# ---- pc_sequencer ----
pc_sequencer/m2.png
(2 px per um)
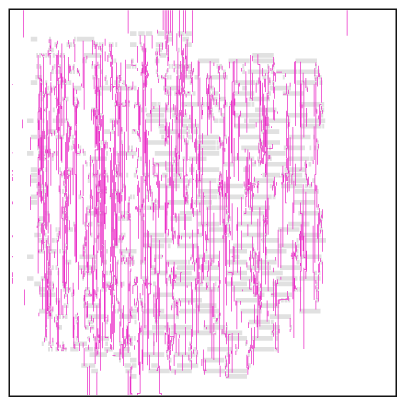
<file path="src/rtl/pc_sequencer.sv">
// Program counter sequencer: increment, jump, relative branch, and call/return
// through a register-based return-address stack with a sticky fault flag.
module pc_sequencer #(
    parameter int unsigned      WIDTH        = 16,
    parameter int unsigned      STACK_DEPTH  = 8,
    parameter logic [WIDTH-1:0] RESET_VECTOR = '0
) (
    input  logic             clk,
    input  logic             rst,
    input  logic             pc_enable,
    input  logic [2:0]       mode,
    input  logic             cond,
    input  logic [WIDTH-1:0] bus,
    output logic [WIDTH-1:0] out,
    output logic             stack_empty,
    output logic             stack_full,
    output logic             fault
);

    localparam int unsigned PTR_W = $clog2(STACK_DEPTH);
    localparam int unsigned CNT_W = PTR_W + 1;

    typedef enum logic [2:0] {
        MODE_INC    = 3'd0,
        MODE_JUMP   = 3'd1,
        MODE_BRANCH = 3'd2,
        MODE_CALL   = 3'd3,
        MODE_RET    = 3'd4,
        MODE_HOLD   = 3'd5
    } mode_e;

    logic [WIDTH-1:0] pc_q, pc_d;
    logic [CNT_W-1:0] cnt_q, cnt_d;
    logic             fault_q, fault_d;
    logic [WIDTH-1:0] stack_q [STACK_DEPTH];

    logic             push;
    logic [PTR_W-1:0] pushIdx;
    logic [PTR_W-1:0] topIdx;
    logic [WIDTH-1:0] pcPlusOne;

    assign pushIdx     = cnt_q[PTR_W-1:0];
    assign topIdx      = PTR_W'(cnt_q - CNT_W'(1));
    assign pcPlusOne   = pc_q + WIDTH'(1);
    assign stack_empty = (cnt_q == '0);
    assign stack_full  = (cnt_q == CNT_W'(STACK_DEPTH));
    assign out         = pc_q;
    assign fault       = fault_q;

    always_comb begin
        pc_d    = pc_q;
        cnt_d   = cnt_q;
        fault_d = fault_q;
        push    = 1'b0;
        if (pc_enable) begin
            case (mode)
                MODE_INC:    pc_d = pcPlusOne;
                MODE_JUMP:   pc_d = bus;
                // bus is already WIDTH bits, so two's-complement addition is the sign-extended add
                MODE_BRANCH: pc_d = cond ? (pc_q + bus) : pcPlusOne;
                MODE_CALL: begin
                    if (stack_full) begin
                        fault_d = 1'b1;
                    end else begin
                        push  = 1'b1;
                        pc_d  = bus;
                        cnt_d = cnt_q + CNT_W'(1);
                    end
                end
                MODE_RET: begin
                    if (stack_empty) begin
                        fault_d = 1'b1;
                    end else begin
                        pc_d  = stack_q[topIdx];
                        cnt_d = cnt_q - CNT_W'(1);
                    end
                end
                default: ;
            endcase
        end
    end

    always_ff @(posedge clk or posedge rst) begin
        if (rst) begin
            pc_q    <= RESET_VECTOR;
            cnt_q   <= '0;
            fault_q <= 1'b0;
        end else begin
            pc_q    <= pc_d;
            cnt_q   <= cnt_d;
            fault_q <= fault_d;
        end
    end

    // Stack storage needs no reset: the count alone decides which entries are live.
    always_ff @(posedge clk) begin
        if (push && !rst) begin
            stack_q[pushIdx] <= pcPlusOne;
        end
    end

endmodule

</file>
<file path="config.mk">
export PLATFORM = sky130hd
export DESIGN_NAME = pc_sequencer
export DESIGN_NICKNAME = d
export VERILOG_FILES = /design/src/rtl/pc_sequencer.sv
export SDC_FILE = /design/constraint.sdc
export NUM_CORES = 1
export LEC_CHECK = 0
export ABC_AREA = 1
export CAP_MARGIN = 20
export CELL_PAD_IN_SITES_DETAIL_PLACEMENT = 0
export CELL_PAD_IN_SITES_GLOBAL_PLACEMENT = 1
export CORE_MARGIN = 8
export CORE_UTILIZATION = 25
export DETAILED_ROUTE_END_ITERATION = 8
export PLACE_DENSITY = 0.48
export SYNTH_ARGS = -nofsm -noshare
export SYNTH_HDL_FRONTEND = slang
export SYNTH_SLANG_ARGS = --single-unit
</file>
<file path="constraint.sdc">
create_clock -name clk -period 4.27 [get_ports clk]
set_input_delay 0.854 -clock clk [delete_from_list [all_inputs] [get_ports clk]]
set_output_delay 0.854 -clock clk [all_outputs]
set_load 0.01 [all_outputs]
</file>
==> flow_summary.ini <==
; synthesis and place-and-route metrics
[outcome]
status = complete, no violations

[logic_synthesis]
yosysTopAreaCell = edfxtp_1
area_leaders = edfxtp_1, nand2_1, dfrtp_1, nor2_1, o21ai_0
flop_cell = edfxtp_1
async_flop_share = 0.141
synthCells = 876
ys_cells = 876

[worst_setup_path]
rr_endpoint = stack_q[0][10]
r2r_setup_slack_ns = 1.63
path_common_cell = inv_1
crit_family = buffers and inverters
critPathArrivalTime_ns = 2.22
start_kind = flop
critPathBufInv = 3
critical_path.max_fanout = 7

[route]
wirelength_mm = 25.2
drt_iter0_drc = 389
vias_per_cell = 4.59
wl_per_cell_um = 18.9

[worst_hold_path]
min_to = fault
holdPathStages = 1
min_path_type = flop to flop

[pwr]
p_seq_uw = 1960
maxPowerGroup = combinational logic

[sta]
finalSetupViolations = 0
worstMarginPinSlew_ns = 0.950
slew_viol_final = 0
rsz0062_at_grt = false
timing.fmax_mhz = 325
fin_skew_ns = 0.0121

[grt]
grt_util_met1 = 0.185
met3_usage = 0.0220

[cts]
postCtsHoldBufs = 0
numCtsBuffers = 17
clkTransAtPathRegs_ns = 0.07

[floorplan]
initial_core_util = 0.255
num_rows = 64
chipArea_sq_mm = 0.0371
coreArea_sq_mm = 0.0307
die_h_um = 193

[finish]
layout-drive-gt1-share = 0.0886
nNetsFinal = 967

[place]
post-place-ws_ns = 1.05
Notes on pc_sequencer/m2.png above:
longest straight run: 120 um
nets with wire on the layer: 702
share of all routed wire: 49%

[cell type report]
| class | count | share of cell area |
|---|---|---|
| clock buffers | 17 | 0.0453 |
| well taps | 396 | 0.0528 |
| repair buffers | 61 | 0.0597 |
| clock inverters | 14 | 0.0236 |
| inverters | 92 | 0.0368 |
| multi-input cells | 604 | 0.317 |
| flip-flops and latches | 149 | 0.465 |
[logic make-up (layout without fill, tap and decap cells)]
| group | count (synthesis) | in the layout | synth area share |
|---|---|---|---|
| AOI/OAI and AO/OA | 171 | 171 | 0.118 |
| xor gates and xnor gates | 13 | 13 | 0.0155 |
| adders and majority gates | 19 | 19 | 0.0314 |
| buffers and inverters | 123 | 184 | 0.0641 |
| DFF | 149 | 149 | 0.560 |
| and+or+nand+nor | 401 | 401 | 0.211 |
[how the worst max path moves through the flow]
stage | slack, ns | to | startpoint
after detailed placement | 1.05 | stack_q[0][0] | mode[2]
after floorplan | 1.01 | stack_q[4][0] | rst
after CTS | 1.15 | stack_full | cnt_q[1]
final | 1.20 | stack_full | cnt_q[1]
after global placement | 1.14 | stack_q[0][0] | mode[2]
after global routing | 1.06 | stack_full | cnt_q[1]

# ---- player_session_ctrl ----
player_session_ctrl/closeup.png
Window x 20 to 60, y 16 to 56 um. Cells in gray, sequential cells in the stronger gray; small squares are vias.
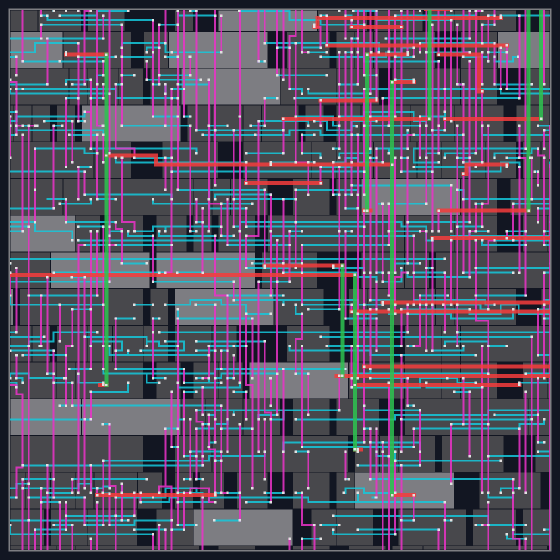
player_session_ctrl/pinout.png
(6 px per um) Pins as bars across the die edge, other pins in gray.
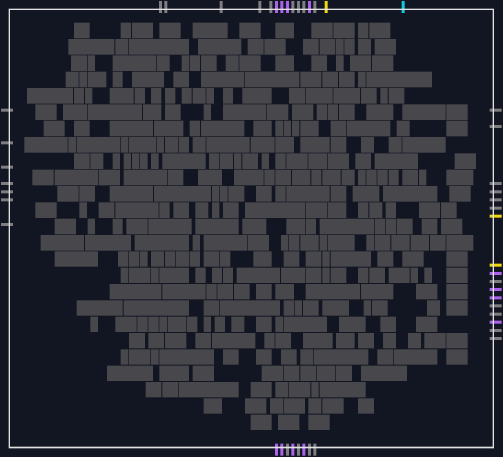
**src/rtl/player_session_ctrl.sv**
```systemverilog
// rtl/player_session_ctrl.sv - per-player session lifecycle, move gating and game-over/winner logic
module player_session_ctrl #(
  parameter int PLAYERS     = 3,
  parameter int GRACE_MOVES = 3
) (
  input  logic                   clk,
  input  logic                   reset,
  input  logic                   start,
  input  logic [PLAYERS-1:0]     player_enable,
  input  logic [4*PLAYERS-1:0]   dir_in,
  input  logic [PLAYERS-1:0]     dead_in,
  output logic [4*PLAYERS-1:0]   dir_out,
  output logic [PLAYERS-1:0]     grace,
  output logic [PLAYERS-1:0]     alive,
  output logic [PLAYERS-1:0]     active,
  output logic                   playing,
  output logic                   game_over,
  output logic [PLAYERS-1:0]     winner
);

  typedef enum logic [1:0] {G_WAIT, G_RUN, G_OVER} gstate_e;
  typedef enum logic [1:0] {P_IDLE, P_GRACE, P_NORMAL, P_DEAD} pstate_e;

  // Move count that ends the grace period; 0 means players start directly in NORMAL.
  localparam logic [3:0] GRACE_LIMIT = 4'(GRACE_MOVES);

  gstate_e            gstate_q, gstate_d;
  pstate_e            pstate_q [PLAYERS];
  pstate_e            pstate_d [PLAYERS];
  logic [3:0]         cnt_q    [PLAYERS];
  logic [3:0]         cnt_d    [PLAYERS];
  logic [PLAYERS-1:0] active_q, active_d;
  logic [PLAYERS-1:0] winner_q, winner_d;
  logic [PLAYERS-1:0] grace_q, alive_q;
  logic [PLAYERS-1:0] grace_d, alive_d;
  logic               playing_q, game_over_q;
  logic [3:0]         alive_cnt;
  logic [3:0]         active_cnt;
  logic [3:0]         cnt_inc;
  logic               last_standing;

  function automatic logic [3:0] popcount(input logic [PLAYERS-1:0] v);
    logic [3:0] n;
    n = 4'd0;
    for (int i = 0; i < PLAYERS; i++) begin
      n = n + 4'(v[i]);
    end
    return n;
  endfunction

  // Next-state for global and per-player FSMs; the game-over decision looks at next-state survivors.
  always_comb begin
    gstate_d      = gstate_q;
    active_d      = active_q;
    winner_d      = winner_q;
    alive_d       = '0;
    grace_d       = '0;
    cnt_inc       = 4'd0;
    alive_cnt     = 4'd0;
    active_cnt    = popcount(active_q);
    last_standing = 1'b0;
    for (int p = 0; p < PLAYERS; p++) begin
      pstate_d[p] = pstate_q[p];
      cnt_d[p]    = cnt_q[p];
    end

    case (gstate_q)
      G_WAIT: begin
        if (start && (player_enable != '0)) begin
          gstate_d = G_RUN;
          active_d = player_enable;
          for (int p = 0; p < PLAYERS; p++) begin
            cnt_d[p] = 4'd0;
            if (player_enable[p]) begin
              pstate_d[p] = (GRACE_MOVES == 0) ? P_NORMAL : P_GRACE;
            end
          end
        end
      end
      G_RUN: begin
        for (int p = 0; p < PLAYERS; p++) begin
          case (pstate_q[p])
            P_GRACE: begin
              // Self-overlap while growing is expected, so deaths are ignored here.
              if (|dir_in[4*p +: 4]) begin
                cnt_inc  = (cnt_q[p] == 4'd15) ? 4'd15 : cnt_q[p] + 4'd1;
                cnt_d[p] = cnt_inc;
                if (cnt_inc >= GRACE_LIMIT) begin
                  pstate_d[p] = P_NORMAL;
                end
              end
            end
            P_NORMAL: begin
              if (dead_in[p]) begin
                pstate_d[p] = P_DEAD;
              end
            end
            default: begin
            end
          endcase
        end
      end
      default: begin
      end
    endcase

    for (int p = 0; p < PLAYERS; p++) begin
      alive_d[p] = (pstate_d[p] == P_GRACE) || (pstate_d[p] == P_NORMAL);
      grace_d[p] = (pstate_d[p] == P_GRACE);
    end
    alive_cnt = popcount(alive_d);

    // A solo game ends when its player dies; a multi-player game ends with one or no survivor.
    if (active_cnt == 4'd1) begin
      last_standing = (alive_cnt == 4'd0);
    end else begin
      last_standing = (alive_cnt <= 4'd1);
    end

    if ((gstate_q == G_RUN) && last_standing) begin
      gstate_d = G_OVER;
      winner_d = alive_d;
    end
  end

  // State and registered status outputs; reset wins over every other input.
  always_ff @(posedge clk) begin
    if (reset) begin
      gstate_q    <= G_WAIT;
      active_q    <= '0;
      winner_q    <= '0;
      grace_q     <= '0;
      alive_q     <= '0;
      playing_q   <= 1'b0;
      game_over_q <= 1'b0;
      for (int p = 0; p < PLAYERS; p++) begin
        pstate_q[p] <= P_IDLE;
        cnt_q[p]    <= 4'd0;
      end
    end else begin
      gstate_q    <= gstate_d;
      active_q    <= active_d;
      winner_q    <= winner_d;
      grace_q     <= grace_d;
      alive_q     <= alive_d;
      playing_q   <= (gstate_d == G_RUN);
      game_over_q <= (gstate_d == G_OVER);
      for (int p = 0; p < PLAYERS; p++) begin
        pstate_q[p] <= pstate_d[p];
        cnt_q[p]    <= cnt_d[p];
      end
    end
  end

  // Zero-latency move gating: one-hot with priority left > right > up > down.
  always_comb begin
    dir_out = '0;
    for (int p = 0; p < PLAYERS; p++) begin
      if ((gstate_q == G_RUN) &&
          ((pstate_q[p] == P_GRACE) || (pstate_q[p] == P_NORMAL))) begin
        if (dir_in[4*p])
          dir_out[4*p +: 4] = 4'b0001;
        else if (dir_in[4*p+1])
          dir_out[4*p +: 4] = 4'b0010;
        else if (dir_in[4*p+2])
          dir_out[4*p +: 4] = 4'b0100;
        else if (dir_in[4*p+3])
          dir_out[4*p +: 4] = 4'b1000;
      end
    end
  end

  assign grace     = grace_q;
  assign alive     = alive_q;
  assign active    = active_q;
  assign playing   = playing_q;
  assign game_over = game_over_q;
  assign winner    = winner_q;

endmodule

```
**config.mk**
```make
export PLATFORM = sky130hd
export DESIGN_NAME = player_session_ctrl
export DESIGN_NICKNAME = d
export VERILOG_FILES = /design/src/rtl/player_session_ctrl.sv
export SDC_FILE = /design/constraint.sdc
export NUM_CORES = 1
export LEC_CHECK = 0
export CAP_MARGIN = 15
export CORE_ASPECT_RATIO = 0.9
export CORE_MARGIN = 2
export CORE_UTILIZATION = 40
export DETAILED_ROUTE_END_ITERATION = 12
export PLACE_DENSITY = 0.77
export SLEW_MARGIN = 30
export SYNTH_ARGS = -nofsm -noshare
export SYNTH_HDL_FRONTEND = slang
export SYNTH_SLANG_ARGS = --single-unit
```
**constraint.sdc**
```tcl
create_clock -name clk -period 2.93 [get_ports clk]
set_input_delay 0.4395 -clock clk [delete_from_list [all_inputs] [get_ports clk]]
set_output_delay 0.4395 -clock clk [all_outputs]
set_load 0.02 [all_outputs]
```
==> flow_summary.ini <==
; synthesis and place-and-route metrics
[outcome]
status = finished, violations left
violations = setup timing

[floorplan]
tap_cells = 67
num_rows = 25
die_h_um = 72.8

[logic_synthesis]
yosysTopAreaCell = dfxtp_1
ys_sh_xor = 0
adder_share = 0.0904
mux_area_frac = 0.0238
yosysWarnings = 0
synth_area_sq_mm = 0.00210
ys_cells = 246

[cts]
cts_tree = done
clkLatencyLatePin_ns = 0.30
clkTransAtPathRegs_ns = 0.08
cts_num_sinks = 34
postCtsHoldBufs = 0
h-tree-depth = 2
ctsResizeCount = 29

[pwr]
p_seq_uw = 605
p_sw_uw = 809
leakage_uw = 0.00131
pwr-share-seq = 0.274
p_per_area_mw_per_mm2 = 645
p_sw_frac = 0.367
pwr-share-comb = 0.484
p_total_uw = 2210

[finish]
nNetsFinal = 380
seq_share = 0.202
antennaDiodeCount = 0
mostFrequentLayoutCells = buf_4, clkdlybuf4s50_1, dfxtp_1
layout-drive-gt1-share = 0.332
syn_to_final_growth_pct = 62.8
non_clock_buffer_count = 101

[sta]
worstMarginPinSlew_ns = 0.485
period_used_share = 1.02
finalSetupViolations = 7
setup_slack_ns = -0.0630
period_needed_ns = 2.99

[worst_setup_path]
path_common_cell = buf_6
start_kind = flop
crit_type = flop to flop
cp-end-kind = flop
critical_path.max_fanout = 5
slowest_stage = fa_1
critPathRequiredTime_ns = 3.15
critPathArrivalTime_ns = 3.21
slowest_delay_ns = 0.44

[route]
drt_iter0_drc = 167
postRouteAntennaNets = 0
wirelength_mm = 6.47
vias_per_cell = 5.59
drt_pre_antenna_iters = 5
wl_per_cell_um = 15.7

[place]
gp_congestion = 0.830
port_buffers = 46

[grt]
grt.overflow.total = 0
grt_pass1_wl_mm = 10.1
antenna_found_initial = 0

[flow_run]
maxCapViolCount = 0

[worst_hold_path]
min_path_type = flop to flop
## Picture notes: player_session_ctrl/closeup.png
| color | layer |
|---|---|
| magenta | M2 |
| cyan | M1 |
| red | M3 |
| green | M4 |
netlist names of flops here include: `cnt_q` (6), `pstate_q` (4), `active` (2)
sequential cells in the window: 16
most frequent: buf_4 (22), dfxtp_1 (15), a21oi_1 (13)
cells with their middle in the window: 155

## Picture notes: player_session_ctrl/pinout.png
| color | port | pins | direction | edge |
|---|---|---|---|---|
| purple | `dir_in` | 12 | input | 4 right, 4 top, 4 bottom |
| yellow | `dead_in` | 3 | input | 2 right, 1 top |
| cyan | `clk` | 1 | input | top |
all pins by edge: 17 right, 15 top, 8 bottom, 7 left

stage by stage:
stage	utilization	std cells	setup TNS [ns]	hold slack [ns]
after global placement	0.585	399	-2.68	0.488
after floorplan	-	246	-0.00288	0.479
after global routing	0.663	413	-0.892	0.541
after detailed placement	0.585	399	-3.57	0.486
final	0.663	413	-0.186	0.511
after CTS	0.641	411	0	0.503
state kept, by name, indices dropped and copies added (netlist names):
name / flops
game_over: 1
cnt_q: 12
gstate_q: 2
alive: 3
active: 3
winner: 3
playing: 1
grace: 3
pstate_q: 6
worst paths after layout:
kind	to	depth (start not counted)	startpoint	slack [ns]
max	winner[1]	12	cnt_q[0][8]	-0.06
min	winner[1]	2	winner[1]	0.51
max reg2reg	winner[1]	12	cnt_q[0][8]	-0.06
min reg2reg	winner[1]	2	winner[1]	0.51
metal layers:
metal / vias to the layer above / share of wire / global-route usage
met5: - / 0 / 0
met2: 78 / 0.46 / 0.344
li1: 1116 / - / -
met1: 1095 / 0.45 / 0.298
met3: 19 / 0.066 / 0.0495
met4: 0 / 0.022 / 0.0904
worst min-delay path: cells and delay by family (launching register included):
kind	cells	cell delay, ns
AOI/OAI and AO/OA	1	0.05
DFF	1	0.33
and+or+nand+nor	1	0.10

# ---- vga_sync_decoder ----
$ cat config.mk
export PLATFORM = sky130hd
export DESIGN_NAME = vga_sync_decoder
export DESIGN_NICKNAME = d
export VERILOG_FILES = /design/src/rtl/vga_sync_decoder.sv
export SDC_FILE = /design/constraint.sdc
export NUM_CORES = 1
export LEC_CHECK = 0
export CORE_MARGIN = 2
export CORE_UTILIZATION = 35
export CTS_BUF_LIST = sky130_fd_sc_hd__clkbuf_2 sky130_fd_sc_hd__clkbuf_4 sky130_fd_sc_hd__clkbuf_8
export DETAILED_ROUTE_END_ITERATION = 12
export SYNTH_ARGS = -nofsm -noshare
export SYNTH_HDL_FRONTEND = slang
export SYNTH_SLANG_ARGS = --single-unit
export TNS_END_PERCENT = 5
$ cat constraint.sdc
create_clock -name clk -period 4.1 [get_ports clk]
set_input_delay 0.41 -clock clk [delete_from_list [all_inputs] [get_ports clk]]
set_output_delay 0.41 -clock clk [all_outputs]
set_load 0.005 [all_outputs]
$ cat src/rtl/vga_sync_decoder.sv
// Receive-side VGA timing decoder: recovers x/y from hsync/vsync on pixel strobes,
// checks sync period, pulse width and H/V phase, and reports lock.
//
// state     | meaning
// ----------+--------------------------------------------------------------
// ST_SEARCH | no timing reference, waiting for a clean vsync fall
// ST_VERIFY | counting consecutive error-free frames toward lock
// ST_LOCKED | timing trusted; valid/newline/newframe enabled
module vga_sync_decoder #(
   parameter int H_ACTIVE    = 640,
   parameter int H_FP        = 16,
   parameter int H_SYNC      = 96,
   parameter int H_TOTAL     = 800,
   parameter int V_ACTIVE    = 480,
   parameter int V_FP        = 10,
   parameter int V_SYNC      = 2,
   parameter int V_TOTAL     = 525,
   parameter int LOCK_FRAMES = 2
) (
   input  logic       clk,
   input  logic       rst,
   input  logic       pix_en,
   input  logic       hsync_n,
   input  logic       vsync_n,
   output logic [9:0] x,
   output logic [9:0] y,
   output logic       valid,
   output logic       newline,
   output logic       newframe,
   output logic       locked,
   output logic       h_err,
   output logic       v_err
);

   localparam logic [9:0]  X_ACT    = 10'(H_ACTIVE);
   localparam logic [9:0]  Y_ACT    = 10'(V_ACTIVE);
   localparam logic [9:0]  X_HFALL  = 10'(H_ACTIVE + H_FP);
   localparam logic [9:0]  Y_VFALL  = 10'(V_ACTIVE + V_FP);
   localparam logic [9:0]  X_LAST   = 10'(H_TOTAL - 1);
   localparam logic [9:0]  Y_LAST   = 10'(V_TOTAL - 1);
   localparam logic [10:0] HPER_OK  = 11'(H_TOTAL);
   localparam logic [10:0] HPER_MAX = 11'(2 * H_TOTAL);
   localparam logic [10:0] HLOW_OK  = 11'(H_SYNC);
   localparam logic [9:0]  VPER_OK  = 10'(V_TOTAL);
   localparam logic [9:0]  VLOW_OK  = 10'(V_SYNC);
   localparam logic [3:0]  GOOD_LOCK = 4'(LOCK_FRAMES);

   typedef enum logic [1:0] {ST_SEARCH, ST_VERIFY, ST_LOCKED} state_t;

   state_t      state;
   logic        hs_prev, vs_prev;
   logic        h_seen, v_seen;
   logic [10:0] hper, hlow;
   logic [9:0]  vcnt, vlow;
   logic [3:0]  good;

   logic        hs_fall, hs_rise, vs_fall, vs_rise;
   logic        x_wrap, h_bad, v_bad, err;
   logic [9:0]  x_nxt, y_nxt;

   assign hs_fall = hs_prev & ~hsync_n;
   assign hs_rise = ~hs_prev & hsync_n;
   assign vs_fall = vs_prev & ~vsync_n;
   assign vs_rise = ~vs_prev & vsync_n;

   assign x_wrap = ~hs_fall & (x == X_LAST);
   assign x_nxt  = hs_fall ? X_HFALL : (x_wrap ? 10'd0 : x + 10'd1);
   assign y_nxt  = vs_fall ? Y_VFALL
                 : (x_wrap ? ((y == Y_LAST) ? 10'd0 : y + 10'd1) : y);

   // Watchdog fires only on the tick that brings the period counter to saturation.
   assign h_bad = (hs_fall & h_seen & ((hper + 11'd1) != HPER_OK))
                | (hs_rise & (hlow != HLOW_OK))
                | (~hs_fall & h_seen & (hper == HPER_MAX - 11'd1));
   assign v_bad = (vs_fall & ((v_seen & (vcnt != VPER_OK)) | (x_nxt != 10'd0)))
                | (vs_rise & (vlow != VLOW_OK));
   assign err   = h_bad | v_bad;

   assign valid = locked & (x < X_ACT) & (y < Y_ACT);

   always_ff @(posedge clk) begin
      newline  <= 1'b0;
      newframe <= 1'b0;
      h_err    <= 1'b0;
      v_err    <= 1'b0;
      if (rst) begin
         state   <= ST_SEARCH;
         hs_prev <= 1'b1;
         vs_prev <= 1'b1;
         h_seen  <= 1'b0;
         v_seen  <= 1'b0;
         hper    <= '0;
         hlow    <= '0;
         vcnt    <= '0;
         vlow    <= '0;
         good    <= '0;
         x       <= '0;
         y       <= '0;
         locked  <= 1'b0;
      end else if (pix_en) begin
         hs_prev  <= hsync_n;
         vs_prev  <= vsync_n;
         h_seen   <= h_seen | hs_fall;
         v_seen   <= v_seen | vs_fall;
         x        <= x_nxt;
         y        <= y_nxt;
         h_err    <= h_bad;
         v_err    <= v_bad;
         newline  <= locked & x_wrap;
         newframe <= locked & x_wrap & (y_nxt == 10'd0);

         if (hs_fall)                hper <= '0;
         else if (hper != HPER_MAX)  hper <= hper + 11'd1;

         if (hs_fall)                          hlow <= 11'd1;
         else if (!hsync_n && hlow != '1)      hlow <= hlow + 11'd1;

         // A coincident hsync fall belongs to the frame that starts at this vsync fall.
         if (vs_fall)                          vcnt <= {9'd0, hs_fall};
         else if (hs_fall && vcnt != '1)       vcnt <= vcnt + 10'd1;

         if (vs_fall)                          vlow <= {9'd0, hs_fall};
         else if (hs_fall && !vsync_n && vlow != '1)
                                               vlow <= vlow + 10'd1;

         case (state)
            ST_SEARCH: begin
               if (vs_fall && !err) begin
                  state <= ST_VERIFY;
                  good  <= '0;
               end
            end
            ST_VERIFY: begin
               if (err) begin
                  state <= ST_SEARCH;
               end else if (vs_fall) begin
                  if (good + 4'd1 == GOOD_LOCK) begin
                     state  <= ST_LOCKED;
                     locked <= 1'b1;
                  end else begin
                     good <= good + 4'd1;
                  end
               end
            end
            ST_LOCKED: begin
               if (err) begin
                  state  <= ST_SEARCH;
                  locked <= 1'b0;
               end
            end
            default: state <= ST_SEARCH;
         endcase
      end
   end

endmodule

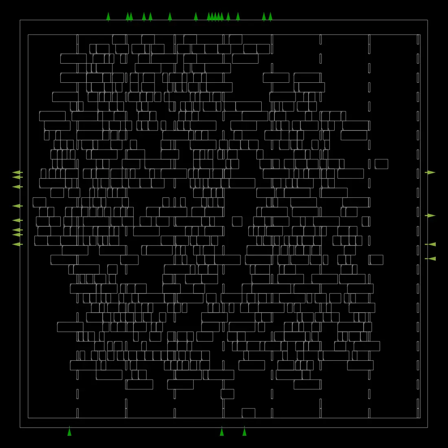
vga_sync_decoder/placed.png
Seq area share: 0.309
Tapcells: 168
registers: 77

==> flow_summary.ini <==
; synthesis and place-and-route metrics
[floorplan]
initial_core_util = 0.360
ios = 31
die_w_um = 116

[route]
wl_per_cell_um = 13.8
postRouteAntennaNets = 0
post-route-drc-count = 0
wl_met3_um = 339
drt_pre_antenna_iters = 5
routedLengthMet1_mm = 5.11

[finish]
fill_cells = 1280
syn_to_final_growth_pct = 14.3
register_area_sq_mm = 0.00154
fin_util = 0.412
nClkBuffers = 10
logic_gate_count = 438
inv_count = 22

[worst_setup_path]
slowest_delay_ns = 0.57
worstPathCellList = clkdlybuf4s50_1 -> nand2b_1 -> and4_1 -> nand4_1 -> nor2_1 -> xor2_1 -> o21ai_0 -> nor4bb_1
rr_endpoint = newframe
critPathBufInv = 1
startpoint = hsync_n

[logic_synthesis]
synthCells = 565
flop_cell = dfxtp_1
avgSynthCellArea_sq_um = 7.73
yosys_area_sq_mm = 0.00437

[cts]
clk_path_buf_depth = 2
numCtsBuffers = 9
clkLatencyLatePin_ns = 0.34
root_buffer = clkbuf_8
clkTransAtPathRegs_ns = 0.08

[pwr]
pwr-share-clk = 0.371
leakage_uw = 0.00172
p_total_uw = 1510

[place]
post-place-ws_ns = 0.973
port_buffers = 30

[worst_hold_path]
hold_start = rst

[flow_run]
tool_warnings = 32

[outcome]
status = complete, no violations

[grt]
grt_pass1_wl_mm = 17.6
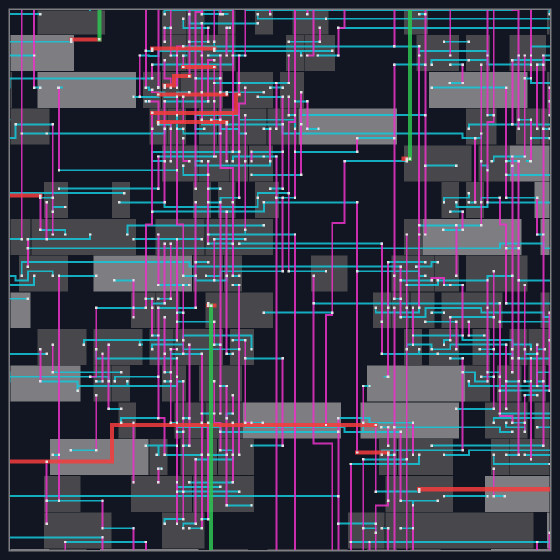
vga_sync_decoder/closeup.png
Window x 38 to 78, y 38 to 78 um. Cells in gray, sequential cells in the stronger gray; small squares are vias.
| color | layer |
|---|---|
| cyan | M1 |
| magenta | M2 |
| green | M4 |
| red | M3 |
cells with their middle in the window: 107
most frequent: nor2_1 (15), dfxtp_1 (12), nand2_1 (10)
netlist names of flops here include: `good` (4), `vcnt` (3), `state` (2)
sequential cells in the window: 12

synthesized netlist by cell type (6+ instances only):
library cell and number:
a21oi_1 47, a31oi_1 6, and3_1 12, and4_1 7
clkbuf_1 26, dfxtp_1 77, ha_1 13, inv_1 22
mux2i_1 9, nand2_1 45, nand3_1 26, nand4_1 13
nor2_1 84, nor2b_1 6, nor3_1 20, nor3b_1 6
o21ai_0 28, or3_1 12, xnor2_1 13, xor2_1 18
flip-flops by register name (all words and copies together) (netlist names):
register	flops
v_err	1
v_seen	1
locked	1
y	10
vs_prev	1
hs_prev	1
vcnt	10
x	10
vlow	10
h_seen	1
good	4
state	2
newline	1
hper	11
hlow	11
h_err	1
newframe	1
kinds of logic (layout without fill, tap and decap cells):
group | Yosys count | count (layout) | synth area share
and+or+nand+nor | 266 | 266 | 0.318
AOI/OAI and AO/OA | 119 | 119 | 0.166
DFF | 77 | 77 | 0.353
buffers and inverters | 50 | 71 | 0.0433
xor gates and xnor gates | 31 | 31 | 0.0622
adders and majority gates | 13 | 13 | 0.0373
muxes | 9 | 9 | 0.0206
metal layers:
metal  vias up  global-route usage
li1       2038                   -
met4         0              0.0643
met5         -                   0
met2        87               0.261
met1      1917               0.217
met3        14              0.0293

# ---- seq_divider ----
[config.mk]
export PLATFORM = sky130hd
export DESIGN_NAME = seq_divider
export DESIGN_NICKNAME = d
export VERILOG_FILES = /design/src/rtl/seq_divider_pkg.sv /design/src/rtl/seq_divider_addsub.sv /design/src/rtl/seq_divider.sv
export SDC_FILE = /design/constraint.sdc
export NUM_CORES = 1
export LEC_CHECK = 0
export CAP_MARGIN = 25
export CORE_ASPECT_RATIO = 1.25
export CORE_MARGIN = 1
export CORE_UTILIZATION = 56
export CTS_CLUSTER_SIZE = 14
export DETAILED_ROUTE_END_ITERATION = 10
export PLACE_DENSITY_LB_ADDON = 0.2
export SLEW_MARGIN = 20
export SYNTH_ARGS = -nofsm -noshare
export SYNTH_HDL_FRONTEND = slang
export SYNTH_SLANG_ARGS = --single-unit
[constraint.sdc]
create_clock -name clk -period 3.25 [get_ports clk]
set_clock_uncertainty 0.2 [all_clocks]
set_input_delay 0.4875 -clock clk [delete_from_list [all_inputs] [get_ports clk]]
set_output_delay 0.4875 -clock clk [all_outputs]
set_load 0.01 [all_outputs]
[src/rtl/seq_divider_pkg.sv]
// Shared types for the sequential signed divider: FSM state encoding and
// step-counter sizing helper.
package div_pkg;

  typedef enum logic [1:0] {
    IDLE,
    RUN,
    FIX,
    DONE
  } state_t;

  function automatic int unsigned cnt_width(input int unsigned w);
    return (w < 2) ? 1 : $clog2(w);
  endfunction

endpackage

[src/rtl/seq_divider_addsub.sv]
// Generic adder/subtractor: add_sub=1 adds, add_sub=0 subtracts (a - b).
module addsub #(
  parameter int unsigned w = 8
) (
  input  logic [w-1:0] a,
  input  logic [w-1:0] b,
  input  logic         add_sub,
  output logic [w-1:0] result
);

  always_comb begin
    result = add_sub ? (a + b) : (a - b);
  end

endmodule

[src/rtl/seq_divider.sv]
// Multi-cycle signed restoring divider, one quotient bit per clock, MSB first.
// Optional DIV_ZERO_SHORTCUT_EN: zero divisor skips RUN/FIX and finishes in one cycle.
module seq_divider
  import div_pkg::*;
#(
  parameter int unsigned dw = 8
) (
  input  logic          clk,
  input  logic          reset,
  input  logic          start,
  input  logic [dw-1:0] dividend,
  input  logic [dw-1:0] divisor,
  output logic          busy,
  output logic          done,
  output logic [dw-1:0] quotient,
  output logic [dw-1:0] remainder,
  output logic          dbz,
  output logic          ovf
);

  localparam int unsigned CW = cnt_width(dw);

  state_t        state, state_nxt;
  logic [dw-1:0] dmag, vmag, qmag, dividend_q;
  // Partial remainder is always below |divisor| <= 2^(dw-1), so dw bits hold it;
  // the extra trial bit lives only in the shifted/trial values.
  logic [dw-1:0] prem;
  logic [dw:0]   shifted, trial;
  logic [CW-1:0] cnt;
  logic          sign_q, sign_r, ovf_case;

  assign shifted = {prem, dmag[dw-1]};

  addsub #(.w(dw + 1)) u_trial (
    .a       (shifted),
    .b       ({1'b0, vmag}),
    .add_sub (1'b0),
    .result  (trial)
  );

  always_ff @(posedge clk or posedge reset) begin
    if (reset) state <= IDLE;
    else       state <= state_nxt;
  end

  always_comb begin
    state_nxt = state;
    busy      = 1'b0;
    done      = 1'b0;
    case (state)
      IDLE: begin
        if (start) begin
`ifdef DIV_ZERO_SHORTCUT_EN
          state_nxt = (divisor == '0) ? DONE : RUN;
`else
          state_nxt = RUN;
`endif
        end
      end
      RUN: begin
        busy = 1'b1;
        if (cnt == CW'(dw - 1)) state_nxt = FIX;
      end
      FIX: begin
        busy      = 1'b1;
        state_nxt = DONE;
      end
      DONE: begin
        done      = 1'b1;
        state_nxt = IDLE;
      end
      default: state_nxt = IDLE;
    endcase
  end

  always_ff @(posedge clk or posedge reset) begin
    if (reset) begin
      dmag       <= '0;
      vmag       <= '0;
      qmag       <= '0;
      dividend_q <= '0;
      prem       <= '0;
      cnt        <= '0;
      sign_q     <= 1'b0;
      sign_r     <= 1'b0;
      ovf_case   <= 1'b0;
      quotient   <= '0;
      remainder  <= '0;
      dbz        <= 1'b0;
      ovf        <= 1'b0;
    end else begin
      case (state)
        IDLE: begin
          if (start) begin
            dmag       <= dividend[dw-1] ? -dividend : dividend;
            vmag       <= divisor[dw-1] ? -divisor : divisor;
            dividend_q <= dividend;
            sign_q     <= dividend[dw-1] ^ divisor[dw-1];
            sign_r     <= dividend[dw-1];
            ovf_case   <= (dividend == {1'b1, {(dw-1){1'b0}}}) && (divisor == '1);
            prem       <= '0;
            qmag       <= '0;
            cnt        <= '0;
            ovf        <= 1'b0;
`ifdef DIV_ZERO_SHORTCUT_EN
            if (divisor == '0) begin
              dbz       <= 1'b1;
              quotient  <= '1;
              remainder <= dividend;
            end else begin
              dbz <= 1'b0;
            end
`else
            dbz <= 1'b0;
`endif
          end
        end
        RUN: begin
          dmag <= {dmag[dw-2:0], 1'b0};
          qmag <= {qmag[dw-2:0], ~trial[dw]};
          prem <= trial[dw] ? shifted[dw-1:0] : trial[dw-1:0];
          cnt  <= cnt + CW'(1);
        end
        FIX: begin
          if (vmag == '0) begin
            dbz       <= 1'b1;
            ovf       <= 1'b0;
            quotient  <= '1;
            remainder <= dividend_q;
          end else begin
            ovf       <= ovf_case;
            quotient  <= sign_q ? -qmag : qmag;
            remainder <= sign_r ? -prem : prem;
          end
        end
        default: ;
      endcase
    end
  end

endmodule
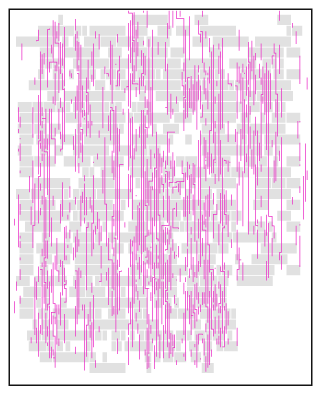
seq_divider/m2.png
(4 px per um)
nets with wire on the layer: 402
wire length on this layer: 4080 um
main direction: vertical
share of all routed wire: 52%

==> flow_summary.ini <==
; synthesis and place-and-route metrics
[route]
num_vias = 3030
drt_iter0_drc = 138
drt_pre_antenna_iters = 5
post-route-drc-count = 0

[finish]
fill_cells = 566
register_area_sq_mm = 0.00163
seq_share = 0.370
nNetsFinal = 472
flop-count = 65

[cts]
postCtsHoldBufs = 0
cts_tree = done
clk_path_buf_depth = 2
clkLatencyLatePin_ns = 0.34
cts_setup_buffers = 0

[logic_synthesis]
synth_top_area_share = 0.433
ys_sh_aoi = 0.186
yosysTopAreaCell = dfrtp_1
flop_cell = dfrtp_1
synth_area_sq_mm = 0.00376

[worst_setup_path]
worstRegToRegCells = 8
worstPathCellList = inv_1 -> ha_1 -> fa_1 -> nand2b_1 -> a211o_1 -> a22o_1 -> or2_1 -> o311ai_0
slowest_stage = o311ai_0
cp.depth = 8

[grt]
antenna_found_initial = 0

[flow_run]
tool_warnings = 30

[outcome]
status = complete, no violations

[worst_hold_path]
hold_start = dmag[6]

[sta]
period_used_share = 0.907

[pwr]
pwr-share-comb = 0.531
comb_power_uw = 2410

[floorplan]
die_w_um = 75.3
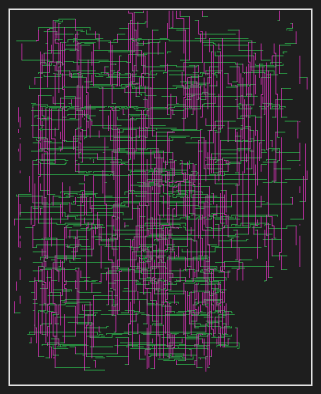
seq_divider/layers.png
(4 px per um) Two of the layers only.
| color | layer | wire length |
|---|---|---|
| magenta | M2 | 4080 um |
| green | M1 | 3410 um |

==> per-layer routing <==
metal,part of all wire,up-vias
li1,-,1488
met1,0.43,1452
met2,0.52,73
met3,0.030,17
met4,0.021,0
met5,0,-
==> how the worst min path moves through the flow <==
stage / slack (ns) / cells after the start / end
floorplan: 0.24 / 2 / ovf_case
global placement: 0.26 / 2 / dmag[6]
detailed placement: 0.28 / 2 / dmag[6]
CTS: 0.29 / 2 / dmag[6]
global route: 0.32 / 2 / dmag[6]
finish: 0.29 / 2 / dmag[6]
==> metrics by stage <==
step	hold slack (ns)	cells	area (sq um)	total power [uW]	worst slack, ns
2_1_floorplan	0.243	397	3760	3210	0.500
3_3_place_gp	0.263	509	4210	3800	0.459
3_5_place_dp	0.276	509	4210	3890	0.410
4_1_cts	0.291	525	4400	4550	0.336
5_1_grt	0.318	525	4400	4940	0.155
6_report	0.287	525	4400	4550	0.304
==> flip-flops by register name, summed over array words and instances (netlist names) <==
register,flops
vmag,8
cnt,3
dividend_q,8
state,2
prem,8
remainder,8
dbz,1
dmag,8
sign_q,1
ovf,1
ovf_case,1
quotient,8
qmag,8

# ---- wallace_mult_arbiter ----
wallace_mult_arbiter/closeup.png
Window x 42 to 82, y 42 to 82 um. Cells in gray, sequential cells in the stronger gray; small squares are vias.
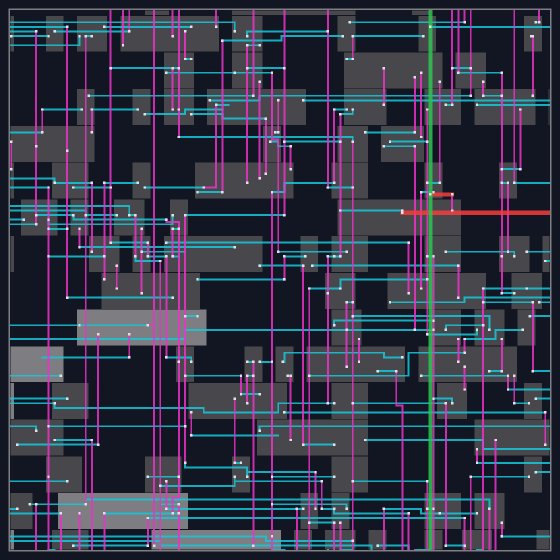
$ cat config.mk
export PLATFORM = sky130hd
export DESIGN_NAME = wallace_mult_arbiter
export DESIGN_NICKNAME = d
export VERILOG_FILES = /design/src/rtl/wallace_arb_pkg.sv /design/src/rtl/wallace_rr_arbiter.sv /design/src/rtl/wallace_tree_multiplier_8_bit.sv /design/src/rtl/wallace_mult_arbiter.sv
export SDC_FILE = /design/constraint.sdc
export NUM_CORES = 1
export LEC_CHECK = 0
export CAP_MARGIN = 20
export CELL_PAD_IN_SITES_DETAIL_PLACEMENT = 1
export CELL_PAD_IN_SITES_GLOBAL_PLACEMENT = 2
export CORE_MARGIN = 1.5
export CORE_UTILIZATION = 31
export CTS_CLUSTER_DIAMETER = 60
export DETAILED_ROUTE_END_ITERATION = 10
export GPL_TIMING_DRIVEN = 0
export PLACE_DENSITY_LB_ADDON = 0.1
export RECOVER_POWER = 25
export REMOVE_ABC_BUFFERS = 1
export SLEW_MARGIN = 20
export SYNTH_ARGS = -nofsm -noshare
export SYNTH_HDL_FRONTEND = slang
export SYNTH_HIERARCHICAL = 1
export SYNTH_SLANG_ARGS = --single-unit
$ cat constraint.sdc
create_clock -name clk -period 4.5 [get_ports clk]
set_input_delay 0.9 -clock clk [delete_from_list [all_inputs] [get_ports clk]]
set_output_delay 0.9 -clock clk [all_outputs]
set_load 0.01 [all_outputs]
$ cat src/rtl/wallace_arb_pkg.sv
// Shared types and carry-save helpers for the arbitrated Wallace multiplier.
package wallace_arb_pkg;
    localparam int OP_W   = 8;
    localparam int PROD_W = 16;

    typedef logic signed [OP_W-1:0]   op_t;
    typedef logic signed [PROD_W-1:0] prod_t;

    function automatic logic [PROD_W-1:0] csa_s(input logic [PROD_W-1:0] a, b, c);
        return a ^ b ^ c;
    endfunction

    // Carry word is already shifted into its column weight.
    function automatic logic [PROD_W-1:0] csa_c(input logic [PROD_W-1:0] a, b, c);
        logic [PROD_W-1:0] m;
        m = (a & b) | (a & c) | (b & c);
        return {m[PROD_W-2:0], 1'b0};
    endfunction
endpackage

$ cat src/rtl/wallace_rr_arbiter.sv
// Request arbiter: round-robin with WALLACE_ARB_RR_EN defined, otherwise
// fixed priority (lowest index wins, no pointer state, no clock).
module wallace_rr_arbiter #(
    parameter int NUM_REQ = 4,
    parameter int ID_W    = $clog2(NUM_REQ)
) (
`ifdef WALLACE_ARB_RR_EN
    input  logic               clk,
    input  logic               reset_n,
`endif
    input  logic [NUM_REQ-1:0] req,
    input  logic               enable,
    output logic [NUM_REQ-1:0] grant,
    output logic [ID_W-1:0]    grant_id
);
    logic w_found;

`ifdef WALLACE_ARB_RR_EN
    logic [ID_W-1:0] r_prio;

    // Scan starts at the pointer and wraps past the top index.
    always_comb begin
        int idx;
        idx      = 0;
        w_found  = 1'b0;
        grant_id = '0;
        for (int off = 0; off < NUM_REQ; off++) begin
            idx = int'(r_prio) + off;
            if (idx >= NUM_REQ) idx = idx - NUM_REQ;
            if (!w_found && req[idx]) begin
                w_found  = 1'b1;
                grant_id = ID_W'(idx);
            end
        end
    end

    always_ff @(posedge clk or negedge reset_n) begin
        if (!reset_n)
            r_prio <= '0;
        else if (|grant)
            r_prio <= (grant_id == ID_W'(NUM_REQ-1)) ? '0 : grant_id + 1'b1;
    end
`else
    always_comb begin
        w_found  = 1'b0;
        grant_id = '0;
        for (int i = NUM_REQ-1; i >= 0; i--) begin
            if (req[i]) begin
                w_found  = 1'b1;
                grant_id = ID_W'(i);
            end
        end
    end
`endif

    assign grant = (enable && w_found) ? (NUM_REQ'(1) << grant_id) : '0;
endmodule

$ cat src/rtl/wallace_tree_multiplier_8_bit.sv
// Combinational 8x8 signed multiplier: sign-extended partial products reduced
// by a four-level 3:2 carry-save tree and one final carry-propagate add.
module wallace_tree_multiplier_8_bit
    import wallace_arb_pkg::*;
(
    input  op_t   a,
    input  op_t   b,
    output prod_t p
);
    logic [PROD_W-1:0]      w_xs;
    logic [8:0][PROD_W-1:0] w_pp;
    logic [PROD_W-1:0]      w_s1a, w_c1a, w_s1b, w_c1b, w_s1c, w_c1c;
    logic [PROD_W-1:0]      w_s2a, w_c2a, w_s2b, w_c2b, w_s3, w_c3, w_s4, w_c4;

    assign w_xs = {{(PROD_W-OP_W){a[OP_W-1]}}, a};

    // The MSB of b carries weight -2^7: subtract via ones-complement plus a +1 row.
    always_comb begin
        w_pp = '0;
        for (int i = 0; i < OP_W-1; i++)
            w_pp[i] = b[i] ? (w_xs << i) : '0;
        w_pp[7] = b[OP_W-1] ? ~(w_xs << (OP_W-1)) : '0;
        w_pp[8] = {{(PROD_W-1){1'b0}}, b[OP_W-1]};
    end

    assign w_s1a = csa_s(w_pp[0], w_pp[1], w_pp[2]);
    assign w_c1a = csa_c(w_pp[0], w_pp[1], w_pp[2]);
    assign w_s1b = csa_s(w_pp[3], w_pp[4], w_pp[5]);
    assign w_c1b = csa_c(w_pp[3], w_pp[4], w_pp[5]);
    assign w_s1c = csa_s(w_pp[6], w_pp[7], w_pp[8]);
    assign w_c1c = csa_c(w_pp[6], w_pp[7], w_pp[8]);

    assign w_s2a = csa_s(w_s1a, w_c1a, w_s1b);
    assign w_c2a = csa_c(w_s1a, w_c1a, w_s1b);
    assign w_s2b = csa_s(w_c1b, w_s1c, w_c1c);
    assign w_c2b = csa_c(w_c1b, w_s1c, w_c1c);

    assign w_s3  = csa_s(w_s2a, w_c2a, w_s2b);
    assign w_c3  = csa_c(w_s2a, w_c2a, w_s2b);
    assign w_s4  = csa_s(w_s3, w_c3, w_c2b);
    assign w_c4  = csa_c(w_s3, w_c3, w_c2b);

    assign p = w_s4 + w_c4;
endmodule

$ cat src/rtl/wallace_mult_arbiter.sv
// NUM_REQ requesters share one Wallace multiplier through a two-stage
// valid/ready pipeline. WALLACE_ARB_RR_EN selects round-robin arbitration.
module wallace_mult_arbiter
    import wallace_arb_pkg::*;
#(
    parameter int NUM_REQ = 4,
    parameter int ID_W    = $clog2(NUM_REQ)
) (
    input  logic                          clk,
    input  logic                          reset_n,
    input  logic [NUM_REQ-1:0]            req_valid,
    input  logic [NUM_REQ-1:0][OP_W-1:0]  req_x,
    input  logic [NUM_REQ-1:0][OP_W-1:0]  req_y,
    output logic [NUM_REQ-1:0]            req_ready,
    output logic                          resp_valid,
    input  logic                          resp_ready,
    output logic [ID_W-1:0]               resp_id,
    output prod_t                         resp_z
);
    logic            r_s1_valid;
    op_t             r_s1_x, r_s1_y;
    logic [ID_W-1:0] r_s1_id;

    logic            w_s2_load, w_s1_free, w_accept;
    logic [ID_W-1:0] w_gid;
    prod_t           w_prod;

    assign w_s2_load = r_s1_valid & (~resp_valid | resp_ready);
    assign w_s1_free = ~r_s1_valid | w_s2_load;
    assign w_accept  = |req_ready;

    wallace_rr_arbiter #(.NUM_REQ(NUM_REQ), .ID_W(ID_W)) u_arb (
`ifdef WALLACE_ARB_RR_EN
        .clk      (clk),
        .reset_n  (reset_n),
`endif
        .req      (req_valid),
        .enable   (w_s1_free),
        .grant    (req_ready),
        .grant_id (w_gid)
    );

    wallace_tree_multiplier_8_bit u_mul (
        .a (r_s1_x),
        .b (r_s1_y),
        .p (w_prod)
    );

    // An accept refills stage 1 even when stage 1 drains on the same edge.
    always_ff @(posedge clk or negedge reset_n) begin
        if (!reset_n) begin
            r_s1_valid <= 1'b0;
            r_s1_x     <= '0;
            r_s1_y     <= '0;
            r_s1_id    <= '0;
            resp_valid <= 1'b0;
            resp_z     <= '0;
            resp_id    <= '0;
        end else begin
            if (w_accept) begin
                r_s1_valid <= 1'b1;
                r_s1_x     <= req_x[w_gid];
                r_s1_y     <= req_y[w_gid];
                r_s1_id    <= w_gid;
            end else if (w_s2_load) begin
                r_s1_valid <= 1'b0;
            end
            if (w_s2_load) begin
                resp_valid <= 1'b1;
                resp_z     <= w_prod;
                resp_id    <= r_s1_id;
            end else if (resp_ready) begin
                resp_valid <= 1'b0;
            end
        end
    end
endmodule

==> flow_summary.ini <==
; synthesis and place-and-route metrics
[outcome]
status = complete, no violations

[worst_setup_path]
rr_endpoint = resp_z[13]
r2r-start = r_s1_y[3]
critPathRequiredTime_ns = 4.67
crit_type = flop to flop
critPathArrivalTime_ns = 4.57
cp-end-kind = flop

[sta]
setup_slack_ns = 0.102
timing.fmax_mhz = 227
relSlewSlack = 0.0683
worstMarginPinSlew_ns = 1.40

[finish]
clock_area_frac = 0.0241
largest_cell_class = multi-input combinational cells
layout-drive-gt1-share = 0.253
mi_logic_area_sq_mm = 0.00347

[logic_synthesis]
synthCells = 413
ys_seq_share = 0.208
async_flop_share = 1.00
synth-edff-count = 0
mux_area_frac = 0.176
avgSynthCellArea_sq_um = 11.1
yosys_area_sq_mm = 0.00457
simple_gate_share = 0.126
synthTopLogicFamily = adder cells
yosysWarnings = 6

[place]
port_buffers = 93

[cts]
h-tree-depth = 2
clkTransAtPathRegs_ns = 0.06
postCtsHoldBufs = 0

[floorplan]
tap_cells = 184

[grt]
track_usage = 0.148

[worst_hold_path]
min_path_type = flop to flop
## Picture notes: wallace_mult_arbiter/closeup.png
| color | layer |
|---|---|
| magenta | M2 |
| cyan | M1 |
| red | M3 |
| green | M4 |
netlist names of flops here include: `r_s1_x` (2), `r_s1_y` (1)
cells with their middle in the window: 80
most frequent: and2_1 (19), inv_1 (13)
sequential cells in the window: 3

how the worst max path moves through the flow:
stage,end,slack [ns],cells past startpoint
finish,resp_z[13],0.10,14
global route,resp_z[13],-0.04,14
CTS,resp_z[12],-0.03,14
detailed placement,resp_z[12],-0.40,14
global placement,resp_z[12],-0.33,14
floorplan,resp_z[12],0.19,14
worst max-delay path: stages (launching register included):
cell      delay [ns]
dfrtp_2         0.46
clkbuf_2        0.18
and2_1          0.18
fa_1            0.48
inv_1           0.05
fa_1            0.46
fa_1            0.52
inv_1           0.05
fa_1            0.52
ha_4            0.23
a211o_1         0.29
o31ai_4         0.33
nand4b_1        0.16
nand3_1         0.08
mux2_2          0.27
cell usage after synthesis (all sizes together) (5+ instances only):
library cell	count	area [sq um]
dfrtp	38	951
mux2	36	405
xnor2	11	96.3
a21oi	11	58.8
nor2	12	45.0
and2	45	282
fa	56	1120
buf	5	43.8
mux4	16	387
ha	31	388
nand2	21	78.8
inv	87	327
state kept, by name (all words and copies together) (netlist names):
signal,cells
resp_id,2
r_s1_valid,1
r_s1_x,8
resp_z,16
r_s1_y,8
r_s1_id,2
resp_valid,1

# ---- sdram_arbit ----
sdram_arbit/placed.png
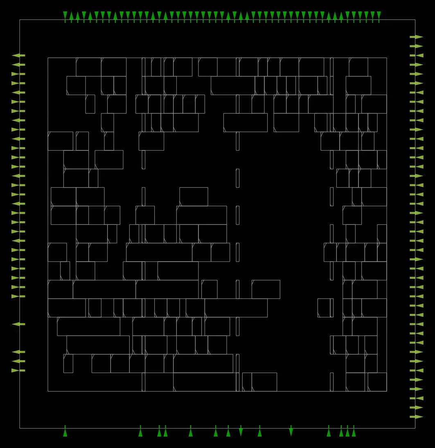
sdram_arbit/pinout.png
(8 px per um) Pins as bars across the die edge, other pins in gray.
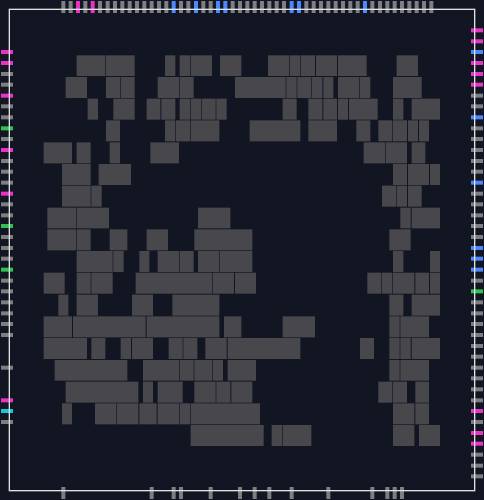
[config.mk]
export PLATFORM = sky130hd
export DESIGN_NAME = sdram_arbit
export DESIGN_NICKNAME = d
export VERILOG_FILES = /design/src/rtl/sdram_arbit_pkg.sv /design/src/rtl/sdram_arbit.sv
export SDC_FILE = /design/constraint.sdc
export NUM_CORES = 1
export LEC_CHECK = 0
export ABC_CLOCK_PERIOD_IN_PS = 1800
export CORE_AREA = 4 4 54 56
export DETAILED_ROUTE_END_ITERATION = 12
export DIE_AREA = 0 0 58 60
export DONT_BUFFER_PORTS = 1
export SLEW_MARGIN = 0
export SYNTH_ARGS = -nofsm -noshare
export SYNTH_HDL_FRONTEND = slang
export SYNTH_SLANG_ARGS = --single-unit
[constraint.sdc]
create_clock -name sclk -period 1.8 [get_ports sclk]
set_input_delay 0.36 -clock sclk [delete_from_list [all_inputs] [get_ports sclk]]
set_output_delay 0.36 -clock sclk [all_outputs]
set_load 0.02 [all_outputs]
[src/rtl/sdram_arbit_pkg.sv]
// Shared SDRAM command encodings and arbiter state constants.
// State constants are also used by top-level debug logic.
package sdram_arbit_pkg;

    localparam logic [3:0] CMD_NOP  = 4'b0111;
    localparam logic [3:0] CMD_PRE  = 4'b0010;
    localparam logic [3:0] CMD_AREF = 4'b0001;

    localparam logic [2:0] ST_INIT  = 3'd0;
    localparam logic [2:0] ST_ARBIT = 3'd1;
    localparam logic [2:0] ST_AREF  = 3'd2;
    localparam logic [2:0] ST_WRITE = 3'd3;
    localparam logic [2:0] ST_READ  = 3'd4;

endpackage

[src/rtl/sdram_arbit.sv]
// Central SDRAM arbiter: grants init/refresh/write/read engines in turn
// and muxes the active engine onto the SDRAM pins.
module sdram_arbit
    import sdram_arbit_pkg::*;
#(
    parameter int ADDR_W = 13,
    parameter int BANK_W = 2,
    parameter int DATA_W = 16
) (
    input  logic              sclk,
    input  logic              s_rst,
    input  logic [3:0]        init_cmd,
    input  logic [ADDR_W-1:0] init_addr,
    input  logic              flag_init_end,
    input  logic              ref_req,
    input  logic              flag_ref_end,
    input  logic [3:0]        aref_cmd,
    input  logic [ADDR_W-1:0] aref_addr,
    output logic              ref_en,
    input  logic              wr_req,
    input  logic              flag_wr_end,
    input  logic [3:0]        wr_cmd,
    input  logic [ADDR_W-1:0] wr_addr,
    input  logic [BANK_W-1:0] wr_bank,
    input  logic [DATA_W-1:0] wr_data,
    input  logic              wr_data_oe,
    output logic              wr_en,
    input  logic              rd_req,
    input  logic              flag_rd_end,
    input  logic [3:0]        rd_cmd,
    input  logic [ADDR_W-1:0] rd_addr,
    input  logic [BANK_W-1:0] rd_bank,
    output logic              rd_en,
    output logic              sdram_cke,
    output logic [3:0]        sdram_cmd,
    output logic [ADDR_W-1:0] sdram_addr,
    output logic [BANK_W-1:0] sdram_bank,
    output logic [DATA_W-1:0] sdram_dq_out,
    output logic              sdram_dq_oe
);

    logic [2:0] r_state;
    logic [2:0] w_next;
    logic       r_last_wr;
    logic       r_ref_en;
    logic       r_wr_en;
    logic       r_rd_en;

    // Refresh always wins; a write/read tie goes to whichever was not granted last.
    always_comb begin
        w_next = r_state;
        case (r_state)
            ST_INIT:  if (flag_init_end) w_next = ST_ARBIT;
            ST_ARBIT: begin
                if (ref_req)
                    w_next = ST_AREF;
                else if (wr_req && rd_req)
                    w_next = r_last_wr ? ST_READ : ST_WRITE;
                else if (wr_req)
                    w_next = ST_WRITE;
                else if (rd_req)
                    w_next = ST_READ;
            end
            ST_AREF:  if (flag_ref_end) w_next = ST_ARBIT;
            ST_WRITE: if (flag_wr_end)  w_next = ST_ARBIT;
            ST_READ:  if (flag_rd_end)  w_next = ST_ARBIT;
            default:  w_next = ST_INIT;
        endcase
    end

    always_ff @(posedge sclk or posedge s_rst) begin
        if (s_rst) begin
            r_state   <= ST_INIT;
            r_last_wr <= 1'b0;
            r_ref_en  <= 1'b0;
            r_wr_en   <= 1'b0;
            r_rd_en   <= 1'b0;
        end else begin
            r_state  <= w_next;
            r_ref_en <= (r_state == ST_ARBIT) && (w_next == ST_AREF);
            r_wr_en  <= (r_state == ST_ARBIT) && (w_next == ST_WRITE);
            r_rd_en  <= (r_state == ST_ARBIT) && (w_next == ST_READ);
            if (r_state == ST_ARBIT && w_next == ST_WRITE)
                r_last_wr <= 1'b1;
            else if (r_state == ST_ARBIT && w_next == ST_READ)
                r_last_wr <= 1'b0;
        end
    end

    always_comb begin
        sdram_cmd  = CMD_NOP;
        sdram_addr = '0;
        sdram_bank = '0;
        case (r_state)
            ST_INIT: begin
                sdram_cmd  = init_cmd;
                sdram_addr = init_addr;
            end
            ST_AREF: begin
                sdram_cmd  = aref_cmd;
                sdram_addr = aref_addr;
            end
            ST_WRITE: begin
                sdram_cmd  = wr_cmd;
                sdram_addr = wr_addr;
                sdram_bank = wr_bank;
            end
            ST_READ: begin
                sdram_cmd  = rd_cmd;
                sdram_addr = rd_addr;
                sdram_bank = rd_bank;
            end
            default: ;
        endcase
    end

    assign ref_en       = r_ref_en;
    assign wr_en        = r_wr_en;
    assign rd_en        = r_rd_en;
    assign sdram_cke    = 1'b1;
    assign sdram_dq_out = wr_data;
    assign sdram_dq_oe  = (r_state == ST_WRITE) && wr_data_oe;

endmodule

==> flow_summary.ini <==
; synthesis and place-and-route metrics
[finish]
final_area_sq_mm = 0.00123
logic_gate_count = 111
largest_cell_class = multi-input combinational cells
clock_area_frac = 0.0223
nClkBuffers = 3
inv_count = 5

[sta]
period_used_share = 1.06
setup_slack_ns = -0.102
finalSetupViolations = 18

[logic_synthesis]
simple_gate_share = 0.208
yosys_area_sq_mm = 0.00107
top_cells_by_count = buf_4, a21oi_1, mux2i_1, nand2_1, nor2_1
ys_seq_share = 0.163
synth_cell_types = 32

[route]
drt_iter0_drc = 92
postRouteAntennaNets = 0
wirelength_mm = 3.29
wl_per_cell_um = 17.8

[place]
placedCellCount = 178
port_buffers = 0
hpwl_mm = 2.66
placed_area_sq_mm = 0.00111

[cts]
clkLatencyLatePin_ns = 0.25
numCtsBuffers = 3

[grt]
grt_util_met1 = 0.181
met3_usage = 0.0518

[outcome]
violations = setup timing
status = finished, violations left

[worst_hold_path]
holdPathStages = 2

[pwr]
p_sw_frac = 0.513
ir_worst_vdd_mv = 1.06
p_seq_uw = 283
pwr-share-clk = 0.065

[worst_setup_path]
critical_path.max_fanout = 16
r2r-start = r_state[2]

[floorplan]
tap_cells = 30
Notes on sdram_arbit/placed.png above:
FILL cells: 237
num rows: 18
Seq area share: 0.143
registers: 7

Notes on sdram_arbit/pinout.png above:
| color | port | pins | direction | edge |
|---|---|---|---|---|
| cyan | `sdram_cke` | 1 | output | left |
| blue | `rd_addr` | 13 | input | 7 top, 6 right |
| green | `sdram_cmd` | 4 | output | 3 left, 1 right |
| magenta | `sdram_dq_out` | 16 | output | 8 right, 6 left, 2 top |
all pins by edge: 51 top, 42 right, 31 left, 14 bottom

[worst max-delay path, stage by stage (launching register included)]
cell and delay, ns:
dfrtp_2 0.43, buf_6 0.16, nor3_4 0.20, buf_12 0.16, nand2_1 0.06, o21ai_1 0.10, buf_4 0.17
[flip-flops by register name, indices dropped and copies added (netlist names)]
| register | count |
|---|---|
| wr_en | 1 |
| r_state | 3 |
| rd_en | 1 |
| r_last_wr | 1 |
| ref_en | 1 |
[repair_timing]
item / CTS / global route
gates resized: 14 / 6
pin swaps: 2 / 0
setup endpoints to repair: 20 / 20
buffers inserted: 0 / 2
hold endpoints to repair: 7 / 0
hold buffers: 1 / 0
[metrics by stage]
step                utilization  hold WS, ns
floorplan                     -        0.163
global placement          0.458        0.200
detailed placement        0.458        0.198
CTS                       0.494        0.286
global route              0.508        0.284
finish                    0.508        0.292
[layout by cell type (no fill, tap or decap), drive strengths merged, types with 3 or more instances in the layout]
| cell | n |
|---|---|
| buf | 27 |
| a21oi | 18 |
| o21ai | 18 |
| mux2i | 17 |
| nor2 | 17 |
| nand2 | 17 |
| dfrtp | 7 |
| inv | 5 |
| nor3 | 4 |
| clkbuf | 3 |

# ---- conv_relu_frame_64x64 ----
===== src/rtl/conv_relu_frame_64x64.sv =====
// conv_relu_frame_64x64: registered ReLU stage that tags each pixel with its raster/channel position.
module conv_relu_frame_64x64 #(
    parameter int DATA_WIDTH      = 32,
    parameter int IMAGE_WIDTH     = 64,
    parameter int IMAGE_HEIGHT    = 64,
    parameter int CHANNEL_NUM_OUT = 304,
    parameter int CH_WIDTH        = 9,
    parameter bit RELU_EN         = 1'b1
) (
    input  logic                  clk,
    input  logic                  reset,
    input  logic                  valid_in,
    input  logic [DATA_WIDTH-1:0] pxl_in,
    output logic [DATA_WIDTH-1:0] pxl_out,
    output logic                  valid_out,
    output logic                  last_col,
    output logic                  last_row,
    output logic                  last_chan,
    output logic [CH_WIDTH-1:0]   chan_idx,
    output logic                  frame_done,
    output logic [15:0]           frame_cnt
);
    localparam int CW = IMAGE_WIDTH > 1 ? $clog2(IMAGE_WIDTH) : 1;
    localparam int RW = IMAGE_HEIGHT > 1 ? $clog2(IMAGE_HEIGHT) : 1;
    logic [CW-1:0]         col_q, col_d;
    logic [RW-1:0]         row_q, row_d;
    logic [CH_WIDTH-1:0]   chan_q, chan_d, chan_idx_q, chan_idx_d;
    logic [DATA_WIDTH-1:0] pxl_out_q, pxl_out_d;
    logic [15:0]           frame_cnt_q, frame_cnt_d;
    logic                  valid_out_q, valid_out_d, last_col_q, last_col_d, last_row_q, last_row_d;
    logic                  last_chan_q, last_chan_d, frame_done_q, frame_done_d;
    logic                  lc, lr, lch, fd;
    always_comb begin
        lc           = col_q == CW'(IMAGE_WIDTH - 1);
        lr           = row_q == RW'(IMAGE_HEIGHT - 1);
        lch          = lc & lr;
        fd           = lch & (chan_q == CH_WIDTH'(CHANNEL_NUM_OUT - 1));
        valid_out_d  = valid_in;
        last_col_d   = valid_in & lc;
        last_row_d   = valid_in & lr;
        last_chan_d  = valid_in & lch;
        frame_done_d = valid_in & fd;
        col_d        = valid_in ? (lc ? '0 : col_q + CW'(1)) : col_q;
        row_d        = valid_in & lc ? (lr ? '0 : row_q + RW'(1)) : row_q;
        chan_d       = valid_in & lch ? (fd ? '0 : chan_q + CH_WIDTH'(1)) : chan_q;
        chan_idx_d   = valid_in ? chan_q : chan_idx_q;
        frame_cnt_d  = valid_in & fd & (frame_cnt_q != 16'hFFFF) ? frame_cnt_q + 16'd1 : frame_cnt_q;
        // Any set sign bit (negatives, -0.0, -inf, negative NaN) clamps to +0.0
        pxl_out_d    = !valid_in ? pxl_out_q : (RELU_EN && pxl_in[DATA_WIDTH-1]) ? '0 : pxl_in;
    end
    always_ff @(posedge clk) begin
        if (reset) begin
            col_q        <= '0;
            row_q        <= '0;
            chan_q       <= '0;
            chan_idx_q   <= '0;
            pxl_out_q    <= '0;
            frame_cnt_q  <= '0;
            valid_out_q  <= 1'b0;
            last_col_q   <= 1'b0;
            last_row_q   <= 1'b0;
            last_chan_q  <= 1'b0;
            frame_done_q <= 1'b0;
        end else begin
            col_q        <= col_d;
            row_q        <= row_d;
            chan_q       <= chan_d;
            chan_idx_q   <= chan_idx_d;
            pxl_out_q    <= pxl_out_d;
            frame_cnt_q  <= frame_cnt_d;
            valid_out_q  <= valid_out_d;
            last_col_q   <= last_col_d;
            last_row_q   <= last_row_d;
            last_chan_q  <= last_chan_d;
            frame_done_q <= frame_done_d;
        end
    end
    assign pxl_out    = pxl_out_q;
    assign valid_out  = valid_out_q;
    assign last_col   = last_col_q;
    assign last_row   = last_row_q;
    assign last_chan  = last_chan_q;
    assign chan_idx   = chan_idx_q;
    assign frame_done = frame_done_q;
    assign frame_cnt  = frame_cnt_q;
endmodule


===== config.mk =====
export PLATFORM = sky130hd
export DESIGN_NAME = conv_relu_frame_64x64
export DESIGN_NICKNAME = d
export VERILOG_FILES = /design/src/rtl/conv_relu_frame_64x64.sv
export SDC_FILE = /design/constraint.sdc
export NUM_CORES = 1
export LEC_CHECK = 0
export ABC_CLOCK_PERIOD_IN_PS = 5500
export CORE_UTILIZATION = 45
export DETAILED_ROUTE_END_ITERATION = 7
export GPL_TIMING_DRIVEN = 0
export PLACE_DENSITY = 0.74
export SLEW_MARGIN = 20
export SYNTH_ARGS = -nofsm -noshare
export SYNTH_HDL_FRONTEND = slang
export SYNTH_SLANG_ARGS = --single-unit
export TNS_END_PERCENT = 20

===== constraint.sdc =====
create_clock -name clk -period 5.5 [get_ports clk]
set_input_delay 0.55 -clock clk [delete_from_list [all_inputs] [get_ports clk]]
set_output_delay 0.55 -clock clk [all_outputs]
set_load 0.005 [all_outputs]

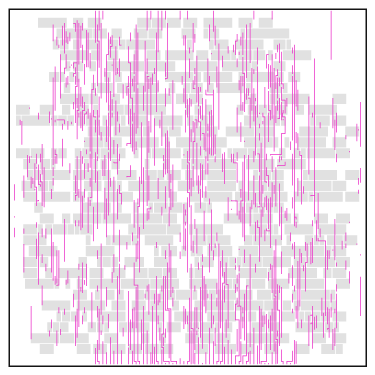
conv_relu_frame_64x64/m2.png
(4 px per um)
wire length on this layer: 3920 um
nets with wire on the layer: 439
share of all routed wire: 48%
main direction: vertical

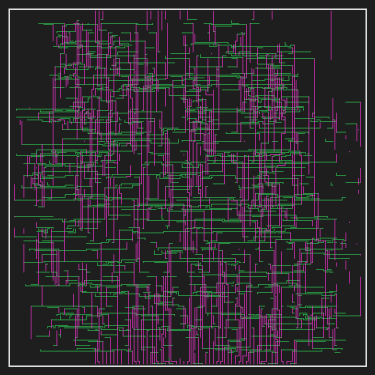
conv_relu_frame_64x64/layers.png
(4 px per um) Two of the layers only.
| color | layer | wire length |
|---|---|---|
| green | M1 | 3780 um |
| magenta | M2 | 3920 um |

==> flow_summary.ini <==
; synthesis and place-and-route metrics
[outcome]
status = complete, no violations

[route]
wl_met3_um = 283
routedLengthMet1_mm = 3.78
drt_pre_antenna_iters = 4
drt_iter0_drc = 116

[flow_run]
tool_warnings = 26

[logic_synthesis]
async_flop_share = 0
yosysTopAreaCell = dfxtp_1
ys_seq_share = 0.484
synth_top_area_share = 0.484
flop_cell = dfxtp_1
synth_area_sq_mm = 0.00339
yosysWarnings = 0
syn_nets = 426
most_common_cell = dfxtp_1

[place]
placed_area_sq_mm = 0.00446
hpwl_mm = 5.93
post-place-ws_ns = 2.91
placedCellCount = 580

[cts]
cts_num_sinks = 82
root_buffer = clkbuf_8
h-tree-depth = 3

[worst_setup_path]
rr_endpoint = frame_cnt[12]
worstRegToRegCells = 7
worstPathCellList = clkdlybuf4s50_1 -> and2_1 -> and4_1 -> buf_6 -> nand4_2 -> buf_6 -> or4_1 -> a21oi_1
crit_type = primary input to flop

[finish]
layout-drive-gt1-share = 0.0585
lay_top_count = clkdlybuf4s50_1
largest_reg_flops = 31
mostFrequentLayoutCells = clkdlybuf4s50_1, dfxtp_1, nor2_1

[sta]
period_used_share = 0.408
relSlewSlack = 0.511
period_needed_ns = 2.25
rsz0062_at_grt = false

[pwr]
ir_worst_vdd_mv = 0.114
clock_net_power_uw = 532
pwr-share-clk = 0.433

[grt]
grt_pass1_wl_mm = 13.3
grt_pass1_vias = 2807
grt_max_degree = 14
antenna_found_initial = 0
grt.overflow.total = 0

[worst_hold_path]
min_path_type = flop to flop
==> how the worst min path moves through the flow <==
stage	to	slack [ns]	cells after the start
floorplan	row_q[5]	0.44	1
global route	pxl_out[29]	0.50	2
global placement	pxl_out[29]	0.46	2
CTS	pxl_out[29]	0.48	2
finish	pxl_out[29]	0.48	2
detailed placement	pxl_out[29]	0.47	2
==> final cells by class <==
cell class / instances / area (sq um)
Multi-Input combinational cell: 277 / 1630
Fill cell: 624 / 2540
Timing Repair Buffer: 94 / 941
Inverter: 4 / 15.0
Clock buffer: 11 / 151
Sequential cell: 82 / 1640
Tap cell: 99 / 124
Clock inverter: 4 / 98.8
Buffer: 24 / 111
==> cell families (layout without fill, tap and decap cells) <==
logic type,after synthesis,count (layout),synth area share
AND/OR/NAND/NOR,184,184,0.286
flip-flops,82,82,0.484
AND-OR/OR-AND,59,59,0.0980
buffers and inverters,28,137,0.0372
XOR/XNOR,18,18,0.0464
multiplexers,11,11,0.0324
adder cells (fa/ha/maj),4,4,0.0147
other,1,1,0.00110
==> critical path: cells and delay by family <==
family,cells,cell delay (ns)
buffers and inverters,3,0.83
AND-OR/OR-AND,1,0.14
AND/OR/NAND/NOR,4,0.99

# ---- hvsync_generator ----
hvsync_generator/placed.png
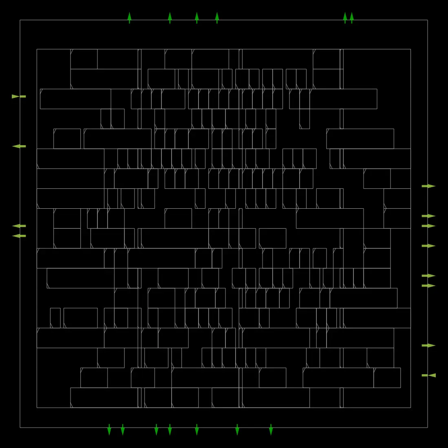
hvsync_generator/m2.png
(6 px per um)
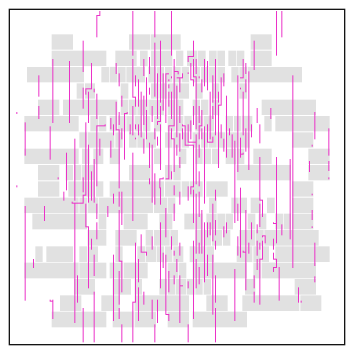
`src/rtl/vga_timing_pkg.sv`:
```
// Shared 640x480@60 VGA timing defaults, derived totals and coordinate type.
// Imported by the sync generator top and its per-axis counter.
package vga_timing_pkg;

    localparam int COORD_W = 10;

    typedef logic [COORD_W-1:0] coord_t;

    // Horizontal timing, in pixel clocks.
    localparam int DEF_H_DISPLAY = 640;
    localparam int DEF_H_FRONT   = 16;
    localparam int DEF_H_SYNC    = 96;
    localparam int DEF_H_BACK    = 48;

    // Vertical timing, in lines.
    localparam int DEF_V_DISPLAY = 480;
    localparam int DEF_V_BOTTOM  = 10;
    localparam int DEF_V_SYNC    = 2;
    localparam int DEF_V_TOP     = 33;

    localparam int DEF_H_TOTAL      = DEF_H_DISPLAY + DEF_H_FRONT + DEF_H_SYNC + DEF_H_BACK;
    localparam int DEF_V_TOTAL      = DEF_V_DISPLAY + DEF_V_BOTTOM + DEF_V_SYNC + DEF_V_TOP;
    localparam int DEF_H_SYNC_START = DEF_H_DISPLAY + DEF_H_FRONT;
    localparam int DEF_H_SYNC_END   = DEF_H_SYNC_START + DEF_H_SYNC - 1;
    localparam int DEF_V_SYNC_START = DEF_V_DISPLAY + DEF_V_BOTTOM;
    localparam int DEF_V_SYNC_END   = DEF_V_SYNC_START + DEF_V_SYNC - 1;

    // True when a coordinate lies inside the inclusive window [lo, hi].
    function automatic logic in_window(input coord_t value, input int lo, input int hi);
        return (int'(value) >= lo) && (int'(value) <= hi);
    endfunction

endpackage

```
`src/rtl/sync_counter.sv`:
```
// One axis of the raster: a wrapping position counter plus an active-low
// sync pulse registered from the next count so it lines up with the count.
module sync_counter
    import vga_timing_pkg::*;
#(
    parameter int TOTAL      = DEF_H_TOTAL,
    parameter int SYNC_START = DEF_H_SYNC_START,
    parameter int SYNC_END   = DEF_H_SYNC_END
) (
    input  logic   clk,
    input  logic   rst_n,
    input  logic   en,
    output coord_t count,
    output logic   wrap,
    output logic   sync_n
);

    logic   at_last;
    coord_t count_next;

    assign at_last = (count == coord_t'(TOTAL - 1));
    assign wrap    = en && at_last;

    always_comb begin
        count_next = count;
        if (en) begin
            count_next = at_last ? '0 : count + coord_t'(1);
        end
    end

    // NOTE: state registers use non-blocking assignments so every flop in the
    // design samples pre-edge values, independent of block evaluation order.
    always_ff @(posedge clk or negedge rst_n) begin
        if (!rst_n) begin
            count  <= '0;
            sync_n <= 1'b1;
        end else begin
            count  <= count_next;
            // Loaded from the next count so the pulse has no lag vs. count.
            sync_n <= !in_window(count_next, SYNC_START, SYNC_END);
        end
    end

endmodule

```
`src/rtl/hvsync_generator.sv`:
```
// VGA raster timing generator: horizontal and vertical sync_counter instances
// chained by the line wrap, plus the visible-area flag.
module hvsync_generator
    import vga_timing_pkg::*;
#(
    parameter int H_DISPLAY = DEF_H_DISPLAY,
    parameter int H_FRONT   = DEF_H_FRONT,
    parameter int H_SYNC    = DEF_H_SYNC,
    parameter int H_BACK    = DEF_H_BACK,
    parameter int V_DISPLAY = DEF_V_DISPLAY,
    parameter int V_BOTTOM  = DEF_V_BOTTOM,
    parameter int V_SYNC    = DEF_V_SYNC,
    parameter int V_TOP     = DEF_V_TOP
) (
    input  logic               clk,
    input  logic               rst_n,
    output logic               hsync,
    output logic               vsync,
    output logic               display_on,
    output logic [COORD_W-1:0] hpos,
    output logic [COORD_W-1:0] vpos
);

    localparam int H_TOTAL      = H_DISPLAY + H_FRONT + H_SYNC + H_BACK;
    localparam int V_TOTAL      = V_DISPLAY + V_BOTTOM + V_SYNC + V_TOP;
    localparam int H_SYNC_START = H_DISPLAY + H_FRONT;
    localparam int H_SYNC_END   = H_SYNC_START + H_SYNC - 1;
    localparam int V_SYNC_START = V_DISPLAY + V_BOTTOM;
    localparam int V_SYNC_END   = V_SYNC_START + V_SYNC - 1;

    logic h_wrap;
    logic v_wrap;

    sync_counter #(
        .TOTAL      (H_TOTAL),
        .SYNC_START (H_SYNC_START),
        .SYNC_END   (H_SYNC_END)
    ) u_h_counter (
        .clk    (clk),
        .rst_n  (rst_n),
        .en     (1'b1),
        .count  (hpos),
        .wrap   (h_wrap),
        .sync_n (hsync)
    );

    // Lines advance only on the pixel-counter wrap.
    sync_counter #(
        .TOTAL      (V_TOTAL),
        .SYNC_START (V_SYNC_START),
        .SYNC_END   (V_SYNC_END)
    ) u_v_counter (
        .clk    (clk),
        .rst_n  (rst_n),
        .en     (h_wrap),
        .count  (vpos),
        .wrap   (v_wrap),
        .sync_n (vsync)
    );

    assign display_on = (hpos < coord_t'(H_DISPLAY)) && (vpos < coord_t'(V_DISPLAY));

    // A frame wrap always lands on the raster origin.
    frame_wrap_to_origin: assert property (
        @(posedge clk) disable iff (!rst_n) v_wrap |=> (hpos == '0 && vpos == '0)
    );

endmodule

```
`config.mk`:
```
export PLATFORM = sky130hd
export DESIGN_NAME = hvsync_generator
export DESIGN_NICKNAME = d
export VERILOG_FILES = /design/src/rtl/vga_timing_pkg.sv /design/src/rtl/sync_counter.sv /design/src/rtl/hvsync_generator.sv
export SDC_FILE = /design/constraint.sdc
export NUM_CORES = 1
export LEC_CHECK = 0
export ABC_AREA = 1
export ABC_CLOCK_PERIOD_IN_PS = 4400
export CORE_MARGIN = 2
export CORE_UTILIZATION = 48
export DETAILED_ROUTE_END_ITERATION = 7
export GPL_TIMING_DRIVEN = 0
export PLACE_DENSITY = 0.74
export SYNTH_ARGS = -nofsm -noshare
export SYNTH_HDL_FRONTEND = slang
export SYNTH_SLANG_ARGS = --single-unit
```
`constraint.sdc`:
```
create_clock -name clk -period 4.4 [get_ports clk]
set_clock_uncertainty 0.15 [all_clocks]
set_input_delay 0.88 -clock clk [delete_from_list [all_inputs] [get_ports clk]]
set_output_delay 0.88 -clock clk [all_outputs]
set_load 0.005 [all_outputs]
```
==> flow_summary.ini <==
; synthesis and place-and-route metrics
[worst_setup_path]
slowest_stage = clkdlybuf4s50_1
critPathBufInv = 2
critical_path.max_fanout = 5
crit_family = buffers and inverters
slowest_delay_ns = 0.58
start_kind = flop

[route]
wl_met3_um = 164
vias_per_cell = 4.97
drt_pre_antenna_iters = 4
drt_iter0_drc = 41
dr.max_layer_used = met4
routedLengthMet1_mm = 1.27

[finish]
lay_top_count = nand2_1
antennaDiodeCount = 0

[logic_synthesis]
avgSynthCellArea_sq_um = 7.20
ys_sh_xor = 0.0205
async_flop_share = 1.00
synth_cell_types = 22
area_leaders = dfrtp_1, nand2_1, inv_1, nand3_1, nor2_1
yosysWarnings = 0
synthTopLogicFamily = simple AND/OR/NAND/NOR gates
synth-edff-count = 0
ys_seq_share = 0.432

[pwr]
maxPowerGroup = registers
p_seq_uw = 202
ir_worst_vdd_mv = 0.176
comb_power_uw = 4.47
p_int_uw = 254

[cts]
h-tree-depth = 1
cts_num_sinks = 22
clkLatencyLatePin_ns = 0.31
root_buffer = clkbuf_4

[grt]
antenna_found_initial = 0
grt_util_met1 = 0.259
grt_pass1_wl_mm = 4.55
grt_pass1_vias = 1074

[floorplan]
die_h_um = 55.7

[place]
gp_congestion = 0.850
hpwl_mm = 2.01
port_buffers = 24

[outcome]
status = complete, no violations

[worst_hold_path]
min_path_type = flop to flop

[sta]
slew_viol_final = 0
relSlewSlack = 0.361
worstMarginPinSlew_ns = 0.956
rsz0062_at_grt = false

[flow_run]
maxCapViolCount = 0
Notes on hvsync_generator/placed.png above:
fin util: 0.638
Seq area share: 0.347
num rows: 18
registers: 22
Core ar.: 0.00250 sq mm

Notes on hvsync_generator/m2.png above:
main direction: vertical
longest straight run: 32.0 um
wire length on this layer: 1180 um
nets with wire on the layer: 163

[through the flow]
stage	std cells	cell area [sq um]	hold WS (ns)	util	worst slack, ns
final	236	1600	0.415	0.638	1.46
after global routing	236	1600	0.462	0.638	1.25
after CTS	236	1600	0.424	0.638	1.45
after detailed placement	232	1560	0.407	0.624	1.82
after global placement	232	1560	0.398	0.624	1.88
after floorplan	178	1280	0.372	-	2.40
[cell type report]
type,instances,area (sq um),share of cell area
buffer,1,11.3,0.00706
timing repair buffer,24,240,0.151
sequential,22,553,0.347
inverter,33,124,0.0776
multi-input combinational,122,593,0.372
tap,30,37.5,0.0235
clock buffer,4,36.3,0.0227
[worst paths after layout]
check	start	endpoint	slack (ns)
min	u_h_counter.count[0]	u_h_counter.count[0]	0.41
max in group asynchronous	rst_n	u_h_counter.count[3]	2.59
max reg2reg	u_h_counter.count[0]	u_v_counter.sync_n	2.32
min reg2reg	u_h_counter.count[0]	u_h_counter.count[0]	0.41
min in group asynchronous	rst_n	u_v_counter.count[6]	0.93
max	u_h_counter.count[8]	display_on	1.46

# ---- l2_mshr_alloc ----
l2_mshr_alloc/pinout.png
(6 px per um) Pins as bars across the die edge, other pins in gray.
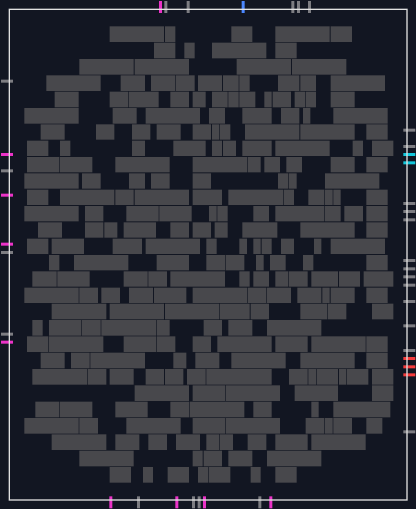
l2_mshr_alloc/m2.png
(4 px per um)
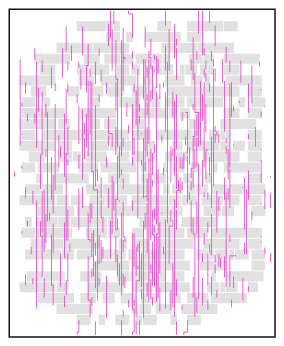
l2_mshr_alloc/closeup.png
Window x 13 to 53, y 21 to 61 um. Cells in gray, sequential cells in the stronger gray; small squares are vias.
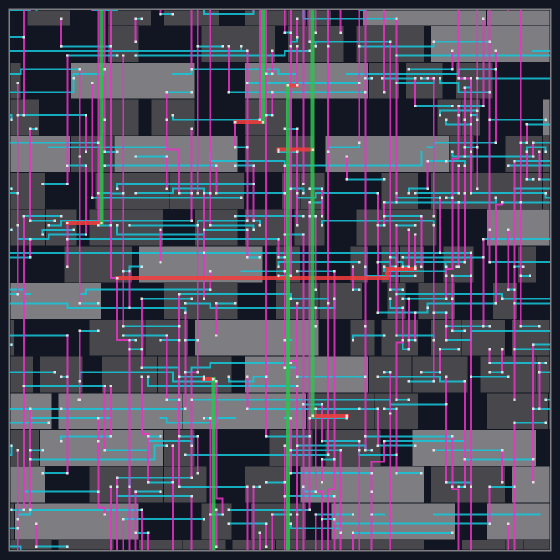
<file path="src/rtl/l2_mshr_alloc.sv">
// L2 MSHR allocation / free-list tracker: lowest-free allocation, per-entry set store,
// set-conflict detection and the single-cycle pulses consumed by the L2 global register block.
module l2_mshr_alloc #(
  parameter int N_MSHR    = 4,
  parameter int MSHR_BITS = 2,
  parameter int SET_BITS  = 9
) (
  input  logic                 clk,
  input  logic                 rst,
  input  logic                 alloc_req,
  input  logic [SET_BITS-1:0]  alloc_set,
  output logic                 alloc_gnt,
  output logic [MSHR_BITS-1:0] alloc_idx,
  input  logic                 free_req,
  input  logic [MSHR_BITS-1:0] free_idx,
  input  logic                 lookup_valid,
  input  logic [SET_BITS-1:0]  lookup_set,
  output logic                 add_mshr_entry,
  output logic                 incr_mshr_cnt,
  output logic [MSHR_BITS-1:0] mshr_i,
  output logic                 set_set_conflict,
  output logic                 clr_set_conflict,
  output logic [MSHR_BITS-1:0] conflict_idx,
  output logic [MSHR_BITS:0]   free_cnt,
  output logic                 full,
  output logic                 err_double_free
);

  localparam logic [MSHR_BITS:0] CNT_MAX = (MSHR_BITS+1)'(N_MSHR);

  logic [N_MSHR-1:0]   valid_q;
  logic [SET_BITS-1:0] set_q [N_MSHR];
  logic                conflict_pending;

  logic                 acc_free;
  logic                 dbl_free;
  logic                 hit;
  logic [MSHR_BITS-1:0] hit_idx;
  logic                 release_hit;

  assign full      = (free_cnt == '0);
  assign alloc_gnt = alloc_req && !full;
  assign acc_free  = free_req && valid_q[free_idx];
  assign dbl_free  = free_req && !valid_q[free_idx];

  // Descending scans so the lowest matching index wins.
  always_comb begin
    alloc_idx = '0;
    hit       = 1'b0;
    hit_idx   = '0;
    for (int i = N_MSHR - 1; i >= 0; i--) begin
      if (!valid_q[i]) alloc_idx = MSHR_BITS'(i);
      if (valid_q[i] && (set_q[i] == lookup_set)) begin
        hit     = 1'b1;
        hit_idx = MSHR_BITS'(i);
      end
    end
  end

  assign release_hit = conflict_pending && acc_free && (free_idx == conflict_idx);

  always_ff @(posedge clk or negedge rst) begin
    if (!rst) begin
      valid_q <= '0;
      for (int i = 0; i < N_MSHR; i++) set_q[i] <= '0;
    end else begin
      if (alloc_gnt) begin
        valid_q[alloc_idx] <= 1'b1;
        set_q[alloc_idx]   <= alloc_set;
      end
      // A granted index is never valid, so it cannot collide with an accepted free.
      if (acc_free) valid_q[free_idx] <= 1'b0;
    end
  end

  // Pulses reflect the net event: the downstream counter gives add priority over incr,
  // so a simultaneous grant and free must produce neither.
  always_ff @(posedge clk or negedge rst) begin
    if (!rst) begin
      free_cnt         <= CNT_MAX;
      add_mshr_entry   <= 1'b0;
      incr_mshr_cnt    <= 1'b0;
      mshr_i           <= '0;
      set_set_conflict <= 1'b0;
      clr_set_conflict <= 1'b0;
      conflict_idx     <= '0;
      conflict_pending <= 1'b0;
      err_double_free  <= 1'b0;
    end else begin
      add_mshr_entry <= alloc_gnt && !acc_free;
      incr_mshr_cnt  <= acc_free && !alloc_gnt;
      if (alloc_gnt && !acc_free)      free_cnt <= free_cnt - 1'b1;
      else if (acc_free && !alloc_gnt) free_cnt <= free_cnt + 1'b1;
      if (acc_free) mshr_i <= free_idx;

      set_set_conflict <= lookup_valid && hit;
      clr_set_conflict <= release_hit;
      if (lookup_valid && hit) begin
        conflict_idx     <= hit_idx;
        conflict_pending <= 1'b1;
      end else if (release_hit) begin
        conflict_pending <= 1'b0;
      end

      if (dbl_free) err_double_free <= 1'b1;
    end
  end

endmodule

</file>
<file path="config.mk">
export PLATFORM = sky130hd
export DESIGN_NAME = l2_mshr_alloc
export DESIGN_NICKNAME = d
export VERILOG_FILES = /design/src/rtl/l2_mshr_alloc.sv
export SDC_FILE = /design/constraint.sdc
export NUM_CORES = 1
export LEC_CHECK = 0
export CORE_ASPECT_RATIO = 1.25
export CORE_MARGIN = 2
export CORE_UTILIZATION = 56
export CTS_BUF_LIST = sky130_fd_sc_hd__clkbuf_2 sky130_fd_sc_hd__clkbuf_4 sky130_fd_sc_hd__clkbuf_8
export CTS_CLUSTER_DIAMETER = 120
export DETAILED_ROUTE_END_ITERATION = 12
export GPL_TIMING_DRIVEN = 0
export PLACE_DENSITY_LB_ADDON = 0.25
export SLEW_MARGIN = 20
export SYNTH_ARGS = -nofsm -noshare
export SYNTH_HDL_FRONTEND = slang
export SYNTH_SLANG_ARGS = --single-unit
</file>
<file path="constraint.sdc">
create_clock -name clk -period 2.9 [get_ports clk]
set_clock_uncertainty 0.2 [all_clocks]
set_input_delay 0.725 -clock clk [delete_from_list [all_inputs] [get_ports clk]]
set_output_delay 0.725 -clock clk [all_outputs]
set_load 0.01 [all_outputs]
</file>
==> flow_summary.ini <==
; synthesis and place-and-route metrics
[outcome]
status = complete, no violations

[place]
gp_congestion = 0.782
placedCellCount = 298

[logic_synthesis]
yosysWarnings = 0
synth-edff-count = 0
top_cells_by_count = dfrtp_1, xnor2_1, mux2_2, mux2_4, clkbuf_2

[finish]
regMostFlops = set_q
largest_cell_class = flip-flops and latches
largest_reg_flops = 36

[worst_setup_path]
slowest_stage = fa_1

[cts]
clkLatencyLatePin_ns = 0.30

[pwr]
p_sw_uw = 1040
leakage_uw = 0.00137
maxPowerGroup = combinational logic
ir_worst_vdd_mv = 0.521

[floorplan]
tap_cells = 60

[route]
num_vias = 1639
Notes on l2_mshr_alloc/pinout.png above:
| color | port | pins | direction | edge |
|---|---|---|---|---|
| magenta | `alloc_set` | 9 | input | 4 left, 4 bottom, 1 top |
| cyan | `mshr_i` | 2 | output | right |
| blue | `lookup_valid` | 1 | input | top |
| red | `free_cnt` | 3 | output | right |
all pins by edge: 18 right, 8 left, 8 bottom, 7 top

Notes on l2_mshr_alloc/m2.png above:
share of all routed wire: 50%
main direction: vertical

Notes on l2_mshr_alloc/closeup.png above:
| color | layer |
|---|---|
| green | M4 |
| magenta | M2 |
| cyan | M1 |
| red | M3 |
cells with their middle in the window: 91
netlist names of flops here include: `set_q` (14), `valid_q` (3)
most frequent: xnor2_1 (19), dfrtp_1 (18), mux2_4 (8)
sequential cells in the window: 18

==> metrics by stage <==
step	utilization	power [uW]	instance area, sq um
detailed placement	0.653	2780	3070
CTS	0.678	3300	3180
global route	0.678	3490	3180
floorplan	-	2350	2690
global placement	0.654	2730	3070
finish	0.678	3270	3180
==> per-layer routing <==
metal / global-route usage / vias to the layer above / wire, um
met5: 0 / - / 0
met4: 0.0857 / 0 / 136
met3: 0.0493 / 12 / 181
met2: 0.370 / 39 / 2480
met1: 0.244 / 809 / 2120
li1: - / 779 / -
==> final timing paths <==
check,endpoint,cells after the start,slack [ns],start
min,free_cnt[0],1,0.24,rst
min in group clk,conflict_pending,1,0.29,conflict_pending
max reg2reg,free_cnt[2],8,0.36,valid_q[2]
max in group asynchronous,set_q[10],1,1.81,rst
min reg2reg,conflict_pending,1,0.29,conflict_pending
max,free_cnt[2],9,0.23,free_idx[0]
==> logic make-up (layout without fill, tap and decap cells) <==
family / Yosys count / count (layout)
AND-OR/OR-AND: 16 / 16
XOR/XNOR: 41 / 41
adder cells (fa/ha/maj): 3 / 3
buffers and inverters: 21 / 59
flip-flops: 53 / 53
multiplexers: 40 / 40
AND/OR/NAND/NOR: 34 / 34

# ---- vga_timing_gen ----
vga_timing_gen/placed.png
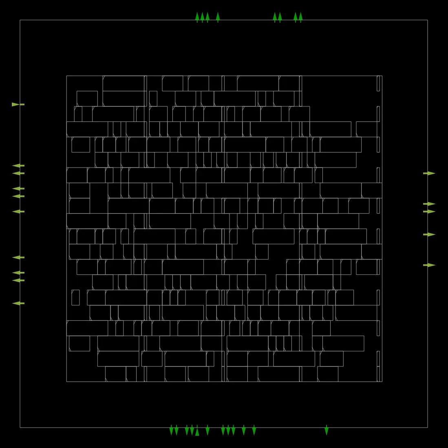
vga_timing_gen/m2.png
(4 px per um)
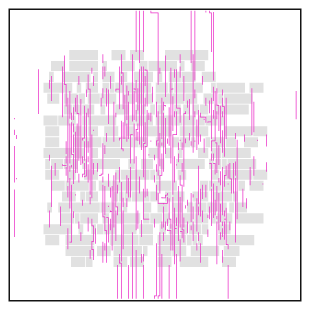
vga_timing_gen/pinout.png
(6 px per um) Pins as bars across the die edge, other pins in gray.
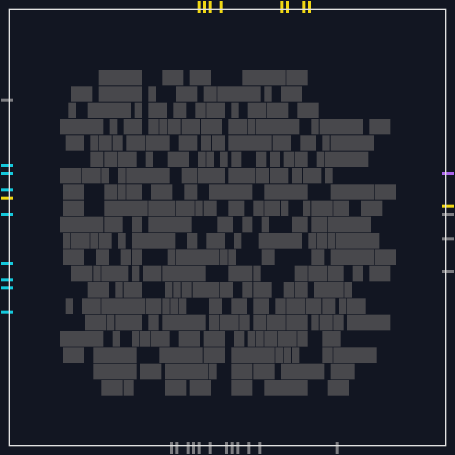
[config.mk]
export PLATFORM = sky130hd
export DESIGN_NAME = vga_timing_gen
export DESIGN_NICKNAME = d
export VERILOG_FILES = /design/src/rtl/vga_timing_gen.sv
export SDC_FILE = /design/constraint.sdc
export NUM_CORES = 1
export LEC_CHECK = 0
export CAP_MARGIN = 0
export CORE_MARGIN = 8
export CORE_UTILIZATION = 54
export DETAILED_ROUTE_END_ITERATION = 8
export GPL_TIMING_DRIVEN = 0
export PLACE_DENSITY_LB_ADDON = 0.3
export SLEW_MARGIN = 15
export SYNTH_ARGS = -nofsm -noshare
export SYNTH_HDL_FRONTEND = slang
export SYNTH_SLANG_ARGS = --single-unit
[constraint.sdc]
create_clock -name clk -period 4.6 [get_ports clk]
set_input_delay 0.92 -clock clk [delete_from_list [all_inputs] [get_ports clk]]
set_output_delay 0.92 -clock clk [all_outputs]
set_load 0.02 [all_outputs]
[src/rtl/vga_timing_gen.sv]
// Pixel-rate raster timing generator: registered x/y coordinates with sync,
// blanking and line/frame strobes that all describe the same pixel.
//
// State tables (horizontal phase on x, vertical phase on y):
//   state      | meaning
//   H_ST_ACT   | visible pixels, x in 0..H_DISPLAY-1
//   H_ST_FP    | horizontal front porch
//   H_ST_SYNC  | horizontal sync pulse
//   H_ST_BP    | horizontal back porch, ends when x wraps
//   V_ST_ACT   | visible lines, y in 0..V_DISPLAY-1
//   V_ST_FP    | vertical front porch
//   V_ST_SYNC  | vertical sync pulse
//   V_ST_BP    | vertical back porch, ends when y wraps
module vga_timing_gen #(
   parameter int unsigned H_DISPLAY   = 640,
   parameter int unsigned H_FRONT     = 16,
   parameter int unsigned H_SYNC      = 96,
   parameter int unsigned H_BACK      = 48,
   parameter int unsigned V_DISPLAY   = 480,
   parameter int unsigned V_FRONT     = 10,
   parameter int unsigned V_SYNC      = 2,
   parameter int unsigned V_BACK      = 33,
   parameter bit          SYNC_ACTIVE = 1'b0
) (
   input  logic       clk,
   input  logic       rst_n,
   output logic [9:0] x,
   output logic [9:0] y,
   output logic       hsync,
   output logic       vsync,
   output logic       display_on,
   output logic       line_start,
   output logic       frame_start,
   output logic [7:0] frame
);

   localparam int unsigned H_TOTAL = H_DISPLAY + H_FRONT + H_SYNC + H_BACK;
   localparam int unsigned V_TOTAL = V_DISPLAY + V_FRONT + V_SYNC + V_BACK;

   localparam logic [9:0] H_ACT_LAST  = 10'(H_DISPLAY - 1);
   localparam logic [9:0] H_FP_LAST   = 10'(H_DISPLAY + H_FRONT - 1);
   localparam logic [9:0] H_SYNC_LAST = 10'(H_DISPLAY + H_FRONT + H_SYNC - 1);
   localparam logic [9:0] H_LAST      = 10'(H_TOTAL - 1);
   localparam logic [9:0] V_ACT_LAST  = 10'(V_DISPLAY - 1);
   localparam logic [9:0] V_FP_LAST   = 10'(V_DISPLAY + V_FRONT - 1);
   localparam logic [9:0] V_SYNC_LAST = 10'(V_DISPLAY + V_FRONT + V_SYNC - 1);
   localparam logic [9:0] V_LAST      = 10'(V_TOTAL - 1);

   // Every phase must be at least one unit long so each state is visited.
   if (H_TOTAL > 1023 || V_TOTAL > 1023 ||
       H_DISPLAY == 0 || H_FRONT == 0 || H_SYNC == 0 || H_BACK == 0 ||
       V_DISPLAY == 0 || V_FRONT == 0 || V_SYNC == 0 || V_BACK == 0) begin : g_bad_params
      $error("vga_timing_gen: timing parameters out of range");
   end

   typedef enum logic [1:0] {H_ST_ACT, H_ST_FP, H_ST_SYNC, H_ST_BP} h_state_t;
   typedef enum logic [1:0] {V_ST_ACT, V_ST_FP, V_ST_SYNC, V_ST_BP} v_state_t;

   h_state_t   h_state, h_nxt;
   v_state_t   v_state, v_nxt;
   logic [9:0] x_nxt, y_nxt;
   logic       x_wrap;
   logic       hsync_nxt, vsync_nxt, display_on_nxt, line_start_nxt, frame_start_nxt;
   logic [7:0] frame_nxt;

   always_ff @(posedge clk) begin
      if (!rst_n) begin
         x           <= H_LAST;
         y           <= V_LAST;
         h_state     <= H_ST_BP;
         v_state     <= V_ST_BP;
         hsync       <= ~SYNC_ACTIVE;
         vsync       <= ~SYNC_ACTIVE;
         display_on  <= 1'b0;
         line_start  <= 1'b0;
         frame_start <= 1'b0;
         frame       <= 8'hFF;
      end else begin
         x           <= x_nxt;
         y           <= y_nxt;
         h_state     <= h_nxt;
         v_state     <= v_nxt;
         hsync       <= hsync_nxt;
         vsync       <= vsync_nxt;
         display_on  <= display_on_nxt;
         line_start  <= line_start_nxt;
         frame_start <= frame_start_nxt;
         frame       <= frame_nxt;
      end
   end

   // Flags are derived from the next-state values so they land on the same
   // edge as the coordinates they describe.
   always_comb begin
      x_wrap = (x == H_LAST);
      x_nxt  = x_wrap ? 10'd0 : x + 10'd1;
      y_nxt  = y;
      if (x_wrap) begin
         y_nxt = (y == V_LAST) ? 10'd0 : y + 10'd1;
      end

      h_nxt = h_state;
      case (h_state)
         H_ST_ACT:  if (x == H_ACT_LAST)  h_nxt = H_ST_FP;
         H_ST_FP:   if (x == H_FP_LAST)   h_nxt = H_ST_SYNC;
         H_ST_SYNC: if (x == H_SYNC_LAST) h_nxt = H_ST_BP;
         H_ST_BP:   if (x_wrap)           h_nxt = H_ST_ACT;
         default:                         h_nxt = H_ST_BP;
      endcase

      v_nxt = v_state;
      if (x_wrap) begin
         case (v_state)
            V_ST_ACT:  if (y == V_ACT_LAST)  v_nxt = V_ST_FP;
            V_ST_FP:   if (y == V_FP_LAST)   v_nxt = V_ST_SYNC;
            V_ST_SYNC: if (y == V_SYNC_LAST) v_nxt = V_ST_BP;
            V_ST_BP:   if (y == V_LAST)      v_nxt = V_ST_ACT;
            default:                         v_nxt = V_ST_BP;
         endcase
      end

      hsync_nxt       = (h_nxt == H_ST_SYNC) ? SYNC_ACTIVE : ~SYNC_ACTIVE;
      vsync_nxt       = (v_nxt == V_ST_SYNC) ? SYNC_ACTIVE : ~SYNC_ACTIVE;
      display_on_nxt  = (h_nxt == H_ST_ACT) && (v_nxt == V_ST_ACT);
      line_start_nxt  = x_wrap;
      frame_start_nxt = x_wrap && (y == V_LAST);
      frame_nxt       = frame_start_nxt ? frame + 8'd1 : frame;
   end

endmodule
==> flow_summary.ini <==
; synthesis and place-and-route metrics
[sta]
slew_viol_final = 0
setup_slack_ns = 2.18
hold_viol = 0
timing.fmax_mhz = 413
finalSetupViolations = 0

[worst_setup_path]
critPathRequiredTime_ns = 3.68
r2r-start = y[1]
r2r_setup_slack_ns = 2.29
startpoint = y[3]
rr_endpoint = y[0]
worstRegToRegCells = 8
cp.depth = 1
crit_family = buffers and inverters

[finish]
fin_util = 0.709
lay_top_count = dfxtp_1
antennaDiodeCount = 0

[logic_synthesis]
syn_nets = 204
synth_top_area_share = 0.430
most_common_cell = dfxtp_1
synth_cell_types = 38
yosys_area_sq_mm = 0.00172
async_flop_share = 0
yosysTopAreaCell = dfxtp_1
synth_flop_count = 37

[floorplan]
num_rows = 20
die_h_um = 72.5
initial_core_util = 0.564
ios = 35

[outcome]
status = complete, no violations

[cts]
ctsResizeCount = 0
cts_num_sinks = 37
clkLatencyLatePin_ns = 0.34
clkTransAtPathRegs_ns = 0.10
cts_setup_buffers = 0

[route]
drt_pre_antenna_iters = 4
wl_per_cell_um = 14.5
post-route-drc-count = 0
vias_per_cell = 5.47

[place]
placedCellCount = 274
gp_congestion = 0.832

[pwr]
p_per_area_mw_per_mm2 = 717
p_sw_frac = 0.442
leakage_uw = 0.000834
clock_net_power_uw = 175
p_seq_uw = 540
p_sw_uw = 686
p_int_uw = 865

[flow_run]
maxCapViolCount = 0

[worst_hold_path]
hold_start = frame[7]

[grt]
grt_pass1_wl_mm = 6.56
Notes on vga_timing_gen/placed.png above:
registers: 37
Core ar.: 0.00305 sq mm
FILL cells: 261
Seq area share: 0.342

Notes on vga_timing_gen/m2.png above:
wire length on this layer: 1950 um
share of all routed wire: 48%
longest straight run: 26.4 um
main direction: vertical

Notes on vga_timing_gen/pinout.png above:
| color | port | pins | direction | edge |
|---|---|---|---|---|
| purple | `vsync` | 1 | output | right |
| yellow | `y` | 10 | output | 8 top, 1 left, 1 right |
| cyan | `frame` | 8 | output | left |
all pins by edge: 12 bottom, 10 left, 8 top, 5 right

logic make-up after synthesis:
kind of cell	synth area share
simple gates	0.306
buf+inv	0.0414
compound gates	0.0842
flops	0.430
xor+xnor	0.102
fa+ha+maj	0.0363
final cells by class:
cell class              count  area share
flip-flops and latches     37       0.342
repair buffers             33       0.153
plain buffers              10      0.0260
multi-input cells         146       0.421
well taps                  44      0.0254
clock buffers               7      0.0254
inverters                   4     0.00694
flip-flops by register name, indices dropped and copies added (netlist names):
| signal | cells |
|---|---|
| x | 10 |
| y | 10 |
| frame | 8 |
| h_state | 2 |
| v_state | 2 |
| display_on | 1 |
| frame_start | 1 |
| hsync | 1 |
| line_start | 1 |
| vsync | 1 |
how the worst min path moves through the flow:
stage,end,slack [ns],depth (start not counted)
after global routing,frame[7],0.56,2
after global placement,frame[7],0.49,2
after detailed placement,frame[7],0.49,2
after floorplan,h_state[0],0.50,2
after CTS,frame[7],0.52,2
final,frame[7],0.51,2
per-layer routing:
| layer | share of wire | GRT usage |
|---|---|---|
| met1 | 0.46 | 0.184 |
| met2 | 0.48 | 0.264 |
| met3 | 0.051 | 0.0496 |
| met4 | 0.014 | 0.0644 |
| met5 | 0 | 0 |

# ---- hub75_rx_monitor ----
hub75_rx_monitor/layers.png
(1.5 px per um) Two of the layers only.
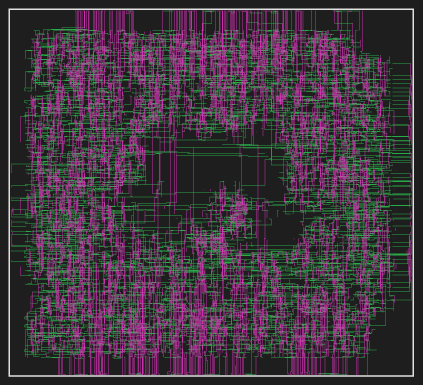
hub75_rx_monitor/m2.png
(1.5 px per um)
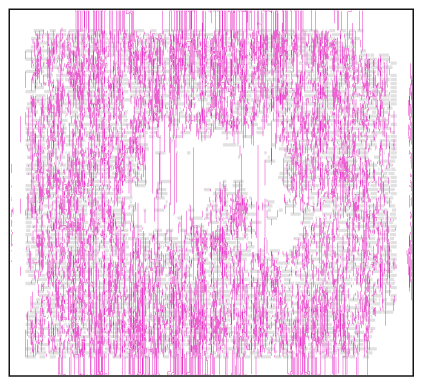
### config.mk
export PLATFORM = sky130hd
export DESIGN_NAME = hub75_rx_monitor
export DESIGN_NICKNAME = d
export VERILOG_FILES = /design/src/rtl/hub75_rx_monitor.sv
export SDC_FILE = /design/constraint.sdc
export NUM_CORES = 2
export LEC_CHECK = 0
export CORE_ASPECT_RATIO = 0.9
export CORE_MARGIN = 10
export CORE_UTILIZATION = 51
export CTS_BUF_LIST = sky130_fd_sc_hd__clkbuf_2 sky130_fd_sc_hd__clkbuf_4 sky130_fd_sc_hd__clkbuf_8
export DETAILED_ROUTE_END_ITERATION = 6
export GPL_TIMING_DRIVEN = 0
export PLACE_DENSITY_LB_ADDON = 0.3
export SLEW_MARGIN = 25
export SYNTH_ARGS = -nofsm -noshare
export SYNTH_HDL_FRONTEND = slang
export SYNTH_SLANG_ARGS = --single-unit
export TNS_END_PERCENT = 100
### constraint.sdc
create_clock -name clk_in -period 1.92 [get_ports clk_in]
set_input_delay 0.288 -clock clk_in [delete_from_list [all_inputs] [get_ports clk_in]]
set_output_delay 0.288 -clock clk_in [all_outputs]
set_load 0.01 [all_outputs]
### src/rtl/hub75_rx_monitor.sv
// hub75_rx_monitor: rebuilds shifted HUB75 rows into parallel words and flags protocol violations
module hub75_rx_monitor #(
  parameter int NUM_COLS    = 64,
  parameter int SYNC_STAGES = 2,
  parameter int TIMEOUT_CYC = 4096
) (
  input  logic                  clk_in,
  input  logic                  reset_in,
  input  logic                  bit_clk_in,
  input  logic                  lat_in,
  input  logic                  oe_in,
  input  logic [3:0]            addr_in,
  input  logic [5:0]            rgb_in,
  output logic [6*NUM_COLS-1:0] row_out,
  output logic [3:0]            row_addr_out,
  output logic                  row_valid_out,
  input  logic                  row_ready_in,
  output logic                  len_err_out,
  output logic                  shift_in_lat_out,
  output logic                  timeout_out,
  output logic                  overrun_out,
  output logic                  oe_during_shift_out
);
  localparam int TW = $clog2(TIMEOUT_CYC + 1);
  typedef enum logic [1:0] {IDLE, SHIFT, CAPTURE} state_t;
  state_t state, state_nx;
  logic [12:0] sync [SYNC_STAGES];
  logic [12:0] s;
  logic bclk_d, lat_d, bclk_rise, lat_rise, timeout;
  logic [6*NUM_COLS-1:0] sr;
  logic [7:0] cnt;
  logic [TW-1:0] tcnt;
  logic [3:0] addr_lat;
  // s = {bclk, lat, oe, addr[3:0], rgb[5:0]}, all from the same synchroniser stage
  assign s = sync[SYNC_STAGES-1];
  assign bclk_rise = s[12] & ~bclk_d;
  assign lat_rise = s[11] & ~lat_d;
  assign timeout = state == SHIFT && !bclk_rise && !lat_rise && tcnt == TW'(TIMEOUT_CYC - 1);
  always_ff @(posedge clk_in) begin
    if (reset_in) begin
      for (int i = 0; i < SYNC_STAGES; i++) sync[i] <= '0;
      bclk_d <= 1'b0;
      lat_d <= 1'b0;
    end else begin
      sync[0] <= {bit_clk_in, lat_in, oe_in, addr_in, rgb_in};
      for (int i = 1; i < SYNC_STAGES; i++) sync[i] <= sync[i-1];
      bclk_d <= s[12];
      lat_d <= s[11];
    end
  end
  always_ff @(posedge clk_in) state <= reset_in ? IDLE : state_nx;
  always_comb begin
    state_nx = state;
    state_nx = (lat_rise && state != CAPTURE) ? CAPTURE :
               timeout ? IDLE :
               state == CAPTURE ? (bclk_rise ? SHIFT : IDLE) :
               bclk_rise ? SHIFT : state;
  end
  always_ff @(posedge clk_in) begin
    if (reset_in) begin
      sr <= '0;
      cnt <= '0;
      tcnt <= '0;
      addr_lat <= '0;
      row_out <= '0;
      row_addr_out <= '0;
      row_valid_out <= 1'b0;
      len_err_out <= 1'b0;
      shift_in_lat_out <= 1'b0;
      timeout_out <= 1'b0;
      overrun_out <= 1'b0;
      oe_during_shift_out <= 1'b0;
    end else begin
      len_err_out <= 1'b0;
      shift_in_lat_out <= bclk_rise & s[11];
      timeout_out <= timeout;
      tcnt <= (state == SHIFT && !bclk_rise) ? tcnt + 1'b1 : '0;
      if (state == SHIFT && !s[10]) oe_during_shift_out <= 1'b1;
      if (lat_rise) addr_lat <= s[9:6];
      if (timeout) sr <= '0;
      else if (bclk_rise)
        for (int i = 0; i < 6; i++) sr[i*NUM_COLS +: NUM_COLS] <= {sr[i*NUM_COLS +: NUM_COLS-1], s[i]};
      // an edge landing in the capture cycle belongs to the next row
      if (timeout) cnt <= '0;
      else if (state == CAPTURE) cnt <= {7'd0, bclk_rise};
      else if (bclk_rise && cnt != 8'hff) cnt <= cnt + 8'd1;
      if (state == CAPTURE) begin
        row_out <= sr;
        row_addr_out <= addr_lat;
        row_valid_out <= 1'b1;
        len_err_out <= cnt != 8'(NUM_COLS);
        if (row_valid_out && !row_ready_in) overrun_out <= 1'b1;
      end else if (row_valid_out && row_ready_in) row_valid_out <= 1'b0;
    end
  end
endmodule
==> flow_summary.ini <==
; synthesis and place-and-route metrics
[sta]
fin_tns_setup_ns = -16.38
hold_viol = 0
worstMarginPinSlew_ns = 0.721
setup_slack_ns = -0.158
finalSetupViolations = 204

[route]
wl_met2_mm = 40.4
wl_met3_mm = 5.53
vias_per_cell = 5.22
post-route-drc-count = 0

[finish]
final_area_sq_mm = 0.0391
syn_to_final_growth_pct = 38.0
largest_registers = row_out x384, sr x384, sync x26

[outcome]
violations = setup timing
status = finished, violations left

[worst_setup_path]
start_kind = flop
worstPathCellList = ha_4 -> nand2_4 -> or3_4 -> o31ai_4 -> buf_6 -> buf_12 -> buf_12 -> buf_16 -> buf_12 -> buf_8 -> a21oi_2
critPathBufInv = 6
cp.depth = 11
rr_endpoint = sr[150]
slowest_delay_ns = 0.35

[pwr]
pwr-share-seq = 0.512
pwr-share-clk = 0.444
pwr-share-comb = 0.044
p_sw_uw = 7760

[floorplan]
coreArea_sq_mm = 0.0546
num_rows = 81
die_h_um = 244

[logic_synthesis]
yosysWarnings = 0
adder_share = 0.00133
most_common_cell = nand2_1
yosys_area_sq_mm = 0.0283
ys_sh_aoi = 0.142

[grt]
antenna_found_initial = 4
Notes on hub75_rx_monitor/layers.png above:
| color | layer | wire length |
|---|---|---|
| green | M1 | 35.4 mm |
| magenta | M2 | 40.4 mm |

Notes on hub75_rx_monitor/m2.png above:
share of all routed wire: 48%
wire length on this layer: 40.4 mm
main direction: vertical
longest straight run: 89.0 um

-- area by class of cell --
class / instances / area [sq um] / area share
plain buffers: 257 / 1510 / 0.0387
repair buffers: 473 / 5930 / 0.152
diodes: 3 / 7.51 / 0.000192
clock buffers: 197 / 2470 / 0.0631
flip-flops and latches: 833 / 16700 / 0.427
clock inverters: 17 / 144 / 0.00368
inverters: 7 / 26.3 / 0.000672
multi-input cells: 2458 / 11400 / 0.292
well taps: 705 / 882 / 0.0226
-- power groups by stage --
stage,registers [uW],clock network [uW],logic (uW)
6_report,17300,15100,1490
2_1_floorplan,17700,0,654
4_1_cts,17300,15300,1420
5_1_grt,17300,16000,1600
3_5_place_dp,17700,0,1020
3_3_place_gp,17700,0,1020
-- how the worst min path moves through the flow --
stage / slack (ns) / end / depth (start not counted) / startpoint
final: 0.07 / sync[0][3] / 2 / rgb_in[3]
after detailed placement: 0.43 / sync[0][23] / 1 / sync[0][10]
after global routing: 0.04 / sync[0][3] / 2 / rgb_in[3]
after global placement: 0.42 / sync[0][24] / 1 / sync[0][11]
after floorplan: 0.41 / sync[0][13] / 1 / sync[0][0]
after CTS: 0.01 / sync[0][3] / 2 / rgb_in[3]

# ---- hololink_init_seq ----
`src/rtl/hololink_init_seq.sv`:
```
// Post-reset APB register initialisation sequencer.
// After a start delay it walks INIT_TABLE and issues each {addr, data} entry as an APB write on
// the downstream port. The host APB port is stalled until the walk completes, then becomes a
// zero-latency combinational pass-through.
module hololink_init_seq #(
   parameter int unsigned              N_INIT_REG     = 1,
   parameter logic [N_INIT_REG*64-1:0] INIT_TABLE     = {32'h0300_0210, 32'h004C_4B40},
   parameter int unsigned              START_DELAY    = 16,
   parameter int unsigned              TIMEOUT_CYCLES = 1024
) (
   input  logic                            i_apb_clk,
   input  logic                            i_apb_rst_n,
   input  logic                            i_start,
   input  logic                            i_h_psel,
   input  logic                            i_h_penable,
   input  logic                            i_h_pwrite,
   input  logic [31:0]                     i_h_paddr,
   input  logic [31:0]                     i_h_pwdata,
   output logic [31:0]                     o_h_prdata,
   output logic                            o_h_pready,
   output logic                            o_h_pslverr,
   output logic                            o_psel,
   output logic                            o_penable,
   output logic                            o_pwrite,
   output logic [31:0]                     o_paddr,
   output logic [31:0]                     o_pwdata,
   input  logic [31:0]                     i_prdata,
   input  logic                            i_pready,
   input  logic                            i_pslverr,
   output logic                            o_init_busy,
   output logic                            o_init_done,
   output logic                            o_init_err,
   output logic [$clog2(N_INIT_REG+1)-1:0] o_err_idx
);

   localparam int unsigned IdxW = $clog2(N_INIT_REG + 1);
   localparam int unsigned DlyW = (START_DELAY > 1) ? $clog2(START_DELAY) : 1;
   localparam int unsigned ToW  = (TIMEOUT_CYCLES > 1) ? $clog2(TIMEOUT_CYCLES) : 1;

   localparam logic [IdxW-1:0] LastIdx = IdxW'(N_INIT_REG - 1);
   localparam logic [DlyW-1:0] DlyLast = DlyW'(START_DELAY - 1);
   localparam logic [ToW-1:0]  ToLast  = ToW'(TIMEOUT_CYCLES - 1);

   // StGap is the one idle cycle inserted after an abandoned (timed-out) write.
   typedef enum logic [2:0] {StWait, StSetup, StAccess, StGap, StDone} state_e;

   state_e          state_q;
   logic [DlyW-1:0] dly_q;
   logic [ToW-1:0]  to_q;
   logic [IdxW-1:0] idx_q;
   logic            psel_q, penable_q, pwrite_q;
   logic [31:0]     paddr_q, pwdata_q;
   logic            busy_q, done_q, err_q, start_pend_q;
   logic [IdxW-1:0] err_idx_q;

   logic [IdxW-1:0] idx_nxt;
   logic [63:0]     entry0, entry_nxt;
   logic            pass;

   // Table lookup for the entry following idx (saturating at the last entry).
   always_comb begin
      idx_nxt   = (idx_q == LastIdx) ? idx_q : idx_q + 1'b1;
      entry0    = INIT_TABLE[63:0];
      entry_nxt = INIT_TABLE[63:0];
      for (int unsigned k = 0; k < N_INIT_REG; k++) begin
         if (idx_nxt == IdxW'(k)) entry_nxt = INIT_TABLE[k*64 +: 64];
      end
   end

   // Sequencer FSM with registered APB and status outputs.
   always_ff @(posedge i_apb_clk or negedge i_apb_rst_n) begin
      if (!i_apb_rst_n) begin
         state_q      <= StWait;
         dly_q        <= '0;
         to_q         <= '0;
         idx_q        <= '0;
         psel_q       <= 1'b0;
         penable_q    <= 1'b0;
         pwrite_q     <= 1'b0;
         paddr_q      <= '0;
         pwdata_q     <= '0;
         busy_q       <= 1'b0;
         done_q       <= 1'b0;
         err_q        <= 1'b0;
         err_idx_q    <= '0;
         start_pend_q <= 1'b0;
      end else begin
         case (state_q)
            StWait: begin
               if (dly_q == DlyLast) begin
                  state_q   <= StSetup;
                  idx_q     <= '0;
                  psel_q    <= 1'b1;
                  penable_q <= 1'b0;
                  pwrite_q  <= 1'b1;
                  paddr_q   <= entry0[63:32];
                  pwdata_q  <= entry0[31:0];
                  busy_q    <= 1'b1;
               end else begin
                  dly_q <= dly_q + 1'b1;
               end
            end
            StSetup: begin
               state_q   <= StAccess;
               penable_q <= 1'b1;
               to_q      <= '0;
            end
            StAccess: begin
               // A response in the expiry cycle still counts as a normal completion.
               if (i_pready) begin
                  if (i_pslverr) begin
                     err_q <= 1'b1;
                     if (!err_q) err_idx_q <= idx_q;
                  end
                  if (idx_q == LastIdx) begin
                     state_q   <= StDone;
                     psel_q    <= 1'b0;
                     penable_q <= 1'b0;
                     pwrite_q  <= 1'b0;
                     busy_q    <= 1'b0;
                     done_q    <= 1'b1;
                  end else begin
                     // psel stays high so consecutive writes run back-to-back.
                     state_q   <= StSetup;
                     idx_q     <= idx_nxt;
                     penable_q <= 1'b0;
                     paddr_q   <= entry_nxt[63:32];
                     pwdata_q  <= entry_nxt[31:0];
                  end
               end else if (to_q == ToLast) begin
                  err_q <= 1'b1;
                  if (!err_q) err_idx_q <= idx_q;
                  state_q   <= StGap;
                  psel_q    <= 1'b0;
                  penable_q <= 1'b0;
                  pwrite_q  <= 1'b0;
               end else begin
                  to_q <= to_q + 1'b1;
               end
            end
            StGap: begin
               if (idx_q == LastIdx) begin
                  state_q <= StDone;
                  busy_q  <= 1'b0;
                  done_q  <= 1'b1;
               end else begin
                  state_q   <= StSetup;
                  idx_q     <= idx_nxt;
                  psel_q    <= 1'b1;
                  penable_q <= 1'b0;
                  pwrite_q  <= 1'b1;
                  paddr_q   <= entry_nxt[63:32];
                  pwdata_q  <= entry_nxt[31:0];
               end
            end
            StDone: begin
               // A rerun request waits until the host is not mid-transfer.
               if ((i_start || start_pend_q) && !i_h_psel) begin
                  state_q      <= StSetup;
                  idx_q        <= '0;
                  psel_q       <= 1'b1;
                  penable_q    <= 1'b0;
                  pwrite_q     <= 1'b1;
                  paddr_q      <= entry0[63:32];
                  pwdata_q     <= entry0[31:0];
                  busy_q       <= 1'b1;
                  done_q       <= 1'b0;
                  err_q        <= 1'b0;
                  err_idx_q    <= '0;
                  start_pend_q <= 1'b0;
               end else if (i_start) begin
                  start_pend_q <= 1'b1;
               end
            end
            default: state_q <= StWait;
         endcase
      end
   end

   // Downstream port is owned by the sequencer until DONE, then by the host.
   assign pass        = (state_q == StDone);
   assign o_psel      = pass ? i_h_psel    : psel_q;
   assign o_penable   = pass ? i_h_penable : penable_q;
   assign o_pwrite    = pass ? i_h_pwrite  : pwrite_q;
   assign o_paddr     = pass ? i_h_paddr   : paddr_q;
   assign o_pwdata    = pass ? i_h_pwdata  : pwdata_q;
   assign o_h_prdata  = pass ? i_prdata    : 32'h0;
   assign o_h_pready  = pass & i_pready;
   assign o_h_pslverr = pass & i_pslverr;

   assign o_init_busy = busy_q;
   assign o_init_done = done_q;
   assign o_init_err  = err_q;
   assign o_err_idx   = err_idx_q;

endmodule

```
`config.mk`:
```
export PLATFORM = sky130hd
export DESIGN_NAME = hololink_init_seq
export DESIGN_NICKNAME = d
export VERILOG_FILES = /design/src/rtl/hololink_init_seq.sv
export SDC_FILE = /design/constraint.sdc
export NUM_CORES = 1
export LEC_CHECK = 0
export CORE_ASPECT_RATIO = 1.5
export CORE_MARGIN = 2
export CORE_UTILIZATION = 28
export DETAILED_ROUTE_END_ITERATION = 12
export PLACE_DENSITY = 0.86
export SLEW_MARGIN = 20
export SYNTH_ARGS = -nofsm -noshare
export SYNTH_HDL_FRONTEND = slang
export SYNTH_SLANG_ARGS = --single-unit
```
`constraint.sdc`:
```
create_clock -name i_apb_clk -period 3.7 [get_ports i_apb_clk]
set_input_delay 0.74 -clock i_apb_clk [delete_from_list [all_inputs] [get_ports i_apb_clk]]
set_output_delay 0.74 -clock i_apb_clk [all_outputs]
set_load 0.1 [all_outputs]
```
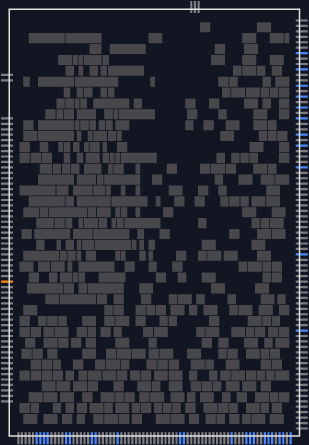
hololink_init_seq/pinout.png
(4 px per um) Pins as bars across the die edge, other pins in gray.
| color | port | pins | direction | edge |
|---|---|---|---|---|
| blue | `i_prdata` | 32 | input | 21 bottom, 11 right |
| orange | `o_init_busy` | 1 | output | left |
all pins by edge: 76 right, 75 bottom, 55 left, 3 top

==> flow_summary.ini <==
; synthesis and place-and-route metrics
[outcome]
status = complete, no violations

[sta]
hold_viol = 0
period_used_share = 0.800
relSlewSlack = 0.345
hold_slack_ns = 0.440

[place]
hpwl_mm = 7.74
post-place-ws_ns = 1.08
placedCellCount = 514

[grt]
grt_pass1_vias = 2518

[finish]
lay_top_count = clkdlybuf4s50_1

[worst_setup_path]
crit_end = o_pwdata[9]
cp.depth = 4

[logic_synthesis]
syn_nets = 348
synth-edff-count = 0

[cts]
root_buffer = clkbuf_8
-- worst reg2reg max path, delay by kind of cell (launching register included) --
kind,cells,cell delay [ns]
compound gates,1,0.25
simple gates,3,0.76
flops,1,0.66
buf+inv,1,0.33
-- flip-flops by register name, indices dropped and copies added, names as in the netlist --
name	flops
o_init_done	1
o_init_busy	1
state_q	3
dly_q	4
pwrite_q	1
o_init_err	1
penable_q	1
start_pend_q	1
paddr_q	1
to_q	10
-- cell families after synthesis --
kind of cell	synth area share
DFF	0.307
adders and majority gates	0.0128
muxes	0.0211
other	0.00192
buffers and inverters	0.0422
xor gates and xnor gates	0.0134
AOI/OAI and AO/OA	0.141
and+or+nand+nor	0.460
-- per-layer routing --
metal,global-route usage,wire length (um)
met3,0.178,1860
met5,0,0
met4,0.0404,74
met1,0.307,3800
met2,0.340,3820
-- cell type report --
class	instances	area [sq um]
Multi-Input combinational cell	199	1280
Clock buffer	3	41.3
Clock inverter	1	30.0
Fill cell	612	2910
Inverter	4	15.0
Tap cell	78	97.6
Sequential cell	24	601
Timing Repair Buffer	209	1830

# ---- ysyx_22050598_exu_ctrl_flat ----
[src/rtl/ysyx_22050598_exu_ctrl_pkg.sv]
// Shared constants, state encoding and decode helper
// for the execute-stage sequencer.
package ysyx_22050598_exu_ctrl_pkg;

  localparam logic [6:0] OP        = 7'b0110011;
  localparam logic [6:0] OP_32     = 7'b0111011;
  localparam logic [6:0] ALU_IMM   = 7'b0010011;
  localparam logic [6:0] CSR_BREAK = 7'b1110011;

  localparam logic [6:0] MULDIV_FUNCT7 = 7'b0000001;

  typedef enum logic [2:0] {
    S_IDLE    = 3'd0,
    S_EXEC    = 3'd1,
    S_MC_WAIT = 3'd2,
    S_WB      = 3'd3,
    S_HALT    = 3'd4
  } state_t;

  function automatic logic is_muldiv(
    input logic [6:0] opcode,
    input logic [6:0] funct7
  );
    return ((opcode == OP) || (opcode == OP_32))
      && (funct7 == MULDIV_FUNCT7);
  endfunction

endpackage

[src/rtl/ysyx_22050598_exu_ctrl_if.sv]
// Bundle of IDU, EXU, mul/div, writeback and status signals.
// master: the controller; slave: the surrounding core.
interface ysyx_22050598_exu_ctrl_if #(
  parameter int XLEN  = 64,
  parameter int CNT_W = 64
);

  logic            id_valid;
  logic            id_ready;
  logic [4:0]      id_rd;
  logic [6:0]      id_opcode;
  logic [2:0]      id_funct3;
  logic [6:0]      id_funct7;
  logic [XLEN-1:0] id_rdata1;
  logic [XLEN-1:0] id_rdata2;
  logic [XLEN-1:0] id_imm;

  logic [4:0]      ex_rd;
  logic [6:0]      ex_opcode;
  logic [2:0]      ex_funct3;
  logic [6:0]      ex_funct7;
  logic [XLEN-1:0] ex_rdata1;
  logic [XLEN-1:0] ex_rdata2;
  logic [XLEN-1:0] ex_imm;

  logic            ex_wen;
  logic [4:0]      ex_waddr;
  logic [XLEN-1:0] ex_wdata;
  logic            ex_ebreak;

  logic            mc_start;
  logic            mc_abort;
  logic            mc_done;
  logic [XLEN-1:0] mc_result;

  logic            wb_valid;
  logic            wb_ready;
  logic            wb_wen;
  logic [4:0]      wb_waddr;
  logic [XLEN-1:0] wb_wdata;

  logic            flush;
  logic            halt;
  logic            halt_err;
  logic [CNT_W-1:0] inst_cnt;

  modport master (
    input  id_valid, id_rd, id_opcode,
    input  id_funct3, id_funct7,
    input  id_rdata1, id_rdata2, id_imm,
    output id_ready,
    output ex_rd, ex_opcode, ex_funct3,
    output ex_funct7, ex_rdata1,
    output ex_rdata2, ex_imm,
    input  ex_wen, ex_waddr, ex_wdata,
    input  ex_ebreak,
    output mc_start, mc_abort,
    input  mc_done, mc_result,
    output wb_valid, wb_wen,
    output wb_waddr, wb_wdata,
    input  wb_ready,
    input  flush,
    output halt, halt_err, inst_cnt
  );

  modport slave (
    output id_valid, id_rd, id_opcode,
    output id_funct3, id_funct7,
    output id_rdata1, id_rdata2, id_imm,
    input  id_ready,
    input  ex_rd, ex_opcode, ex_funct3,
    input  ex_funct7, ex_rdata1,
    input  ex_rdata2, ex_imm,
    output ex_wen, ex_waddr, ex_wdata,
    output ex_ebreak,
    input  mc_start, mc_abort,
    output mc_done, mc_result,
    input  wb_valid, wb_wen,
    input  wb_waddr, wb_wdata,
    output wb_ready,
    output flush,
    input  halt, halt_err, inst_cnt
  );

endinterface

[src/rtl/ysyx_22050598_exu_timeout.sv]
// Loadable down-counter bounding the mul/div wait.
// Ports: clk, rst_n, load, dec in; expired out (count is zero).
module ysyx_22050598_exu_timeout #(
  parameter int MC_TIMEOUT = 64
) (
  input  logic clk,
  input  logic rst_n,
  input  logic load,
  input  logic dec,
  output logic expired
);

  localparam int TW = $clog2(MC_TIMEOUT);

  logic [TW-1:0] cnt;

  // Loaded with MC_TIMEOUT-1 so zero marks the last allowed cycle.
  always_ff @(posedge clk or negedge rst_n) begin
    if (!rst_n) begin
      cnt <= '0;
    end else if (load) begin
      cnt <= TW'(MC_TIMEOUT - 1);
    end else if (dec && !expired) begin
      cnt <= cnt - TW'(1);
    end
  end

  assign expired = (cnt == '0);

endmodule

[src/rtl/ysyx_22050598_exu_ctrl.sv]
// Execute-stage sequencer: latches one decoded instruction, waits on EXU or mul/div,
// hands the result to writeback. Ports: clk, rst_n, io (bundle, master side).
module ysyx_22050598_exu_ctrl
  import ysyx_22050598_exu_ctrl_pkg::*;
#(
  parameter int XLEN       = 64,
  parameter int MC_TIMEOUT = 64,
  parameter int CNT_W      = 64
) (
  input logic clk,
  input logic rst_n,
  ysyx_22050598_exu_ctrl_if.master io
);

  state_t state;
  state_t state_n;

  logic cap;
  logic muldiv;
  logic mc_first;
  logic expired;
  logic to_load;
  logic to_dec;
  logic ld_exec;
  logic ld_mc;
  logic retire;
  logic go_halt;
  logic go_err;

  logic            wen_d;
  logic [4:0]      waddr_d;
  logic [XLEN-1:0] wdata_d;

  assign muldiv = is_muldiv(io.id_opcode, io.id_funct7);

  assign io.id_ready = !io.flush
    && ((state == S_IDLE)
    || ((state == S_WB) && io.wb_ready));

  assign cap      = io.id_valid && io.id_ready;
  assign to_load  = cap && muldiv;
  assign io.wb_valid = (state == S_WB);
  assign io.mc_start = (state == S_MC_WAIT) && mc_first;

  ysyx_22050598_exu_timeout #(
    .MC_TIMEOUT(MC_TIMEOUT)
  ) u_timeout (
    .clk    (clk),
    .rst_n  (rst_n),
    .load   (to_load),
    .dec    (to_dec),
    .expired(expired)
  );

  always_comb begin
    state_n     = state;
    io.mc_abort = 1'b0;
    ld_exec     = 1'b0;
    ld_mc       = 1'b0;
    retire      = 1'b0;
    to_dec      = 1'b0;
    go_halt     = 1'b0;
    go_err      = 1'b0;
    unique case (state)
      S_IDLE: begin
        if (cap) begin
          state_n = muldiv ? S_MC_WAIT : S_EXEC;
        end
      end
      S_EXEC: begin
        if (io.flush) begin
          state_n = S_IDLE;
        end else if (io.ex_ebreak) begin
          state_n = S_HALT;
          go_halt = 1'b1;
        end else begin
          state_n = S_WB;
          ld_exec = 1'b1;
        end
      end
      S_MC_WAIT: begin
        // Flush wins over a same-cycle mc_done.
        if (io.flush) begin
          state_n     = S_IDLE;
          io.mc_abort = 1'b1;
        end else if (io.mc_done) begin
          state_n = S_WB;
          ld_mc   = 1'b1;
        end else if (expired) begin
          state_n     = S_HALT;
          io.mc_abort = 1'b1;
          go_halt     = 1'b1;
          go_err      = 1'b1;
        end else begin
          to_dec = 1'b1;
        end
      end
      S_WB: begin
        if (io.flush) begin
          state_n = S_IDLE;
        end else if (io.wb_ready) begin
          retire = 1'b1;
          if (!cap) begin
            state_n = S_IDLE;
          end else begin
            state_n = muldiv ? S_MC_WAIT : S_EXEC;
          end
        end
      end
      S_HALT: begin
        state_n = S_HALT;
      end
      default: begin
        state_n = S_IDLE;
      end
    endcase
  end

  always_comb begin
    wen_d   = 1'b0;
    waddr_d = '0;
    wdata_d = '0;
    unique case (1'b1)
      ld_mc: begin
        wen_d   = (io.ex_rd != 5'd0);
        waddr_d = io.ex_rd;
        wdata_d = io.mc_result;
      end
      default: begin
        wen_d   = io.ex_wen
          && (io.ex_waddr != 5'd0);
        waddr_d = io.ex_waddr;
        wdata_d = io.ex_wdata;
      end
    endcase
  end

  always_ff @(posedge clk or negedge rst_n) begin
    if (!rst_n) begin
      state    <= S_IDLE;
      mc_first <= 1'b0;
    end else begin
      state    <= state_n;
      mc_first <= to_load;
    end
  end

  always_ff @(posedge clk or negedge rst_n) begin
    if (!rst_n) begin
      io.ex_rd     <= '0;
      io.ex_opcode <= '0;
      io.ex_funct3 <= '0;
      io.ex_funct7 <= '0;
      io.ex_rdata1 <= '0;
      io.ex_rdata2 <= '0;
      io.ex_imm    <= '0;
    end else if (cap) begin
      io.ex_rd     <= io.id_rd;
      io.ex_opcode <= io.id_opcode;
      io.ex_funct3 <= io.id_funct3;
      io.ex_funct7 <= io.id_funct7;
      io.ex_rdata1 <= io.id_rdata1;
      io.ex_rdata2 <= io.id_rdata2;
      io.ex_imm    <= io.id_imm;
    end
  end

  always_ff @(posedge clk or negedge rst_n) begin
    if (!rst_n) begin
      io.wb_wen   <= 1'b0;
      io.wb_waddr <= '0;
      io.wb_wdata <= '0;
    end else if (ld_exec || ld_mc) begin
      io.wb_wen   <= wen_d;
      io.wb_waddr <= waddr_d;
      io.wb_wdata <= wdata_d;
    end
  end

  always_ff @(posedge clk or negedge rst_n) begin
    if (!rst_n) begin
      io.halt     <= 1'b0;
      io.halt_err <= 1'b0;
      io.inst_cnt <= '0;
    end else begin
      if (go_halt) begin
        io.halt <= 1'b1;
      end
      if (go_err) begin
        io.halt_err <= 1'b1;
      end
      if (retire) begin
        io.inst_cnt <= io.inst_cnt + CNT_W'(1);
      end
    end
  end

endmodule
[src/flat_wrapper.sv]
// flat-port wrapper written by rule: the top's interface ports become plain ports
module ysyx_22050598_exu_ctrl_flat import ysyx_22050598_exu_ctrl_pkg::*;
#(
  parameter int XLEN       = 64,
  parameter int MC_TIMEOUT = 64,
  parameter int CNT_W      = 64
)
  (clk, rst_n, io_id_valid, io_id_rd, io_id_opcode, io_id_funct3, io_id_funct7, io_id_rdata1, io_id_rdata2, io_id_imm, io_id_ready, io_ex_rd, io_ex_opcode, io_ex_funct3, io_ex_funct7, io_ex_rdata1, io_ex_rdata2, io_ex_imm, io_ex_wen, io_ex_waddr, io_ex_wdata, io_ex_ebreak, io_mc_start, io_mc_abort, io_mc_done, io_mc_result, io_wb_valid, io_wb_wen, io_wb_waddr, io_wb_wdata, io_wb_ready, io_flush, io_halt, io_halt_err, io_inst_cnt);
  ysyx_22050598_exu_ctrl_if #(.XLEN(XLEN), .CNT_W(CNT_W)) io_i ();
  input logic clk;
  input logic rst_n;
  input wire logic [$bits(io_i.id_valid)-1:0] io_id_valid;
  input wire logic [$bits(io_i.id_rd)-1:0] io_id_rd;
  input wire logic [$bits(io_i.id_opcode)-1:0] io_id_opcode;
  input wire logic [$bits(io_i.id_funct3)-1:0] io_id_funct3;
  input wire logic [$bits(io_i.id_funct7)-1:0] io_id_funct7;
  input wire logic [$bits(io_i.id_rdata1)-1:0] io_id_rdata1;
  input wire logic [$bits(io_i.id_rdata2)-1:0] io_id_rdata2;
  input wire logic [$bits(io_i.id_imm)-1:0] io_id_imm;
  output wire logic [$bits(io_i.id_ready)-1:0] io_id_ready;
  output wire logic [$bits(io_i.ex_rd)-1:0] io_ex_rd;
  output wire logic [$bits(io_i.ex_opcode)-1:0] io_ex_opcode;
  output wire logic [$bits(io_i.ex_funct3)-1:0] io_ex_funct3;
  output wire logic [$bits(io_i.ex_funct7)-1:0] io_ex_funct7;
  output wire logic [$bits(io_i.ex_rdata1)-1:0] io_ex_rdata1;
  output wire logic [$bits(io_i.ex_rdata2)-1:0] io_ex_rdata2;
  output wire logic [$bits(io_i.ex_imm)-1:0] io_ex_imm;
  input wire logic [$bits(io_i.ex_wen)-1:0] io_ex_wen;
  input wire logic [$bits(io_i.ex_waddr)-1:0] io_ex_waddr;
  input wire logic [$bits(io_i.ex_wdata)-1:0] io_ex_wdata;
  input wire logic [$bits(io_i.ex_ebreak)-1:0] io_ex_ebreak;
  output wire logic [$bits(io_i.mc_start)-1:0] io_mc_start;
  output wire logic [$bits(io_i.mc_abort)-1:0] io_mc_abort;
  input wire logic [$bits(io_i.mc_done)-1:0] io_mc_done;
  input wire logic [$bits(io_i.mc_result)-1:0] io_mc_result;
  output wire logic [$bits(io_i.wb_valid)-1:0] io_wb_valid;
  output wire logic [$bits(io_i.wb_wen)-1:0] io_wb_wen;
  output wire logic [$bits(io_i.wb_waddr)-1:0] io_wb_waddr;
  output wire logic [$bits(io_i.wb_wdata)-1:0] io_wb_wdata;
  input wire logic [$bits(io_i.wb_ready)-1:0] io_wb_ready;
  input wire logic [$bits(io_i.flush)-1:0] io_flush;
  output wire logic [$bits(io_i.halt)-1:0] io_halt;
  output wire logic [$bits(io_i.halt_err)-1:0] io_halt_err;
  output wire logic [$bits(io_i.inst_cnt)-1:0] io_inst_cnt;
  assign io_i.id_valid = io_id_valid;
  assign io_i.id_rd = io_id_rd;
  assign io_i.id_opcode = io_id_opcode;
  assign io_i.id_funct3 = io_id_funct3;
  assign io_i.id_funct7 = io_id_funct7;
  assign io_i.id_rdata1 = io_id_rdata1;
  assign io_i.id_rdata2 = io_id_rdata2;
  assign io_i.id_imm = io_id_imm;
  assign io_id_ready = io_i.id_ready;
  assign io_ex_rd = io_i.ex_rd;
  assign io_ex_opcode = io_i.ex_opcode;
  assign io_ex_funct3 = io_i.ex_funct3;
  assign io_ex_funct7 = io_i.ex_funct7;
  assign io_ex_rdata1 = io_i.ex_rdata1;
  assign io_ex_rdata2 = io_i.ex_rdata2;
  assign io_ex_imm = io_i.ex_imm;
  assign io_i.ex_wen = io_ex_wen;
  assign io_i.ex_waddr = io_ex_waddr;
  assign io_i.ex_wdata = io_ex_wdata;
  assign io_i.ex_ebreak = io_ex_ebreak;
  assign io_mc_start = io_i.mc_start;
  assign io_mc_abort = io_i.mc_abort;
  assign io_i.mc_done = io_mc_done;
  assign io_i.mc_result = io_mc_result;
  assign io_wb_valid = io_i.wb_valid;
  assign io_wb_wen = io_i.wb_wen;
  assign io_wb_waddr = io_i.wb_waddr;
  assign io_wb_wdata = io_i.wb_wdata;
  assign io_i.wb_ready = io_wb_ready;
  assign io_i.flush = io_flush;
  assign io_halt = io_i.halt;
  assign io_halt_err = io_i.halt_err;
  assign io_inst_cnt = io_i.inst_cnt;
  ysyx_22050598_exu_ctrl #(.XLEN(XLEN), .MC_TIMEOUT(MC_TIMEOUT), .CNT_W(CNT_W)) u_core (.clk(clk), .rst_n(rst_n), .io(io_i));
endmodule
[config.mk]
export PLATFORM = sky130hd
export DESIGN_NAME = ysyx_22050598_exu_ctrl_flat
export DESIGN_NICKNAME = d
export VERILOG_FILES = /design/src/rtl/ysyx_22050598_exu_ctrl_pkg.sv /design/src/rtl/ysyx_22050598_exu_ctrl_if.sv /design/src/rtl/ysyx_22050598_exu_timeout.sv /design/src/rtl/ysyx_22050598_exu_ctrl.sv /design/src/flat_wrapper.sv
export SDC_FILE = /design/constraint.sdc
export NUM_CORES = 1
export LEC_CHECK = 0
export CELL_PAD_IN_SITES_DETAIL_PLACEMENT = 0
export CELL_PAD_IN_SITES_GLOBAL_PLACEMENT = 1
export CORE_AREA = 2 2 278 280
export DETAILED_ROUTE_END_ITERATION = 12
export DIE_AREA = 0 0 280 282
export DONT_BUFFER_PORTS = 1
export GPL_TIMING_DRIVEN = 1
export PLACE_DENSITY = 0.4
export SYNTH_ARGS = -nofsm -noshare
export SYNTH_HDL_FRONTEND = slang
export SYNTH_SLANG_ARGS = --single-unit
[constraint.sdc]
create_clock -name clk -period 2.5 [get_ports clk]
set_clock_uncertainty 0.1 [all_clocks]
set_input_delay 0.5 -clock clk [delete_from_list [all_inputs] [get_ports clk]]
set_output_delay 0.5 -clock clk [all_outputs]
set_load 0.01 [all_outputs]
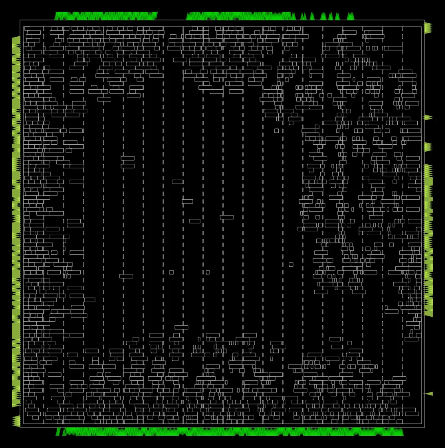
ysyx_22050598_exu_ctrl_flat/placed.png
Tapcells: 978
num rows: 101
Seq area share: 0.426

==> flow_summary.ini <==
; synthesis and place-and-route metrics
[outcome]
status = finished, violations left
violations = hold timing, slew limit, setup timing

[cts]
clkTransAtPathRegs_ns = 0.06
cts_num_sinks = 360
numCtsBuffers = 44
cts_tree = done
clk_path_buf_depth = 3

[logic_synthesis]
ys_sh_xor = 0.0400
yosys_area_sq_mm = 0.0149
ys_cells = 1129
yosysTopAreaCell = dfrtp_1
ys_sh_aoi = 0.0298
yosysWarnings = 0
top_cells_by_count = dfrtp_1, mux2_2, nand2_1, o21ai_0, mux2i_1
synth_area_sq_mm = 0.0149
ys_seq_share = 0.605
mux_area_frac = 0.209
synth_cell_types = 47
synthCells = 1129

[sta]
relSlewSlack = -0.676
finalSetupViolations = 1
period_needed_ns = 2.83
setup_slack_ns = -0.330
period_used_share = 1.13
rsz0062_at_grt = true
timing.fmax_mhz = 353
hold_slack_ns = -0.456
hold_viol = 202
slew_viol_final = 231

[pwr]
p_per_area_mw_per_mm2 = 1070

[finish]
layout-drive-gt1-share = 0.260
nNetsFinal = 1855
mi_logic_area_sq_mm = 0.00567
fill_cells = 7774
fin_cells = 2506
largest_cell_class = flip-flops and latches
antennaDiodeCount = 0
comb_area_frac = 0.268
register_area_sq_mm = 0.00901
mostFrequentLayoutCells = dfrtp_1, dlygate4sd3_1, mux2_2

[worst_setup_path]
path_common_cell = buf_4
cp.depth = 8
critPathBufInv = 3
r2r_setup_slack_ns = 0.19
critPathRequiredTime_ns = 1.90
r2r-start = u_core.state[2]
critPathArrivalTime_ns = 2.23

[place]
post-place-ws_ns = -0.0473
placedCellCount = 2142
port_buffers = 0

[grt]
grt.overflow.total = 0
grt_pass1_vias = 11700
track_usage = 0.127

[route]
num_vias = 10400
wirelength_mm = 52.0
postRouteAntennaNets = 0

[worst_hold_path]
min_path_type = primary input to async pin

[floorplan]
die_w_um = 280
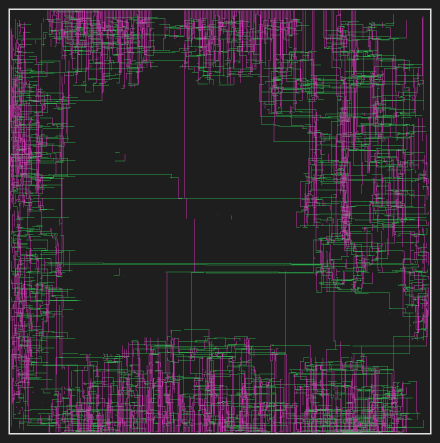
ysyx_22050598_exu_ctrl_flat/layers.png
(1.5 px per um) Two of the layers only.
| color | layer | wire length |
|---|---|---|
| magenta | M2 | 27.1 mm |
| green | M1 | 18900 um |

-- how the worst min path moves through the flow --
stage          depth (start not counted)  start                     end  slack [ns]
3_3_place_gp                           0  rst_n  u_core.io.wb_wdata[51]        0.11
2_1_floorplan                          0  rst_n  u_core.io.ex_funct3[0]        0.10
5_1_grt                                0  rst_n  u_core.io.wb_wdata[39]       -0.50
4_1_cts                                0  rst_n        u_core.io.wb_wen       -0.50
3_5_place_dp                           0  rst_n  u_core.io.wb_wdata[19]        0.11
6_report                               0  rst_n  u_core.io.wb_wdata[39]       -0.46
-- report_power, final --
part | internal (uW) | switching, uW | leakage, uW
logic | 2580 | 1500 | 0.00365
registers | 8270 | 3440 | 0.00440
clock network | 4260 | 2580 | 0.000748
-- cell families (layout without fill, tap and decap cells) --
logic type,Yosys count,count (layout)
buffers and inverters,67,466
XOR/XNOR,68,68
AND/OR/NAND/NOR,264,264
adder cells (fa/ha/maj),2,2
flip-flops,360,360
AND-OR/OR-AND,84,84
multiplexers,284,284
-- metal layers --
layer,vias to the layer above,routed length (um),GRT usage
met2,397,27100,0.229
met1,5153,18900,0.137
met5,-,0,0
li1,4723,-,-
met4,0,1560,0.0424
met3,84,4440,0.0464

# ---- calc_sequencer ----
calc_sequencer/pinout.png
(4 px per um) Pins as bars across the die edge, other pins in gray.
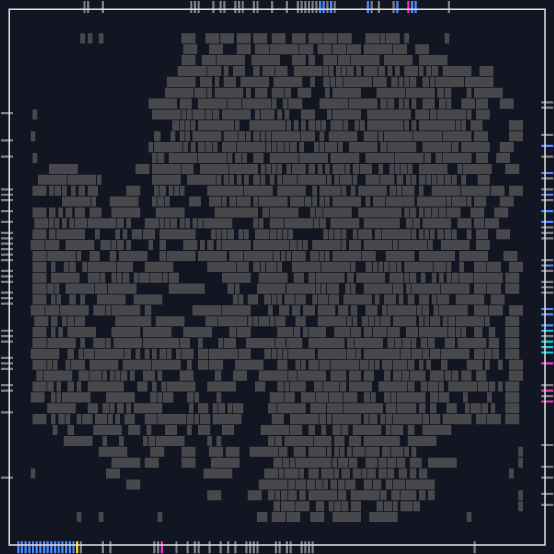
## src/rtl/calc_sequencer.sv

```systemverilog
// Operation sequencer: a CPU-visible slave that drives one arithmetic peripheral
// through the write / init / poll / read sequence, optionally chaining into BCD.
module calc_sequencer #(
    parameter int unsigned TIMEOUT   = 1024,
    parameter logic [4:0]  ADDR_A    = 5'h04,
    parameter logic [4:0]  ADDR_B    = 5'h08,
    parameter logic [4:0]  ADDR_INIT = 5'h0C,
    parameter logic [4:0]  ADDR_RES  = 5'h10,
    parameter logic [4:0]  ADDR_DONE = 5'h14
) (
    input  logic        clk,
    input  logic        reset,
    input  logic [31:0] d_in,
    input  logic        cs,
    input  logic [4:0]  addr,
    input  logic        rd,
    input  logic        wr,
    output logic [31:0] d_out,
    output logic [3:0]  m_cs,
    output logic [4:0]  m_addr,
    output logic        m_rd,
    output logic        m_wr,
    output logic [31:0] m_d_out,
    input  logic [31:0] m_d_in
);

    localparam logic [4:0]  REG_OPA    = 5'h00;
    localparam logic [4:0]  REG_OPB    = 5'h04;
    localparam logic [4:0]  REG_CTRL   = 5'h08;
    localparam logic [4:0]  REG_STATUS = 5'h0C;
    localparam logic [4:0]  REG_RESULT = 5'h10;
    localparam logic [4:0]  REG_BCD    = 5'h14;
    localparam logic [1:0]  OP_SQRT    = 2'd2;
    localparam logic [1:0]  OP_BCD     = 2'd3;
    localparam logic [15:0] POLL_LIMIT = 16'(TIMEOUT);

    typedef enum logic [3:0] {
        IDLE, WR_A, WR_B, WR_INIT, POLL_RD, POLL_CHK, RD_RES, CAP, FIN, ERR
    } state_t;

    state_t      state_q, state_d;
    logic [15:0] opa_q, opa_d, opb_q, opb_d;
    logic [15:0] a_q, a_d, b_q, b_d;
    logic [15:0] poll_q, poll_d;
    logic [1:0]  op_q, op_d;
    logic        chain_q, chain_d;
    logic        busy_q, busy_d, done_q, done_d, err_q, err_d;
    logic [31:0] result_q, result_d, bcd_q, bcd_d, d_out_q, d_out_d;
    logic        start_acc;
    logic        unused_bits;

    assign unused_bits = ^d_in[31:16];
    assign d_out       = d_out_q;
    assign start_acc   = cs && wr && (addr == REG_CTRL) && d_in[3] && !busy_q;

    always_ff @(posedge clk) begin
        if (reset) begin
            state_q  <= IDLE;
            opa_q    <= '0;
            opb_q    <= '0;
            a_q      <= '0;
            b_q      <= '0;
            poll_q   <= '0;
            op_q     <= '0;
            chain_q  <= 1'b0;
            busy_q   <= 1'b0;
            done_q   <= 1'b0;
            err_q    <= 1'b0;
            result_q <= '0;
            bcd_q    <= '0;
            d_out_q  <= '0;
        end else begin
            state_q  <= state_d;
            opa_q    <= opa_d;
            opb_q    <= opb_d;
            a_q      <= a_d;
            b_q      <= b_d;
            poll_q   <= poll_d;
            op_q     <= op_d;
            chain_q  <= chain_d;
            busy_q   <= busy_d;
            done_q   <= done_d;
            err_q    <= err_d;
            result_q <= result_d;
            bcd_q    <= bcd_d;
            d_out_q  <= d_out_d;
        end
    end

    always_comb begin
        state_d  = state_q;
        opa_d    = opa_q;
        opb_d    = opb_q;
        a_d      = a_q;
        b_d      = b_q;
        poll_d   = poll_q;
        op_d     = op_q;
        chain_d  = chain_q;
        busy_d   = busy_q;
        done_d   = done_q;
        err_d    = err_q;
        result_d = result_q;
        bcd_d    = bcd_q;
        d_out_d  = d_out_q;
        m_addr   = '0;
        m_rd     = 1'b0;
        m_wr     = 1'b0;
        m_d_out  = '0;
        m_cs     = (state_q == IDLE) ? 4'b0000 : (4'b0001 << op_q);

        if (cs && wr && !busy_q) begin
            if (addr == REG_OPA) opa_d = d_in[15:0];
            if (addr == REG_OPB) opb_d = d_in[15:0];
        end

        if (cs && rd) begin
            case (addr)
                REG_OPA:    d_out_d = {16'h0, opa_q};
                REG_OPB:    d_out_d = {16'h0, opb_q};
                REG_STATUS: d_out_d = {29'h0, err_q, done_q, busy_q};
                REG_RESULT: d_out_d = result_q;
                REG_BCD:    d_out_d = bcd_q;
                default:    d_out_d = '0;
            endcase
        end

        case (state_q)
            // FIN and ERR flags were already set on entry, so a start may
            // be accepted here as well as in IDLE.
            IDLE, FIN, ERR: begin
                state_d = IDLE;
                if (start_acc) begin
                    busy_d  = 1'b1;
                    done_d  = 1'b0;
                    err_d   = 1'b0;
                    op_d    = d_in[1:0];
                    chain_d = d_in[2];
                    a_d     = opa_q;
                    b_d     = opb_q;
                    poll_d  = '0;
                    state_d = WR_A;
                end
            end
            WR_A: begin
                m_wr    = 1'b1;
                m_addr  = ADDR_A;
                m_d_out = {16'h0, a_q};
                state_d = (op_q == OP_SQRT || op_q == OP_BCD) ? WR_INIT : WR_B;
            end
            WR_B: begin
                m_wr    = 1'b1;
                m_addr  = ADDR_B;
                m_d_out = {16'h0, b_q};
                state_d = WR_INIT;
            end
            WR_INIT: begin
                m_wr    = 1'b1;
                m_addr  = ADDR_INIT;
                m_d_out = 32'd1;
                state_d = POLL_RD;
            end
            POLL_RD: begin
                m_rd    = 1'b1;
                m_addr  = ADDR_DONE;
                state_d = POLL_CHK;
            end
            POLL_CHK: begin
                if (m_d_in[0]) begin
                    state_d = RD_RES;
                end else if (poll_q == POLL_LIMIT) begin
                    busy_d  = 1'b0;
                    done_d  = 1'b1;
                    err_d   = 1'b1;
                    state_d = ERR;
                end else begin
                    poll_d  = poll_q + 16'd1;
                    state_d = POLL_RD;
                end
            end
            RD_RES: begin
                m_rd    = 1'b1;
                m_addr  = ADDR_RES;
                state_d = CAP;
            end
            CAP: begin
                if (op_q == OP_BCD) bcd_d = m_d_in;
                else                result_d = m_d_in;
                if (chain_q && op_q != OP_BCD) begin
                    op_d    = OP_BCD;
                    a_d     = {8'h0, m_d_in[7:0]};
                    poll_d  = '0;
                    state_d = WR_A;
                end else begin
                    busy_d  = 1'b0;
                    done_d  = 1'b1;
                    state_d = FIN;
                end
            end
            default: state_d = IDLE;
        endcase
    end

endmodule
```

## config.mk

```make
export PLATFORM = sky130hd
export DESIGN_NAME = calc_sequencer
export DESIGN_NICKNAME = d
export VERILOG_FILES = /design/src/rtl/calc_sequencer.sv
export SDC_FILE = /design/constraint.sdc
export NUM_CORES = 1
export LEC_CHECK = 0
export CORE_MARGIN = 5
export CORE_UTILIZATION = 52
export CTS_CLUSTER_SIZE = 20
export DETAILED_ROUTE_END_ITERATION = 10
export HOLD_SLACK_MARGIN = 0.06
export PLACE_DENSITY = 0.89
export SLEW_MARGIN = 25
export SYNTH_ARGS = -nofsm -noshare
export SYNTH_HDL_FRONTEND = slang
export SYNTH_SLANG_ARGS = --single-unit
```

## constraint.sdc

```tcl
create_clock -name clk -period 2.9 [get_ports clk]
set_clock_uncertainty 0.15 [all_clocks]
set_input_delay 0.435 -clock clk [delete_from_list [all_inputs] [get_ports clk]]
set_output_delay 0.435 -clock clk [all_outputs]
set_load 0.01 [all_outputs]
```

==> flow_summary.ini <==
; synthesis and place-and-route metrics
[finish]
layout-drive-gt1-share = 0.0887
fin_cells = 1270
fin_util = 0.657

[worst_setup_path]
critical_path.max_fanout = 14
start_kind = flop
cp.depth = 5
critPathRequiredTime_ns = 2.32
r2r_setup_slack_ns = 0.32
critPathBufInv = 2
rr_endpoint = poll_q[2]

[logic_synthesis]
synthTopLogicFamily = AND-OR/OR-AND gates
synth_top_area_share = 0.469
flop_cell = dfxtp_1
most_common_cell = nand2_1
simple_gate_share = 0.217
top_cells_by_count = nand2_1, dfxtp_1, a21oi_1, nor2_1, clkbuf_1

[sta]
hold_viol = 0
fin_tns_setup_ns = 0
setup_slack_ns = 0.0833

[cts]
ctsResizeCount = 6
h-tree-depth = 4
cts_setup_buffers = 0

[worst_hold_path]
min_to = bcd_q[20]
holdPathStages = 2

[floorplan]
ios = 149
die_h_um = 134
initial_core_util = 0.526

[route]
postRouteAntennaNets = 0

[grt]
antenna_found_initial = 0
grt.overflow.total = 0

[outcome]
status = complete, no violations

[place]
post-place-ws_ns = 0.105
About calc_sequencer/pinout.png:
| color | port | pins | direction | edge |
|---|---|---|---|---|
| cyan | `m_cs` | 4 | output | right |
| magenta | `m_addr` | 5 | output | 3 right, 1 bottom, 1 top |
| yellow | `clk` | 1 | input | bottom |
| blue | `d_in` | 32 | input | 16 bottom, 9 right, 7 top |

-- cell usage in the layout, fill, tap and decap left out, types with 13 or more instances in the layout --
master	synthesis	routed
nand2_1	260	260
clkbuf_16	0	17
a22oi_1	22	22
dfxtp_1	186	186
conb_1	1	18
a22o_1	31	31
nor3_1	13	13
a2bb2oi_1	16	16
a222oi_1	13	13
nand3_1	14	14
mux2i_1	21	21
clkdlybuf4s50_1	0	113
nor2_1	66	64
o21ai_0	16	16
a21oi_1	126	125
buf_4	21	35
-- power by group --
group	switching (uW)	internal [uW]
Clock	1040	1380
Combinational	123	95.9
Sequential	2.95	2560
-- per-layer routing --
metal  vias up  GRT usage
li1       3557          -
met1      3569      0.318
met2       427      0.415
met3        64     0.0608
met4         0      0.104
met5         -          0
-- worst max path at each step --
stage,endpoint
2_1_floorplan,opa_q[10]
3_3_place_gp,op_q[1]
3_5_place_dp,op_q[1]
4_1_cts,m_d_out[7]
5_1_grt,m_d_out[3]
6_report,m_d_out[7]
-- cell type report --
cell class	count	area, sq um
Multi-Input combinational cell	704	3840
Tap cell	188	235
Inverter	8	30.0
Timing Repair Buffer	152	1470
Clock inverter	15	189
Clock buffer	17	425
Sequential cell	186	3720
Fill cell	1191	5180

# ---- ppu_tile_row_render_nspr ----
ppu_tile_row_render_nspr/placed.png
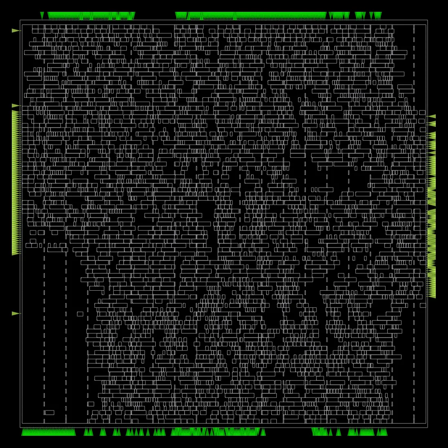
<file path="src/rtl/ppu_render_pkg.sv">
// Shared types and constants for the tile-row renderer: FSM states,
// ppu_ctrl2 / sprite attribute bit positions and the palette index helper.
package ppu_render_pkg;

    typedef enum logic [3:0] {
        IDLE,
        BG_NT,
        BG_LO,
        BG_HI,
        BG_AT,
        SPR_LO,
        SPR_HI,
        SPR_NEXT,
        WRITE,
        DONE
    } state_t;

    localparam int CTRL_BG_LEFT  = 1;
    localparam int CTRL_SPR_LEFT = 2;
    localparam int CTRL_BG_EN    = 3;
    localparam int CTRL_SPR_EN   = 4;

    localparam int ATTR_BEHIND = 5;
    localparam int ATTR_HFLIP  = 6;
    localparam int ATTR_VFLIP  = 7;

    function automatic logic [3:0] pal_index(input logic [1:0] pal, input logic [1:0] val);
        return {pal, val};
    endfunction

endpackage

</file>
<file path="src/rtl/ppu_tile_row_render_nspr_pixel_mux.sv">
// Per-pixel BG/sprite priority resolution and palette lookup.
module ppu_pixel_mux
    import ppu_render_pkg::*;
#(
    parameter int PAL_W = 8
) (
    input  logic [1:0]          bg_val,
    input  logic [1:0]          bg_pal,
    input  logic                spr_opaque,
    input  logic [1:0]          spr_val,
    input  logic [1:0]          spr_pal,
    input  logic                spr_behind,
    input  logic [16*PAL_W-1:0] bg_colors,
    input  logic [16*PAL_W-1:0] spr_colors,
    output logic [PAL_W-1:0]    color
);

    always_comb begin
        color = bg_colors[PAL_W-1:0];
        if (spr_opaque && (!spr_behind || bg_val == 2'b00)) begin
            color = spr_colors[int'(pal_index(spr_pal, spr_val))*PAL_W +: PAL_W];
        end else if (bg_val != 2'b00) begin
            color = bg_colors[int'(pal_index(bg_pal, bg_val))*PAL_W +: PAL_W];
        end
    end

endmodule

</file>
<file path="src/rtl/ppu_tile_row_render_nspr.sv">
// Renders one 8-pixel tile row: BG fetch, per-slot sprite fetch, pixel write-out.
// Define PPU_SPRITE_FLIP_EN to honour sprite hflip/vflip attribute bits.
module ppu_tile_row_render_nspr
    import ppu_render_pkg::*;
#(
    parameter int NUM_SPRITES = 2,
    parameter int PAL_W       = 8
) (
    input  logic                     clk,
    input  logic                     rst,
    input  logic                     start,
    input  logic [8:0]               curr_row,
    input  logic [8:0]               curr_col,
    output logic [15:0]              vram_addr,
    input  logic [7:0]               vram_data_in,
    input  logic [7:0]               ppu_ctrl2,
    input  logic [16*PAL_W-1:0]      background_colors,
    input  logic [15:0]              background_pattern_base,
    input  logic [15:0]              nametable_ptr,
    input  logic [2:0]               pattern_table_offset,
    input  logic [15:0]              attr_ptr,
    input  logic [1:0]               attr_shift,
    input  logic [16*PAL_W-1:0]      sprite_colors,
    input  logic [15:0]              sprite_pattern_base,
    input  logic [NUM_SPRITES-1:0]   sprite_on_tile,
    input  logic [8*NUM_SPRITES-1:0] sprite_tile_num,
    input  logic [8*NUM_SPRITES-1:0] sprite_row,
    input  logic [8*NUM_SPRITES-1:0] sprite_col,
    input  logic [8*NUM_SPRITES-1:0] sprite_attr,
    output logic [8:0]               vga_ram_row,
    output logic [8:0]               vga_ram_col,
    output logic [PAL_W-1:0]         vga_ram_data,
    output logic                     vga_write_en,
    output logic                     busy,
    output logic                     sprite0_hit
);

    state_t state_q, state_d;
    logic       ph_q, ph_d;
    logic [3:0] idx_q, idx_d;
    logic [2:0] pix_q, pix_d;
    logic       busy_q, busy_d;

    logic [8:0]               row_q, row_d, col_q, col_d;
    logic [7:0]               ctrl_q, ctrl_d;
    logic [16*PAL_W-1:0]      bgc_q, bgc_d, spc_q, spc_d;
    logic [15:0]              bg_base_q, bg_base_d, spr_base_q, spr_base_d, attr_ptr_q, attr_ptr_d;
    logic [2:0]               off_q, off_d;
    logic [1:0]               attr_shift_q, attr_shift_d;
    logic [NUM_SPRITES-1:0]   on_q, on_d;
    logic [8*NUM_SPRITES-1:0] tile_q, tile_d, srow_q, srow_d, scol_q, scol_d, sattr_q, sattr_d;
    logic [8*NUM_SPRITES-1:0] slo_q, slo_d, shi_q, shi_d;
    logic [7:0]               nt_q, nt_d, bg_lo_q, bg_lo_d, bg_hi_q, bg_hi_d, at_q, at_d;

    logic [15:0]      vaddr_q, vaddr_d;
    logic [8:0]       vrow_q, vrow_d, vcol_q, vcol_d;
    logic [PAL_W-1:0] vdata_q, vdata_d;
    logic             vwe_q, vwe_d, hit_q, hit_d;

    // Sprite fetch addressing for the current slot and the next slot to visit.
    logic [3:0]  nxt_slot;
    logic        nxt_on;
    logic [15:0] cur_addr, nxt_addr;

    always_comb begin
        logic [7:0]             a_b;
        logic [2:0]             r;
        logic [15:0]            addr;
        logic [NUM_SPRITES-1:0] on_sh;
        nxt_slot = (state_q == BG_AT) ? 4'd0 : idx_q + 4'd1;
        nxt_on   = 1'b0;
        cur_addr = '0;
        nxt_addr = '0;
        a_b      = '0;
        r        = '0;
        addr     = '0;
        on_sh    = '0;
        for (int unsigned i = 0; i < NUM_SPRITES; i++) begin
            a_b = sattr_q[8*i +: 8];
            r   = row_q[2:0] - srow_q[8*i +: 3];
`ifdef PPU_SPRITE_FLIP_EN
            if (a_b[ATTR_VFLIP]) r = 3'd7 - r;
`endif
            addr  = spr_base_q + {4'h0, tile_q[8*i +: 8], 4'h0} + {13'b0, r};
            on_sh = on_q >> i;
            if (idx_q == 4'(i)) cur_addr = addr;
            if (nxt_slot == 4'(i)) begin
                nxt_addr = addr;
                nxt_on   = on_sh[0];
            end
        end
    end

    // Pixel evaluation for pixel pix_q of the row.
    logic signed [9:0] pix_col;
    logic              on_screen, slot0_opaque, spr_opaque, spr_behind;
    logic [1:0]        bg_val, bg_pal, spr_val, spr_pal;
    logic [PAL_W-1:0]  pix_color;

    always_comb begin
        logic              col_ge8, bg_show, spr_show, in_range, opq;
        logic [2:0]        bg_bit, s_bit;
        logic signed [9:0] s_off;
        logic [7:0]        a_b, lo_b, hi_b;
        logic [1:0]        s_val;
        logic [NUM_SPRITES-1:0] on_sh;
        pix_col   = $signed({col_q[8], col_q}) + $signed({7'b0, pix_q});
        on_screen = (pix_col >= 10'sd0) && (pix_col <= 10'sd255)
                    && ($signed(row_q) >= 9'sd0) && ($signed(row_q) <= 9'sd239);
        col_ge8   = pix_col >= 10'sd8;
        bg_show   = ctrl_q[CTRL_BG_EN] && (col_ge8 || ctrl_q[CTRL_BG_LEFT]);
        spr_show  = ctrl_q[CTRL_SPR_EN] && (col_ge8 || ctrl_q[CTRL_SPR_LEFT]);
        bg_bit    = 3'd7 - pix_q;
        bg_val    = bg_show ? {bg_hi_q[bg_bit], bg_lo_q[bg_bit]} : 2'b00;
        bg_pal    = at_q[{attr_shift_q, 1'b0} +: 2];
        spr_opaque   = 1'b0;
        spr_val      = 2'b00;
        spr_pal      = 2'b00;
        spr_behind   = 1'b0;
        slot0_opaque = 1'b0;
        in_range = 1'b0;
        opq      = 1'b0;
        s_bit    = '0;
        s_off    = '0;
        a_b      = '0;
        lo_b     = '0;
        hi_b     = '0;
        s_val    = '0;
        on_sh    = '0;
        for (int unsigned i = 0; i < NUM_SPRITES; i++) begin
            a_b      = sattr_q[8*i +: 8];
            lo_b     = slo_q[8*i +: 8];
            hi_b     = shi_q[8*i +: 8];
            on_sh    = on_q >> i;
            s_off    = pix_col - $signed({2'b00, scol_q[8*i +: 8]});
            in_range = (s_off >= 10'sd0) && (s_off <= 10'sd7);
            s_bit    = 3'd7 - s_off[2:0];
`ifdef PPU_SPRITE_FLIP_EN
            if (a_b[ATTR_HFLIP]) s_bit = s_off[2:0];
`endif
            s_val = {hi_b[s_bit], lo_b[s_bit]};
            opq   = on_sh[0] && spr_show && in_range && (s_val != 2'b00);
            if (i == 0) slot0_opaque = opq;
            if (opq && !spr_opaque) begin
                spr_opaque = 1'b1;
                spr_val    = s_val;
                spr_pal    = a_b[1:0];
                spr_behind = a_b[ATTR_BEHIND];
            end
        end
    end

    ppu_pixel_mux #(.PAL_W(PAL_W)) u_mux (
        .bg_val     (bg_val),
        .bg_pal     (bg_pal),
        .spr_opaque (spr_opaque),
        .spr_val    (spr_val),
        .spr_pal    (spr_pal),
        .spr_behind (spr_behind),
        .bg_colors  (bgc_q),
        .spr_colors (spc_q),
        .color      (pix_color)
    );

    // Read states present the address in phase 0; data is captured in phase 1
    // and the next address is loaded on that same transition.
    always_comb begin
        logic advance;
        advance      = 1'b0;
        state_d      = state_q;
        ph_d         = ph_q;
        idx_d        = idx_q;
        pix_d        = pix_q;
        busy_d       = busy_q;
        row_d        = row_q;
        col_d        = col_q;
        ctrl_d       = ctrl_q;
        bgc_d        = bgc_q;
        spc_d        = spc_q;
        bg_base_d    = bg_base_q;
        spr_base_d   = spr_base_q;
        attr_ptr_d   = attr_ptr_q;
        off_d        = off_q;
        attr_shift_d = attr_shift_q;
        on_d         = on_q;
        tile_d       = tile_q;
        srow_d       = srow_q;
        scol_d       = scol_q;
        sattr_d      = sattr_q;
        slo_d        = slo_q;
        shi_d        = shi_q;
        nt_d         = nt_q;
        bg_lo_d      = bg_lo_q;
        bg_hi_d      = bg_hi_q;
        at_d         = at_q;
        vaddr_d      = vaddr_q;
        vrow_d       = vrow_q;
        vcol_d       = vcol_q;
        vdata_d      = vdata_q;
        vwe_d        = 1'b0;
        hit_d        = hit_q;
        case (state_q)
            IDLE: begin
                if (start) begin
                    row_d        = curr_row;
                    col_d        = curr_col;
                    ctrl_d       = ppu_ctrl2;
                    bgc_d        = background_colors;
                    spc_d        = sprite_colors;
                    bg_base_d    = background_pattern_base;
                    spr_base_d   = sprite_pattern_base;
                    attr_ptr_d   = attr_ptr;
                    off_d        = pattern_table_offset;
                    attr_shift_d = attr_shift;
                    on_d         = sprite_on_tile;
                    tile_d       = sprite_tile_num;
                    srow_d       = sprite_row;
                    scol_d       = sprite_col;
                    sattr_d      = sprite_attr;
                    hit_d        = 1'b0;
                    busy_d       = 1'b1;
                    ph_d         = 1'b0;
                    vaddr_d      = nametable_ptr;
                    state_d      = BG_NT;
                end
            end
            BG_NT: begin
                if (ph_q) begin
                    nt_d    = vram_data_in;
                    vaddr_d = bg_base_q + {4'h0, vram_data_in, 4'h0} + {13'b0, off_q};
                    ph_d    = 1'b0;
                    state_d = BG_LO;
                end else ph_d = 1'b1;
            end
            BG_LO: begin
                if (ph_q) begin
                    bg_lo_d = vram_data_in;
                    vaddr_d = bg_base_q + {4'h0, nt_q, 4'h0} + {13'b0, off_q} + 16'd8;
                    ph_d    = 1'b0;
                    state_d = BG_HI;
                end else ph_d = 1'b1;
            end
            BG_HI: begin
                if (ph_q) begin
                    bg_hi_d = vram_data_in;
                    vaddr_d = attr_ptr_q;
                    ph_d    = 1'b0;
                    state_d = BG_AT;
                end else ph_d = 1'b1;
            end
            BG_AT: begin
                if (ph_q) begin
                    at_d    = vram_data_in;
                    advance = 1'b1;
                end else ph_d = 1'b1;
            end
            SPR_LO: begin
                if (ph_q) begin
                    for (int unsigned i = 0; i < NUM_SPRITES; i++)
                        if (idx_q == 4'(i)) slo_d[8*i +: 8] = vram_data_in;
                    vaddr_d = cur_addr + 16'd8;
                    ph_d    = 1'b0;
                    state_d = SPR_HI;
                end else ph_d = 1'b1;
            end
            SPR_HI: begin
                if (ph_q) begin
                    for (int unsigned i = 0; i < NUM_SPRITES; i++)
                        if (idx_q == 4'(i)) shi_d[8*i +: 8] = vram_data_in;
                    advance = 1'b1;
                end else ph_d = 1'b1;
            end
            SPR_NEXT: advance = 1'b1;
            WRITE: begin
                if (on_screen) begin
                    vwe_d   = 1'b1;
                    vrow_d  = row_q;
                    vcol_d  = pix_col[8:0];
                    vdata_d = pix_color;
                    if (pix_col != 10'sd255 && slot0_opaque && bg_val != 2'b00) hit_d = 1'b1;
                end
                pix_d = pix_q + 3'd1;
                if (pix_q == 3'd7) state_d = DONE;
            end
            DONE: begin
                busy_d  = 1'b0;
                state_d = IDLE;
            end
            default: state_d = IDLE;
        endcase
        if (advance) begin
            idx_d = nxt_slot;
            ph_d  = 1'b0;
            if (nxt_slot == 4'(NUM_SPRITES)) begin
                pix_d   = '0;
                state_d = WRITE;
            end else if (nxt_on) begin
                vaddr_d = nxt_addr;
                state_d = SPR_LO;
            end else begin
                state_d = SPR_NEXT;
            end
        end
    end

    always_ff @(posedge clk or negedge rst) begin
        if (!rst) begin
            state_q      <= IDLE;
            ph_q         <= 1'b0;
            idx_q        <= '0;
            pix_q        <= '0;
            busy_q       <= 1'b0;
            row_q        <= '0;
            col_q        <= '0;
            ctrl_q       <= '0;
            bgc_q        <= '0;
            spc_q        <= '0;
            bg_base_q    <= '0;
            spr_base_q   <= '0;
            attr_ptr_q   <= '0;
            off_q        <= '0;
            attr_shift_q <= '0;
            on_q         <= '0;
            tile_q       <= '0;
            srow_q       <= '0;
            scol_q       <= '0;
            sattr_q      <= '0;
            slo_q        <= '0;
            shi_q        <= '0;
            nt_q         <= '0;
            bg_lo_q      <= '0;
            bg_hi_q      <= '0;
            at_q         <= '0;
            vaddr_q      <= '0;
            vrow_q       <= '0;
            vcol_q       <= '0;
            vdata_q      <= '0;
            vwe_q        <= 1'b0;
            hit_q        <= 1'b0;
        end else begin
            state_q      <= state_d;
            ph_q         <= ph_d;
            idx_q        <= idx_d;
            pix_q        <= pix_d;
            busy_q       <= busy_d;
            row_q        <= row_d;
            col_q        <= col_d;
            ctrl_q       <= ctrl_d;
            bgc_q        <= bgc_d;
            spc_q        <= spc_d;
            bg_base_q    <= bg_base_d;
            spr_base_q   <= spr_base_d;
            attr_ptr_q   <= attr_ptr_d;
            off_q        <= off_d;
            attr_shift_q <= attr_shift_d;
            on_q         <= on_d;
            tile_q       <= tile_d;
            srow_q       <= srow_d;
            scol_q       <= scol_d;
            sattr_q      <= sattr_d;
            slo_q        <= slo_d;
            shi_q        <= shi_d;
            nt_q         <= nt_d;
            bg_lo_q      <= bg_lo_d;
            bg_hi_q      <= bg_hi_d;
            at_q         <= at_d;
            vaddr_q      <= vaddr_d;
            vrow_q       <= vrow_d;
            vcol_q       <= vcol_d;
            vdata_q      <= vdata_d;
            vwe_q        <= vwe_d;
            hit_q        <= hit_d;
        end
    end

    logic unused_bits;
    assign unused_bits = ^{ctrl_q, srow_q, sattr_q, pix_col};

    assign vram_addr    = vaddr_q;
    assign vga_ram_row  = vrow_q;
    assign vga_ram_col  = vcol_q;
    assign vga_ram_data = vdata_q;
    assign vga_write_en = vwe_q;
    assign busy         = busy_q;
    assign sprite0_hit  = hit_q;

endmodule

</file>
<file path="config.mk">
export PLATFORM = sky130hd
export DESIGN_NAME = ppu_tile_row_render_nspr
export DESIGN_NICKNAME = d
export VERILOG_FILES = /design/src/rtl/ppu_render_pkg.sv /design/src/rtl/ppu_tile_row_render_nspr_pixel_mux.sv /design/src/rtl/ppu_tile_row_render_nspr.sv
export SDC_FILE = /design/constraint.sdc
export NUM_CORES = 1
export LEC_CHECK = 0
export CORE_UTILIZATION = 40
export DETAILED_ROUTE_END_ITERATION = 7
export GPL_ROUTABILITY_DRIVEN = 0
export SETUP_SLACK_MARGIN = 0.15
export SYNTH_ARGS = -nofsm -noshare
export SYNTH_HDL_FRONTEND = slang
export SYNTH_SLANG_ARGS = --single-unit
</file>
<file path="constraint.sdc">
create_clock -name clk -period 6.3 [get_ports clk]
set_input_delay 1.575 -clock clk [delete_from_list [all_inputs] [get_ports clk]]
set_output_delay 1.575 -clock clk [all_outputs]
set_load 0.1 [all_outputs]
</file>
==> flow_summary.ini <==
; synthesis and place-and-route metrics
[outcome]
status = complete, no violations

[logic_synthesis]
flop_cell = dfrtp_1
simple_gate_share = 0.235
synth_flop_count = 487
syn_nets = 3542
mux_area_frac = 0.0839

[finish]
nClkBuffers = 73
comb_area_frac = 0.399
largest_reg_flops = 126
largest_cell_class = multi-input combinational cells

[route]
postRouteAntennaNets = 0
vias_per_cell = 5.43
drt_pre_antenna_iters = 6

[place]
hpwl_mm = 63.7

[grt]
antenna_found_initial = 5

[worst_setup_path]
cp.depth = 16
slowest_stage = dfrtp_1
slowest_delay_ns = 0.55

[worst_hold_path]
min_to = bgc_q[61]

[sta]
hold_viol = 0
setup_slack_ns = 0.618

[cts]
h-tree-depth = 2
clkLatencyLatePin_ns = 0.61
clk_path_buf_depth = 3

[floorplan]
chipArea_sq_mm = 0.0669

[pwr]
p_total_uw = 17500
About ppu_tile_row_render_nspr/placed.png:
FILL cells: 5973
Core ar.: 0.0648 sq mm

stage by stage:
step	hold WS (ns)	util	cells
floorplan	0.438	-	3038
global placement	0.446	0.487	4207
global route	0.488	0.516	4310
CTS	0.469	0.515	4306
finish	0.467	0.516	4310
detailed placement	0.454	0.487	4207
power by group:
group / switching, uW / leakage, uW / internal, uW / total, uW
registers: 970 / 0.00609 / 4540 / 5510
clock network: 1320 / 0.000922 / 1970 / 3290
logic: 5370 / 0.00904 / 3300 / 8670
total: 7660 / 0.0160 / 9800 / 17500
placed cells by master, fill, tap and decap left out, types with 10 or more instances in the layout:
cell                n
nand2b_1           13
and3_1             10
nor3_1             52
a221oi_1           21
buf_4              27
nor2b_1            27
o21ai_0           101
a31oi_1            25
a211o_1            10
mux2_2             72
o22ai_1            11
xnor2_1            31
or3_1              11
and2_1             13
clkbuf_8           10
dfrtp_1           487
nand2_1          1219
a21o_1             14
ha_1               68
clkinv_2           14
nand3_1            38
mux2i_1           103
o211ai_1           15
o2111ai_1          11
inv_1              73
xor2_1             28
o21a_1             17
nor2_1             90
a21oi_1            71
mux4_2             15
a222oi_1           17
a211oi_1           46
clkbuf_16          55
a22oi_1            20
clkdlybuf4s50_1   436

# ---- hazard_detect_unit ----
hazard_detect_unit/layers.png
(8 px per um) Two of the layers only.
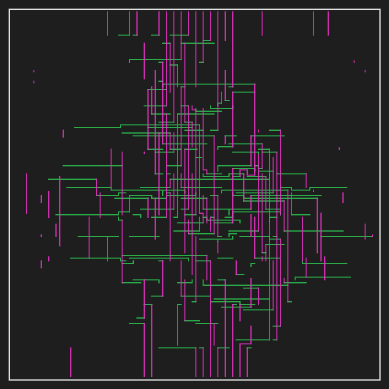
### config.mk
export PLATFORM = sky130hd
export DESIGN_NAME = hazard_detect_unit
export DESIGN_NICKNAME = d
export VERILOG_FILES = /design/src/rtl/hazard_detect_unit.sv
export SDC_FILE = /design/constraint.sdc
export NUM_CORES = 1
export LEC_CHECK = 0
export CORE_MARGIN = 1.5
export CORE_UTILIZATION = 25
export DETAILED_ROUTE_END_ITERATION = 12
export PLACE_DENSITY = 0.8
export SLEW_MARGIN = 5
export SYNTH_ARGS = -nofsm -noshare
export SYNTH_HDL_FRONTEND = slang
export SYNTH_SLANG_ARGS = --single-unit
### constraint.sdc
create_clock -name Clk -period 2.1 [get_ports Clk]
set_input_delay 0.525 -clock Clk [delete_from_list [all_inputs] [get_ports Clk]]
set_output_delay 0.525 -clock Clk [all_outputs]
set_load 0.01 [all_outputs]
### src/rtl/hazard_detect_unit.sv
// Pipeline hazard detection: load-use and branch-operand stalls, taken-branch flush.
// Zero-latency combinational stall/flush; HAZARD_STATS_EN compiles in a saturating stall counter.
module hazard_detect_unit (
    input  logic        Clk,
    input  logic        Rst,
    input  logic [4:0]  ID_Rs,
    input  logic [4:0]  ID_Rt,
    input  logic        ID_UsesRt,
    input  logic        ID_Branch,
    input  logic        ID_Taken,
    input  logic        EX_MemRead,
    input  logic        EX_RegWrite,
    input  logic [4:0]  EX_WriteReg,
    input  logic        MEM_MemRead,
    input  logic [4:0]  MEM_WriteReg,
    output logic        HazardSel,
    output logic        PCWrite,
    output logic        IFIDWrite,
    output logic        IFFlush,
    output logic [15:0] StallCount
);

    typedef enum logic {
        IDLE   = 1'b0,
        STALL2 = 1'b1
    } state_t;

    state_t state;
    state_t state_nxt;

    logic ex_match;
    logic mem_match;
    logic load_use;
    logic br_load;
    logic br_alu;
    logic br_mem;
    logic stall_raw;
    logic stall;

    // Register 0 is hardwired, so a write to it can never create a dependency.
    function automatic logic reg_match(input logic [4:0] r, input logic [4:0] rs,
                                       input logic [4:0] rt, input logic uses_rt);
        return (r != 5'd0) && ((r == rs) || (uses_rt && (r == rt)));
    endfunction

    always_comb begin
        ex_match  = reg_match(EX_WriteReg, ID_Rs, ID_Rt, ID_UsesRt);
        mem_match = reg_match(MEM_WriteReg, ID_Rs, ID_Rt, ID_UsesRt);
        load_use  = EX_MemRead && ex_match;
        br_load   = ID_Branch && load_use;
        br_alu    = ID_Branch && EX_RegWrite && !EX_MemRead && ex_match;
        br_mem    = ID_Branch && MEM_MemRead && mem_match;
    end

    always_ff @(posedge Clk or negedge Rst) begin
        if (!Rst) begin
            state <= IDLE;
        end else begin
            state <= state_nxt;
        end
    end

    // A branch behind a load needs the loaded value two stages later, hence STALL2.
    always_comb begin
        state_nxt = state;
        stall_raw = 1'b0;
        case (state)
            IDLE: begin
                stall_raw = load_use || br_alu || br_mem;
                if (br_load) begin
                    state_nxt = STALL2;
                end
            end
            STALL2: begin
                stall_raw = 1'b1;
                state_nxt = IDLE;
            end
            default: begin
                stall_raw = 1'b0;
                state_nxt = IDLE;
            end
        endcase
    end

    assign stall     = Rst && stall_raw;
    assign HazardSel = stall;
    assign PCWrite   = !stall;
    assign IFIDWrite = !stall;
    // The branch re-resolves after the stall, so the flush is deferred, never lost.
    assign IFFlush   = Rst && ID_Taken && !stall;

`ifdef HAZARD_STATS_EN
    logic [15:0] stall_cnt;

    always_ff @(posedge Clk or negedge Rst) begin
        if (!Rst) begin
            stall_cnt <= 16'd0;
        end else if (stall && (stall_cnt != 16'hFFFF)) begin
            stall_cnt <= stall_cnt + 16'd1;
        end
    end

    assign StallCount = stall_cnt;
`else
    assign StallCount = 16'd0;
`endif

endmodule

==> flow_summary.ini <==
; synthesis and place-and-route metrics
[pwr]
maxPowerGroup = combinational logic
p_int_uw = 105
pwr-share-seq = 0.113
comb_power_uw = 159
pwr-share-clk = 0
pwr-share-comb = 0.887
ir_worst_vdd_mv = 0.101

[finish]
fin_util = 0.501
layout-drive-gt1-share = 0.393
flop-count = 1
seq_share = 0.0286
regMostFlops = state
largest_registers = state x1
register_area_sq_um = 25.0
fill_cells = 175
largest_cell_class = multi-input combinational cells

[worst_setup_path]
worstPathCellList = buf_8 -> xor2_2 -> nor4_2 -> a32oi_2 -> nor3_2 -> buf_4 -> o21a_1 -> buf_2
cp-end-kind = output pin
crit_family = simple AND/OR/NAND/NOR gates
slowest_delay_ns = 0.31
critPathBufInv = 3
worstRegToRegCells = 1

[sta]
finalSetupViolations = 4
setup_slack_ns = -0.289
hold_viol = 0
hold_slack_ns = 0.484
period_needed_ns = 2.39
fin_tns_setup_ns = -1.08

[route]
wirelength_mm = 1.36
wl_per_cell_um = 10.3
post-route-drc-count = 0
num_vias = 533
drt_iter0_drc = 5
vias_per_cell = 4.04

[logic_synthesis]
area_leaders = buf_4, xnor2_1, xor2_1, dfrtp_1, nand2_1
synthCells = 64
synth_cell_types = 19
synth_top_area_share = 0.274
ys_seq_share = 0.0538
synth_flop_count = 1
yosysWarnings = 0

[floorplan]
num_rows = 15
tap_cells = 25
initial_core_util = 0.267

[place]
placed_area_sq_um = 815

[grt]
track_usage = 0.118
grt_pass1_wl_mm = 1.89
grt.overflow.total = 0

[cts]
clkTransAtPathRegs_ns = 0
cts_setup_buffers = 3

[outcome]
violations = setup timing
status = finished, violations left
## Picture notes: hazard_detect_unit/layers.png
| color | layer | wire length |
|---|---|---|
| green | M1 | 505 um |
| magenta | M2 | 729 um |

[cell usage after synthesis (all sizes together)]
cell / n
o21ai: 1
buf: 17
a21oi: 1
nand4: 1
nor4: 2
nand2: 6
xnor2: 11
a32oi: 1
a41o: 1
o21a: 1
dfrtp: 1
nand3: 1
conb: 1
nor2: 3
inv: 1
xor2: 9
o22ai: 1
nor3: 5
[path summary, 6_finish.rpt]
kind | startpoint | end | slack, ns
worst max-delay path | ID_Rt[4] | HazardSel | -0.29
worst max register to register | state | state | 1.19
max in group asynchronous | Rst | state | 1.13
worst min register to register | state | state | 0.48
min in group asynchronous | Rst | state | 0.87
worst min-delay path | state | state | 0.48
[logic make-up after synthesis]
group | Yosys count | share of synthesized area
flip-flops | 1 | 0.0538
AND/OR/NAND/NOR | 18 | 0.188
other | 1 | 0.00806
AND-OR/OR-AND | 6 | 0.0914
XOR/XNOR | 20 | 0.376
buffers and inverters | 18 | 0.282
[metal layers]
layer | up-vias | share of wire | GRT usage | wire [um]
li1 | 266 | - | - | -
met3 | 4 | 0.072 | 0.00784 | 98
met5 | - | 0 | 0 | 0
met1 | 238 | 0.37 | 0.132 | 505
met4 | 0 | 0.023 | 0.0286 | 31
met2 | 25 | 0.53 | 0.233 | 728

# ---- move_input_conditioner ----
### config.mk
export PLATFORM = sky130hd
export DESIGN_NAME = move_input_conditioner
export DESIGN_NICKNAME = d
export VERILOG_FILES = /design/src/rtl/move_input_conditioner.sv
export SDC_FILE = /design/constraint.sdc
export NUM_CORES = 1
export LEC_CHECK = 0
export ABC_AREA = 1
export ABC_CLOCK_PERIOD_IN_PS = 2600
export CAP_MARGIN = 20
export CORE_MARGIN = 2
export CORE_UTILIZATION = 66
export DETAILED_ROUTE_END_ITERATION = 10
export PLACE_DENSITY = 0.92
export REMOVE_ABC_BUFFERS = 1
export SKIP_CTS_REPAIR_TIMING = 1
export SLEW_MARGIN = 25
export SYNTH_ARGS = -nofsm -noshare
export SYNTH_HDL_FRONTEND = slang
export SYNTH_SLANG_ARGS = --single-unit
export TNS_END_PERCENT = 100
### constraint.sdc
create_clock -name Clk -period 2.6 [get_ports Clk]
set_input_delay 0.39 -clock Clk [delete_from_list [all_inputs] [get_ports Clk]]
set_output_delay 0.39 -clock Clk [all_outputs]
set_load 0.03 [all_outputs]
### src/rtl/move_input_conditioner.sv
// Direction-button conditioner for the 2048 controller: sync, debounce, priority, one held request.
// Optional auto-repeat while a button stays held is built when MOVE_AUTOREPEAT_EN is defined.
module move_input_conditioner #(
    parameter int DEBOUNCE_CYCLES = 500000,
    parameter int REPEAT_DELAY    = 25000000,
    parameter int REPEAT_PERIOD   = 10000000,
    parameter int CNT_W           = 25
) (
    input  logic Clk,
    input  logic Reset_n,
    input  logic BtnU,
    input  logic BtnD,
    input  logic BtnL,
    input  logic BtnR,
    input  logic move_ack,
    output logic up,
    output logic down,
    output logic left,
    output logic right,
    output logic move_pending
);

    localparam longint CNT_MAX = longint'(1) << CNT_W;
    localparam logic [CNT_W-1:0] DB_LAST = CNT_W'(DEBOUNCE_CYCLES - 1);

    if (DEBOUNCE_CYCLES < 2) begin : g_chk_db
        $error("DEBOUNCE_CYCLES must be at least 2");
    end
    if (CNT_MAX <= DEBOUNCE_CYCLES || CNT_MAX <= REPEAT_DELAY || CNT_MAX <= REPEAT_PERIOD) begin : g_chk_w
        $error("CNT_W too narrow for the configured cycle counts");
    end

    // Bit order everywhere: [0]=up, [1]=down, [2]=left, [3]=right.
    logic [3:0] raw, sync1, sync2, stable, stable_d, press, win, dir;

    assign raw = {BtnR, BtnL, BtnD, BtnU};

    always_ff @(posedge Clk or negedge Reset_n) begin
        if (!Reset_n) begin
            sync1    <= '0;
            sync2    <= '0;
            stable_d <= '0;
        end else begin
            sync1    <= raw;
            sync2    <= sync1;
            stable_d <= stable;
        end
    end

    for (genvar g = 0; g < 4; g++) begin : g_db
        logic             st;
        logic [CNT_W-1:0] cnt;

        always_ff @(posedge Clk or negedge Reset_n) begin
            if (!Reset_n) begin
                st  <= 1'b0;
                cnt <= '0;
            end else if (sync2[g] == st) begin
                cnt <= '0;
            end else if (cnt == DB_LAST) begin
                st  <= sync2[g];
                cnt <= '0;
            end else begin
                cnt <= cnt + CNT_W'(1);
            end
        end

        assign stable[g] = st;
    end

    assign press = stable & ~stable_d;

    always_comb begin
        win = 4'b0000;
        if      (press[0]) win = 4'b0001;
        else if (press[1]) win = 4'b0010;
        else if (press[2]) win = 4'b0100;
        else if (press[3]) win = 4'b1000;
    end

`ifdef MOVE_AUTOREPEAT_EN
    typedef enum logic [1:0] {IDLE, PEND, HOLD} state_t;

    localparam logic [CNT_W-1:0] RD_LAST = CNT_W'(REPEAT_DELAY - 1);
    localparam logic [CNT_W-1:0] RP_LAST = CNT_W'(REPEAT_PERIOD - 1);

    state_t           state;
    logic [3:0]       held;
    logic [CNT_W-1:0] rpt;
    logic             first;

    always_ff @(posedge Clk or negedge Reset_n) begin
        if (!Reset_n) begin
            state <= IDLE;
            dir   <= '0;
            held  <= '0;
            rpt   <= '0;
            first <= 1'b0;
        end else begin
            case (state)
                IDLE: if (|win) begin
                    dir   <= win;
                    held  <= win;
                    first <= 1'b1;
                    state <= PEND;
                end
                PEND: if (move_ack) begin
                    dir   <= '0;
                    rpt   <= '0;
                    state <= HOLD;
                end
                HOLD: begin
                    // A fresh press elsewhere wins over the repeat in progress.
                    if (|win) begin
                        dir   <= win;
                        held  <= win;
                        first <= 1'b1;
                        state <= PEND;
                    end else if (!(|(stable & held))) begin
                        state <= IDLE;
                    end else if (rpt == (first ? RD_LAST : RP_LAST)) begin
                        dir   <= held;
                        first <= 1'b0;
                        state <= PEND;
                    end else begin
                        rpt <= rpt + CNT_W'(1);
                    end
                end
                default: begin
                    dir   <= '0;
                    state <= IDLE;
                end
            endcase
        end
    end
`else
    typedef enum logic {IDLE, PEND} state_t;

    state_t state;

    // Presses seen while a move is pending (including the ack cycle) are dropped.
    always_ff @(posedge Clk or negedge Reset_n) begin
        if (!Reset_n) begin
            state <= IDLE;
            dir   <= '0;
        end else begin
            case (state)
                IDLE: if (|win) begin
                    dir   <= win;
                    state <= PEND;
                end
                PEND: if (move_ack) begin
                    dir   <= '0;
                    state <= IDLE;
                end
            endcase
        end
    end
`endif

    assign {right, left, down, up} = dir;
    assign move_pending            = |dir;

endmodule

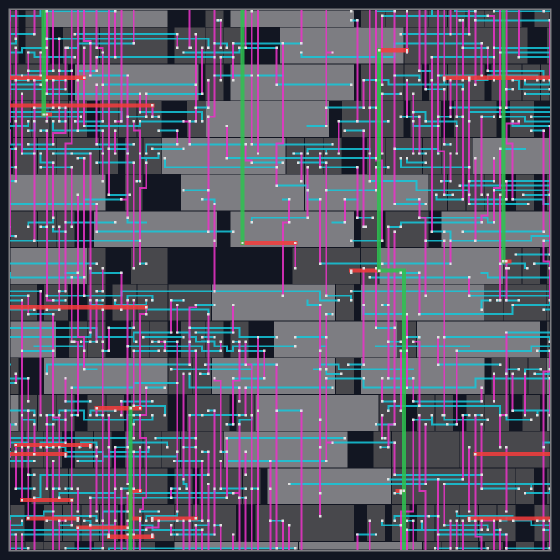
move_input_conditioner/closeup.png
Window x 32 to 72, y 32 to 72 um. Cells in gray, sequential cells in the stronger gray; small squares are vias.
| color | layer |
|---|---|
| green | M4 |
| red | M3 |
| magenta | M2 |
| cyan | M1 |
cells with their middle in the window: 159
most frequent: nand2_1 (35), nor2_1 (34), dfrtp_1 (24)
sequential cells in the window: 24
netlist names of flops here include: `g_db.cnt` (15), `g_db.st` (4), `stable_d` (4)

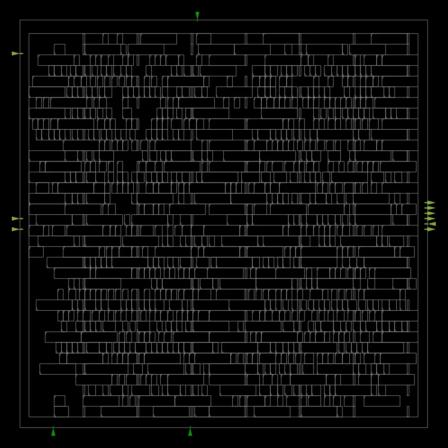
move_input_conditioner/placed.png
Core ar.: 0.00973 sq mm
Seq area share: 0.403
fin util: 0.772

==> flow_summary.ini <==
; synthesis and place-and-route metrics
[grt]
grt_util_met1 = 0.393
track_usage = 0.307
grt.overflow.total = 0
antenna_found_initial = 0
grt_busiest_layer = met2

[logic_synthesis]
synth_cell_types = 25
top_cells_by_count = nand2_1, nor2_1, dfrtp_1, inv_1, nand3_1
avgSynthCellArea_sq_um = 7.10

[worst_hold_path]
min_to = sync1[0]
holdPathStages = 1

[pwr]
p_per_area_mw_per_mm2 = 594
leakage_uw = 0.00322

[route]
wirelength_mm = 15.7
drt_pre_antenna_iters = 6
wl_per_cell_um = 14.2

[worst_setup_path]
crit_end = move_pending
critPathRequiredTime_ns = 2.21
cp-end-kind = output pin

[outcome]
status = complete, no violations

[floorplan]
initial_core_util = 0.680
num_rows = 36
chipArea_sq_mm = 0.0108

[place]
post-place-ws_ns = 0.971
placed_area_sq_mm = 0.00690

[finish]
register_area_sq_mm = 0.00303

[flow_run]
maxCapViolCount = 0

[sta]
period_used_share = 0.811
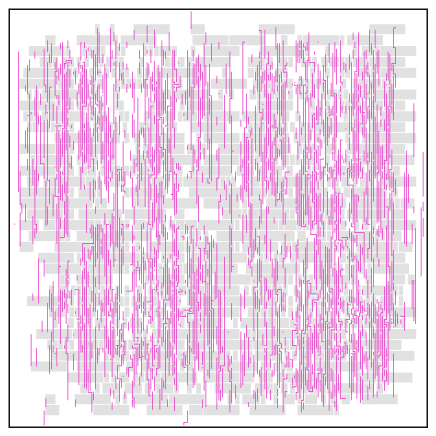
move_input_conditioner/m2.png
(4 px per um)
main direction: vertical
wire length on this layer: 7860 um
nets with wire on the layer: 813

power by group through the flow:
stage,registers [uW],logic (uW),clock network [uW]
6_report,1930,146,2390
5_1_grt,1930,168,2500
4_1_cts,1930,147,2410
3_5_place_dp,1960,145,0
3_3_place_gp,1960,140,0
2_1_floorplan,1960,53.8,0
cells by family (layout without fill, tap and decap cells):
kind of cell / after synthesis / count (layout) / synth area share
DFF: 121 / 121 / 0.458
and+or+nand+nor: 637 / 637 / 0.399
buffers and inverters: 99 / 141 / 0.0573
AOI/OAI and AO/OA: 29 / 29 / 0.0242
xor gates and xnor gates: 41 / 41 / 0.0543
adders and majority gates: 4 / 4 / 0.00757
cell type report:
class | count | area share
multi-input combinational | 711 | 0.427
sequential | 121 | 0.403
clock buffer | 20 | 0.0606
inverter | 93 | 0.0465
tap | 133 | 0.0221
timing repair buffer | 16 | 0.0213
clock inverter | 12 | 0.0197
sequential cells by signal, summed over array words and instances (netlist names):
name / count
g_db.cnt: 100
dir: 4
g_db.st: 4
stable_d: 4
sync1: 4
sync2: 4
state: 1

# ---- vedic_mult_pipe ----
vedic_mult_pipe/m2.png
(1.5 px per um)
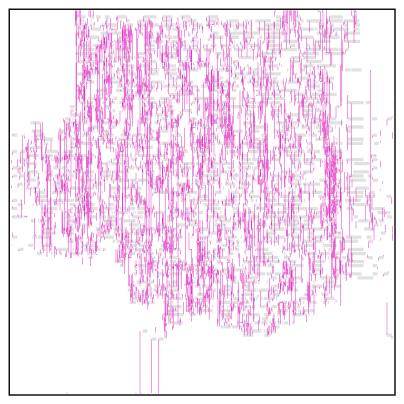
vedic_mult_pipe/blocks.png
(1 px per um) Other sequential cells in the stronger gray, the rest of the logic in the fainter gray.
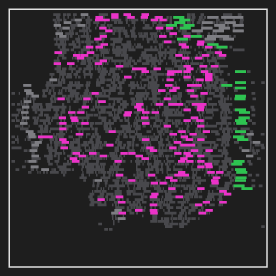
**src/rtl/vedic_mult_pipe.sv**
```systemverilog
// vedic_mult_pipe: pipelined WIDTH x WIDTH Urdhva-Tiryagbhyam multiplier with valid/ready
// handshake and a sideband tag carried alongside every operand pair.
// Stage 1 registers the operands, stage 2 holds every 4x4 leaf product, and each later
// stage merges groups of four sub-products into products of twice the operand width.
// Leaf products are stored in Morton (bit-interleaved) order. Because of this, every
// group of four consecutive entries is always {LL, LH, HL, HH} at each level.
// Optional feature: define VEDIC_MULT_SIGNED_EN to add the in_signed port, which
// selects two's-complement operands.
module vedic_mult_pipe #(
    parameter int WIDTH = 16,
    parameter int TAG_W = 4
) (
    input  logic               clk,
    input  logic               rst,
    input  logic               in_valid,
    output logic               in_ready,
    input  logic [WIDTH-1:0]   a,
    input  logic [WIDTH-1:0]   b,
    input  logic [TAG_W-1:0]   in_tag,
`ifdef VEDIC_MULT_SIGNED_EN
    input  logic               in_signed,
`endif
    output logic               out_valid,
    input  logic               out_ready,
    output logic [2*WIDTH-1:0] y,
    output logic [TAG_W-1:0]   out_tag
);
    localparam int LEVELS = $clog2(WIDTH / 4);
    localparam int LAT    = 2 + LEVELS;
    localparam int DIGITS = WIDTH / 4;
    localparam int NLEAF  = DIGITS * DIGITS;

    // Extract the operand digit index from a Morton leaf index (off=1: a digit, off=0: b digit)
    function automatic int digit_of(input int idx, input int off);
        int r;
        r = 0;
        for (int t = 0; t < 8; t++) begin
            r = r | (((idx >> (2 * t + off)) & 1) << t);
        end
        return r;
    endfunction

    logic               adv;
    logic [LAT-1:0]     vld;
    logic [TAG_W-1:0]   tag_q [LAT];
    logic [WIDTH-1:0]   a_q;
    logic [WIDTH-1:0]   b_q;
    logic [WIDTH-1:0]   a_mag;
    logic [WIDTH-1:0]   b_mag;
    logic               neg_final;
    logic [7:0]         leaf_d [NLEAF];
    logic [7:0]         leaf [NLEAF];

    // A single global enable moves every stage together; in_ready only depends on the output side.
    assign adv       = !out_valid || out_ready;
    assign in_ready  = adv;
    assign out_valid = vld[LAT-1];
    assign out_tag   = tag_q[LAT-1];

`ifdef VEDIC_MULT_SIGNED_EN
    logic           sign_in;
    logic [LAT-2:0] sign_q;

    // Convert signed operands to magnitudes; the product sign travels down the pipe.
    always_comb begin
        a_mag   = a;
        b_mag   = b;
        sign_in = 1'b0;
        if (in_signed) begin
            if (a[WIDTH-1]) a_mag = -a;
            if (b[WIDTH-1]) b_mag = -b;
            sign_in = a[WIDTH-1] ^ b[WIDTH-1];
        end
    end

    // Sign bit pipeline; it only needs to reach the stage that feeds the final register.
    always_ff @(posedge clk) begin
        if (rst) begin
            sign_q <= '0;
        end else if (adv) begin
            sign_q[0] <= sign_in;
            for (int s = 1; s < LAT - 1; s++) begin
                sign_q[s] <= sign_q[s-1];
            end
        end
    end

    assign neg_final = sign_q[LAT-2];
`else
    assign a_mag     = a;
    assign b_mag     = b;
    assign neg_final = 1'b0;
`endif

    // Stage 1: operand registers plus the valid and tag shift chains for all stages.
    always_ff @(posedge clk) begin
        if (rst) begin
            a_q <= '0;
            b_q <= '0;
            vld <= '0;
            for (int i = 0; i < LAT; i++) begin
                tag_q[i] <= '0;
            end
        end else if (adv) begin
            a_q      <= a_mag;
            b_q      <= b_mag;
            vld      <= {vld[LAT-2:0], in_valid};
            tag_q[0] <= in_tag;
            for (int i = 1; i < LAT; i++) begin
                tag_q[i] <= tag_q[i-1];
            end
        end
    end

    // Exact 8-bit product of each 4-bit digit pair, laid out in Morton order.
    always_comb begin
        for (int n = 0; n < NLEAF; n++) begin
            leaf_d[n] = {4'b0, a_q[4*digit_of(n, 1) +: 4]} * {4'b0, b_q[4*digit_of(n, 0) +: 4]};
        end
    end

    // Stage 2: leaf product registers. At WIDTH=4 this is also the output stage.
    always_ff @(posedge clk) begin
        if (rst) begin
            for (int n = 0; n < NLEAF; n++) begin
                leaf[n] <= '0;
            end
        end else if (adv) begin
            for (int n = 0; n < NLEAF; n++) begin
                leaf[n] <= (LEVELS == 0 && neg_final) ? -leaf_d[n] : leaf_d[n];
            end
        end
    end

    for (genvar k = 1; k <= LEVELS; k++) begin : g_lvl
        localparam int  H     = 2 << k;
        localparam int  NOUT  = NLEAF >> (2 * k);
        localparam bit  FINAL = (k == LEVELS);

        logic [2*H-1:0] src  [4*NOUT];
        logic [4*H-1:0] comb [NOUT];
        logic [4*H-1:0] prod [NOUT];

        // Merge four HxH sub-products into one 2Hx2H product.
        // The middle column is reduced with two carry-save layers and then a single adder.
        function automatic logic [4*H-1:0] combine(input logic [2*H-1:0] ll,
                                                   input logic [2*H-1:0] lh,
                                                   input logic [2*H-1:0] hl,
                                                   input logic [2*H-1:0] hh);
            logic [2*H+1:0] x0, x1, x2, x3, s1, c1, s2, c2, mid;
            logic [H-1:0]   top;
            x0  = {2'b0, {H{1'b0}}, ll[2*H-1:H]};
            x1  = {2'b0, lh};
            x2  = {2'b0, hl};
            x3  = {2'b0, hh[H-1:0], {H{1'b0}}};
            s1  = x0 ^ x1 ^ x2;
            c1  = ((x0 & x1) | (x0 & x2) | (x1 & x2)) << 1;
            s2  = s1 ^ c1 ^ x3;
            c2  = ((s1 & c1) | (s1 & x3) | (c1 & x3)) << 1;
            mid = s2 + c2;
            top = hh[2*H-1:H] + {{(H-2){1'b0}}, mid[2*H+1:2*H]};
            return {top, mid[2*H-1:0], ll[H-1:0]};
        endfunction

        if (k == 1) begin : g_src
            assign src = leaf;
        end else begin : g_src
            assign src = g_lvl[k-1].prod;
        end

        // Combinational recombination of each group of four sub-products.
        always_comb begin
            for (int g = 0; g < NOUT; g++) begin
                comb[g] = combine(src[4*g], src[4*g+1], src[4*g+2], src[4*g+3]);
            end
        end

        // Level register. The last level applies the sign and drives y.
        always_ff @(posedge clk) begin
            if (rst) begin
                for (int g = 0; g < NOUT; g++) begin
                    prod[g] <= '0;
                end
            end else if (adv) begin
                for (int g = 0; g < NOUT; g++) begin
                    prod[g] <= (FINAL && neg_final) ? -comb[g] : comb[g];
                end
            end
        end
    end

    if (LEVELS == 0) begin : g_out
        assign y = leaf[0];
    end else begin : g_out
        assign y = g_lvl[LEVELS].prod[0];
    end

endmodule

```
**config.mk**
```make
export PLATFORM = sky130hd
export DESIGN_NAME = vedic_mult_pipe
export DESIGN_NICKNAME = d
export VERILOG_FILES = /design/src/rtl/vedic_mult_pipe.sv
export SDC_FILE = /design/constraint.sdc
export NUM_CORES = 1
export LEC_CHECK = 0
export CAP_MARGIN = 30
export CORE_UTILIZATION = 32
export CTS_CLUSTER_DIAMETER = 120
export DETAILED_ROUTE_END_ITERATION = 12
export GPL_ROUTABILITY_DRIVEN = 0
export PLACE_DENSITY = 0.56
export SKIP_CTS_REPAIR_TIMING = 1
export SLEW_MARGIN = 40
export SYNTH_ARGS = -nofsm -noshare
export SYNTH_HDL_FRONTEND = slang
export SYNTH_SLANG_ARGS = --single-unit
```
**constraint.sdc**
```tcl
create_clock -name clk -period 4.6 [get_ports clk]
set_input_delay 0.46 -clock clk [delete_from_list [all_inputs] [get_ports clk]]
set_output_delay 0.46 -clock clk [all_outputs]
set_load 0.02 [all_outputs]
```
==> flow_summary.ini <==
; synthesis and place-and-route metrics
[outcome]
status = complete, no violations

[worst_setup_path]
crit_type = flop to flop
r2r-start = g_lvl[1].prod[18]
cp-end-kind = flop
start_kind = flop
r2r_setup_slack_ns = 0.52
startpoint = g_lvl[1].prod[18]
slowest_delay_ns = 0.53
slowest_stage = fa_1
critPathArrivalTime_ns = 4.36
critical_path.max_fanout = 3
critPathBufInv = 2
crit_family = adder cells

[pwr]
p_int_uw = 4590
leakage_uw = 0.0111
pwr-share-clk = 0.439
pwr-share-seq = 0.430
p_per_area_mw_per_mm2 = 270

[logic_synthesis]
avgSynthCellArea_sq_um = 8.70
yosysTopAreaCell = dfxtp_1
synth-edff-count = 48
flop_cell = dfxtp_1
synth_cell_types = 53
ys_cells = 2376
yosysWarnings = 0
ys_seq_share = 0.291

[finish]
nNetsFinal = 2837
syn_to_final_growth_pct = 13.0
fin_util = 0.368
final_area_sq_mm = 0.0234
fill_cells = 6426
lay_top_count = nand2_1
logic_gate_count = 1715
non_clock_buffer_count = 98

[flow_run]
maxCapViolCount = 0
tool_warnings = 30

[grt]
grt_max_degree = 184
track_usage = 0.152

[sta]
relSlewSlack = 0.414
period_needed_ns = 4.08
fin_skew_ns = 0.0214
timing.fmax_mhz = 245

[route]
drt_iter0_drc = 858
dr.max_layer_used = met4
routedLengthMet1_mm = 25.5
wl_met3_mm = 1.78
drt_pre_antenna_iters = 5
wl_met2_mm = 20.7
vias_per_cell = 4.71

[floorplan]
initial_core_util = 0.326
tap_cells = 846

[worst_hold_path]
min_path_type = primary input to flop

[cts]
cts_num_sinks = 276
numCtsBuffers = 34
cts_tree = done
h-tree-depth = 2

[place]
placed_area_sq_mm = 0.0222
About vedic_mult_pipe/m2.png:
longest straight run: 97.9 um
wire length on this layer: 20.7 mm

About vedic_mult_pipe/blocks.png:
| color | scope | flops |
|---|---|---|
| magenta | `g_lvl[1]` | 192 |
| green | `g_lvl[2]` | 32 |
not colored: 52

==> cell families after synthesis <==
group	Yosys count	synth area share
AOI/OAI and AO/OA	410	0.117
adders and majority gates	410	0.292
and+or+nand+nor	794	0.181
DFF	276	0.291
muxes	17	0.00823
buffers and inverters	385	0.0747
xor gates and xnor gates	84	0.0356
==> power groups by stage <==
stage | Clock (uW) | Sequential, uW | Combinational [uW]
2_1_floorplan | 0 | 2710 | 576
3_3_place_gp | 0 | 2760 | 809
3_5_place_dp | 0 | 2770 | 819
4_1_cts | 2850 | 2710 | 833
5_1_grt | 2940 | 2730 | 941
6_report | 2770 | 2710 | 825
==> state kept, by name (all words and copies together) (netlist names) <==
signal and cells:
a_q 16, b_q 16, g_lvl.comb 16, g_lvl.prod 96, g_lvl.src 112, tag_q 16
vld 4
==> per-stage QoR <==
step / power (uW) / cells / setup slack, ns
floorplan: 3280 / 2376 / 0.822
global placement: 3570 / 3196 / 0.535
detailed placement: 3580 / 3196 / 0.506
CTS: 6390 / 3258 / 0.495
global route: 6610 / 3259 / 0.316
finish: 6310 / 3259 / 0.523

# ---- mem_port_arbiter ----
mem_port_arbiter/closeup.png
Window x 59 to 99, y 36 to 76 um. Cells in gray, sequential cells in the stronger gray; small squares are vias.
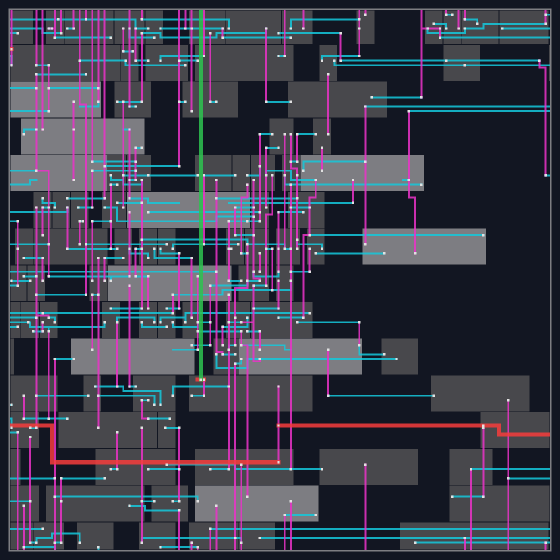
mem_port_arbiter/layers.png
(2 px per um) Two of the layers only.
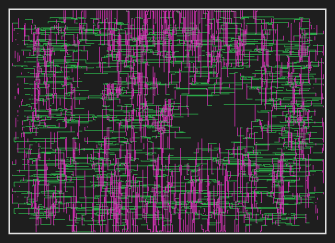
==> config.mk <==
export PLATFORM = sky130hd
export DESIGN_NAME = mem_port_arbiter
export DESIGN_NICKNAME = d
export VERILOG_FILES = /design/src/rtl/mem_port_arbiter.sv
export SDC_FILE = /design/constraint.sdc
export NUM_CORES = 1
export LEC_CHECK = 0
export ABC_AREA = 1
export ABC_CLOCK_PERIOD_IN_PS = 2000
export CAP_MARGIN = 20
export CORE_ASPECT_RATIO = 0.7
export CORE_MARGIN = 2
export CORE_UTILIZATION = 40
export CTS_CLUSTER_DIAMETER = 50
export DETAILED_ROUTE_END_ITERATION = 10
export PLACE_DENSITY_LB_ADDON = 0.12
export SYNTH_ARGS = -nofsm -noshare
export SYNTH_HDL_FRONTEND = slang
export SYNTH_SLANG_ARGS = --single-unit
==> constraint.sdc <==
create_clock -name clk -period 2 [get_ports clk]
set_clock_uncertainty 0.1 [all_clocks]
set_input_delay 0.4 -clock clk [delete_from_list [all_inputs] [get_ports clk]]
set_output_delay 0.4 -clock clk [all_outputs]
set_load 0.1 [all_outputs]
==> src/rtl/mem_port_arbiter.sv <==
// Arbitrates the single unified memory port between instruction fetch and data access.
// Data has fixed priority, fetch is forced after MAX_SKIP data grants; BUSY transactions time out.
module mem_port_arbiter #(
  parameter int ADDR_W   = 32,
  parameter int DATA_W   = 32,
  parameter int MAX_SKIP = 4,
  parameter int TIMEOUT  = 16
) (
  input  logic              clk,
  input  logic              reset_n,
  input  logic              if_req,
  input  logic [ADDR_W-1:0] if_addr,
  output logic [DATA_W-1:0] if_rdata,
  output logic              if_done,
  output logic              if_stall,
  input  logic              d_read,
  input  logic              d_write,
  input  logic [ADDR_W-1:0] d_addr,
  input  logic [DATA_W-1:0] d_wdata,
  output logic [DATA_W-1:0] d_rdata,
  output logic              d_done,
  output logic              d_stall,
  output logic              m_req,
  output logic              m_we,
  output logic [ADDR_W-1:0] m_addr,
  output logic [DATA_W-1:0] m_wdata,
  input  logic [DATA_W-1:0] m_rdata,
  input  logic              m_ready,
  output logic              bus_err
);

  localparam int SKIP_W = (MAX_SKIP < 1) ? 1 : $clog2(MAX_SKIP + 1);
  localparam int TMO_W  = (TIMEOUT < 2) ? 1 : $clog2(TIMEOUT + 1);
  localparam logic [SKIP_W-1:0] SKIP_MAX = SKIP_W'(MAX_SKIP);
  localparam logic [TMO_W-1:0]  TMO_LAST = TMO_W'(TIMEOUT - 1);

  typedef enum logic [1:0] {
    S_IDLE = 2'd0,
    S_BUSY = 2'd1,
    S_DONE = 2'd2
  } state_e;

  state_e              state_q, state_d;
  logic                own_data_q, own_data_d;
  logic                m_req_q, m_req_d;
  logic                m_we_q, m_we_d;
  logic [ADDR_W-1:0]   m_addr_q, m_addr_d;
  logic [DATA_W-1:0]   m_wdata_q, m_wdata_d;
  logic [DATA_W-1:0]   if_rdata_q, if_rdata_d;
  logic [DATA_W-1:0]   d_rdata_q, d_rdata_d;
  logic                if_done_q, if_done_d;
  logic                d_done_q, d_done_d;
  logic [SKIP_W-1:0]   skip_q, skip_d;
  logic [TMO_W-1:0]    tmo_q, tmo_d;
  logic                bus_err_q, bus_err_d;

  logic d_req_s;
  logic skip_at_max_s;
  logic data_win_s;

  assign d_req_s       = d_read | d_write;
  assign skip_at_max_s = (skip_q == SKIP_MAX);
  // a waiting fetch that has been passed over MAX_SKIP times beats data
  assign data_win_s    = d_req_s & ~(if_req & skip_at_max_s);

  // Next-state, memory-port and completion logic for the transaction sequencer
  always_comb begin
    state_d    = state_q;
    own_data_d = own_data_q;
    m_req_d    = m_req_q;
    m_we_d     = m_we_q;
    m_addr_d   = m_addr_q;
    m_wdata_d  = m_wdata_q;
    if_rdata_d = if_rdata_q;
    d_rdata_d  = d_rdata_q;
    if_done_d  = 1'b0;
    d_done_d   = 1'b0;
    skip_d     = skip_q;
    tmo_d      = tmo_q;
    bus_err_d  = bus_err_q;
    case (state_q)
      S_IDLE: begin
        if (data_win_s) begin
          own_data_d = 1'b1;
          m_req_d    = 1'b1;
          m_we_d     = d_write;
          m_addr_d   = d_addr;
          m_wdata_d  = d_wdata;
          tmo_d      = '0;
          state_d    = S_BUSY;
          if (if_req && !skip_at_max_s) begin
            skip_d = skip_q + SKIP_W'(1);
          end else begin
            skip_d = skip_q;
          end
        end else if (if_req) begin
          own_data_d = 1'b0;
          m_req_d    = 1'b1;
          m_we_d     = 1'b0;
          m_addr_d   = if_addr;
          m_wdata_d  = '0;
          tmo_d      = '0;
          skip_d     = '0;
          state_d    = S_BUSY;
        end else begin
          m_req_d = 1'b0;
        end
      end
      S_BUSY: begin
        if (m_ready) begin
          m_req_d = 1'b0;
          state_d = S_DONE;
          if (own_data_q) begin
            d_done_d = 1'b1;
            if (!m_we_q) begin
              d_rdata_d = m_rdata;
            end else begin
              d_rdata_d = d_rdata_q;
            end
          end else begin
            if_done_d  = 1'b1;
            if_rdata_d = m_rdata;
          end
        end else if (tmo_q == TMO_LAST) begin
          // abort: the requester still sees a completion, but with zeroed data
          bus_err_d = 1'b1;
          m_req_d   = 1'b0;
          state_d   = S_DONE;
          if (own_data_q) begin
            d_done_d  = 1'b1;
            d_rdata_d = '0;
          end else begin
            if_done_d  = 1'b1;
            if_rdata_d = '0;
          end
        end else begin
          tmo_d = tmo_q + TMO_W'(1);
        end
      end
      S_DONE: begin
        state_d = S_IDLE;
      end
      default: begin
        state_d = S_IDLE;
        m_req_d = 1'b0;
      end
    endcase
  end

  // State and output registers
  always_ff @(posedge clk or negedge reset_n) begin
    if (!reset_n) begin
      state_q    <= S_IDLE;
      own_data_q <= 1'b0;
      m_req_q    <= 1'b0;
      m_we_q     <= 1'b0;
      m_addr_q   <= '0;
      m_wdata_q  <= '0;
      if_rdata_q <= '0;
      d_rdata_q  <= '0;
      if_done_q  <= 1'b0;
      d_done_q   <= 1'b0;
      skip_q     <= '0;
      tmo_q      <= '0;
      bus_err_q  <= 1'b0;
    end else begin
      state_q    <= state_d;
      own_data_q <= own_data_d;
      m_req_q    <= m_req_d;
      m_we_q     <= m_we_d;
      m_addr_q   <= m_addr_d;
      m_wdata_q  <= m_wdata_d;
      if_rdata_q <= if_rdata_d;
      d_rdata_q  <= d_rdata_d;
      if_done_q  <= if_done_d;
      d_done_q   <= d_done_d;
      skip_q     <= skip_d;
      tmo_q      <= tmo_d;
      bus_err_q  <= bus_err_d;
    end
  end

  assign m_req    = m_req_q;
  assign m_we     = m_we_q;
  assign m_addr   = m_addr_q;
  assign m_wdata  = m_wdata_q;
  assign if_rdata = if_rdata_q;
  assign d_rdata  = d_rdata_q;
  assign if_done  = if_done_q;
  assign d_done   = d_done_q;
  assign bus_err  = bus_err_q;
  assign if_stall = if_req & ~if_done_q;
  assign d_stall  = d_req_s & ~d_done_q;

endmodule

==> flow_summary.ini <==
; synthesis and place-and-route metrics
[grt]
grt_util_met1 = 0.284
track_usage = 0.213
grt_busiest_layer = met2
grt_pass1_wl_mm = 29.3
grt.overflow.total = 0

[logic_synthesis]
area_leaders = dfrtp_1, nand2_1, nand3_1, inv_1, nand3b_1
ys_sh_aoi = 0.0448
ys_seq_share = 0.547
synthTopLogicFamily = simple AND/OR/NAND/NOR gates
avgSynthCellArea_sq_um = 8.40
synthCells = 785
mux_area_frac = 0
synth_top_area_share = 0.547
synth-edff-count = 0
synth_area_sq_mm = 0.00659
simple_gate_share = 0.311
yosysTopAreaCell = dfrtp_1
async_flop_share = 1.00
ys_sh_xor = 0.00133
syn_nets = 923
yosys_area_sq_mm = 0.00659
synth_cell_types = 28

[finish]
lay_top_count = nand2_1
flop-count = 144
comb_area_frac = 0.226
fin_util = 0.661
mostFrequentLayoutCells = nand2_1, dfrtp_1, clkdlybuf4s50_1
logic_gate_count = 517
fin_cells = 1303
mi_logic_area_sq_mm = 0.00242
seq_share = 0.336
clock_area_frac = 0.0587
non_clock_buffer_count = 304
fill_cells = 1372

[worst_setup_path]
critPathArrivalTime_ns = 1.42
crit_type = primary input to output pin
critPathRequiredTime_ns = 1.50

[cts]
cts_num_sinks = 144
cts_tree = done
clk_path_buf_depth = 2
clkTransAtPathRegs_ns = 0.06

[place]
placedCellCount = 1269
post-place-ws_ns = 0.0619

[sta]
period_used_share = 0.962
relSlewSlack = 0.773
hold_viol = 0
rsz0062_at_grt = true
worstMarginPinSlew_ns = 0.340
slew_viol_final = 0
timing.fmax_mhz = 519

[floorplan]
initial_core_util = 0.407
coreArea_sq_mm = 0.0162
num_rows = 39
die_w_um = 157
tap_cells = 225

[route]
wl_met2_mm = 8.11
drt_pre_antenna_iters = 4
postRouteAntennaNets = 0
num_vias = 5871
drt_iter0_drc = 417
vias_per_cell = 4.51
wirelength_mm = 18.1
routedLengthMet1_mm = 8.13

[outcome]
status = complete, no violations

[worst_hold_path]
min_path_type = primary input to async pin
## Picture notes: mem_port_arbiter/closeup.png
| color | layer |
|---|---|
| red | M3 |
| cyan | M1 |
| magenta | M2 |
| green | M4 |
cells with their middle in the window: 93
netlist names of flops here include: `tmo_q` (5)
most frequent: nand2_1 (18), buf_4 (13), dfrtp_1 (10)
sequential cells in the window: 10

## Picture notes: mem_port_arbiter/layers.png
| color | layer | wire length |
|---|---|---|
| green | M1 | 8130 um |
| magenta | M2 | 8110 um |

==> cells by family after synthesis <==
| group | Yosys count |
|---|---|
| compound gates | 38 |
| fa+ha+maj | 4 |
| flops | 144 |
| simple gates | 474 |
| buf+inv | 124 |
| xor+xnor | 1 |
==> worst paths after layout <==
path | from | to | slack [ns] | cells after the start
max | d_write | d_stall | 0.08 | 5
min | reset_n | d_rdata[9] | 0.32 | 2
max reg2reg | tmo_q[1] | d_rdata[3] | 0.10 | 10
min reg2reg | d_rdata[7] | d_rdata[7] | 0.37 | 2
max in group asynchronous | reset_n | m_wdata[17] | 0.92 | 3
min in group clk | d_rdata[7] | d_rdata[7] | 0.37 | 2
==> repair_timing <==
action,4_1_cts,5_1_grt
resized,0,2
hold endpoints to repair,19,0
buffers inserted,0,1
hold buffers,1,0
setup endpoints to repair,0,65
==> sequential cells by signal, summed over array words and instances (netlist names), 2 cells and up <==
name	flops
tmo_q	5
d_rdata	32
m_addr	32
m_wdata	32
skip_q	3
state_q	2
if_rdata	32
==> critical path: stages <==
cell and delay, ns:
clkdlybuf4s50_1 0.53, nor2_2 0.07, buf_4 0.14, nor2_4 0.09
buf_12 0.18

# ---- sram_readout ----
sram_readout/m2.png
(3 px per um)
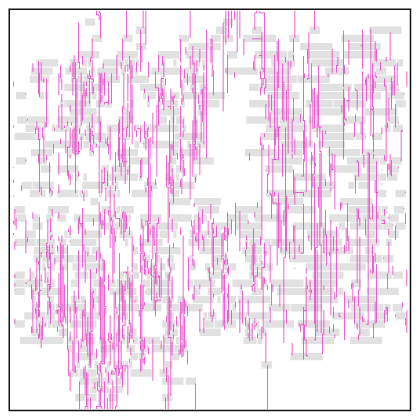
sram_readout/layers.png
(3 px per um) Two of the layers only.
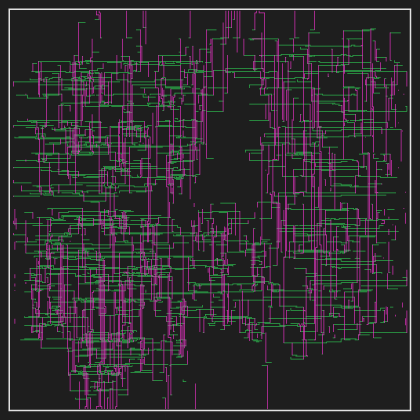
**src/rtl/sram_readout_pkg.sv**
```systemverilog
// Shared SRAM constants and readout state encoding.
// The SRAM writer imports the same package, so the SRAM geometry is defined in one place.
package sram_readout_pkg;

    localparam int SRAM_AW = 20;
    localparam int SRAM_DW = 16;

    // Constants owned by the SRAM writer side of the shared memory
    localparam logic [SRAM_DW-1:0] WR_SYNC_WORD  = 16'hEB90;
    localparam logic [SRAM_AW-1:0] WR_MAX_WORDS  = '1;

    typedef enum logic [1:0] {
        ST_IDLE,
        ST_READ,
        ST_DRAIN,
        ST_DONE
    } rd_state_e;

endpackage

```
**src/rtl/sram_rd_fifo.sv**
```systemverilog
// Output skid FIFO between the SRAM capture pipeline and the host link.
// The head word reads as zero while the FIFO is empty.
module sram_rd_fifo
    import sram_readout_pkg::*;
#(
    parameter int DEPTH = 4,
    parameter int CW    = $clog2(DEPTH + 1)
) (
    input  logic               clk_i,
    input  logic               rst_i,
    input  logic               flush_i,
    input  logic               push_i,
    input  logic [SRAM_DW-1:0] push_data_i,
    input  logic               pop_i,
    output logic [SRAM_DW-1:0] head_o,
    output logic               empty_o,
    output logic [CW-1:0]      count_o
);

    localparam int AW = (DEPTH > 1) ? $clog2(DEPTH) : 1;

    logic [SRAM_DW-1:0] r_mem [DEPTH];
    logic [AW-1:0]      r_wr_ptr;
    logic [AW-1:0]      r_rd_ptr;
    logic [CW-1:0]      r_count;
    logic               w_pop;

    function automatic logic [AW-1:0] next_ptr(input logic [AW-1:0] p);
        return (p == AW'(DEPTH - 1)) ? '0 : p + AW'(1);
    endfunction

    assign w_pop = pop_i && (r_count != '0);

    // NOTE: state registers use non-blocking assignments so every flop samples pre-edge values.
    always_ff @(posedge clk_i) begin
        if (rst_i || flush_i) begin
            r_wr_ptr <= '0;
            r_rd_ptr <= '0;
            r_count  <= '0;
        end else begin
            if (push_i) r_wr_ptr <= next_ptr(r_wr_ptr);
            if (w_pop)  r_rd_ptr <= next_ptr(r_rd_ptr);
            r_count <= r_count + CW'(push_i) - CW'(w_pop);
        end
    end

    // NOTE: storage is not reset; the pointers and count alone define which entries are live.
    always_ff @(posedge clk_i) begin
        if (push_i) r_mem[r_wr_ptr] <= push_data_i;
    end

    assign empty_o = (r_count == '0);
    assign head_o  = empty_o ? '0 : r_mem[r_rd_ptr];
    assign count_o = r_count;

endmodule

```
**src/rtl/sram_readout.sv**
```systemverilog
// Streams a captured record out of SRAM to the host link through a credit-limited
// read pipeline and a skid FIFO; ping_i or reset abandons the readout.
module sram_readout
    import sram_readout_pkg::*;
#(
    parameter int READ_LATENCY = 2,
    parameter int FIFO_DEPTH   = 4
) (
    input  logic               clk_i,
    input  logic               rst_i,
    input  logic               ping_i,
    input  logic               packet_formed_i,
    input  logic               forming_packet_i,
    input  logic [SRAM_AW-1:0] total_words_i,
    output logic [SRAM_AW-1:0] sram_addr,
    output logic               sram_rd_n,
    input  logic [SRAM_DW-1:0] sram_q,
    output logic [SRAM_DW-1:0] tx_data_o,
    output logic               tx_valid_o,
    input  logic               tx_ready_i,
    output logic               busy_o,
    output logic               done_o
);

    localparam int CW = $clog2(FIFO_DEPTH + 1);

    rd_state_e               r_state, w_next_state;
    logic                    r_pf, r_armed, r_rd_n, r_done;
    logic [SRAM_AW-1:0]      r_remaining, r_rd_ptr, r_addr;
    logic [READ_LATENCY-1:0] r_vld;
    logic [CW-1:0]           r_in_flight, w_fifo_count;
    logic [CW:0]             w_outstanding;
    logic                    w_fifo_empty, w_start, w_strobe, w_flush, w_push, w_pop, w_credit;

    // Armed only after packet_formed_i has been seen low, so a level held through reset cannot start.
    assign w_start = (r_state == ST_IDLE) && r_armed && !r_pf && packet_formed_i
                     && !forming_packet_i && !ping_i;

    assign w_outstanding = {1'b0, r_in_flight} + {1'b0, w_fifo_count};
    assign w_credit      = w_outstanding < (CW + 1)'(FIFO_DEPTH);
    assign w_push        = r_vld[READ_LATENCY-1];
    assign w_pop         = tx_valid_o && tx_ready_i;

    // NOTE: every always_comb output gets a default first so no path can infer a latch.
    always_comb begin
        w_next_state = r_state;
        w_strobe     = 1'b0;
        w_flush      = 1'b0;
        if (ping_i && r_state != ST_IDLE) begin
            w_next_state = ST_IDLE;
            w_flush      = 1'b1;
        end else begin
            case (r_state)
                ST_IDLE:  if (w_start) w_next_state = (total_words_i == '0) ? ST_DONE : ST_READ;
                ST_READ:  if (w_credit) begin
                              w_strobe = 1'b1;
                              if (r_remaining == SRAM_AW'(1)) w_next_state = ST_DRAIN;
                          end
                ST_DRAIN: if (r_in_flight == '0 && w_fifo_empty) w_next_state = ST_DONE;
                ST_DONE:  w_next_state = ST_IDLE;
                default:  w_next_state = ST_IDLE;
            endcase
        end
    end

    always_ff @(posedge clk_i) begin
        if (rst_i) begin
            r_state     <= ST_IDLE;
            r_pf        <= 1'b0;
            r_armed     <= 1'b0;
            r_rd_n      <= 1'b1;
            r_done      <= 1'b0;
            r_remaining <= '0;
            r_rd_ptr    <= '0;
            r_addr      <= '0;
            r_vld       <= '0;
            r_in_flight <= '0;
        end else begin
            r_state <= w_next_state;
            r_pf    <= packet_formed_i;
            if (!packet_formed_i) r_armed <= 1'b1;
            r_rd_n  <= !w_strobe;
            r_done  <= (r_state == ST_DONE) && !ping_i;
            // The valid pipe starts one cycle after the strobe, lining up with sram_q.
            if (w_flush) begin
                r_vld       <= '0;
                r_in_flight <= '0;
            end else begin
                r_vld       <= (r_vld << 1) | READ_LATENCY'(!r_rd_n);
                r_in_flight <= r_in_flight + CW'(w_strobe) - CW'(w_push);
            end
            if (w_start) begin
                r_remaining <= total_words_i;
                r_rd_ptr    <= '0;
                r_addr      <= '0;
            end else if (w_strobe) begin
                r_addr      <= r_rd_ptr;
                r_rd_ptr    <= r_rd_ptr + SRAM_AW'(1);
                r_remaining <= r_remaining - SRAM_AW'(1);
            end
        end
    end

    sram_rd_fifo #(
        .DEPTH (FIFO_DEPTH)
    ) u_fifo (
        .clk_i       (clk_i),
        .rst_i       (rst_i),
        .flush_i     (w_flush),
        .push_i      (w_push),
        .push_data_i (sram_q),
        .pop_i       (w_pop),
        .head_o      (tx_data_o),
        .empty_o     (w_fifo_empty),
        .count_o     (w_fifo_count)
    );

    assign tx_valid_o = !w_fifo_empty;
    assign sram_addr  = r_addr;
    assign sram_rd_n  = r_rd_n;
    assign busy_o     = (r_state == ST_READ) || (r_state == ST_DRAIN);
    assign done_o     = r_done;

endmodule

```
**config.mk**
```make
export PLATFORM = sky130hd
export DESIGN_NAME = sram_readout
export DESIGN_NICKNAME = d
export VERILOG_FILES = /design/src/rtl/sram_readout_pkg.sv /design/src/rtl/sram_rd_fifo.sv /design/src/rtl/sram_readout.sv
export SDC_FILE = /design/constraint.sdc
export NUM_CORES = 1
export LEC_CHECK = 0
export CAP_MARGIN = 10
export CORE_UTILIZATION = 35
export CTS_CLUSTER_DIAMETER = 50
export DETAILED_ROUTE_END_ITERATION = 8
export PLACE_DENSITY = 0.55
export SYNTH_ARGS = -nofsm -noshare
export SYNTH_HDL_FRONTEND = slang
export SYNTH_SLANG_ARGS = --single-unit
```
**constraint.sdc**
```tcl
create_clock -name clk_i -period 4.3 [get_ports clk_i]
set_clock_uncertainty 0.2 [all_clocks]
set_input_delay 0.645 -clock clk_i [delete_from_list [all_inputs] [get_ports clk_i]]
set_output_delay 0.645 -clock clk_i [all_outputs]
set_load 0.01 [all_outputs]
```
==> flow_summary.ini <==
; synthesis and place-and-route metrics
[logic_synthesis]
synthCells = 526
ys_seq_share = 0.584
async_flop_share = 0
synth_cell_types = 38
most_common_cell = dfxtp_1
simple_gate_share = 0.173

[pwr]
clock_net_power_uw = 1530
pwr-share-seq = 0.367
p_total_uw = 4500

[finish]
antennaDiodeCount = 0
layout-drive-gt1-share = 0.0870

[cts]
h-tree-depth = 4

[sta]
fin_tns_setup_ns = 0
hold_slack_ns = 0.230

[worst_hold_path]
holdPathStages = 1
hold_start = r_vld[0]

[outcome]
status = complete, no violations

[worst_setup_path]
crit_type = flop to output pin
r2r_setup_slack_ns = 1.12
crit_end = tx_data_o[15]

[grt]
grt_pass1_vias = 4112

[place]
post-place-ws_ns = 0.702
Notes on sram_readout/m2.png above:
nets with wire on the layer: 566
main direction: vertical
share of all routed wire: 49%
longest straight run: 57.5 um
wire length on this layer: 6150 um

Notes on sram_readout/layers.png above:
| color | layer | wire length |
|---|---|---|
| magenta | M2 | 6150 um |
| green | M1 | 5800 um |

## cell type report
class                           count  area (sq um)  area share
Timing Repair Buffer               86           848       0.110
Sequential cell                   144          3520       0.458
Inverter                           15          56.3     0.00733
Clock buffer                       19           433      0.0563
Tap cell                          220           275      0.0358
Multi-Input combinational cell    344          2360       0.307
Clock inverter                     13           188      0.0244
## through the flow
stage               instances  instance area, sq um  utilization
floorplan                 526                  6030            -
CTS                       841                  7690        0.460
global placement          809                  7070        0.423
global route              841                  7690        0.460
finish                    841                  7690        0.460
detailed placement        809                  7070        0.423
## placed cells by master, fill, tap and decap left out, types with 2 or more instances in the layout
cell type,n
a211oi_1,14
a21oi_1,26
and2_1,28
and3_1,4
buf_4,5
bufinv_16,4
clkbuf_1,2
clkbuf_16,17
clkdlybuf4s50_1,81
clkinv_4,4
clkinvlp_4,2
dfxtp_1,80
edfxtp_1,64
fa_1,2
ha_1,18
inv_1,14
mux2i_1,3
mux4_2,16
nand2_1,64
nand2b_1,3
nand3_1,17
nand4_1,9
nand4b_1,2
nor2_1,48
nor2b_1,3
nor3_1,10
nor3b_1,2
nor4_1,10
o21ai_0,4
o21ai_1,4
or3_1,4
or4_1,4
xnor2_1,15
xor2_1,26

# ---- matrix_result_streamer ----
**src/rtl/matrix_pkg.sv**
```systemverilog
// Shared constants and state encoding for the matrix multiplier datapath.
package matrix_pkg;

  localparam int N      = 10;
  localparam int ELEM_W = 16;
  localparam int OUT_W  = 8;
  localparam int SETTLE = 1;
  localparam int BEATS  = N * N * ELEM_W / OUT_W;

  typedef enum logic [1:0] {IDLE, WAIT, SEND} state_t;

endpackage

```
**src/rtl/matrix_result_streamer.sv**
```systemverilog
// Captures the multiplier's flat result on completion and streams it out as
// OUT_W beats, row-major, element 0 first, most significant byte first.
module matrix_result_streamer #(
  parameter int N      = matrix_pkg::N,
  parameter int ELEM_W = matrix_pkg::ELEM_W,
  parameter int OUT_W  = matrix_pkg::OUT_W,
  parameter int SETTLE = matrix_pkg::SETTLE
) (
  input  logic                      clk,
  input  logic                      rst,
  input  logic                      mult_done,
  input  logic [N*N*ELEM_W-1:0]     result,
  output logic [OUT_W-1:0]          out_data,
  output logic                      out_valid,
  input  logic                      out_ready,
  output logic                      out_last,
  output logic                      busy,
  output logic                      stream_done,
  output logic                      overrun
);
  import matrix_pkg::*;

  localparam int TOTAL_W = N * N * ELEM_W;
  localparam int NBEATS  = TOTAL_W / OUT_W;
  localparam int BPE     = ELEM_W / OUT_W;
  localparam int BW      = (NBEATS > 1) ? $clog2(NBEATS) : 1;
  localparam int CW      = (SETTLE > 1) ? $clog2(SETTLE) : 1;
  localparam logic [BW-1:0] LAST_BEAT = BW'(NBEATS - 1);
  localparam logic [BW-1:0] PENULT    = BW'(NBEATS - 2);
  localparam logic [CW-1:0] SETTLE_END = CW'(SETTLE - 1);

  // Reorders the flat bus so beat b sits at [b*OUT_W +: OUT_W]; bytes within
  // each element are swapped so the MSB byte leaves first.
  function automatic logic [TOTAL_W-1:0] msb_first(input logic [TOTAL_W-1:0] flat);
    logic [TOTAL_W-1:0] r;
    r = '0;
    for (int e = 0; e < N * N; e++) begin
      for (int j = 0; j < BPE; j++) begin
        r[(e*BPE + j)*OUT_W +: OUT_W] = flat[e*ELEM_W + (BPE-1-j)*OUT_W +: OUT_W];
      end
    end
    return r;
  endfunction

  state_t               state_q;
  logic                 md_q;
  logic [TOTAL_W-1:0]   shadow_q;
  logic [BW-1:0]        beat_q;
  logic [CW-1:0]        cnt_q;
  logic                 out_valid_q;
  logic                 out_last_q;
  logic                 busy_q;
  logic                 done_q;
  logic                 ovr_q;
  logic                 rise;

  assign rise        = mult_done && !md_q;
  assign out_data    = shadow_q[OUT_W-1:0];
  assign out_valid   = out_valid_q;
  assign out_last    = out_last_q;
  assign busy        = busy_q;
  assign stream_done = done_q;
  assign overrun     = ovr_q;

  // Frame controller: edge detect, settle wait, shadow load and beat shifting.
  always_ff @(posedge clk) begin
    if (rst) begin
      state_q     <= IDLE;
      md_q        <= 1'b0;
      shadow_q    <= '0;
      beat_q      <= '0;
      cnt_q       <= '0;
      out_valid_q <= 1'b0;
      out_last_q  <= 1'b0;
      busy_q      <= 1'b0;
      done_q      <= 1'b0;
      ovr_q       <= 1'b0;
    end else begin
      md_q   <= mult_done;
      done_q <= 1'b0;
      ovr_q  <= 1'b0;
      case (state_q)
        IDLE: begin
          if (rise) begin
            busy_q <= 1'b1;
            beat_q <= '0;
            cnt_q  <= '0;
            if (SETTLE == 0) begin
              shadow_q    <= msb_first(result);
              out_valid_q <= 1'b1;
              out_last_q  <= (NBEATS == 1);
              state_q     <= SEND;
            end else begin
              state_q <= WAIT;
            end
          end
        end
        WAIT: begin
          if (rise) ovr_q <= 1'b1;
          if (cnt_q == SETTLE_END) begin
            shadow_q    <= msb_first(result);
            out_valid_q <= 1'b1;
            out_last_q  <= (NBEATS == 1);
            state_q     <= SEND;
          end else begin
            cnt_q <= cnt_q + 1'b1;
          end
        end
        SEND: begin
          if (rise) ovr_q <= 1'b1;
          if (out_valid_q && out_ready) begin
            shadow_q <= shadow_q >> OUT_W;
            if (beat_q == LAST_BEAT) begin
              out_valid_q <= 1'b0;
              out_last_q  <= 1'b0;
              busy_q      <= 1'b0;
              done_q      <= 1'b1;
              state_q     <= IDLE;
            end else begin
              beat_q     <= beat_q + 1'b1;
              out_last_q <= (beat_q == PENULT);
            end
          end
        end
        default: state_q <= IDLE;
      endcase
    end
  end

endmodule

```
**config.mk**
```make
export PLATFORM = sky130hd
export DESIGN_NAME = matrix_result_streamer
export DESIGN_NICKNAME = d
export VERILOG_FILES = /design/src/rtl/matrix_pkg.sv /design/src/rtl/matrix_result_streamer.sv
export SDC_FILE = /design/constraint.sdc
export NUM_CORES = 2
export LEC_CHECK = 0
export CAP_MARGIN = 20
export CORE_AREA = 2 2 622 624
export DETAILED_ROUTE_END_ITERATION = 6
export DIE_AREA = 0 0 624 626
export PLACE_DENSITY = 0.36
export REMOVE_ABC_BUFFERS = 1
export SETUP_SLACK_MARGIN = 0.15
export SLEW_MARGIN = 30
export SYNTH_ARGS = -nofsm -noshare
export SYNTH_HDL_FRONTEND = slang
export SYNTH_SLANG_ARGS = --single-unit
```
**constraint.sdc**
```tcl
create_clock -name clk -period 2.05 [get_ports clk]
set_clock_uncertainty 0.05 [all_clocks]
set_input_delay 0.615 -clock clk [delete_from_list [all_inputs] [get_ports clk]]
set_output_delay 0.615 -clock clk [all_outputs]
set_load 0.1 [all_outputs]
```
==> flow_summary.ini <==
; synthesis and place-and-route metrics
[cts]
clkLatencyLatePin_ns = 0.89
cts_setup_buffers = 113

[finish]
mi_logic_area_sq_mm = 0.0426
layout-drive-gt1-share = 0.293

[grt]
grt_pass1_vias = 62500
met3_usage = 0.0391

[sta]
hold_slack_ns = 0.279
finalSetupViolations = 1210
relSlewSlack = 0.368
period_used_share = 1.11
setup_slack_ns = -0.220

[outcome]
violations = setup timing
status = finished, violations left

[logic_synthesis]
simple_gate_share = 0.0856
synth-edff-count = 0
ys_sh_aoi = 0.200
synthTopLogicFamily = multiplexers

[route]
wirelength_mm = 365

[worst_setup_path]
critical_path.max_fanout = 7
crit_type = flop to flop
start_kind = flop
critPathArrivalTime_ns = 2.98

[flow_run]
maxCapViolCount = 0
[final timing paths]
check	from	endpoint	slack (ns)	depth (start not counted)
setup / recovery	state_q[0]	shadow_q[64]	-0.22	11
setup reg to reg	state_q[0]	shadow_q[64]	-0.22	11
hold reg to reg	beat_q[7]	beat_q[7]	0.43	1
hold / removal	rst	shadow_q[1317]	0.28	3
[power by group]
part           total (uW)  leakage [uW]  switching (uW)  internal (uW)
Combinational       94200        0.0230           44100          50100
Sequential          54500        0.0133            9790          44700
Clock               37000       0.00330           15500          21500
[registers in the layout (all words and copies together), names as in the netlist]
register	count
out_valid	1
out_last	1
stream_done	1
shadow_q	1600
state_q	2
beat_q	8
busy	1
overrun	1
md_q	1
[cell type report]
class / count / area share
inverter: 4 / 0.000125
clock inverter: 33 / 0.00334
sequential: 1616 / 0.269
timing repair buffer: 2546 / 0.267
antenna: 84 / 0.00175
tap: 5060 / 0.0526
multi-input combinational: 4861 / 0.354
clock buffer: 332 / 0.0527
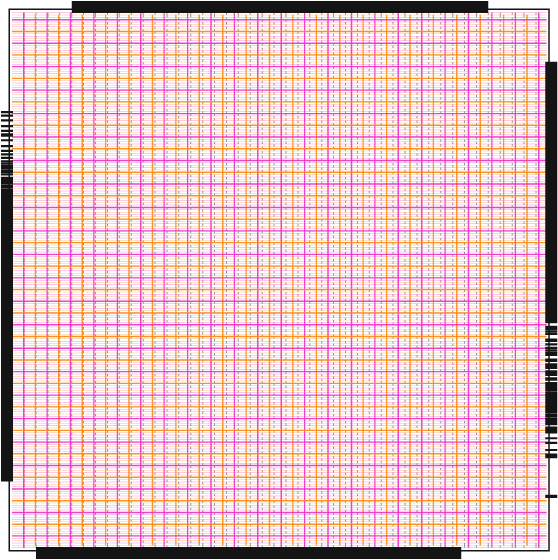
matrix_result_streamer/floorplan.png
Pins as bars on the die edge. Tap cells in gray.
| color | net |
|---|---|
| magenta | VSS |
| orange | VDD |
met1 rails: 229
met5 straps: 45

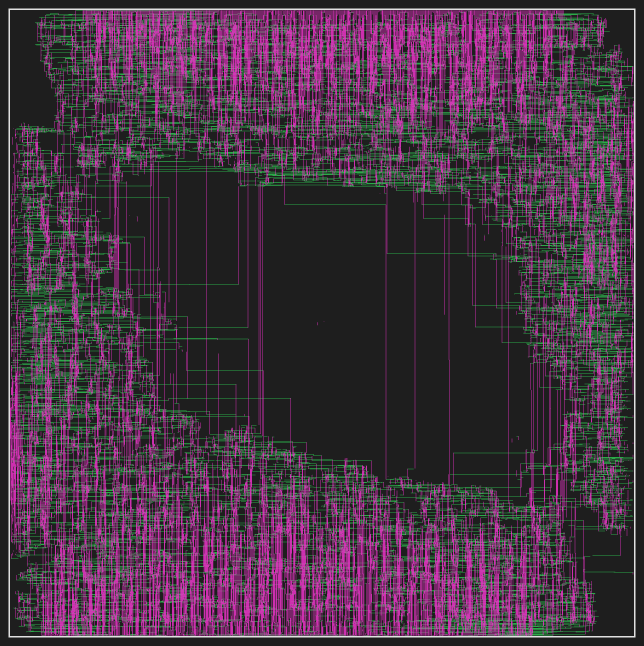
matrix_result_streamer/layers.png
(1 px per um) Two of the layers only.
| color | layer | wire length |
|---|---|---|
| magenta | M2 | 189 mm |
| green | M1 | 143 mm |

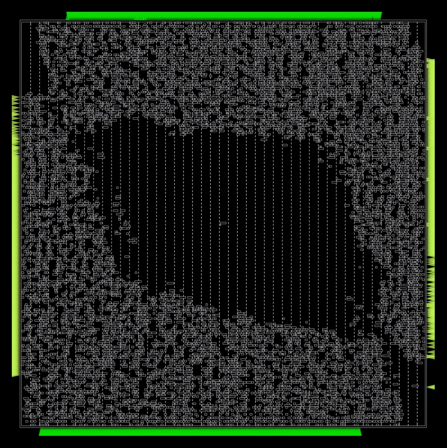
matrix_result_streamer/placed.png
Core ar.: 0.384 sq mm
num rows: 228
registers: 1616


# ---- alu_serial_ctrl_flat ----
### src/rtl/alu_serial_if.sv
// Handshake and operand/result bundle between the multicycle control FSM and the
// bit-serial ALU sequencer.
interface alu_serial_if #(
    parameter int WIDTH = 8,
    parameter int IDXW  = 3
);
    logic             start;
    logic [2:0]       op;
    logic [WIDTH-1:0] a;
    logic [WIDTH-1:0] b;
    logic             busy;
    logic             done;
    logic [WIDTH-1:0] result;
    logic             zero;
    logic             ovf;
    logic             binv;
    logic [IDXW-1:0]  bit_idx;

    modport master (
        output start, op, a, b,
        input  busy, done, result, zero, ovf, binv, bit_idx
    );

    modport slave (
        input  start, op, a, b,
        output busy, done, result, zero, ovf, binv, bit_idx
    );
endinterface

### src/rtl/alu_serial_ctrl.sv
// Bit-serial ALU sequencer: latches an op and two operands, walks a 1-bit
// AND/OR/adder slice LSB->MSB, and reports result, zero and signed overflow.
module alu_serial_ctrl #(
    parameter int WIDTH = 8,
    parameter int IDXW  = 3
) (
    input  logic         clk,
    input  logic         rst,
    alu_serial_if.slave  bus
);
    typedef enum logic [1:0] {
        IDLE = 2'd0,
        RUN  = 2'd1,
        FIX  = 2'd2,
        DONE = 2'd3
    } state_t;

    localparam logic [2:0] OP_AND = 3'b000;
    localparam logic [2:0] OP_OR  = 3'b001;
    localparam logic [2:0] OP_ADD = 3'b010;
    localparam logic [2:0] OP_SUB = 3'b110;
    localparam logic [2:0] OP_SLT = 3'b111;

    state_t           state;
    logic [WIDTH-1:0] a_r;
    logic [WIDTH-1:0] b_r;
    logic [2:0]       op_r;
    logic             carry_r;
    logic             lt_r;
    logic             busy_r;
    logic             done_r;
    logic [WIDTH-1:0] result_r;
    logic             zero_r;
    logic             ovf_r;
    logic             binv_r;
    logic [IDXW-1:0]  bit_idx_r;

    logic [1:0]       slice_s;
    logic             b_bit_s;
    logic [WIDTH-1:0] res_next_s;
    logic             last_bit_s;
    logic             slt_bit_s;
    logic             is_arith_s;
    logic             inv_sel_s;

    // One slice evaluation: returns {carry_out, result_bit}; illegal codes yield 0.
    function automatic logic [1:0] slice_bit(input logic [2:0] opc, input logic ai,
                                             input logic bi, input logic ci);
        logic [1:0] r;
        r = 2'b00;
        case (opc)
            OP_AND:                 r = {1'b0, ai & bi};
            OP_OR:                  r = {1'b0, ai | bi};
            OP_ADD, OP_SUB, OP_SLT: r = {(ai & bi) | (ai & ci) | (bi & ci), ai ^ bi ^ ci};
            default:                r = 2'b00;
        endcase
        return r;
    endfunction

    // Slice datapath for the bit selected by bit_idx and the next result image.
    always_comb begin
        b_bit_s               = b_r[bit_idx_r] ^ binv_r;
        slice_s               = slice_bit(op_r, a_r[bit_idx_r], b_bit_s, carry_r);
        res_next_s            = result_r;
        res_next_s[bit_idx_r] = slice_s[0];
        last_bit_s            = (bit_idx_r == IDXW'(WIDTH - 1));
        // Sign of the difference corrected by subtract overflow gives signed less-than.
        slt_bit_s             = slice_s[0] ^ (carry_r ^ slice_s[1]);
        is_arith_s            = (op_r == OP_ADD) || (op_r == OP_SUB);
        inv_sel_s             = (bus.op == OP_SUB) || (bus.op == OP_SLT);
    end

    // Sequencer FSM with registered handshake and result outputs.
    always_ff @(posedge clk or posedge rst) begin
        if (rst) begin
            state     <= IDLE;
            a_r       <= '0;
            b_r       <= '0;
            op_r      <= 3'b000;
            carry_r   <= 1'b0;
            lt_r      <= 1'b0;
            busy_r    <= 1'b0;
            done_r    <= 1'b0;
            result_r  <= '0;
            zero_r    <= 1'b0;
            ovf_r     <= 1'b0;
            binv_r    <= 1'b0;
            bit_idx_r <= '0;
        end else begin
            case (state)
                IDLE: begin
                    done_r <= 1'b0;
                    binv_r <= 1'b0;
                    if (bus.start) begin
                        a_r       <= bus.a;
                        b_r       <= bus.b;
                        op_r      <= bus.op;
                        binv_r    <= inv_sel_s;
                        carry_r   <= inv_sel_s;
                        result_r  <= '0;
                        zero_r    <= 1'b0;
                        ovf_r     <= 1'b0;
                        bit_idx_r <= '0;
                        busy_r    <= 1'b1;
                        state     <= RUN;
                    end
                end
                RUN: begin
                    result_r  <= res_next_s;
                    carry_r   <= slice_s[1];
                    bit_idx_r <= bit_idx_r + IDXW'(1);
                    if (last_bit_s) begin
                        if (op_r == OP_SLT) begin
                            lt_r  <= slt_bit_s;
                            state <= FIX;
                        end else begin
                            busy_r <= 1'b0;
                            done_r <= 1'b1;
                            zero_r <= (res_next_s == '0);
                            ovf_r  <= is_arith_s & (carry_r ^ slice_s[1]);
                            state  <= DONE;
                        end
                    end
                end
                FIX: begin
                    result_r <= {{(WIDTH-1){1'b0}}, lt_r};
                    zero_r   <= ~lt_r;
                    ovf_r    <= 1'b0;
                    busy_r   <= 1'b0;
                    done_r   <= 1'b1;
                    state    <= DONE;
                end
                DONE: begin
                    done_r <= 1'b0;
                    binv_r <= 1'b0;
                    state  <= IDLE;
                end
                default: begin
                    busy_r <= 1'b0;
                    done_r <= 1'b0;
                    state  <= IDLE;
                end
            endcase
        end
    end

    assign bus.busy    = busy_r;
    assign bus.done    = done_r;
    assign bus.result  = result_r;
    assign bus.zero    = zero_r;
    assign bus.ovf     = ovf_r;
    assign bus.binv    = binv_r;
    assign bus.bit_idx = bit_idx_r;
endmodule

### src/flat_wrapper.sv
// flat-port wrapper written by rule: the top's interface ports become plain ports
module alu_serial_ctrl_flat 
#(
    parameter int WIDTH = 8,
    parameter int IDXW  = 3
)
  (clk, rst, bus_start, bus_op, bus_a, bus_b, bus_busy, bus_done, bus_result, bus_zero, bus_ovf, bus_binv, bus_bit_idx);
  alu_serial_if #(.WIDTH(WIDTH), .IDXW(IDXW)) bus_i ();
  input  logic clk;
  input  logic rst;
  input wire logic [$bits(bus_i.start)-1:0] bus_start;
  input wire logic [$bits(bus_i.op)-1:0] bus_op;
  input wire logic [$bits(bus_i.a)-1:0] bus_a;
  input wire logic [$bits(bus_i.b)-1:0] bus_b;
  output wire logic [$bits(bus_i.busy)-1:0] bus_busy;
  output wire logic [$bits(bus_i.done)-1:0] bus_done;
  output wire logic [$bits(bus_i.result)-1:0] bus_result;
  output wire logic [$bits(bus_i.zero)-1:0] bus_zero;
  output wire logic [$bits(bus_i.ovf)-1:0] bus_ovf;
  output wire logic [$bits(bus_i.binv)-1:0] bus_binv;
  output wire logic [$bits(bus_i.bit_idx)-1:0] bus_bit_idx;
  assign bus_i.start = bus_start;
  assign bus_i.op = bus_op;
  assign bus_i.a = bus_a;
  assign bus_i.b = bus_b;
  assign bus_busy = bus_i.busy;
  assign bus_done = bus_i.done;
  assign bus_result = bus_i.result;
  assign bus_zero = bus_i.zero;
  assign bus_ovf = bus_i.ovf;
  assign bus_binv = bus_i.binv;
  assign bus_bit_idx = bus_i.bit_idx;
  alu_serial_ctrl #(.WIDTH(WIDTH), .IDXW(IDXW)) u_core (.clk(clk), .rst(rst), .bus(bus_i));
endmodule
### config.mk
export PLATFORM = sky130hd
export DESIGN_NAME = alu_serial_ctrl_flat
export DESIGN_NICKNAME = d
export VERILOG_FILES = /design/src/rtl/alu_serial_if.sv /design/src/rtl/alu_serial_ctrl.sv /design/src/flat_wrapper.sv
export SDC_FILE = /design/constraint.sdc
export NUM_CORES = 1
export LEC_CHECK = 0
export ABC_AREA = 0
export CAP_MARGIN = 5
export CORE_MARGIN = 1
export CORE_UTILIZATION = 56
export DETAILED_ROUTE_END_ITERATION = 16
export GPL_TIMING_DRIVEN = 1
export PLACE_DENSITY = 0.93
export SKIP_LAST_GASP = 1
export SYNTH_ARGS = -nofsm -noshare
export SYNTH_HDL_FRONTEND = slang
export SYNTH_SLANG_ARGS = --single-unit
### constraint.sdc
create_clock -name clk -period 8 [get_ports clk]
set_input_delay 1.6 -clock clk [delete_from_list [all_inputs] [get_ports clk]]
set_output_delay 1.6 -clock clk [all_outputs]
set_load 0.01 [all_outputs]
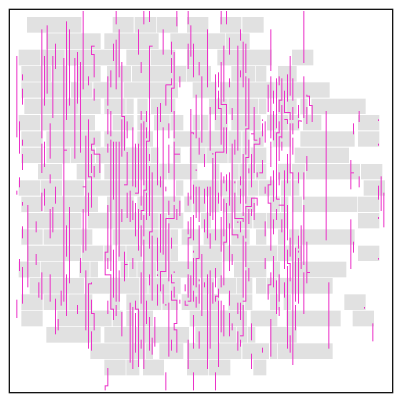
alu_serial_ctrl_flat/m2.png
(6 px per um)
longest straight run: 40.5 um
share of all routed wire: 48%
main direction: vertical

-- critical path, cell delays in order, from the launching register on --
cell	delay, ns
dfrtp_1	0.75
mux2i_1	0.31
nor2_1	0.06
a311o_1	0.34
a222oi_1	0.35
xnor2_1	0.24
fa_1	0.47
o211ai_1	0.15
o31ai_2	0.17
nor4b_1	0.34
o2111ai_1	0.15
a21oi_1	0.16
-- state kept, by name (all words and copies together) (netlist names) --
name and flops:
u_core.lt_r 1, u_core.bus.binv 1, u_core.b_r 8, u_core.carry_r 1, u_core.op_r 3, u_core.bus.bit_idx 3
u_core.bus.result 8, u_core.bus.ovf 1, u_core.bus.zero 1, u_core.bus.busy 1, u_core.a_r 8, u_core.state 2
u_core.bus.done 1
-- how the worst min path moves through the flow --
stage                    from              to  slack [ns]  depth (start not counted)
2_1_floorplan   u_core.a_r[3]   u_core.a_r[3]        0.47                          1
3_3_place_gp   u_core.bus.ovf  u_core.bus.ovf        0.47                          2
3_5_place_dp   u_core.bus.ovf  u_core.bus.ovf        0.49                          2
4_1_cts        u_core.bus.ovf  u_core.bus.ovf        0.50                          2
5_1_grt        u_core.bus.ovf  u_core.bus.ovf        0.54                          2
6_report       u_core.bus.ovf  u_core.bus.ovf        0.50                          2
==> flow_summary.ini <==
; synthesis and place-and-route metrics
[pwr]
p_per_area_mw_per_mm2 = 397
pwr-share-seq = 0.354
ir_worst_vdd_mv = 0.301
clock_net_power_uw = 143
p_seq_uw = 367
pwr-share-comb = 0.509

[logic_synthesis]
syn_nets = 237
yosysTopAreaCell = dfrtp_1
most_common_cell = dfrtp_1
simple_gate_share = 0.109
yosys_area_sq_mm = 0.00213
synthTopLogicFamily = AND-OR/OR-AND gates
adder_share = 0.0564
synth_flop_count = 39
synth_top_area_share = 0.458
async_flop_share = 1.00
top_cells_by_count = dfrtp_1, mux2_2, nand2_1, nor2_1, o21ai_0
mux_area_frac = 0.145
ys_sh_aoi = 0.175

[route]
drt_iter0_drc = 69
postRouteAntennaNets = 0
drt_pre_antenna_iters = 4
vias_per_cell = 5.77
wl_per_cell_um = 14.7
routedLengthMet1_mm = 1.96
post-route-drc-count = 0

[worst_setup_path]
crit_type = flop to flop
startpoint = u_core.bus.bit_idx[1]
worstRegToRegCells = 11
r2r-start = u_core.bus.bit_idx[1]
critical_path.max_fanout = 18
crit_end = u_core.bus.zero
start_kind = flop

[outcome]
status = complete, no violations

[sta]
hold_viol = 0
worstMarginPinSlew_ns = 0.730
setup_slack_ns = 4.44
period_needed_ns = 3.56
rsz0062_at_grt = false
fin_skew_ns = 0.00462

[finish]
seq_share = 0.373
non_clock_buffer_count = 38
fin_cells = 290
clock_area_frac = 0.0382
layout-drive-gt1-share = 0.136
non_clock_buffer_area_share = 0.144
lay_top_count = dfrtp_1
final_area_sq_mm = 0.00262
fin_util = 0.715
logic_gate_count = 145

[grt]
antenna_found_initial = 0
met3_usage = 0.0507
met2_usage = 0.367
grt_pass1_wl_mm = 7.33
grt_busiest_layer = met2

[place]
placedCellCount = 282
port_buffers = 37
hpwl_mm = 3.22

[floorplan]
initial_core_util = 0.582
die_h_um = 63.7

[cts]
clkTransAtPathRegs_ns = 0.07
cts_setup_buffers = 0
numCtsBuffers = 5

[worst_hold_path]
min_path_type = flop to flop

[flow_run]
tool_warnings = 31

# ---- alu_arbiter ----
alu_arbiter/layers.png
(3 px per um) Two of the layers only.
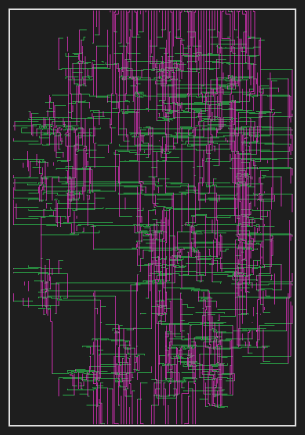
alu_arbiter/placed.png
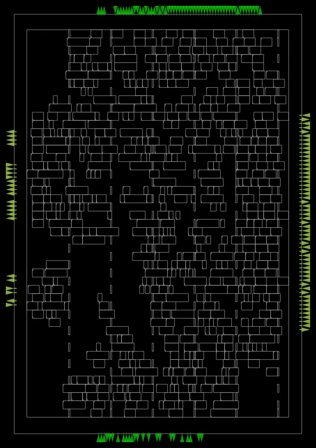
### src/rtl/alu_pkg.sv
`default_nettype none
// ============================================================================
//  Module      : alu_pkg
//  Description : Opcodes, arbiter FSM state encoding and opcode legality check
//                shared by the ALU arbiter slice.
//  Revision    : 1.0 - initial release
// ============================================================================
package alu_pkg;

   localparam logic [3:0] ADD     = 4'd0;
   localparam logic [3:0] SUB     = 4'd1;
   localparam logic [3:0] AND     = 4'd2;
   localparam logic [3:0] OR      = 4'd3;
   localparam logic [3:0] XOR     = 4'd4;
   localparam logic [3:0] SHL     = 4'd5;
   localparam logic [3:0] SHR     = 4'd6;
   localparam logic [3:0] CMP     = 4'd7;
   localparam logic [3:0] OP_IDLE = 4'hF;

   localparam logic [1:0] c_st_idle    = 2'd0;
   localparam logic [1:0] c_st_issue   = 2'd1;
   localparam logic [1:0] c_st_capture = 2'd2;
   localparam logic [1:0] c_st_respond = 2'd3;

   typedef enum logic [1:0] {
      IDLE    = c_st_idle,
      ISSUE   = c_st_issue,
      CAPTURE = c_st_capture,
      RESPOND = c_st_respond
   } state_t;

   function automatic logic is_legal_op(input logic [3:0] op);
      return (op <= CMP);
   endfunction

endpackage
`default_nettype wire

### src/rtl/rr_arbiter.sv
`default_nettype none
// ============================================================================
//  Module      : rr_arbiter
//  Description : Combinational round-robin pick; the first requester above
//                last_grant (with wrap-around) wins.
//  Revision    : 1.0 - initial release
// ============================================================================
module rr_arbiter
   import alu_pkg::*;
#(
   parameter int NUM_REQ = 4
)(
   input  logic [NUM_REQ-1:0]         req,
   input  logic [$clog2(NUM_REQ)-1:0] last_grant,
   output logic [NUM_REQ-1:0]         grant,
   output logic [$clog2(NUM_REQ)-1:0] grant_idx
);

   localparam int IDX_W = $clog2(NUM_REQ);

   logic [IDX_W-1:0] w_idx;

   // Walk from the farthest candidate to the nearest so the nearest one wins.
   always_comb begin
      grant     = '0;
      grant_idx = '0;
      w_idx     = '0;
      for (int k = NUM_REQ; k >= 1; k--) begin
         w_idx = IDX_W'((int'(last_grant) + k) % NUM_REQ);
         if (req[w_idx]) begin
            grant        = '0;
            grant[w_idx] = 1'b1;
            grant_idx    = w_idx;
         end
      end
   end

endmodule
`default_nettype wire

### src/rtl/alu_arbiter.sv
`default_nettype none
// ============================================================================
//  Module      : alu_arbiter
//  Description : Round-robin sharing of one registered 8-bit ALU among
//                NUM_REQ requesters, one operation in flight at a time.
//  Revision    : 1.0 - initial release
// ============================================================================
module alu_arbiter
   import alu_pkg::*;
#(
   parameter int NUM_REQ = 4,
   parameter int CNT_W   = 16
)(
   input  logic                 clk,
   input  logic                 rst_n,
   input  logic [NUM_REQ-1:0]   req_valid,
   output logic [NUM_REQ-1:0]   req_ready,
   input  logic [NUM_REQ*8-1:0] req_a,
   input  logic [NUM_REQ*8-1:0] req_b,
   input  logic [NUM_REQ*4-1:0] req_op,
   output logic [NUM_REQ-1:0]   rsp_valid,
   input  logic [NUM_REQ-1:0]   rsp_ready,
   output logic [7:0]           rsp_result,
   output logic                 rsp_zero,
   output logic                 rsp_ovf,
   output logic                 rsp_err,
   output logic [7:0]           alu_a,
   output logic [7:0]           alu_b,
   output logic [3:0]           alu_opcode,
   input  logic [7:0]           alu_result,
   input  logic                 alu_zero_flag,
   input  logic                 alu_overflow_flag,
   output logic                 busy,
   output logic [CNT_W-1:0]     ops_done
);

   localparam int IDX_W = $clog2(NUM_REQ);

   state_t             r_state;
   logic [IDX_W-1:0]   r_last_grant;
   logic [IDX_W-1:0]   r_grant_idx;
   logic [7:0]         r_alu_a;
   logic [7:0]         r_alu_b;
   logic [3:0]         r_alu_opcode;
   logic [7:0]         r_rsp_result;
   logic               r_rsp_zero;
   logic               r_rsp_ovf;
   logic               r_rsp_err;
   logic [CNT_W-1:0]   r_ops_done;

   logic [NUM_REQ-1:0] w_grant;
   logic [IDX_W-1:0]   w_grant_idx;
   logic [7:0]         w_sel_a;
   logic [7:0]         w_sel_b;
   logic [3:0]         w_sel_op;
   logic               w_accept;
   logic               w_rsp_hs;

   rr_arbiter #(.NUM_REQ(NUM_REQ)) u_rr_arbiter (
      .req        (req_valid),
      .last_grant (r_last_grant),
      .grant      (w_grant),
      .grant_idx  (w_grant_idx)
   );

   assign w_accept = (r_state == IDLE) && (|req_valid);
   assign w_rsp_hs = (r_state == RESPOND) && rsp_ready[r_grant_idx];
   assign w_sel_a  = req_a[{w_grant_idx, 3'b000} +: 8];
   assign w_sel_b  = req_b[{w_grant_idx, 3'b000} +: 8];
   assign w_sel_op = req_op[{w_grant_idx, 2'b00} +: 4];

   // Ready depends only on the request vector and the IDLE state, never on rsp_ready.
   assign req_ready  = (r_state == IDLE) ? w_grant : '0;
   assign rsp_valid  = (r_state == RESPOND) ? (NUM_REQ'(1) << r_grant_idx) : '0;
   assign rsp_result = r_rsp_result;
   assign rsp_zero   = r_rsp_zero;
   assign rsp_ovf    = r_rsp_ovf;
   assign rsp_err    = r_rsp_err;
   assign alu_a      = r_alu_a;
   assign alu_b      = r_alu_b;
   assign alu_opcode = r_alu_opcode;
   assign busy       = (r_state != IDLE);
   assign ops_done   = r_ops_done;

   always_ff @(posedge clk) begin
      if (!rst_n) begin
         r_state      <= IDLE;
         r_last_grant <= IDX_W'(NUM_REQ - 1);
         r_grant_idx  <= '0;
         r_alu_a      <= '0;
         r_alu_b      <= '0;
         r_alu_opcode <= OP_IDLE;
         r_rsp_result <= '0;
         r_rsp_zero   <= 1'b0;
         r_rsp_ovf    <= 1'b0;
         r_rsp_err    <= 1'b0;
         r_ops_done   <= '0;
      end else begin
         case (r_state)
            IDLE: begin
               if (w_accept) begin
                  r_grant_idx  <= w_grant_idx;
                  r_last_grant <= w_grant_idx;
                  if (is_legal_op(w_sel_op)) begin
                     r_alu_a      <= w_sel_a;
                     r_alu_b      <= w_sel_b;
                     r_alu_opcode <= w_sel_op;
                     r_state      <= ISSUE;
                  end else begin
                     // Illegal opcodes bypass the ALU and answer immediately.
                     r_rsp_result <= '0;
                     r_rsp_zero   <= 1'b0;
                     r_rsp_ovf    <= 1'b0;
                     r_rsp_err    <= 1'b1;
                     r_state      <= RESPOND;
                  end
               end
            end
            ISSUE: begin
               r_alu_opcode <= OP_IDLE;
               r_state      <= CAPTURE;
            end
            CAPTURE: begin
               r_rsp_result <= alu_result;
               r_rsp_zero   <= alu_zero_flag;
               r_rsp_ovf    <= alu_overflow_flag;
               r_rsp_err    <= 1'b0;
               r_state      <= RESPOND;
            end
            RESPOND: begin
               if (w_rsp_hs) begin
                  r_ops_done <= r_ops_done + CNT_W'(1);
                  r_state    <= IDLE;
               end
            end
            default: r_state <= IDLE;
         endcase
      end
   end

endmodule
`default_nettype wire

### config.mk
export PLATFORM = sky130hd
export DESIGN_NAME = alu_arbiter
export DESIGN_NICKNAME = d
export VERILOG_FILES = /design/src/rtl/alu_pkg.sv /design/src/rtl/rr_arbiter.sv /design/src/rtl/alu_arbiter.sv
export SDC_FILE = /design/constraint.sdc
export NUM_CORES = 1
export LEC_CHECK = 0
export CORE_ASPECT_RATIO = 1.5
export CORE_MARGIN = 4
export CORE_UTILIZATION = 30
export CTS_BUF_LIST = sky130_fd_sc_hd__clkbuf_2 sky130_fd_sc_hd__clkbuf_4 sky130_fd_sc_hd__clkbuf_8
export DETAILED_ROUTE_END_ITERATION = 7
export GPL_ROUTABILITY_DRIVEN = 0
export GPL_TIMING_DRIVEN = 0
export PLACE_DENSITY = 0.63
export SLEW_MARGIN = 20
export SYNTH_ARGS = -nofsm -noshare
export SYNTH_HDL_FRONTEND = slang
export SYNTH_SLANG_ARGS = --single-unit
### constraint.sdc
create_clock -name clk -period 4.1 [get_ports clk]
set_clock_uncertainty 0.1 [all_clocks]
set_input_delay 0.615 -clock clk [delete_from_list [all_inputs] [get_ports clk]]
set_output_delay 0.615 -clock clk [all_outputs]
set_load 0.02 [all_outputs]
==> flow_summary.ini <==
; synthesis and place-and-route metrics
[finish]
mostFrequentLayoutCells = clkdlybuf4s50_1, dfxtp_1, mux2i_1
clock_area_frac = 0.0187
non_clock_buffer_count = 183
non_clock_buffer_area_share = 0.325
flop-count = 53
register_area_sq_mm = 0.00106

[logic_synthesis]
yosysWarnings = 0
ys_sh_aoi = 0.198
area_leaders = dfxtp_1, mux2i_1, a2111o_1, ha_1, mux4_2
synth_area_sq_mm = 0.00340
syn_nets = 502
adder_share = 0.0478
synth_cell_types = 40
ys_seq_share = 0.312
flop_cell = dfxtp_1

[floorplan]
ios = 156
die_h_um = 138
tap_cells = 147

[worst_setup_path]
critPathArrivalTime_ns = 3.81
worstPathCellList = buf_2 -> inv_1 -> ha_2 -> mux2i_1 -> o31ai_1 -> a211oi_1 -> clkbuf_1 -> clkbuf_1 -> a211oi_1 -> a2111o_1 -> a21oi_1
crit_type = flop to flop
critPathRequiredTime_ns = 4.25
slowest_stage = clkbuf_1
crit_end = alu_a[4]
crit_family = buffers and inverters
critical_path.max_fanout = 10
slowest_delay_ns = 0.47

[grt]
grt.overflow.total = 0
track_usage = 0.174

[pwr]
maxPowerGroup = combinational logic
clock_net_power_uw = 322
p_sw_uw = 1410
ir_worst_vdd_mv = 0.191
p_sw_frac = 0.456
p_per_area_mw_per_mm2 = 590
pwr-share-comb = 0.660
p_seq_uw = 726
leakage_uw = 0.00205

[sta]
hold_slack_ns = 0.369
rsz0062_at_grt = false
period_used_share = 0.894
worstMarginPinSlew_ns = 0.611
timing.fmax_mhz = 273
relSlewSlack = 0.589

[cts]
root_buffer = clkbuf_8
h-tree-depth = 2

[route]
num_vias = 3566
routedLengthMet1_mm = 4.58
wirelength_mm = 11.7
dr.max_layer_used = met4
wl_met3_um = 571
postRouteAntennaNets = 0

[outcome]
status = complete, no violations

[worst_hold_path]
holdPathStages = 2

[place]
placedCellCount = 689
port_buffers = 153
hpwl_mm = 9.49
## Picture notes: alu_arbiter/layers.png
| color | layer | wire length |
|---|---|---|
| magenta | M2 | 6270 um |
| green | M1 | 4580 um |

## Picture notes: alu_arbiter/placed.png
num rows: 47
non-filler cells, final: 697
fin util: 0.473
Seq area share: 0.203

==> cells in the mapped netlist, drive strengths merged (7+ instances only) <==
cell type,count
a2111o,16
a211oi,17
a21oi,21
and3,20
buf,9
clkbuf,21
dfxtp,53
ha,13
inv,10
mux2i,42
nand2,34
nand3,14
nor2,33
o21ai,23
xnor2,7
xor2,8
==> tightest hold or removal path: cells and delay by family, from the launching register on <==
kind / cells / cell delay [ns]
AND/OR/NAND/NOR: 1 / 0.05
multiplexers: 1 / 0.06
flip-flops: 1 / 0.32
==> flip-flops by register name (all words and copies together) (netlist names) <==
signal,count
ops_done,16
alu_a,8
alu_b,8
rsp_result,8
alu_opcode,4
r_grant_idx,2
r_last_grant,2
r_state,2
rsp_err,1
rsp_ovf,1
rsp_zero,1
==> layer usage <==
metal,track usage,up-vias
li1,-,1745
met1,0.192,1693
met2,0.329,113
met3,0.0217,15
met4,0.0593,0
met5,0,-
==> stage by stage <==
step                      setup slack, ns  area [sq um]
final                               0.434          5230
after CTS                          0.0795          5220
after global placement              0.327          5110
after global routing                0.126          5230
after detailed placement            0.238          5110
after floorplan                      1.09          3400


==> screenshots <==
Met2 routing.
shot_01.png
(4 px per um)
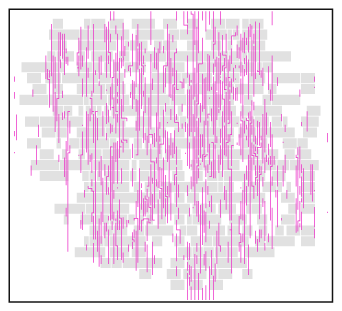
shot_02.png
(3 px per um)
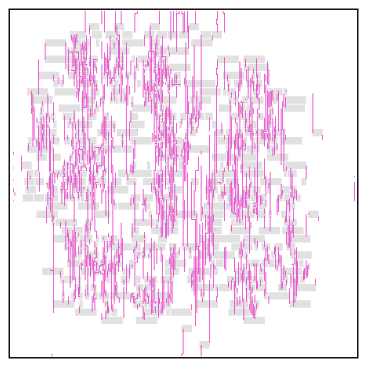
shot_03.png
(2 px per um)
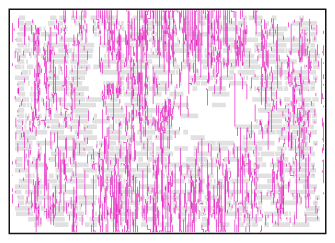
shot_04.png
(1 px per um)
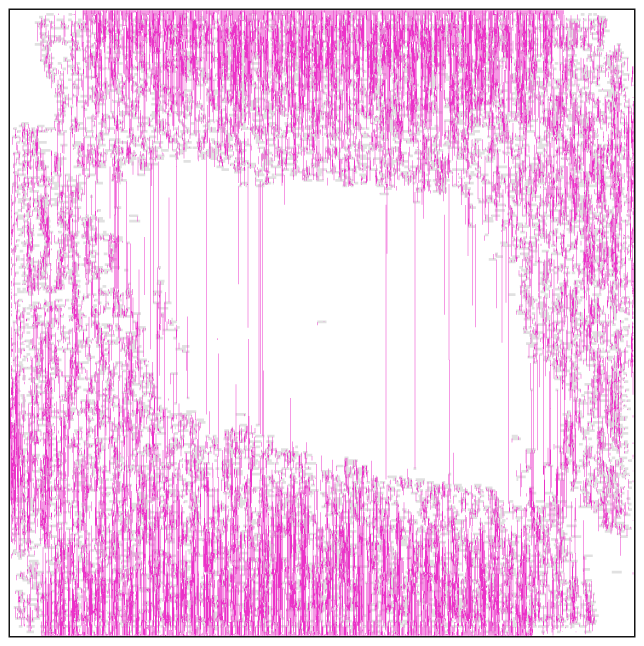
shot_05.png
(3 px per um)
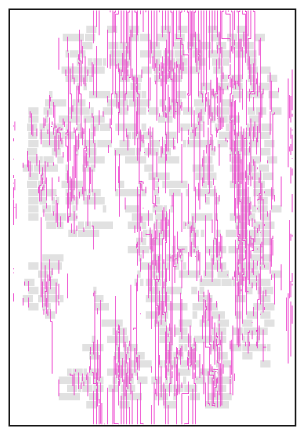
shot_06.png
(3 px per um)
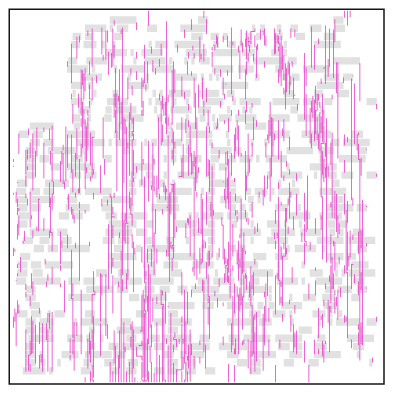
wallace_mult_arbiter: shot_06.png
vga_sync_decoder: shot_02.png
matrix_result_streamer: shot_04.png
player_session_ctrl: shot_01.png
mem_port_arbiter: shot_03.png
alu_arbiter: shot_05.png
The one with the smallest die is shot_01.png.
The one with the largest die is shot_04.png.


==> layout pictures side by side <==
Supply network.
panel A
(8 px per um) Pins as bars on the die edge. Tap cells in gray.
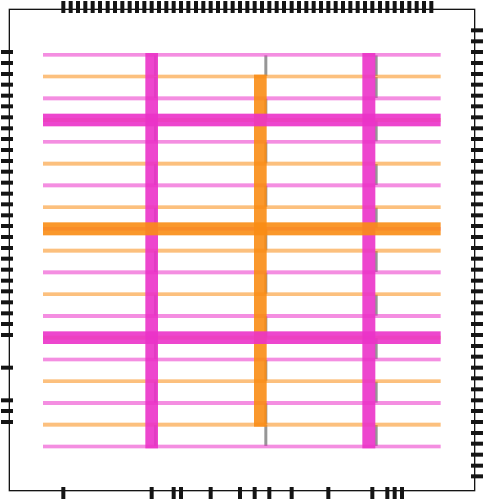
panel B
(1.5 px per um) Pins as bars on the die edge. Tap cells in gray.
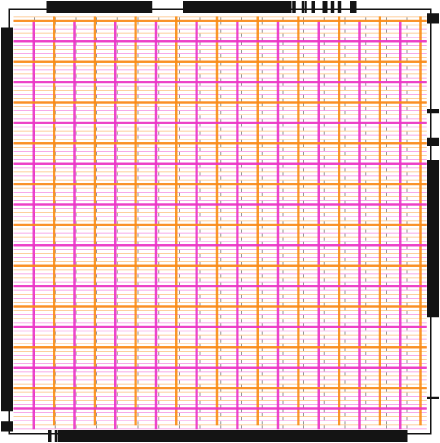
panel C
(10 px per um) Pins as bars on the die edge. Tap cells in gray.
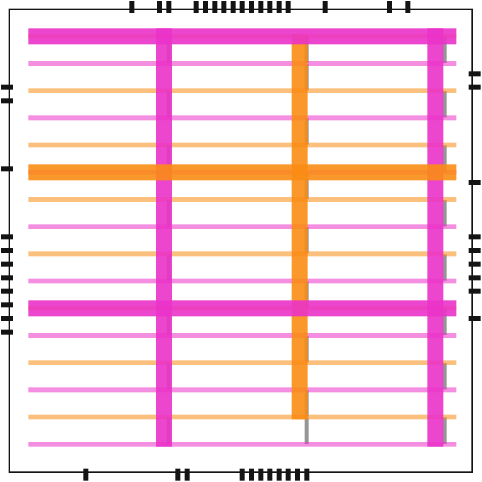
panel D
(8 px per um) Pins as bars on the die edge. Tap cells in gray.
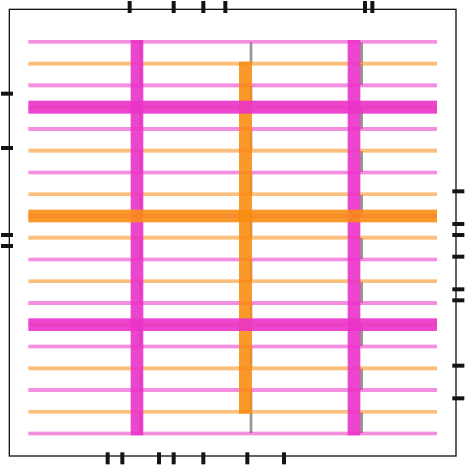
panel E
(4 px per um) Pins as bars on the die edge. Tap cells in gray.
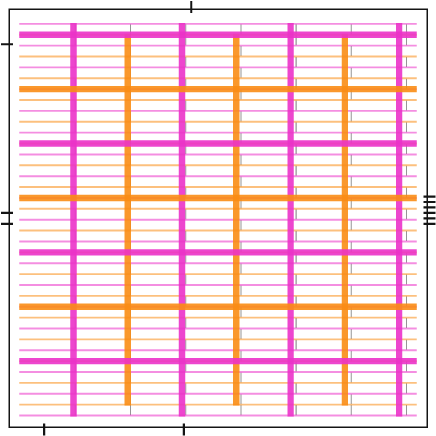
The one with the largest die is panel B.
The one with the most pins is panel B.
sdram_arbit: panel A
ysyx_22050598_exu_ctrl_flat: panel B
hvsync_generator: panel D
hazard_detect_unit: panel C
move_input_conditioner: panel E

Key to panel C:
| color | net |
|---|---|
| magenta | VSS |
| orange | VDD |
met5 straps: 3
met4 straps: 3

Power figures rest on the tool's default switching activity, not on a simulated workload.
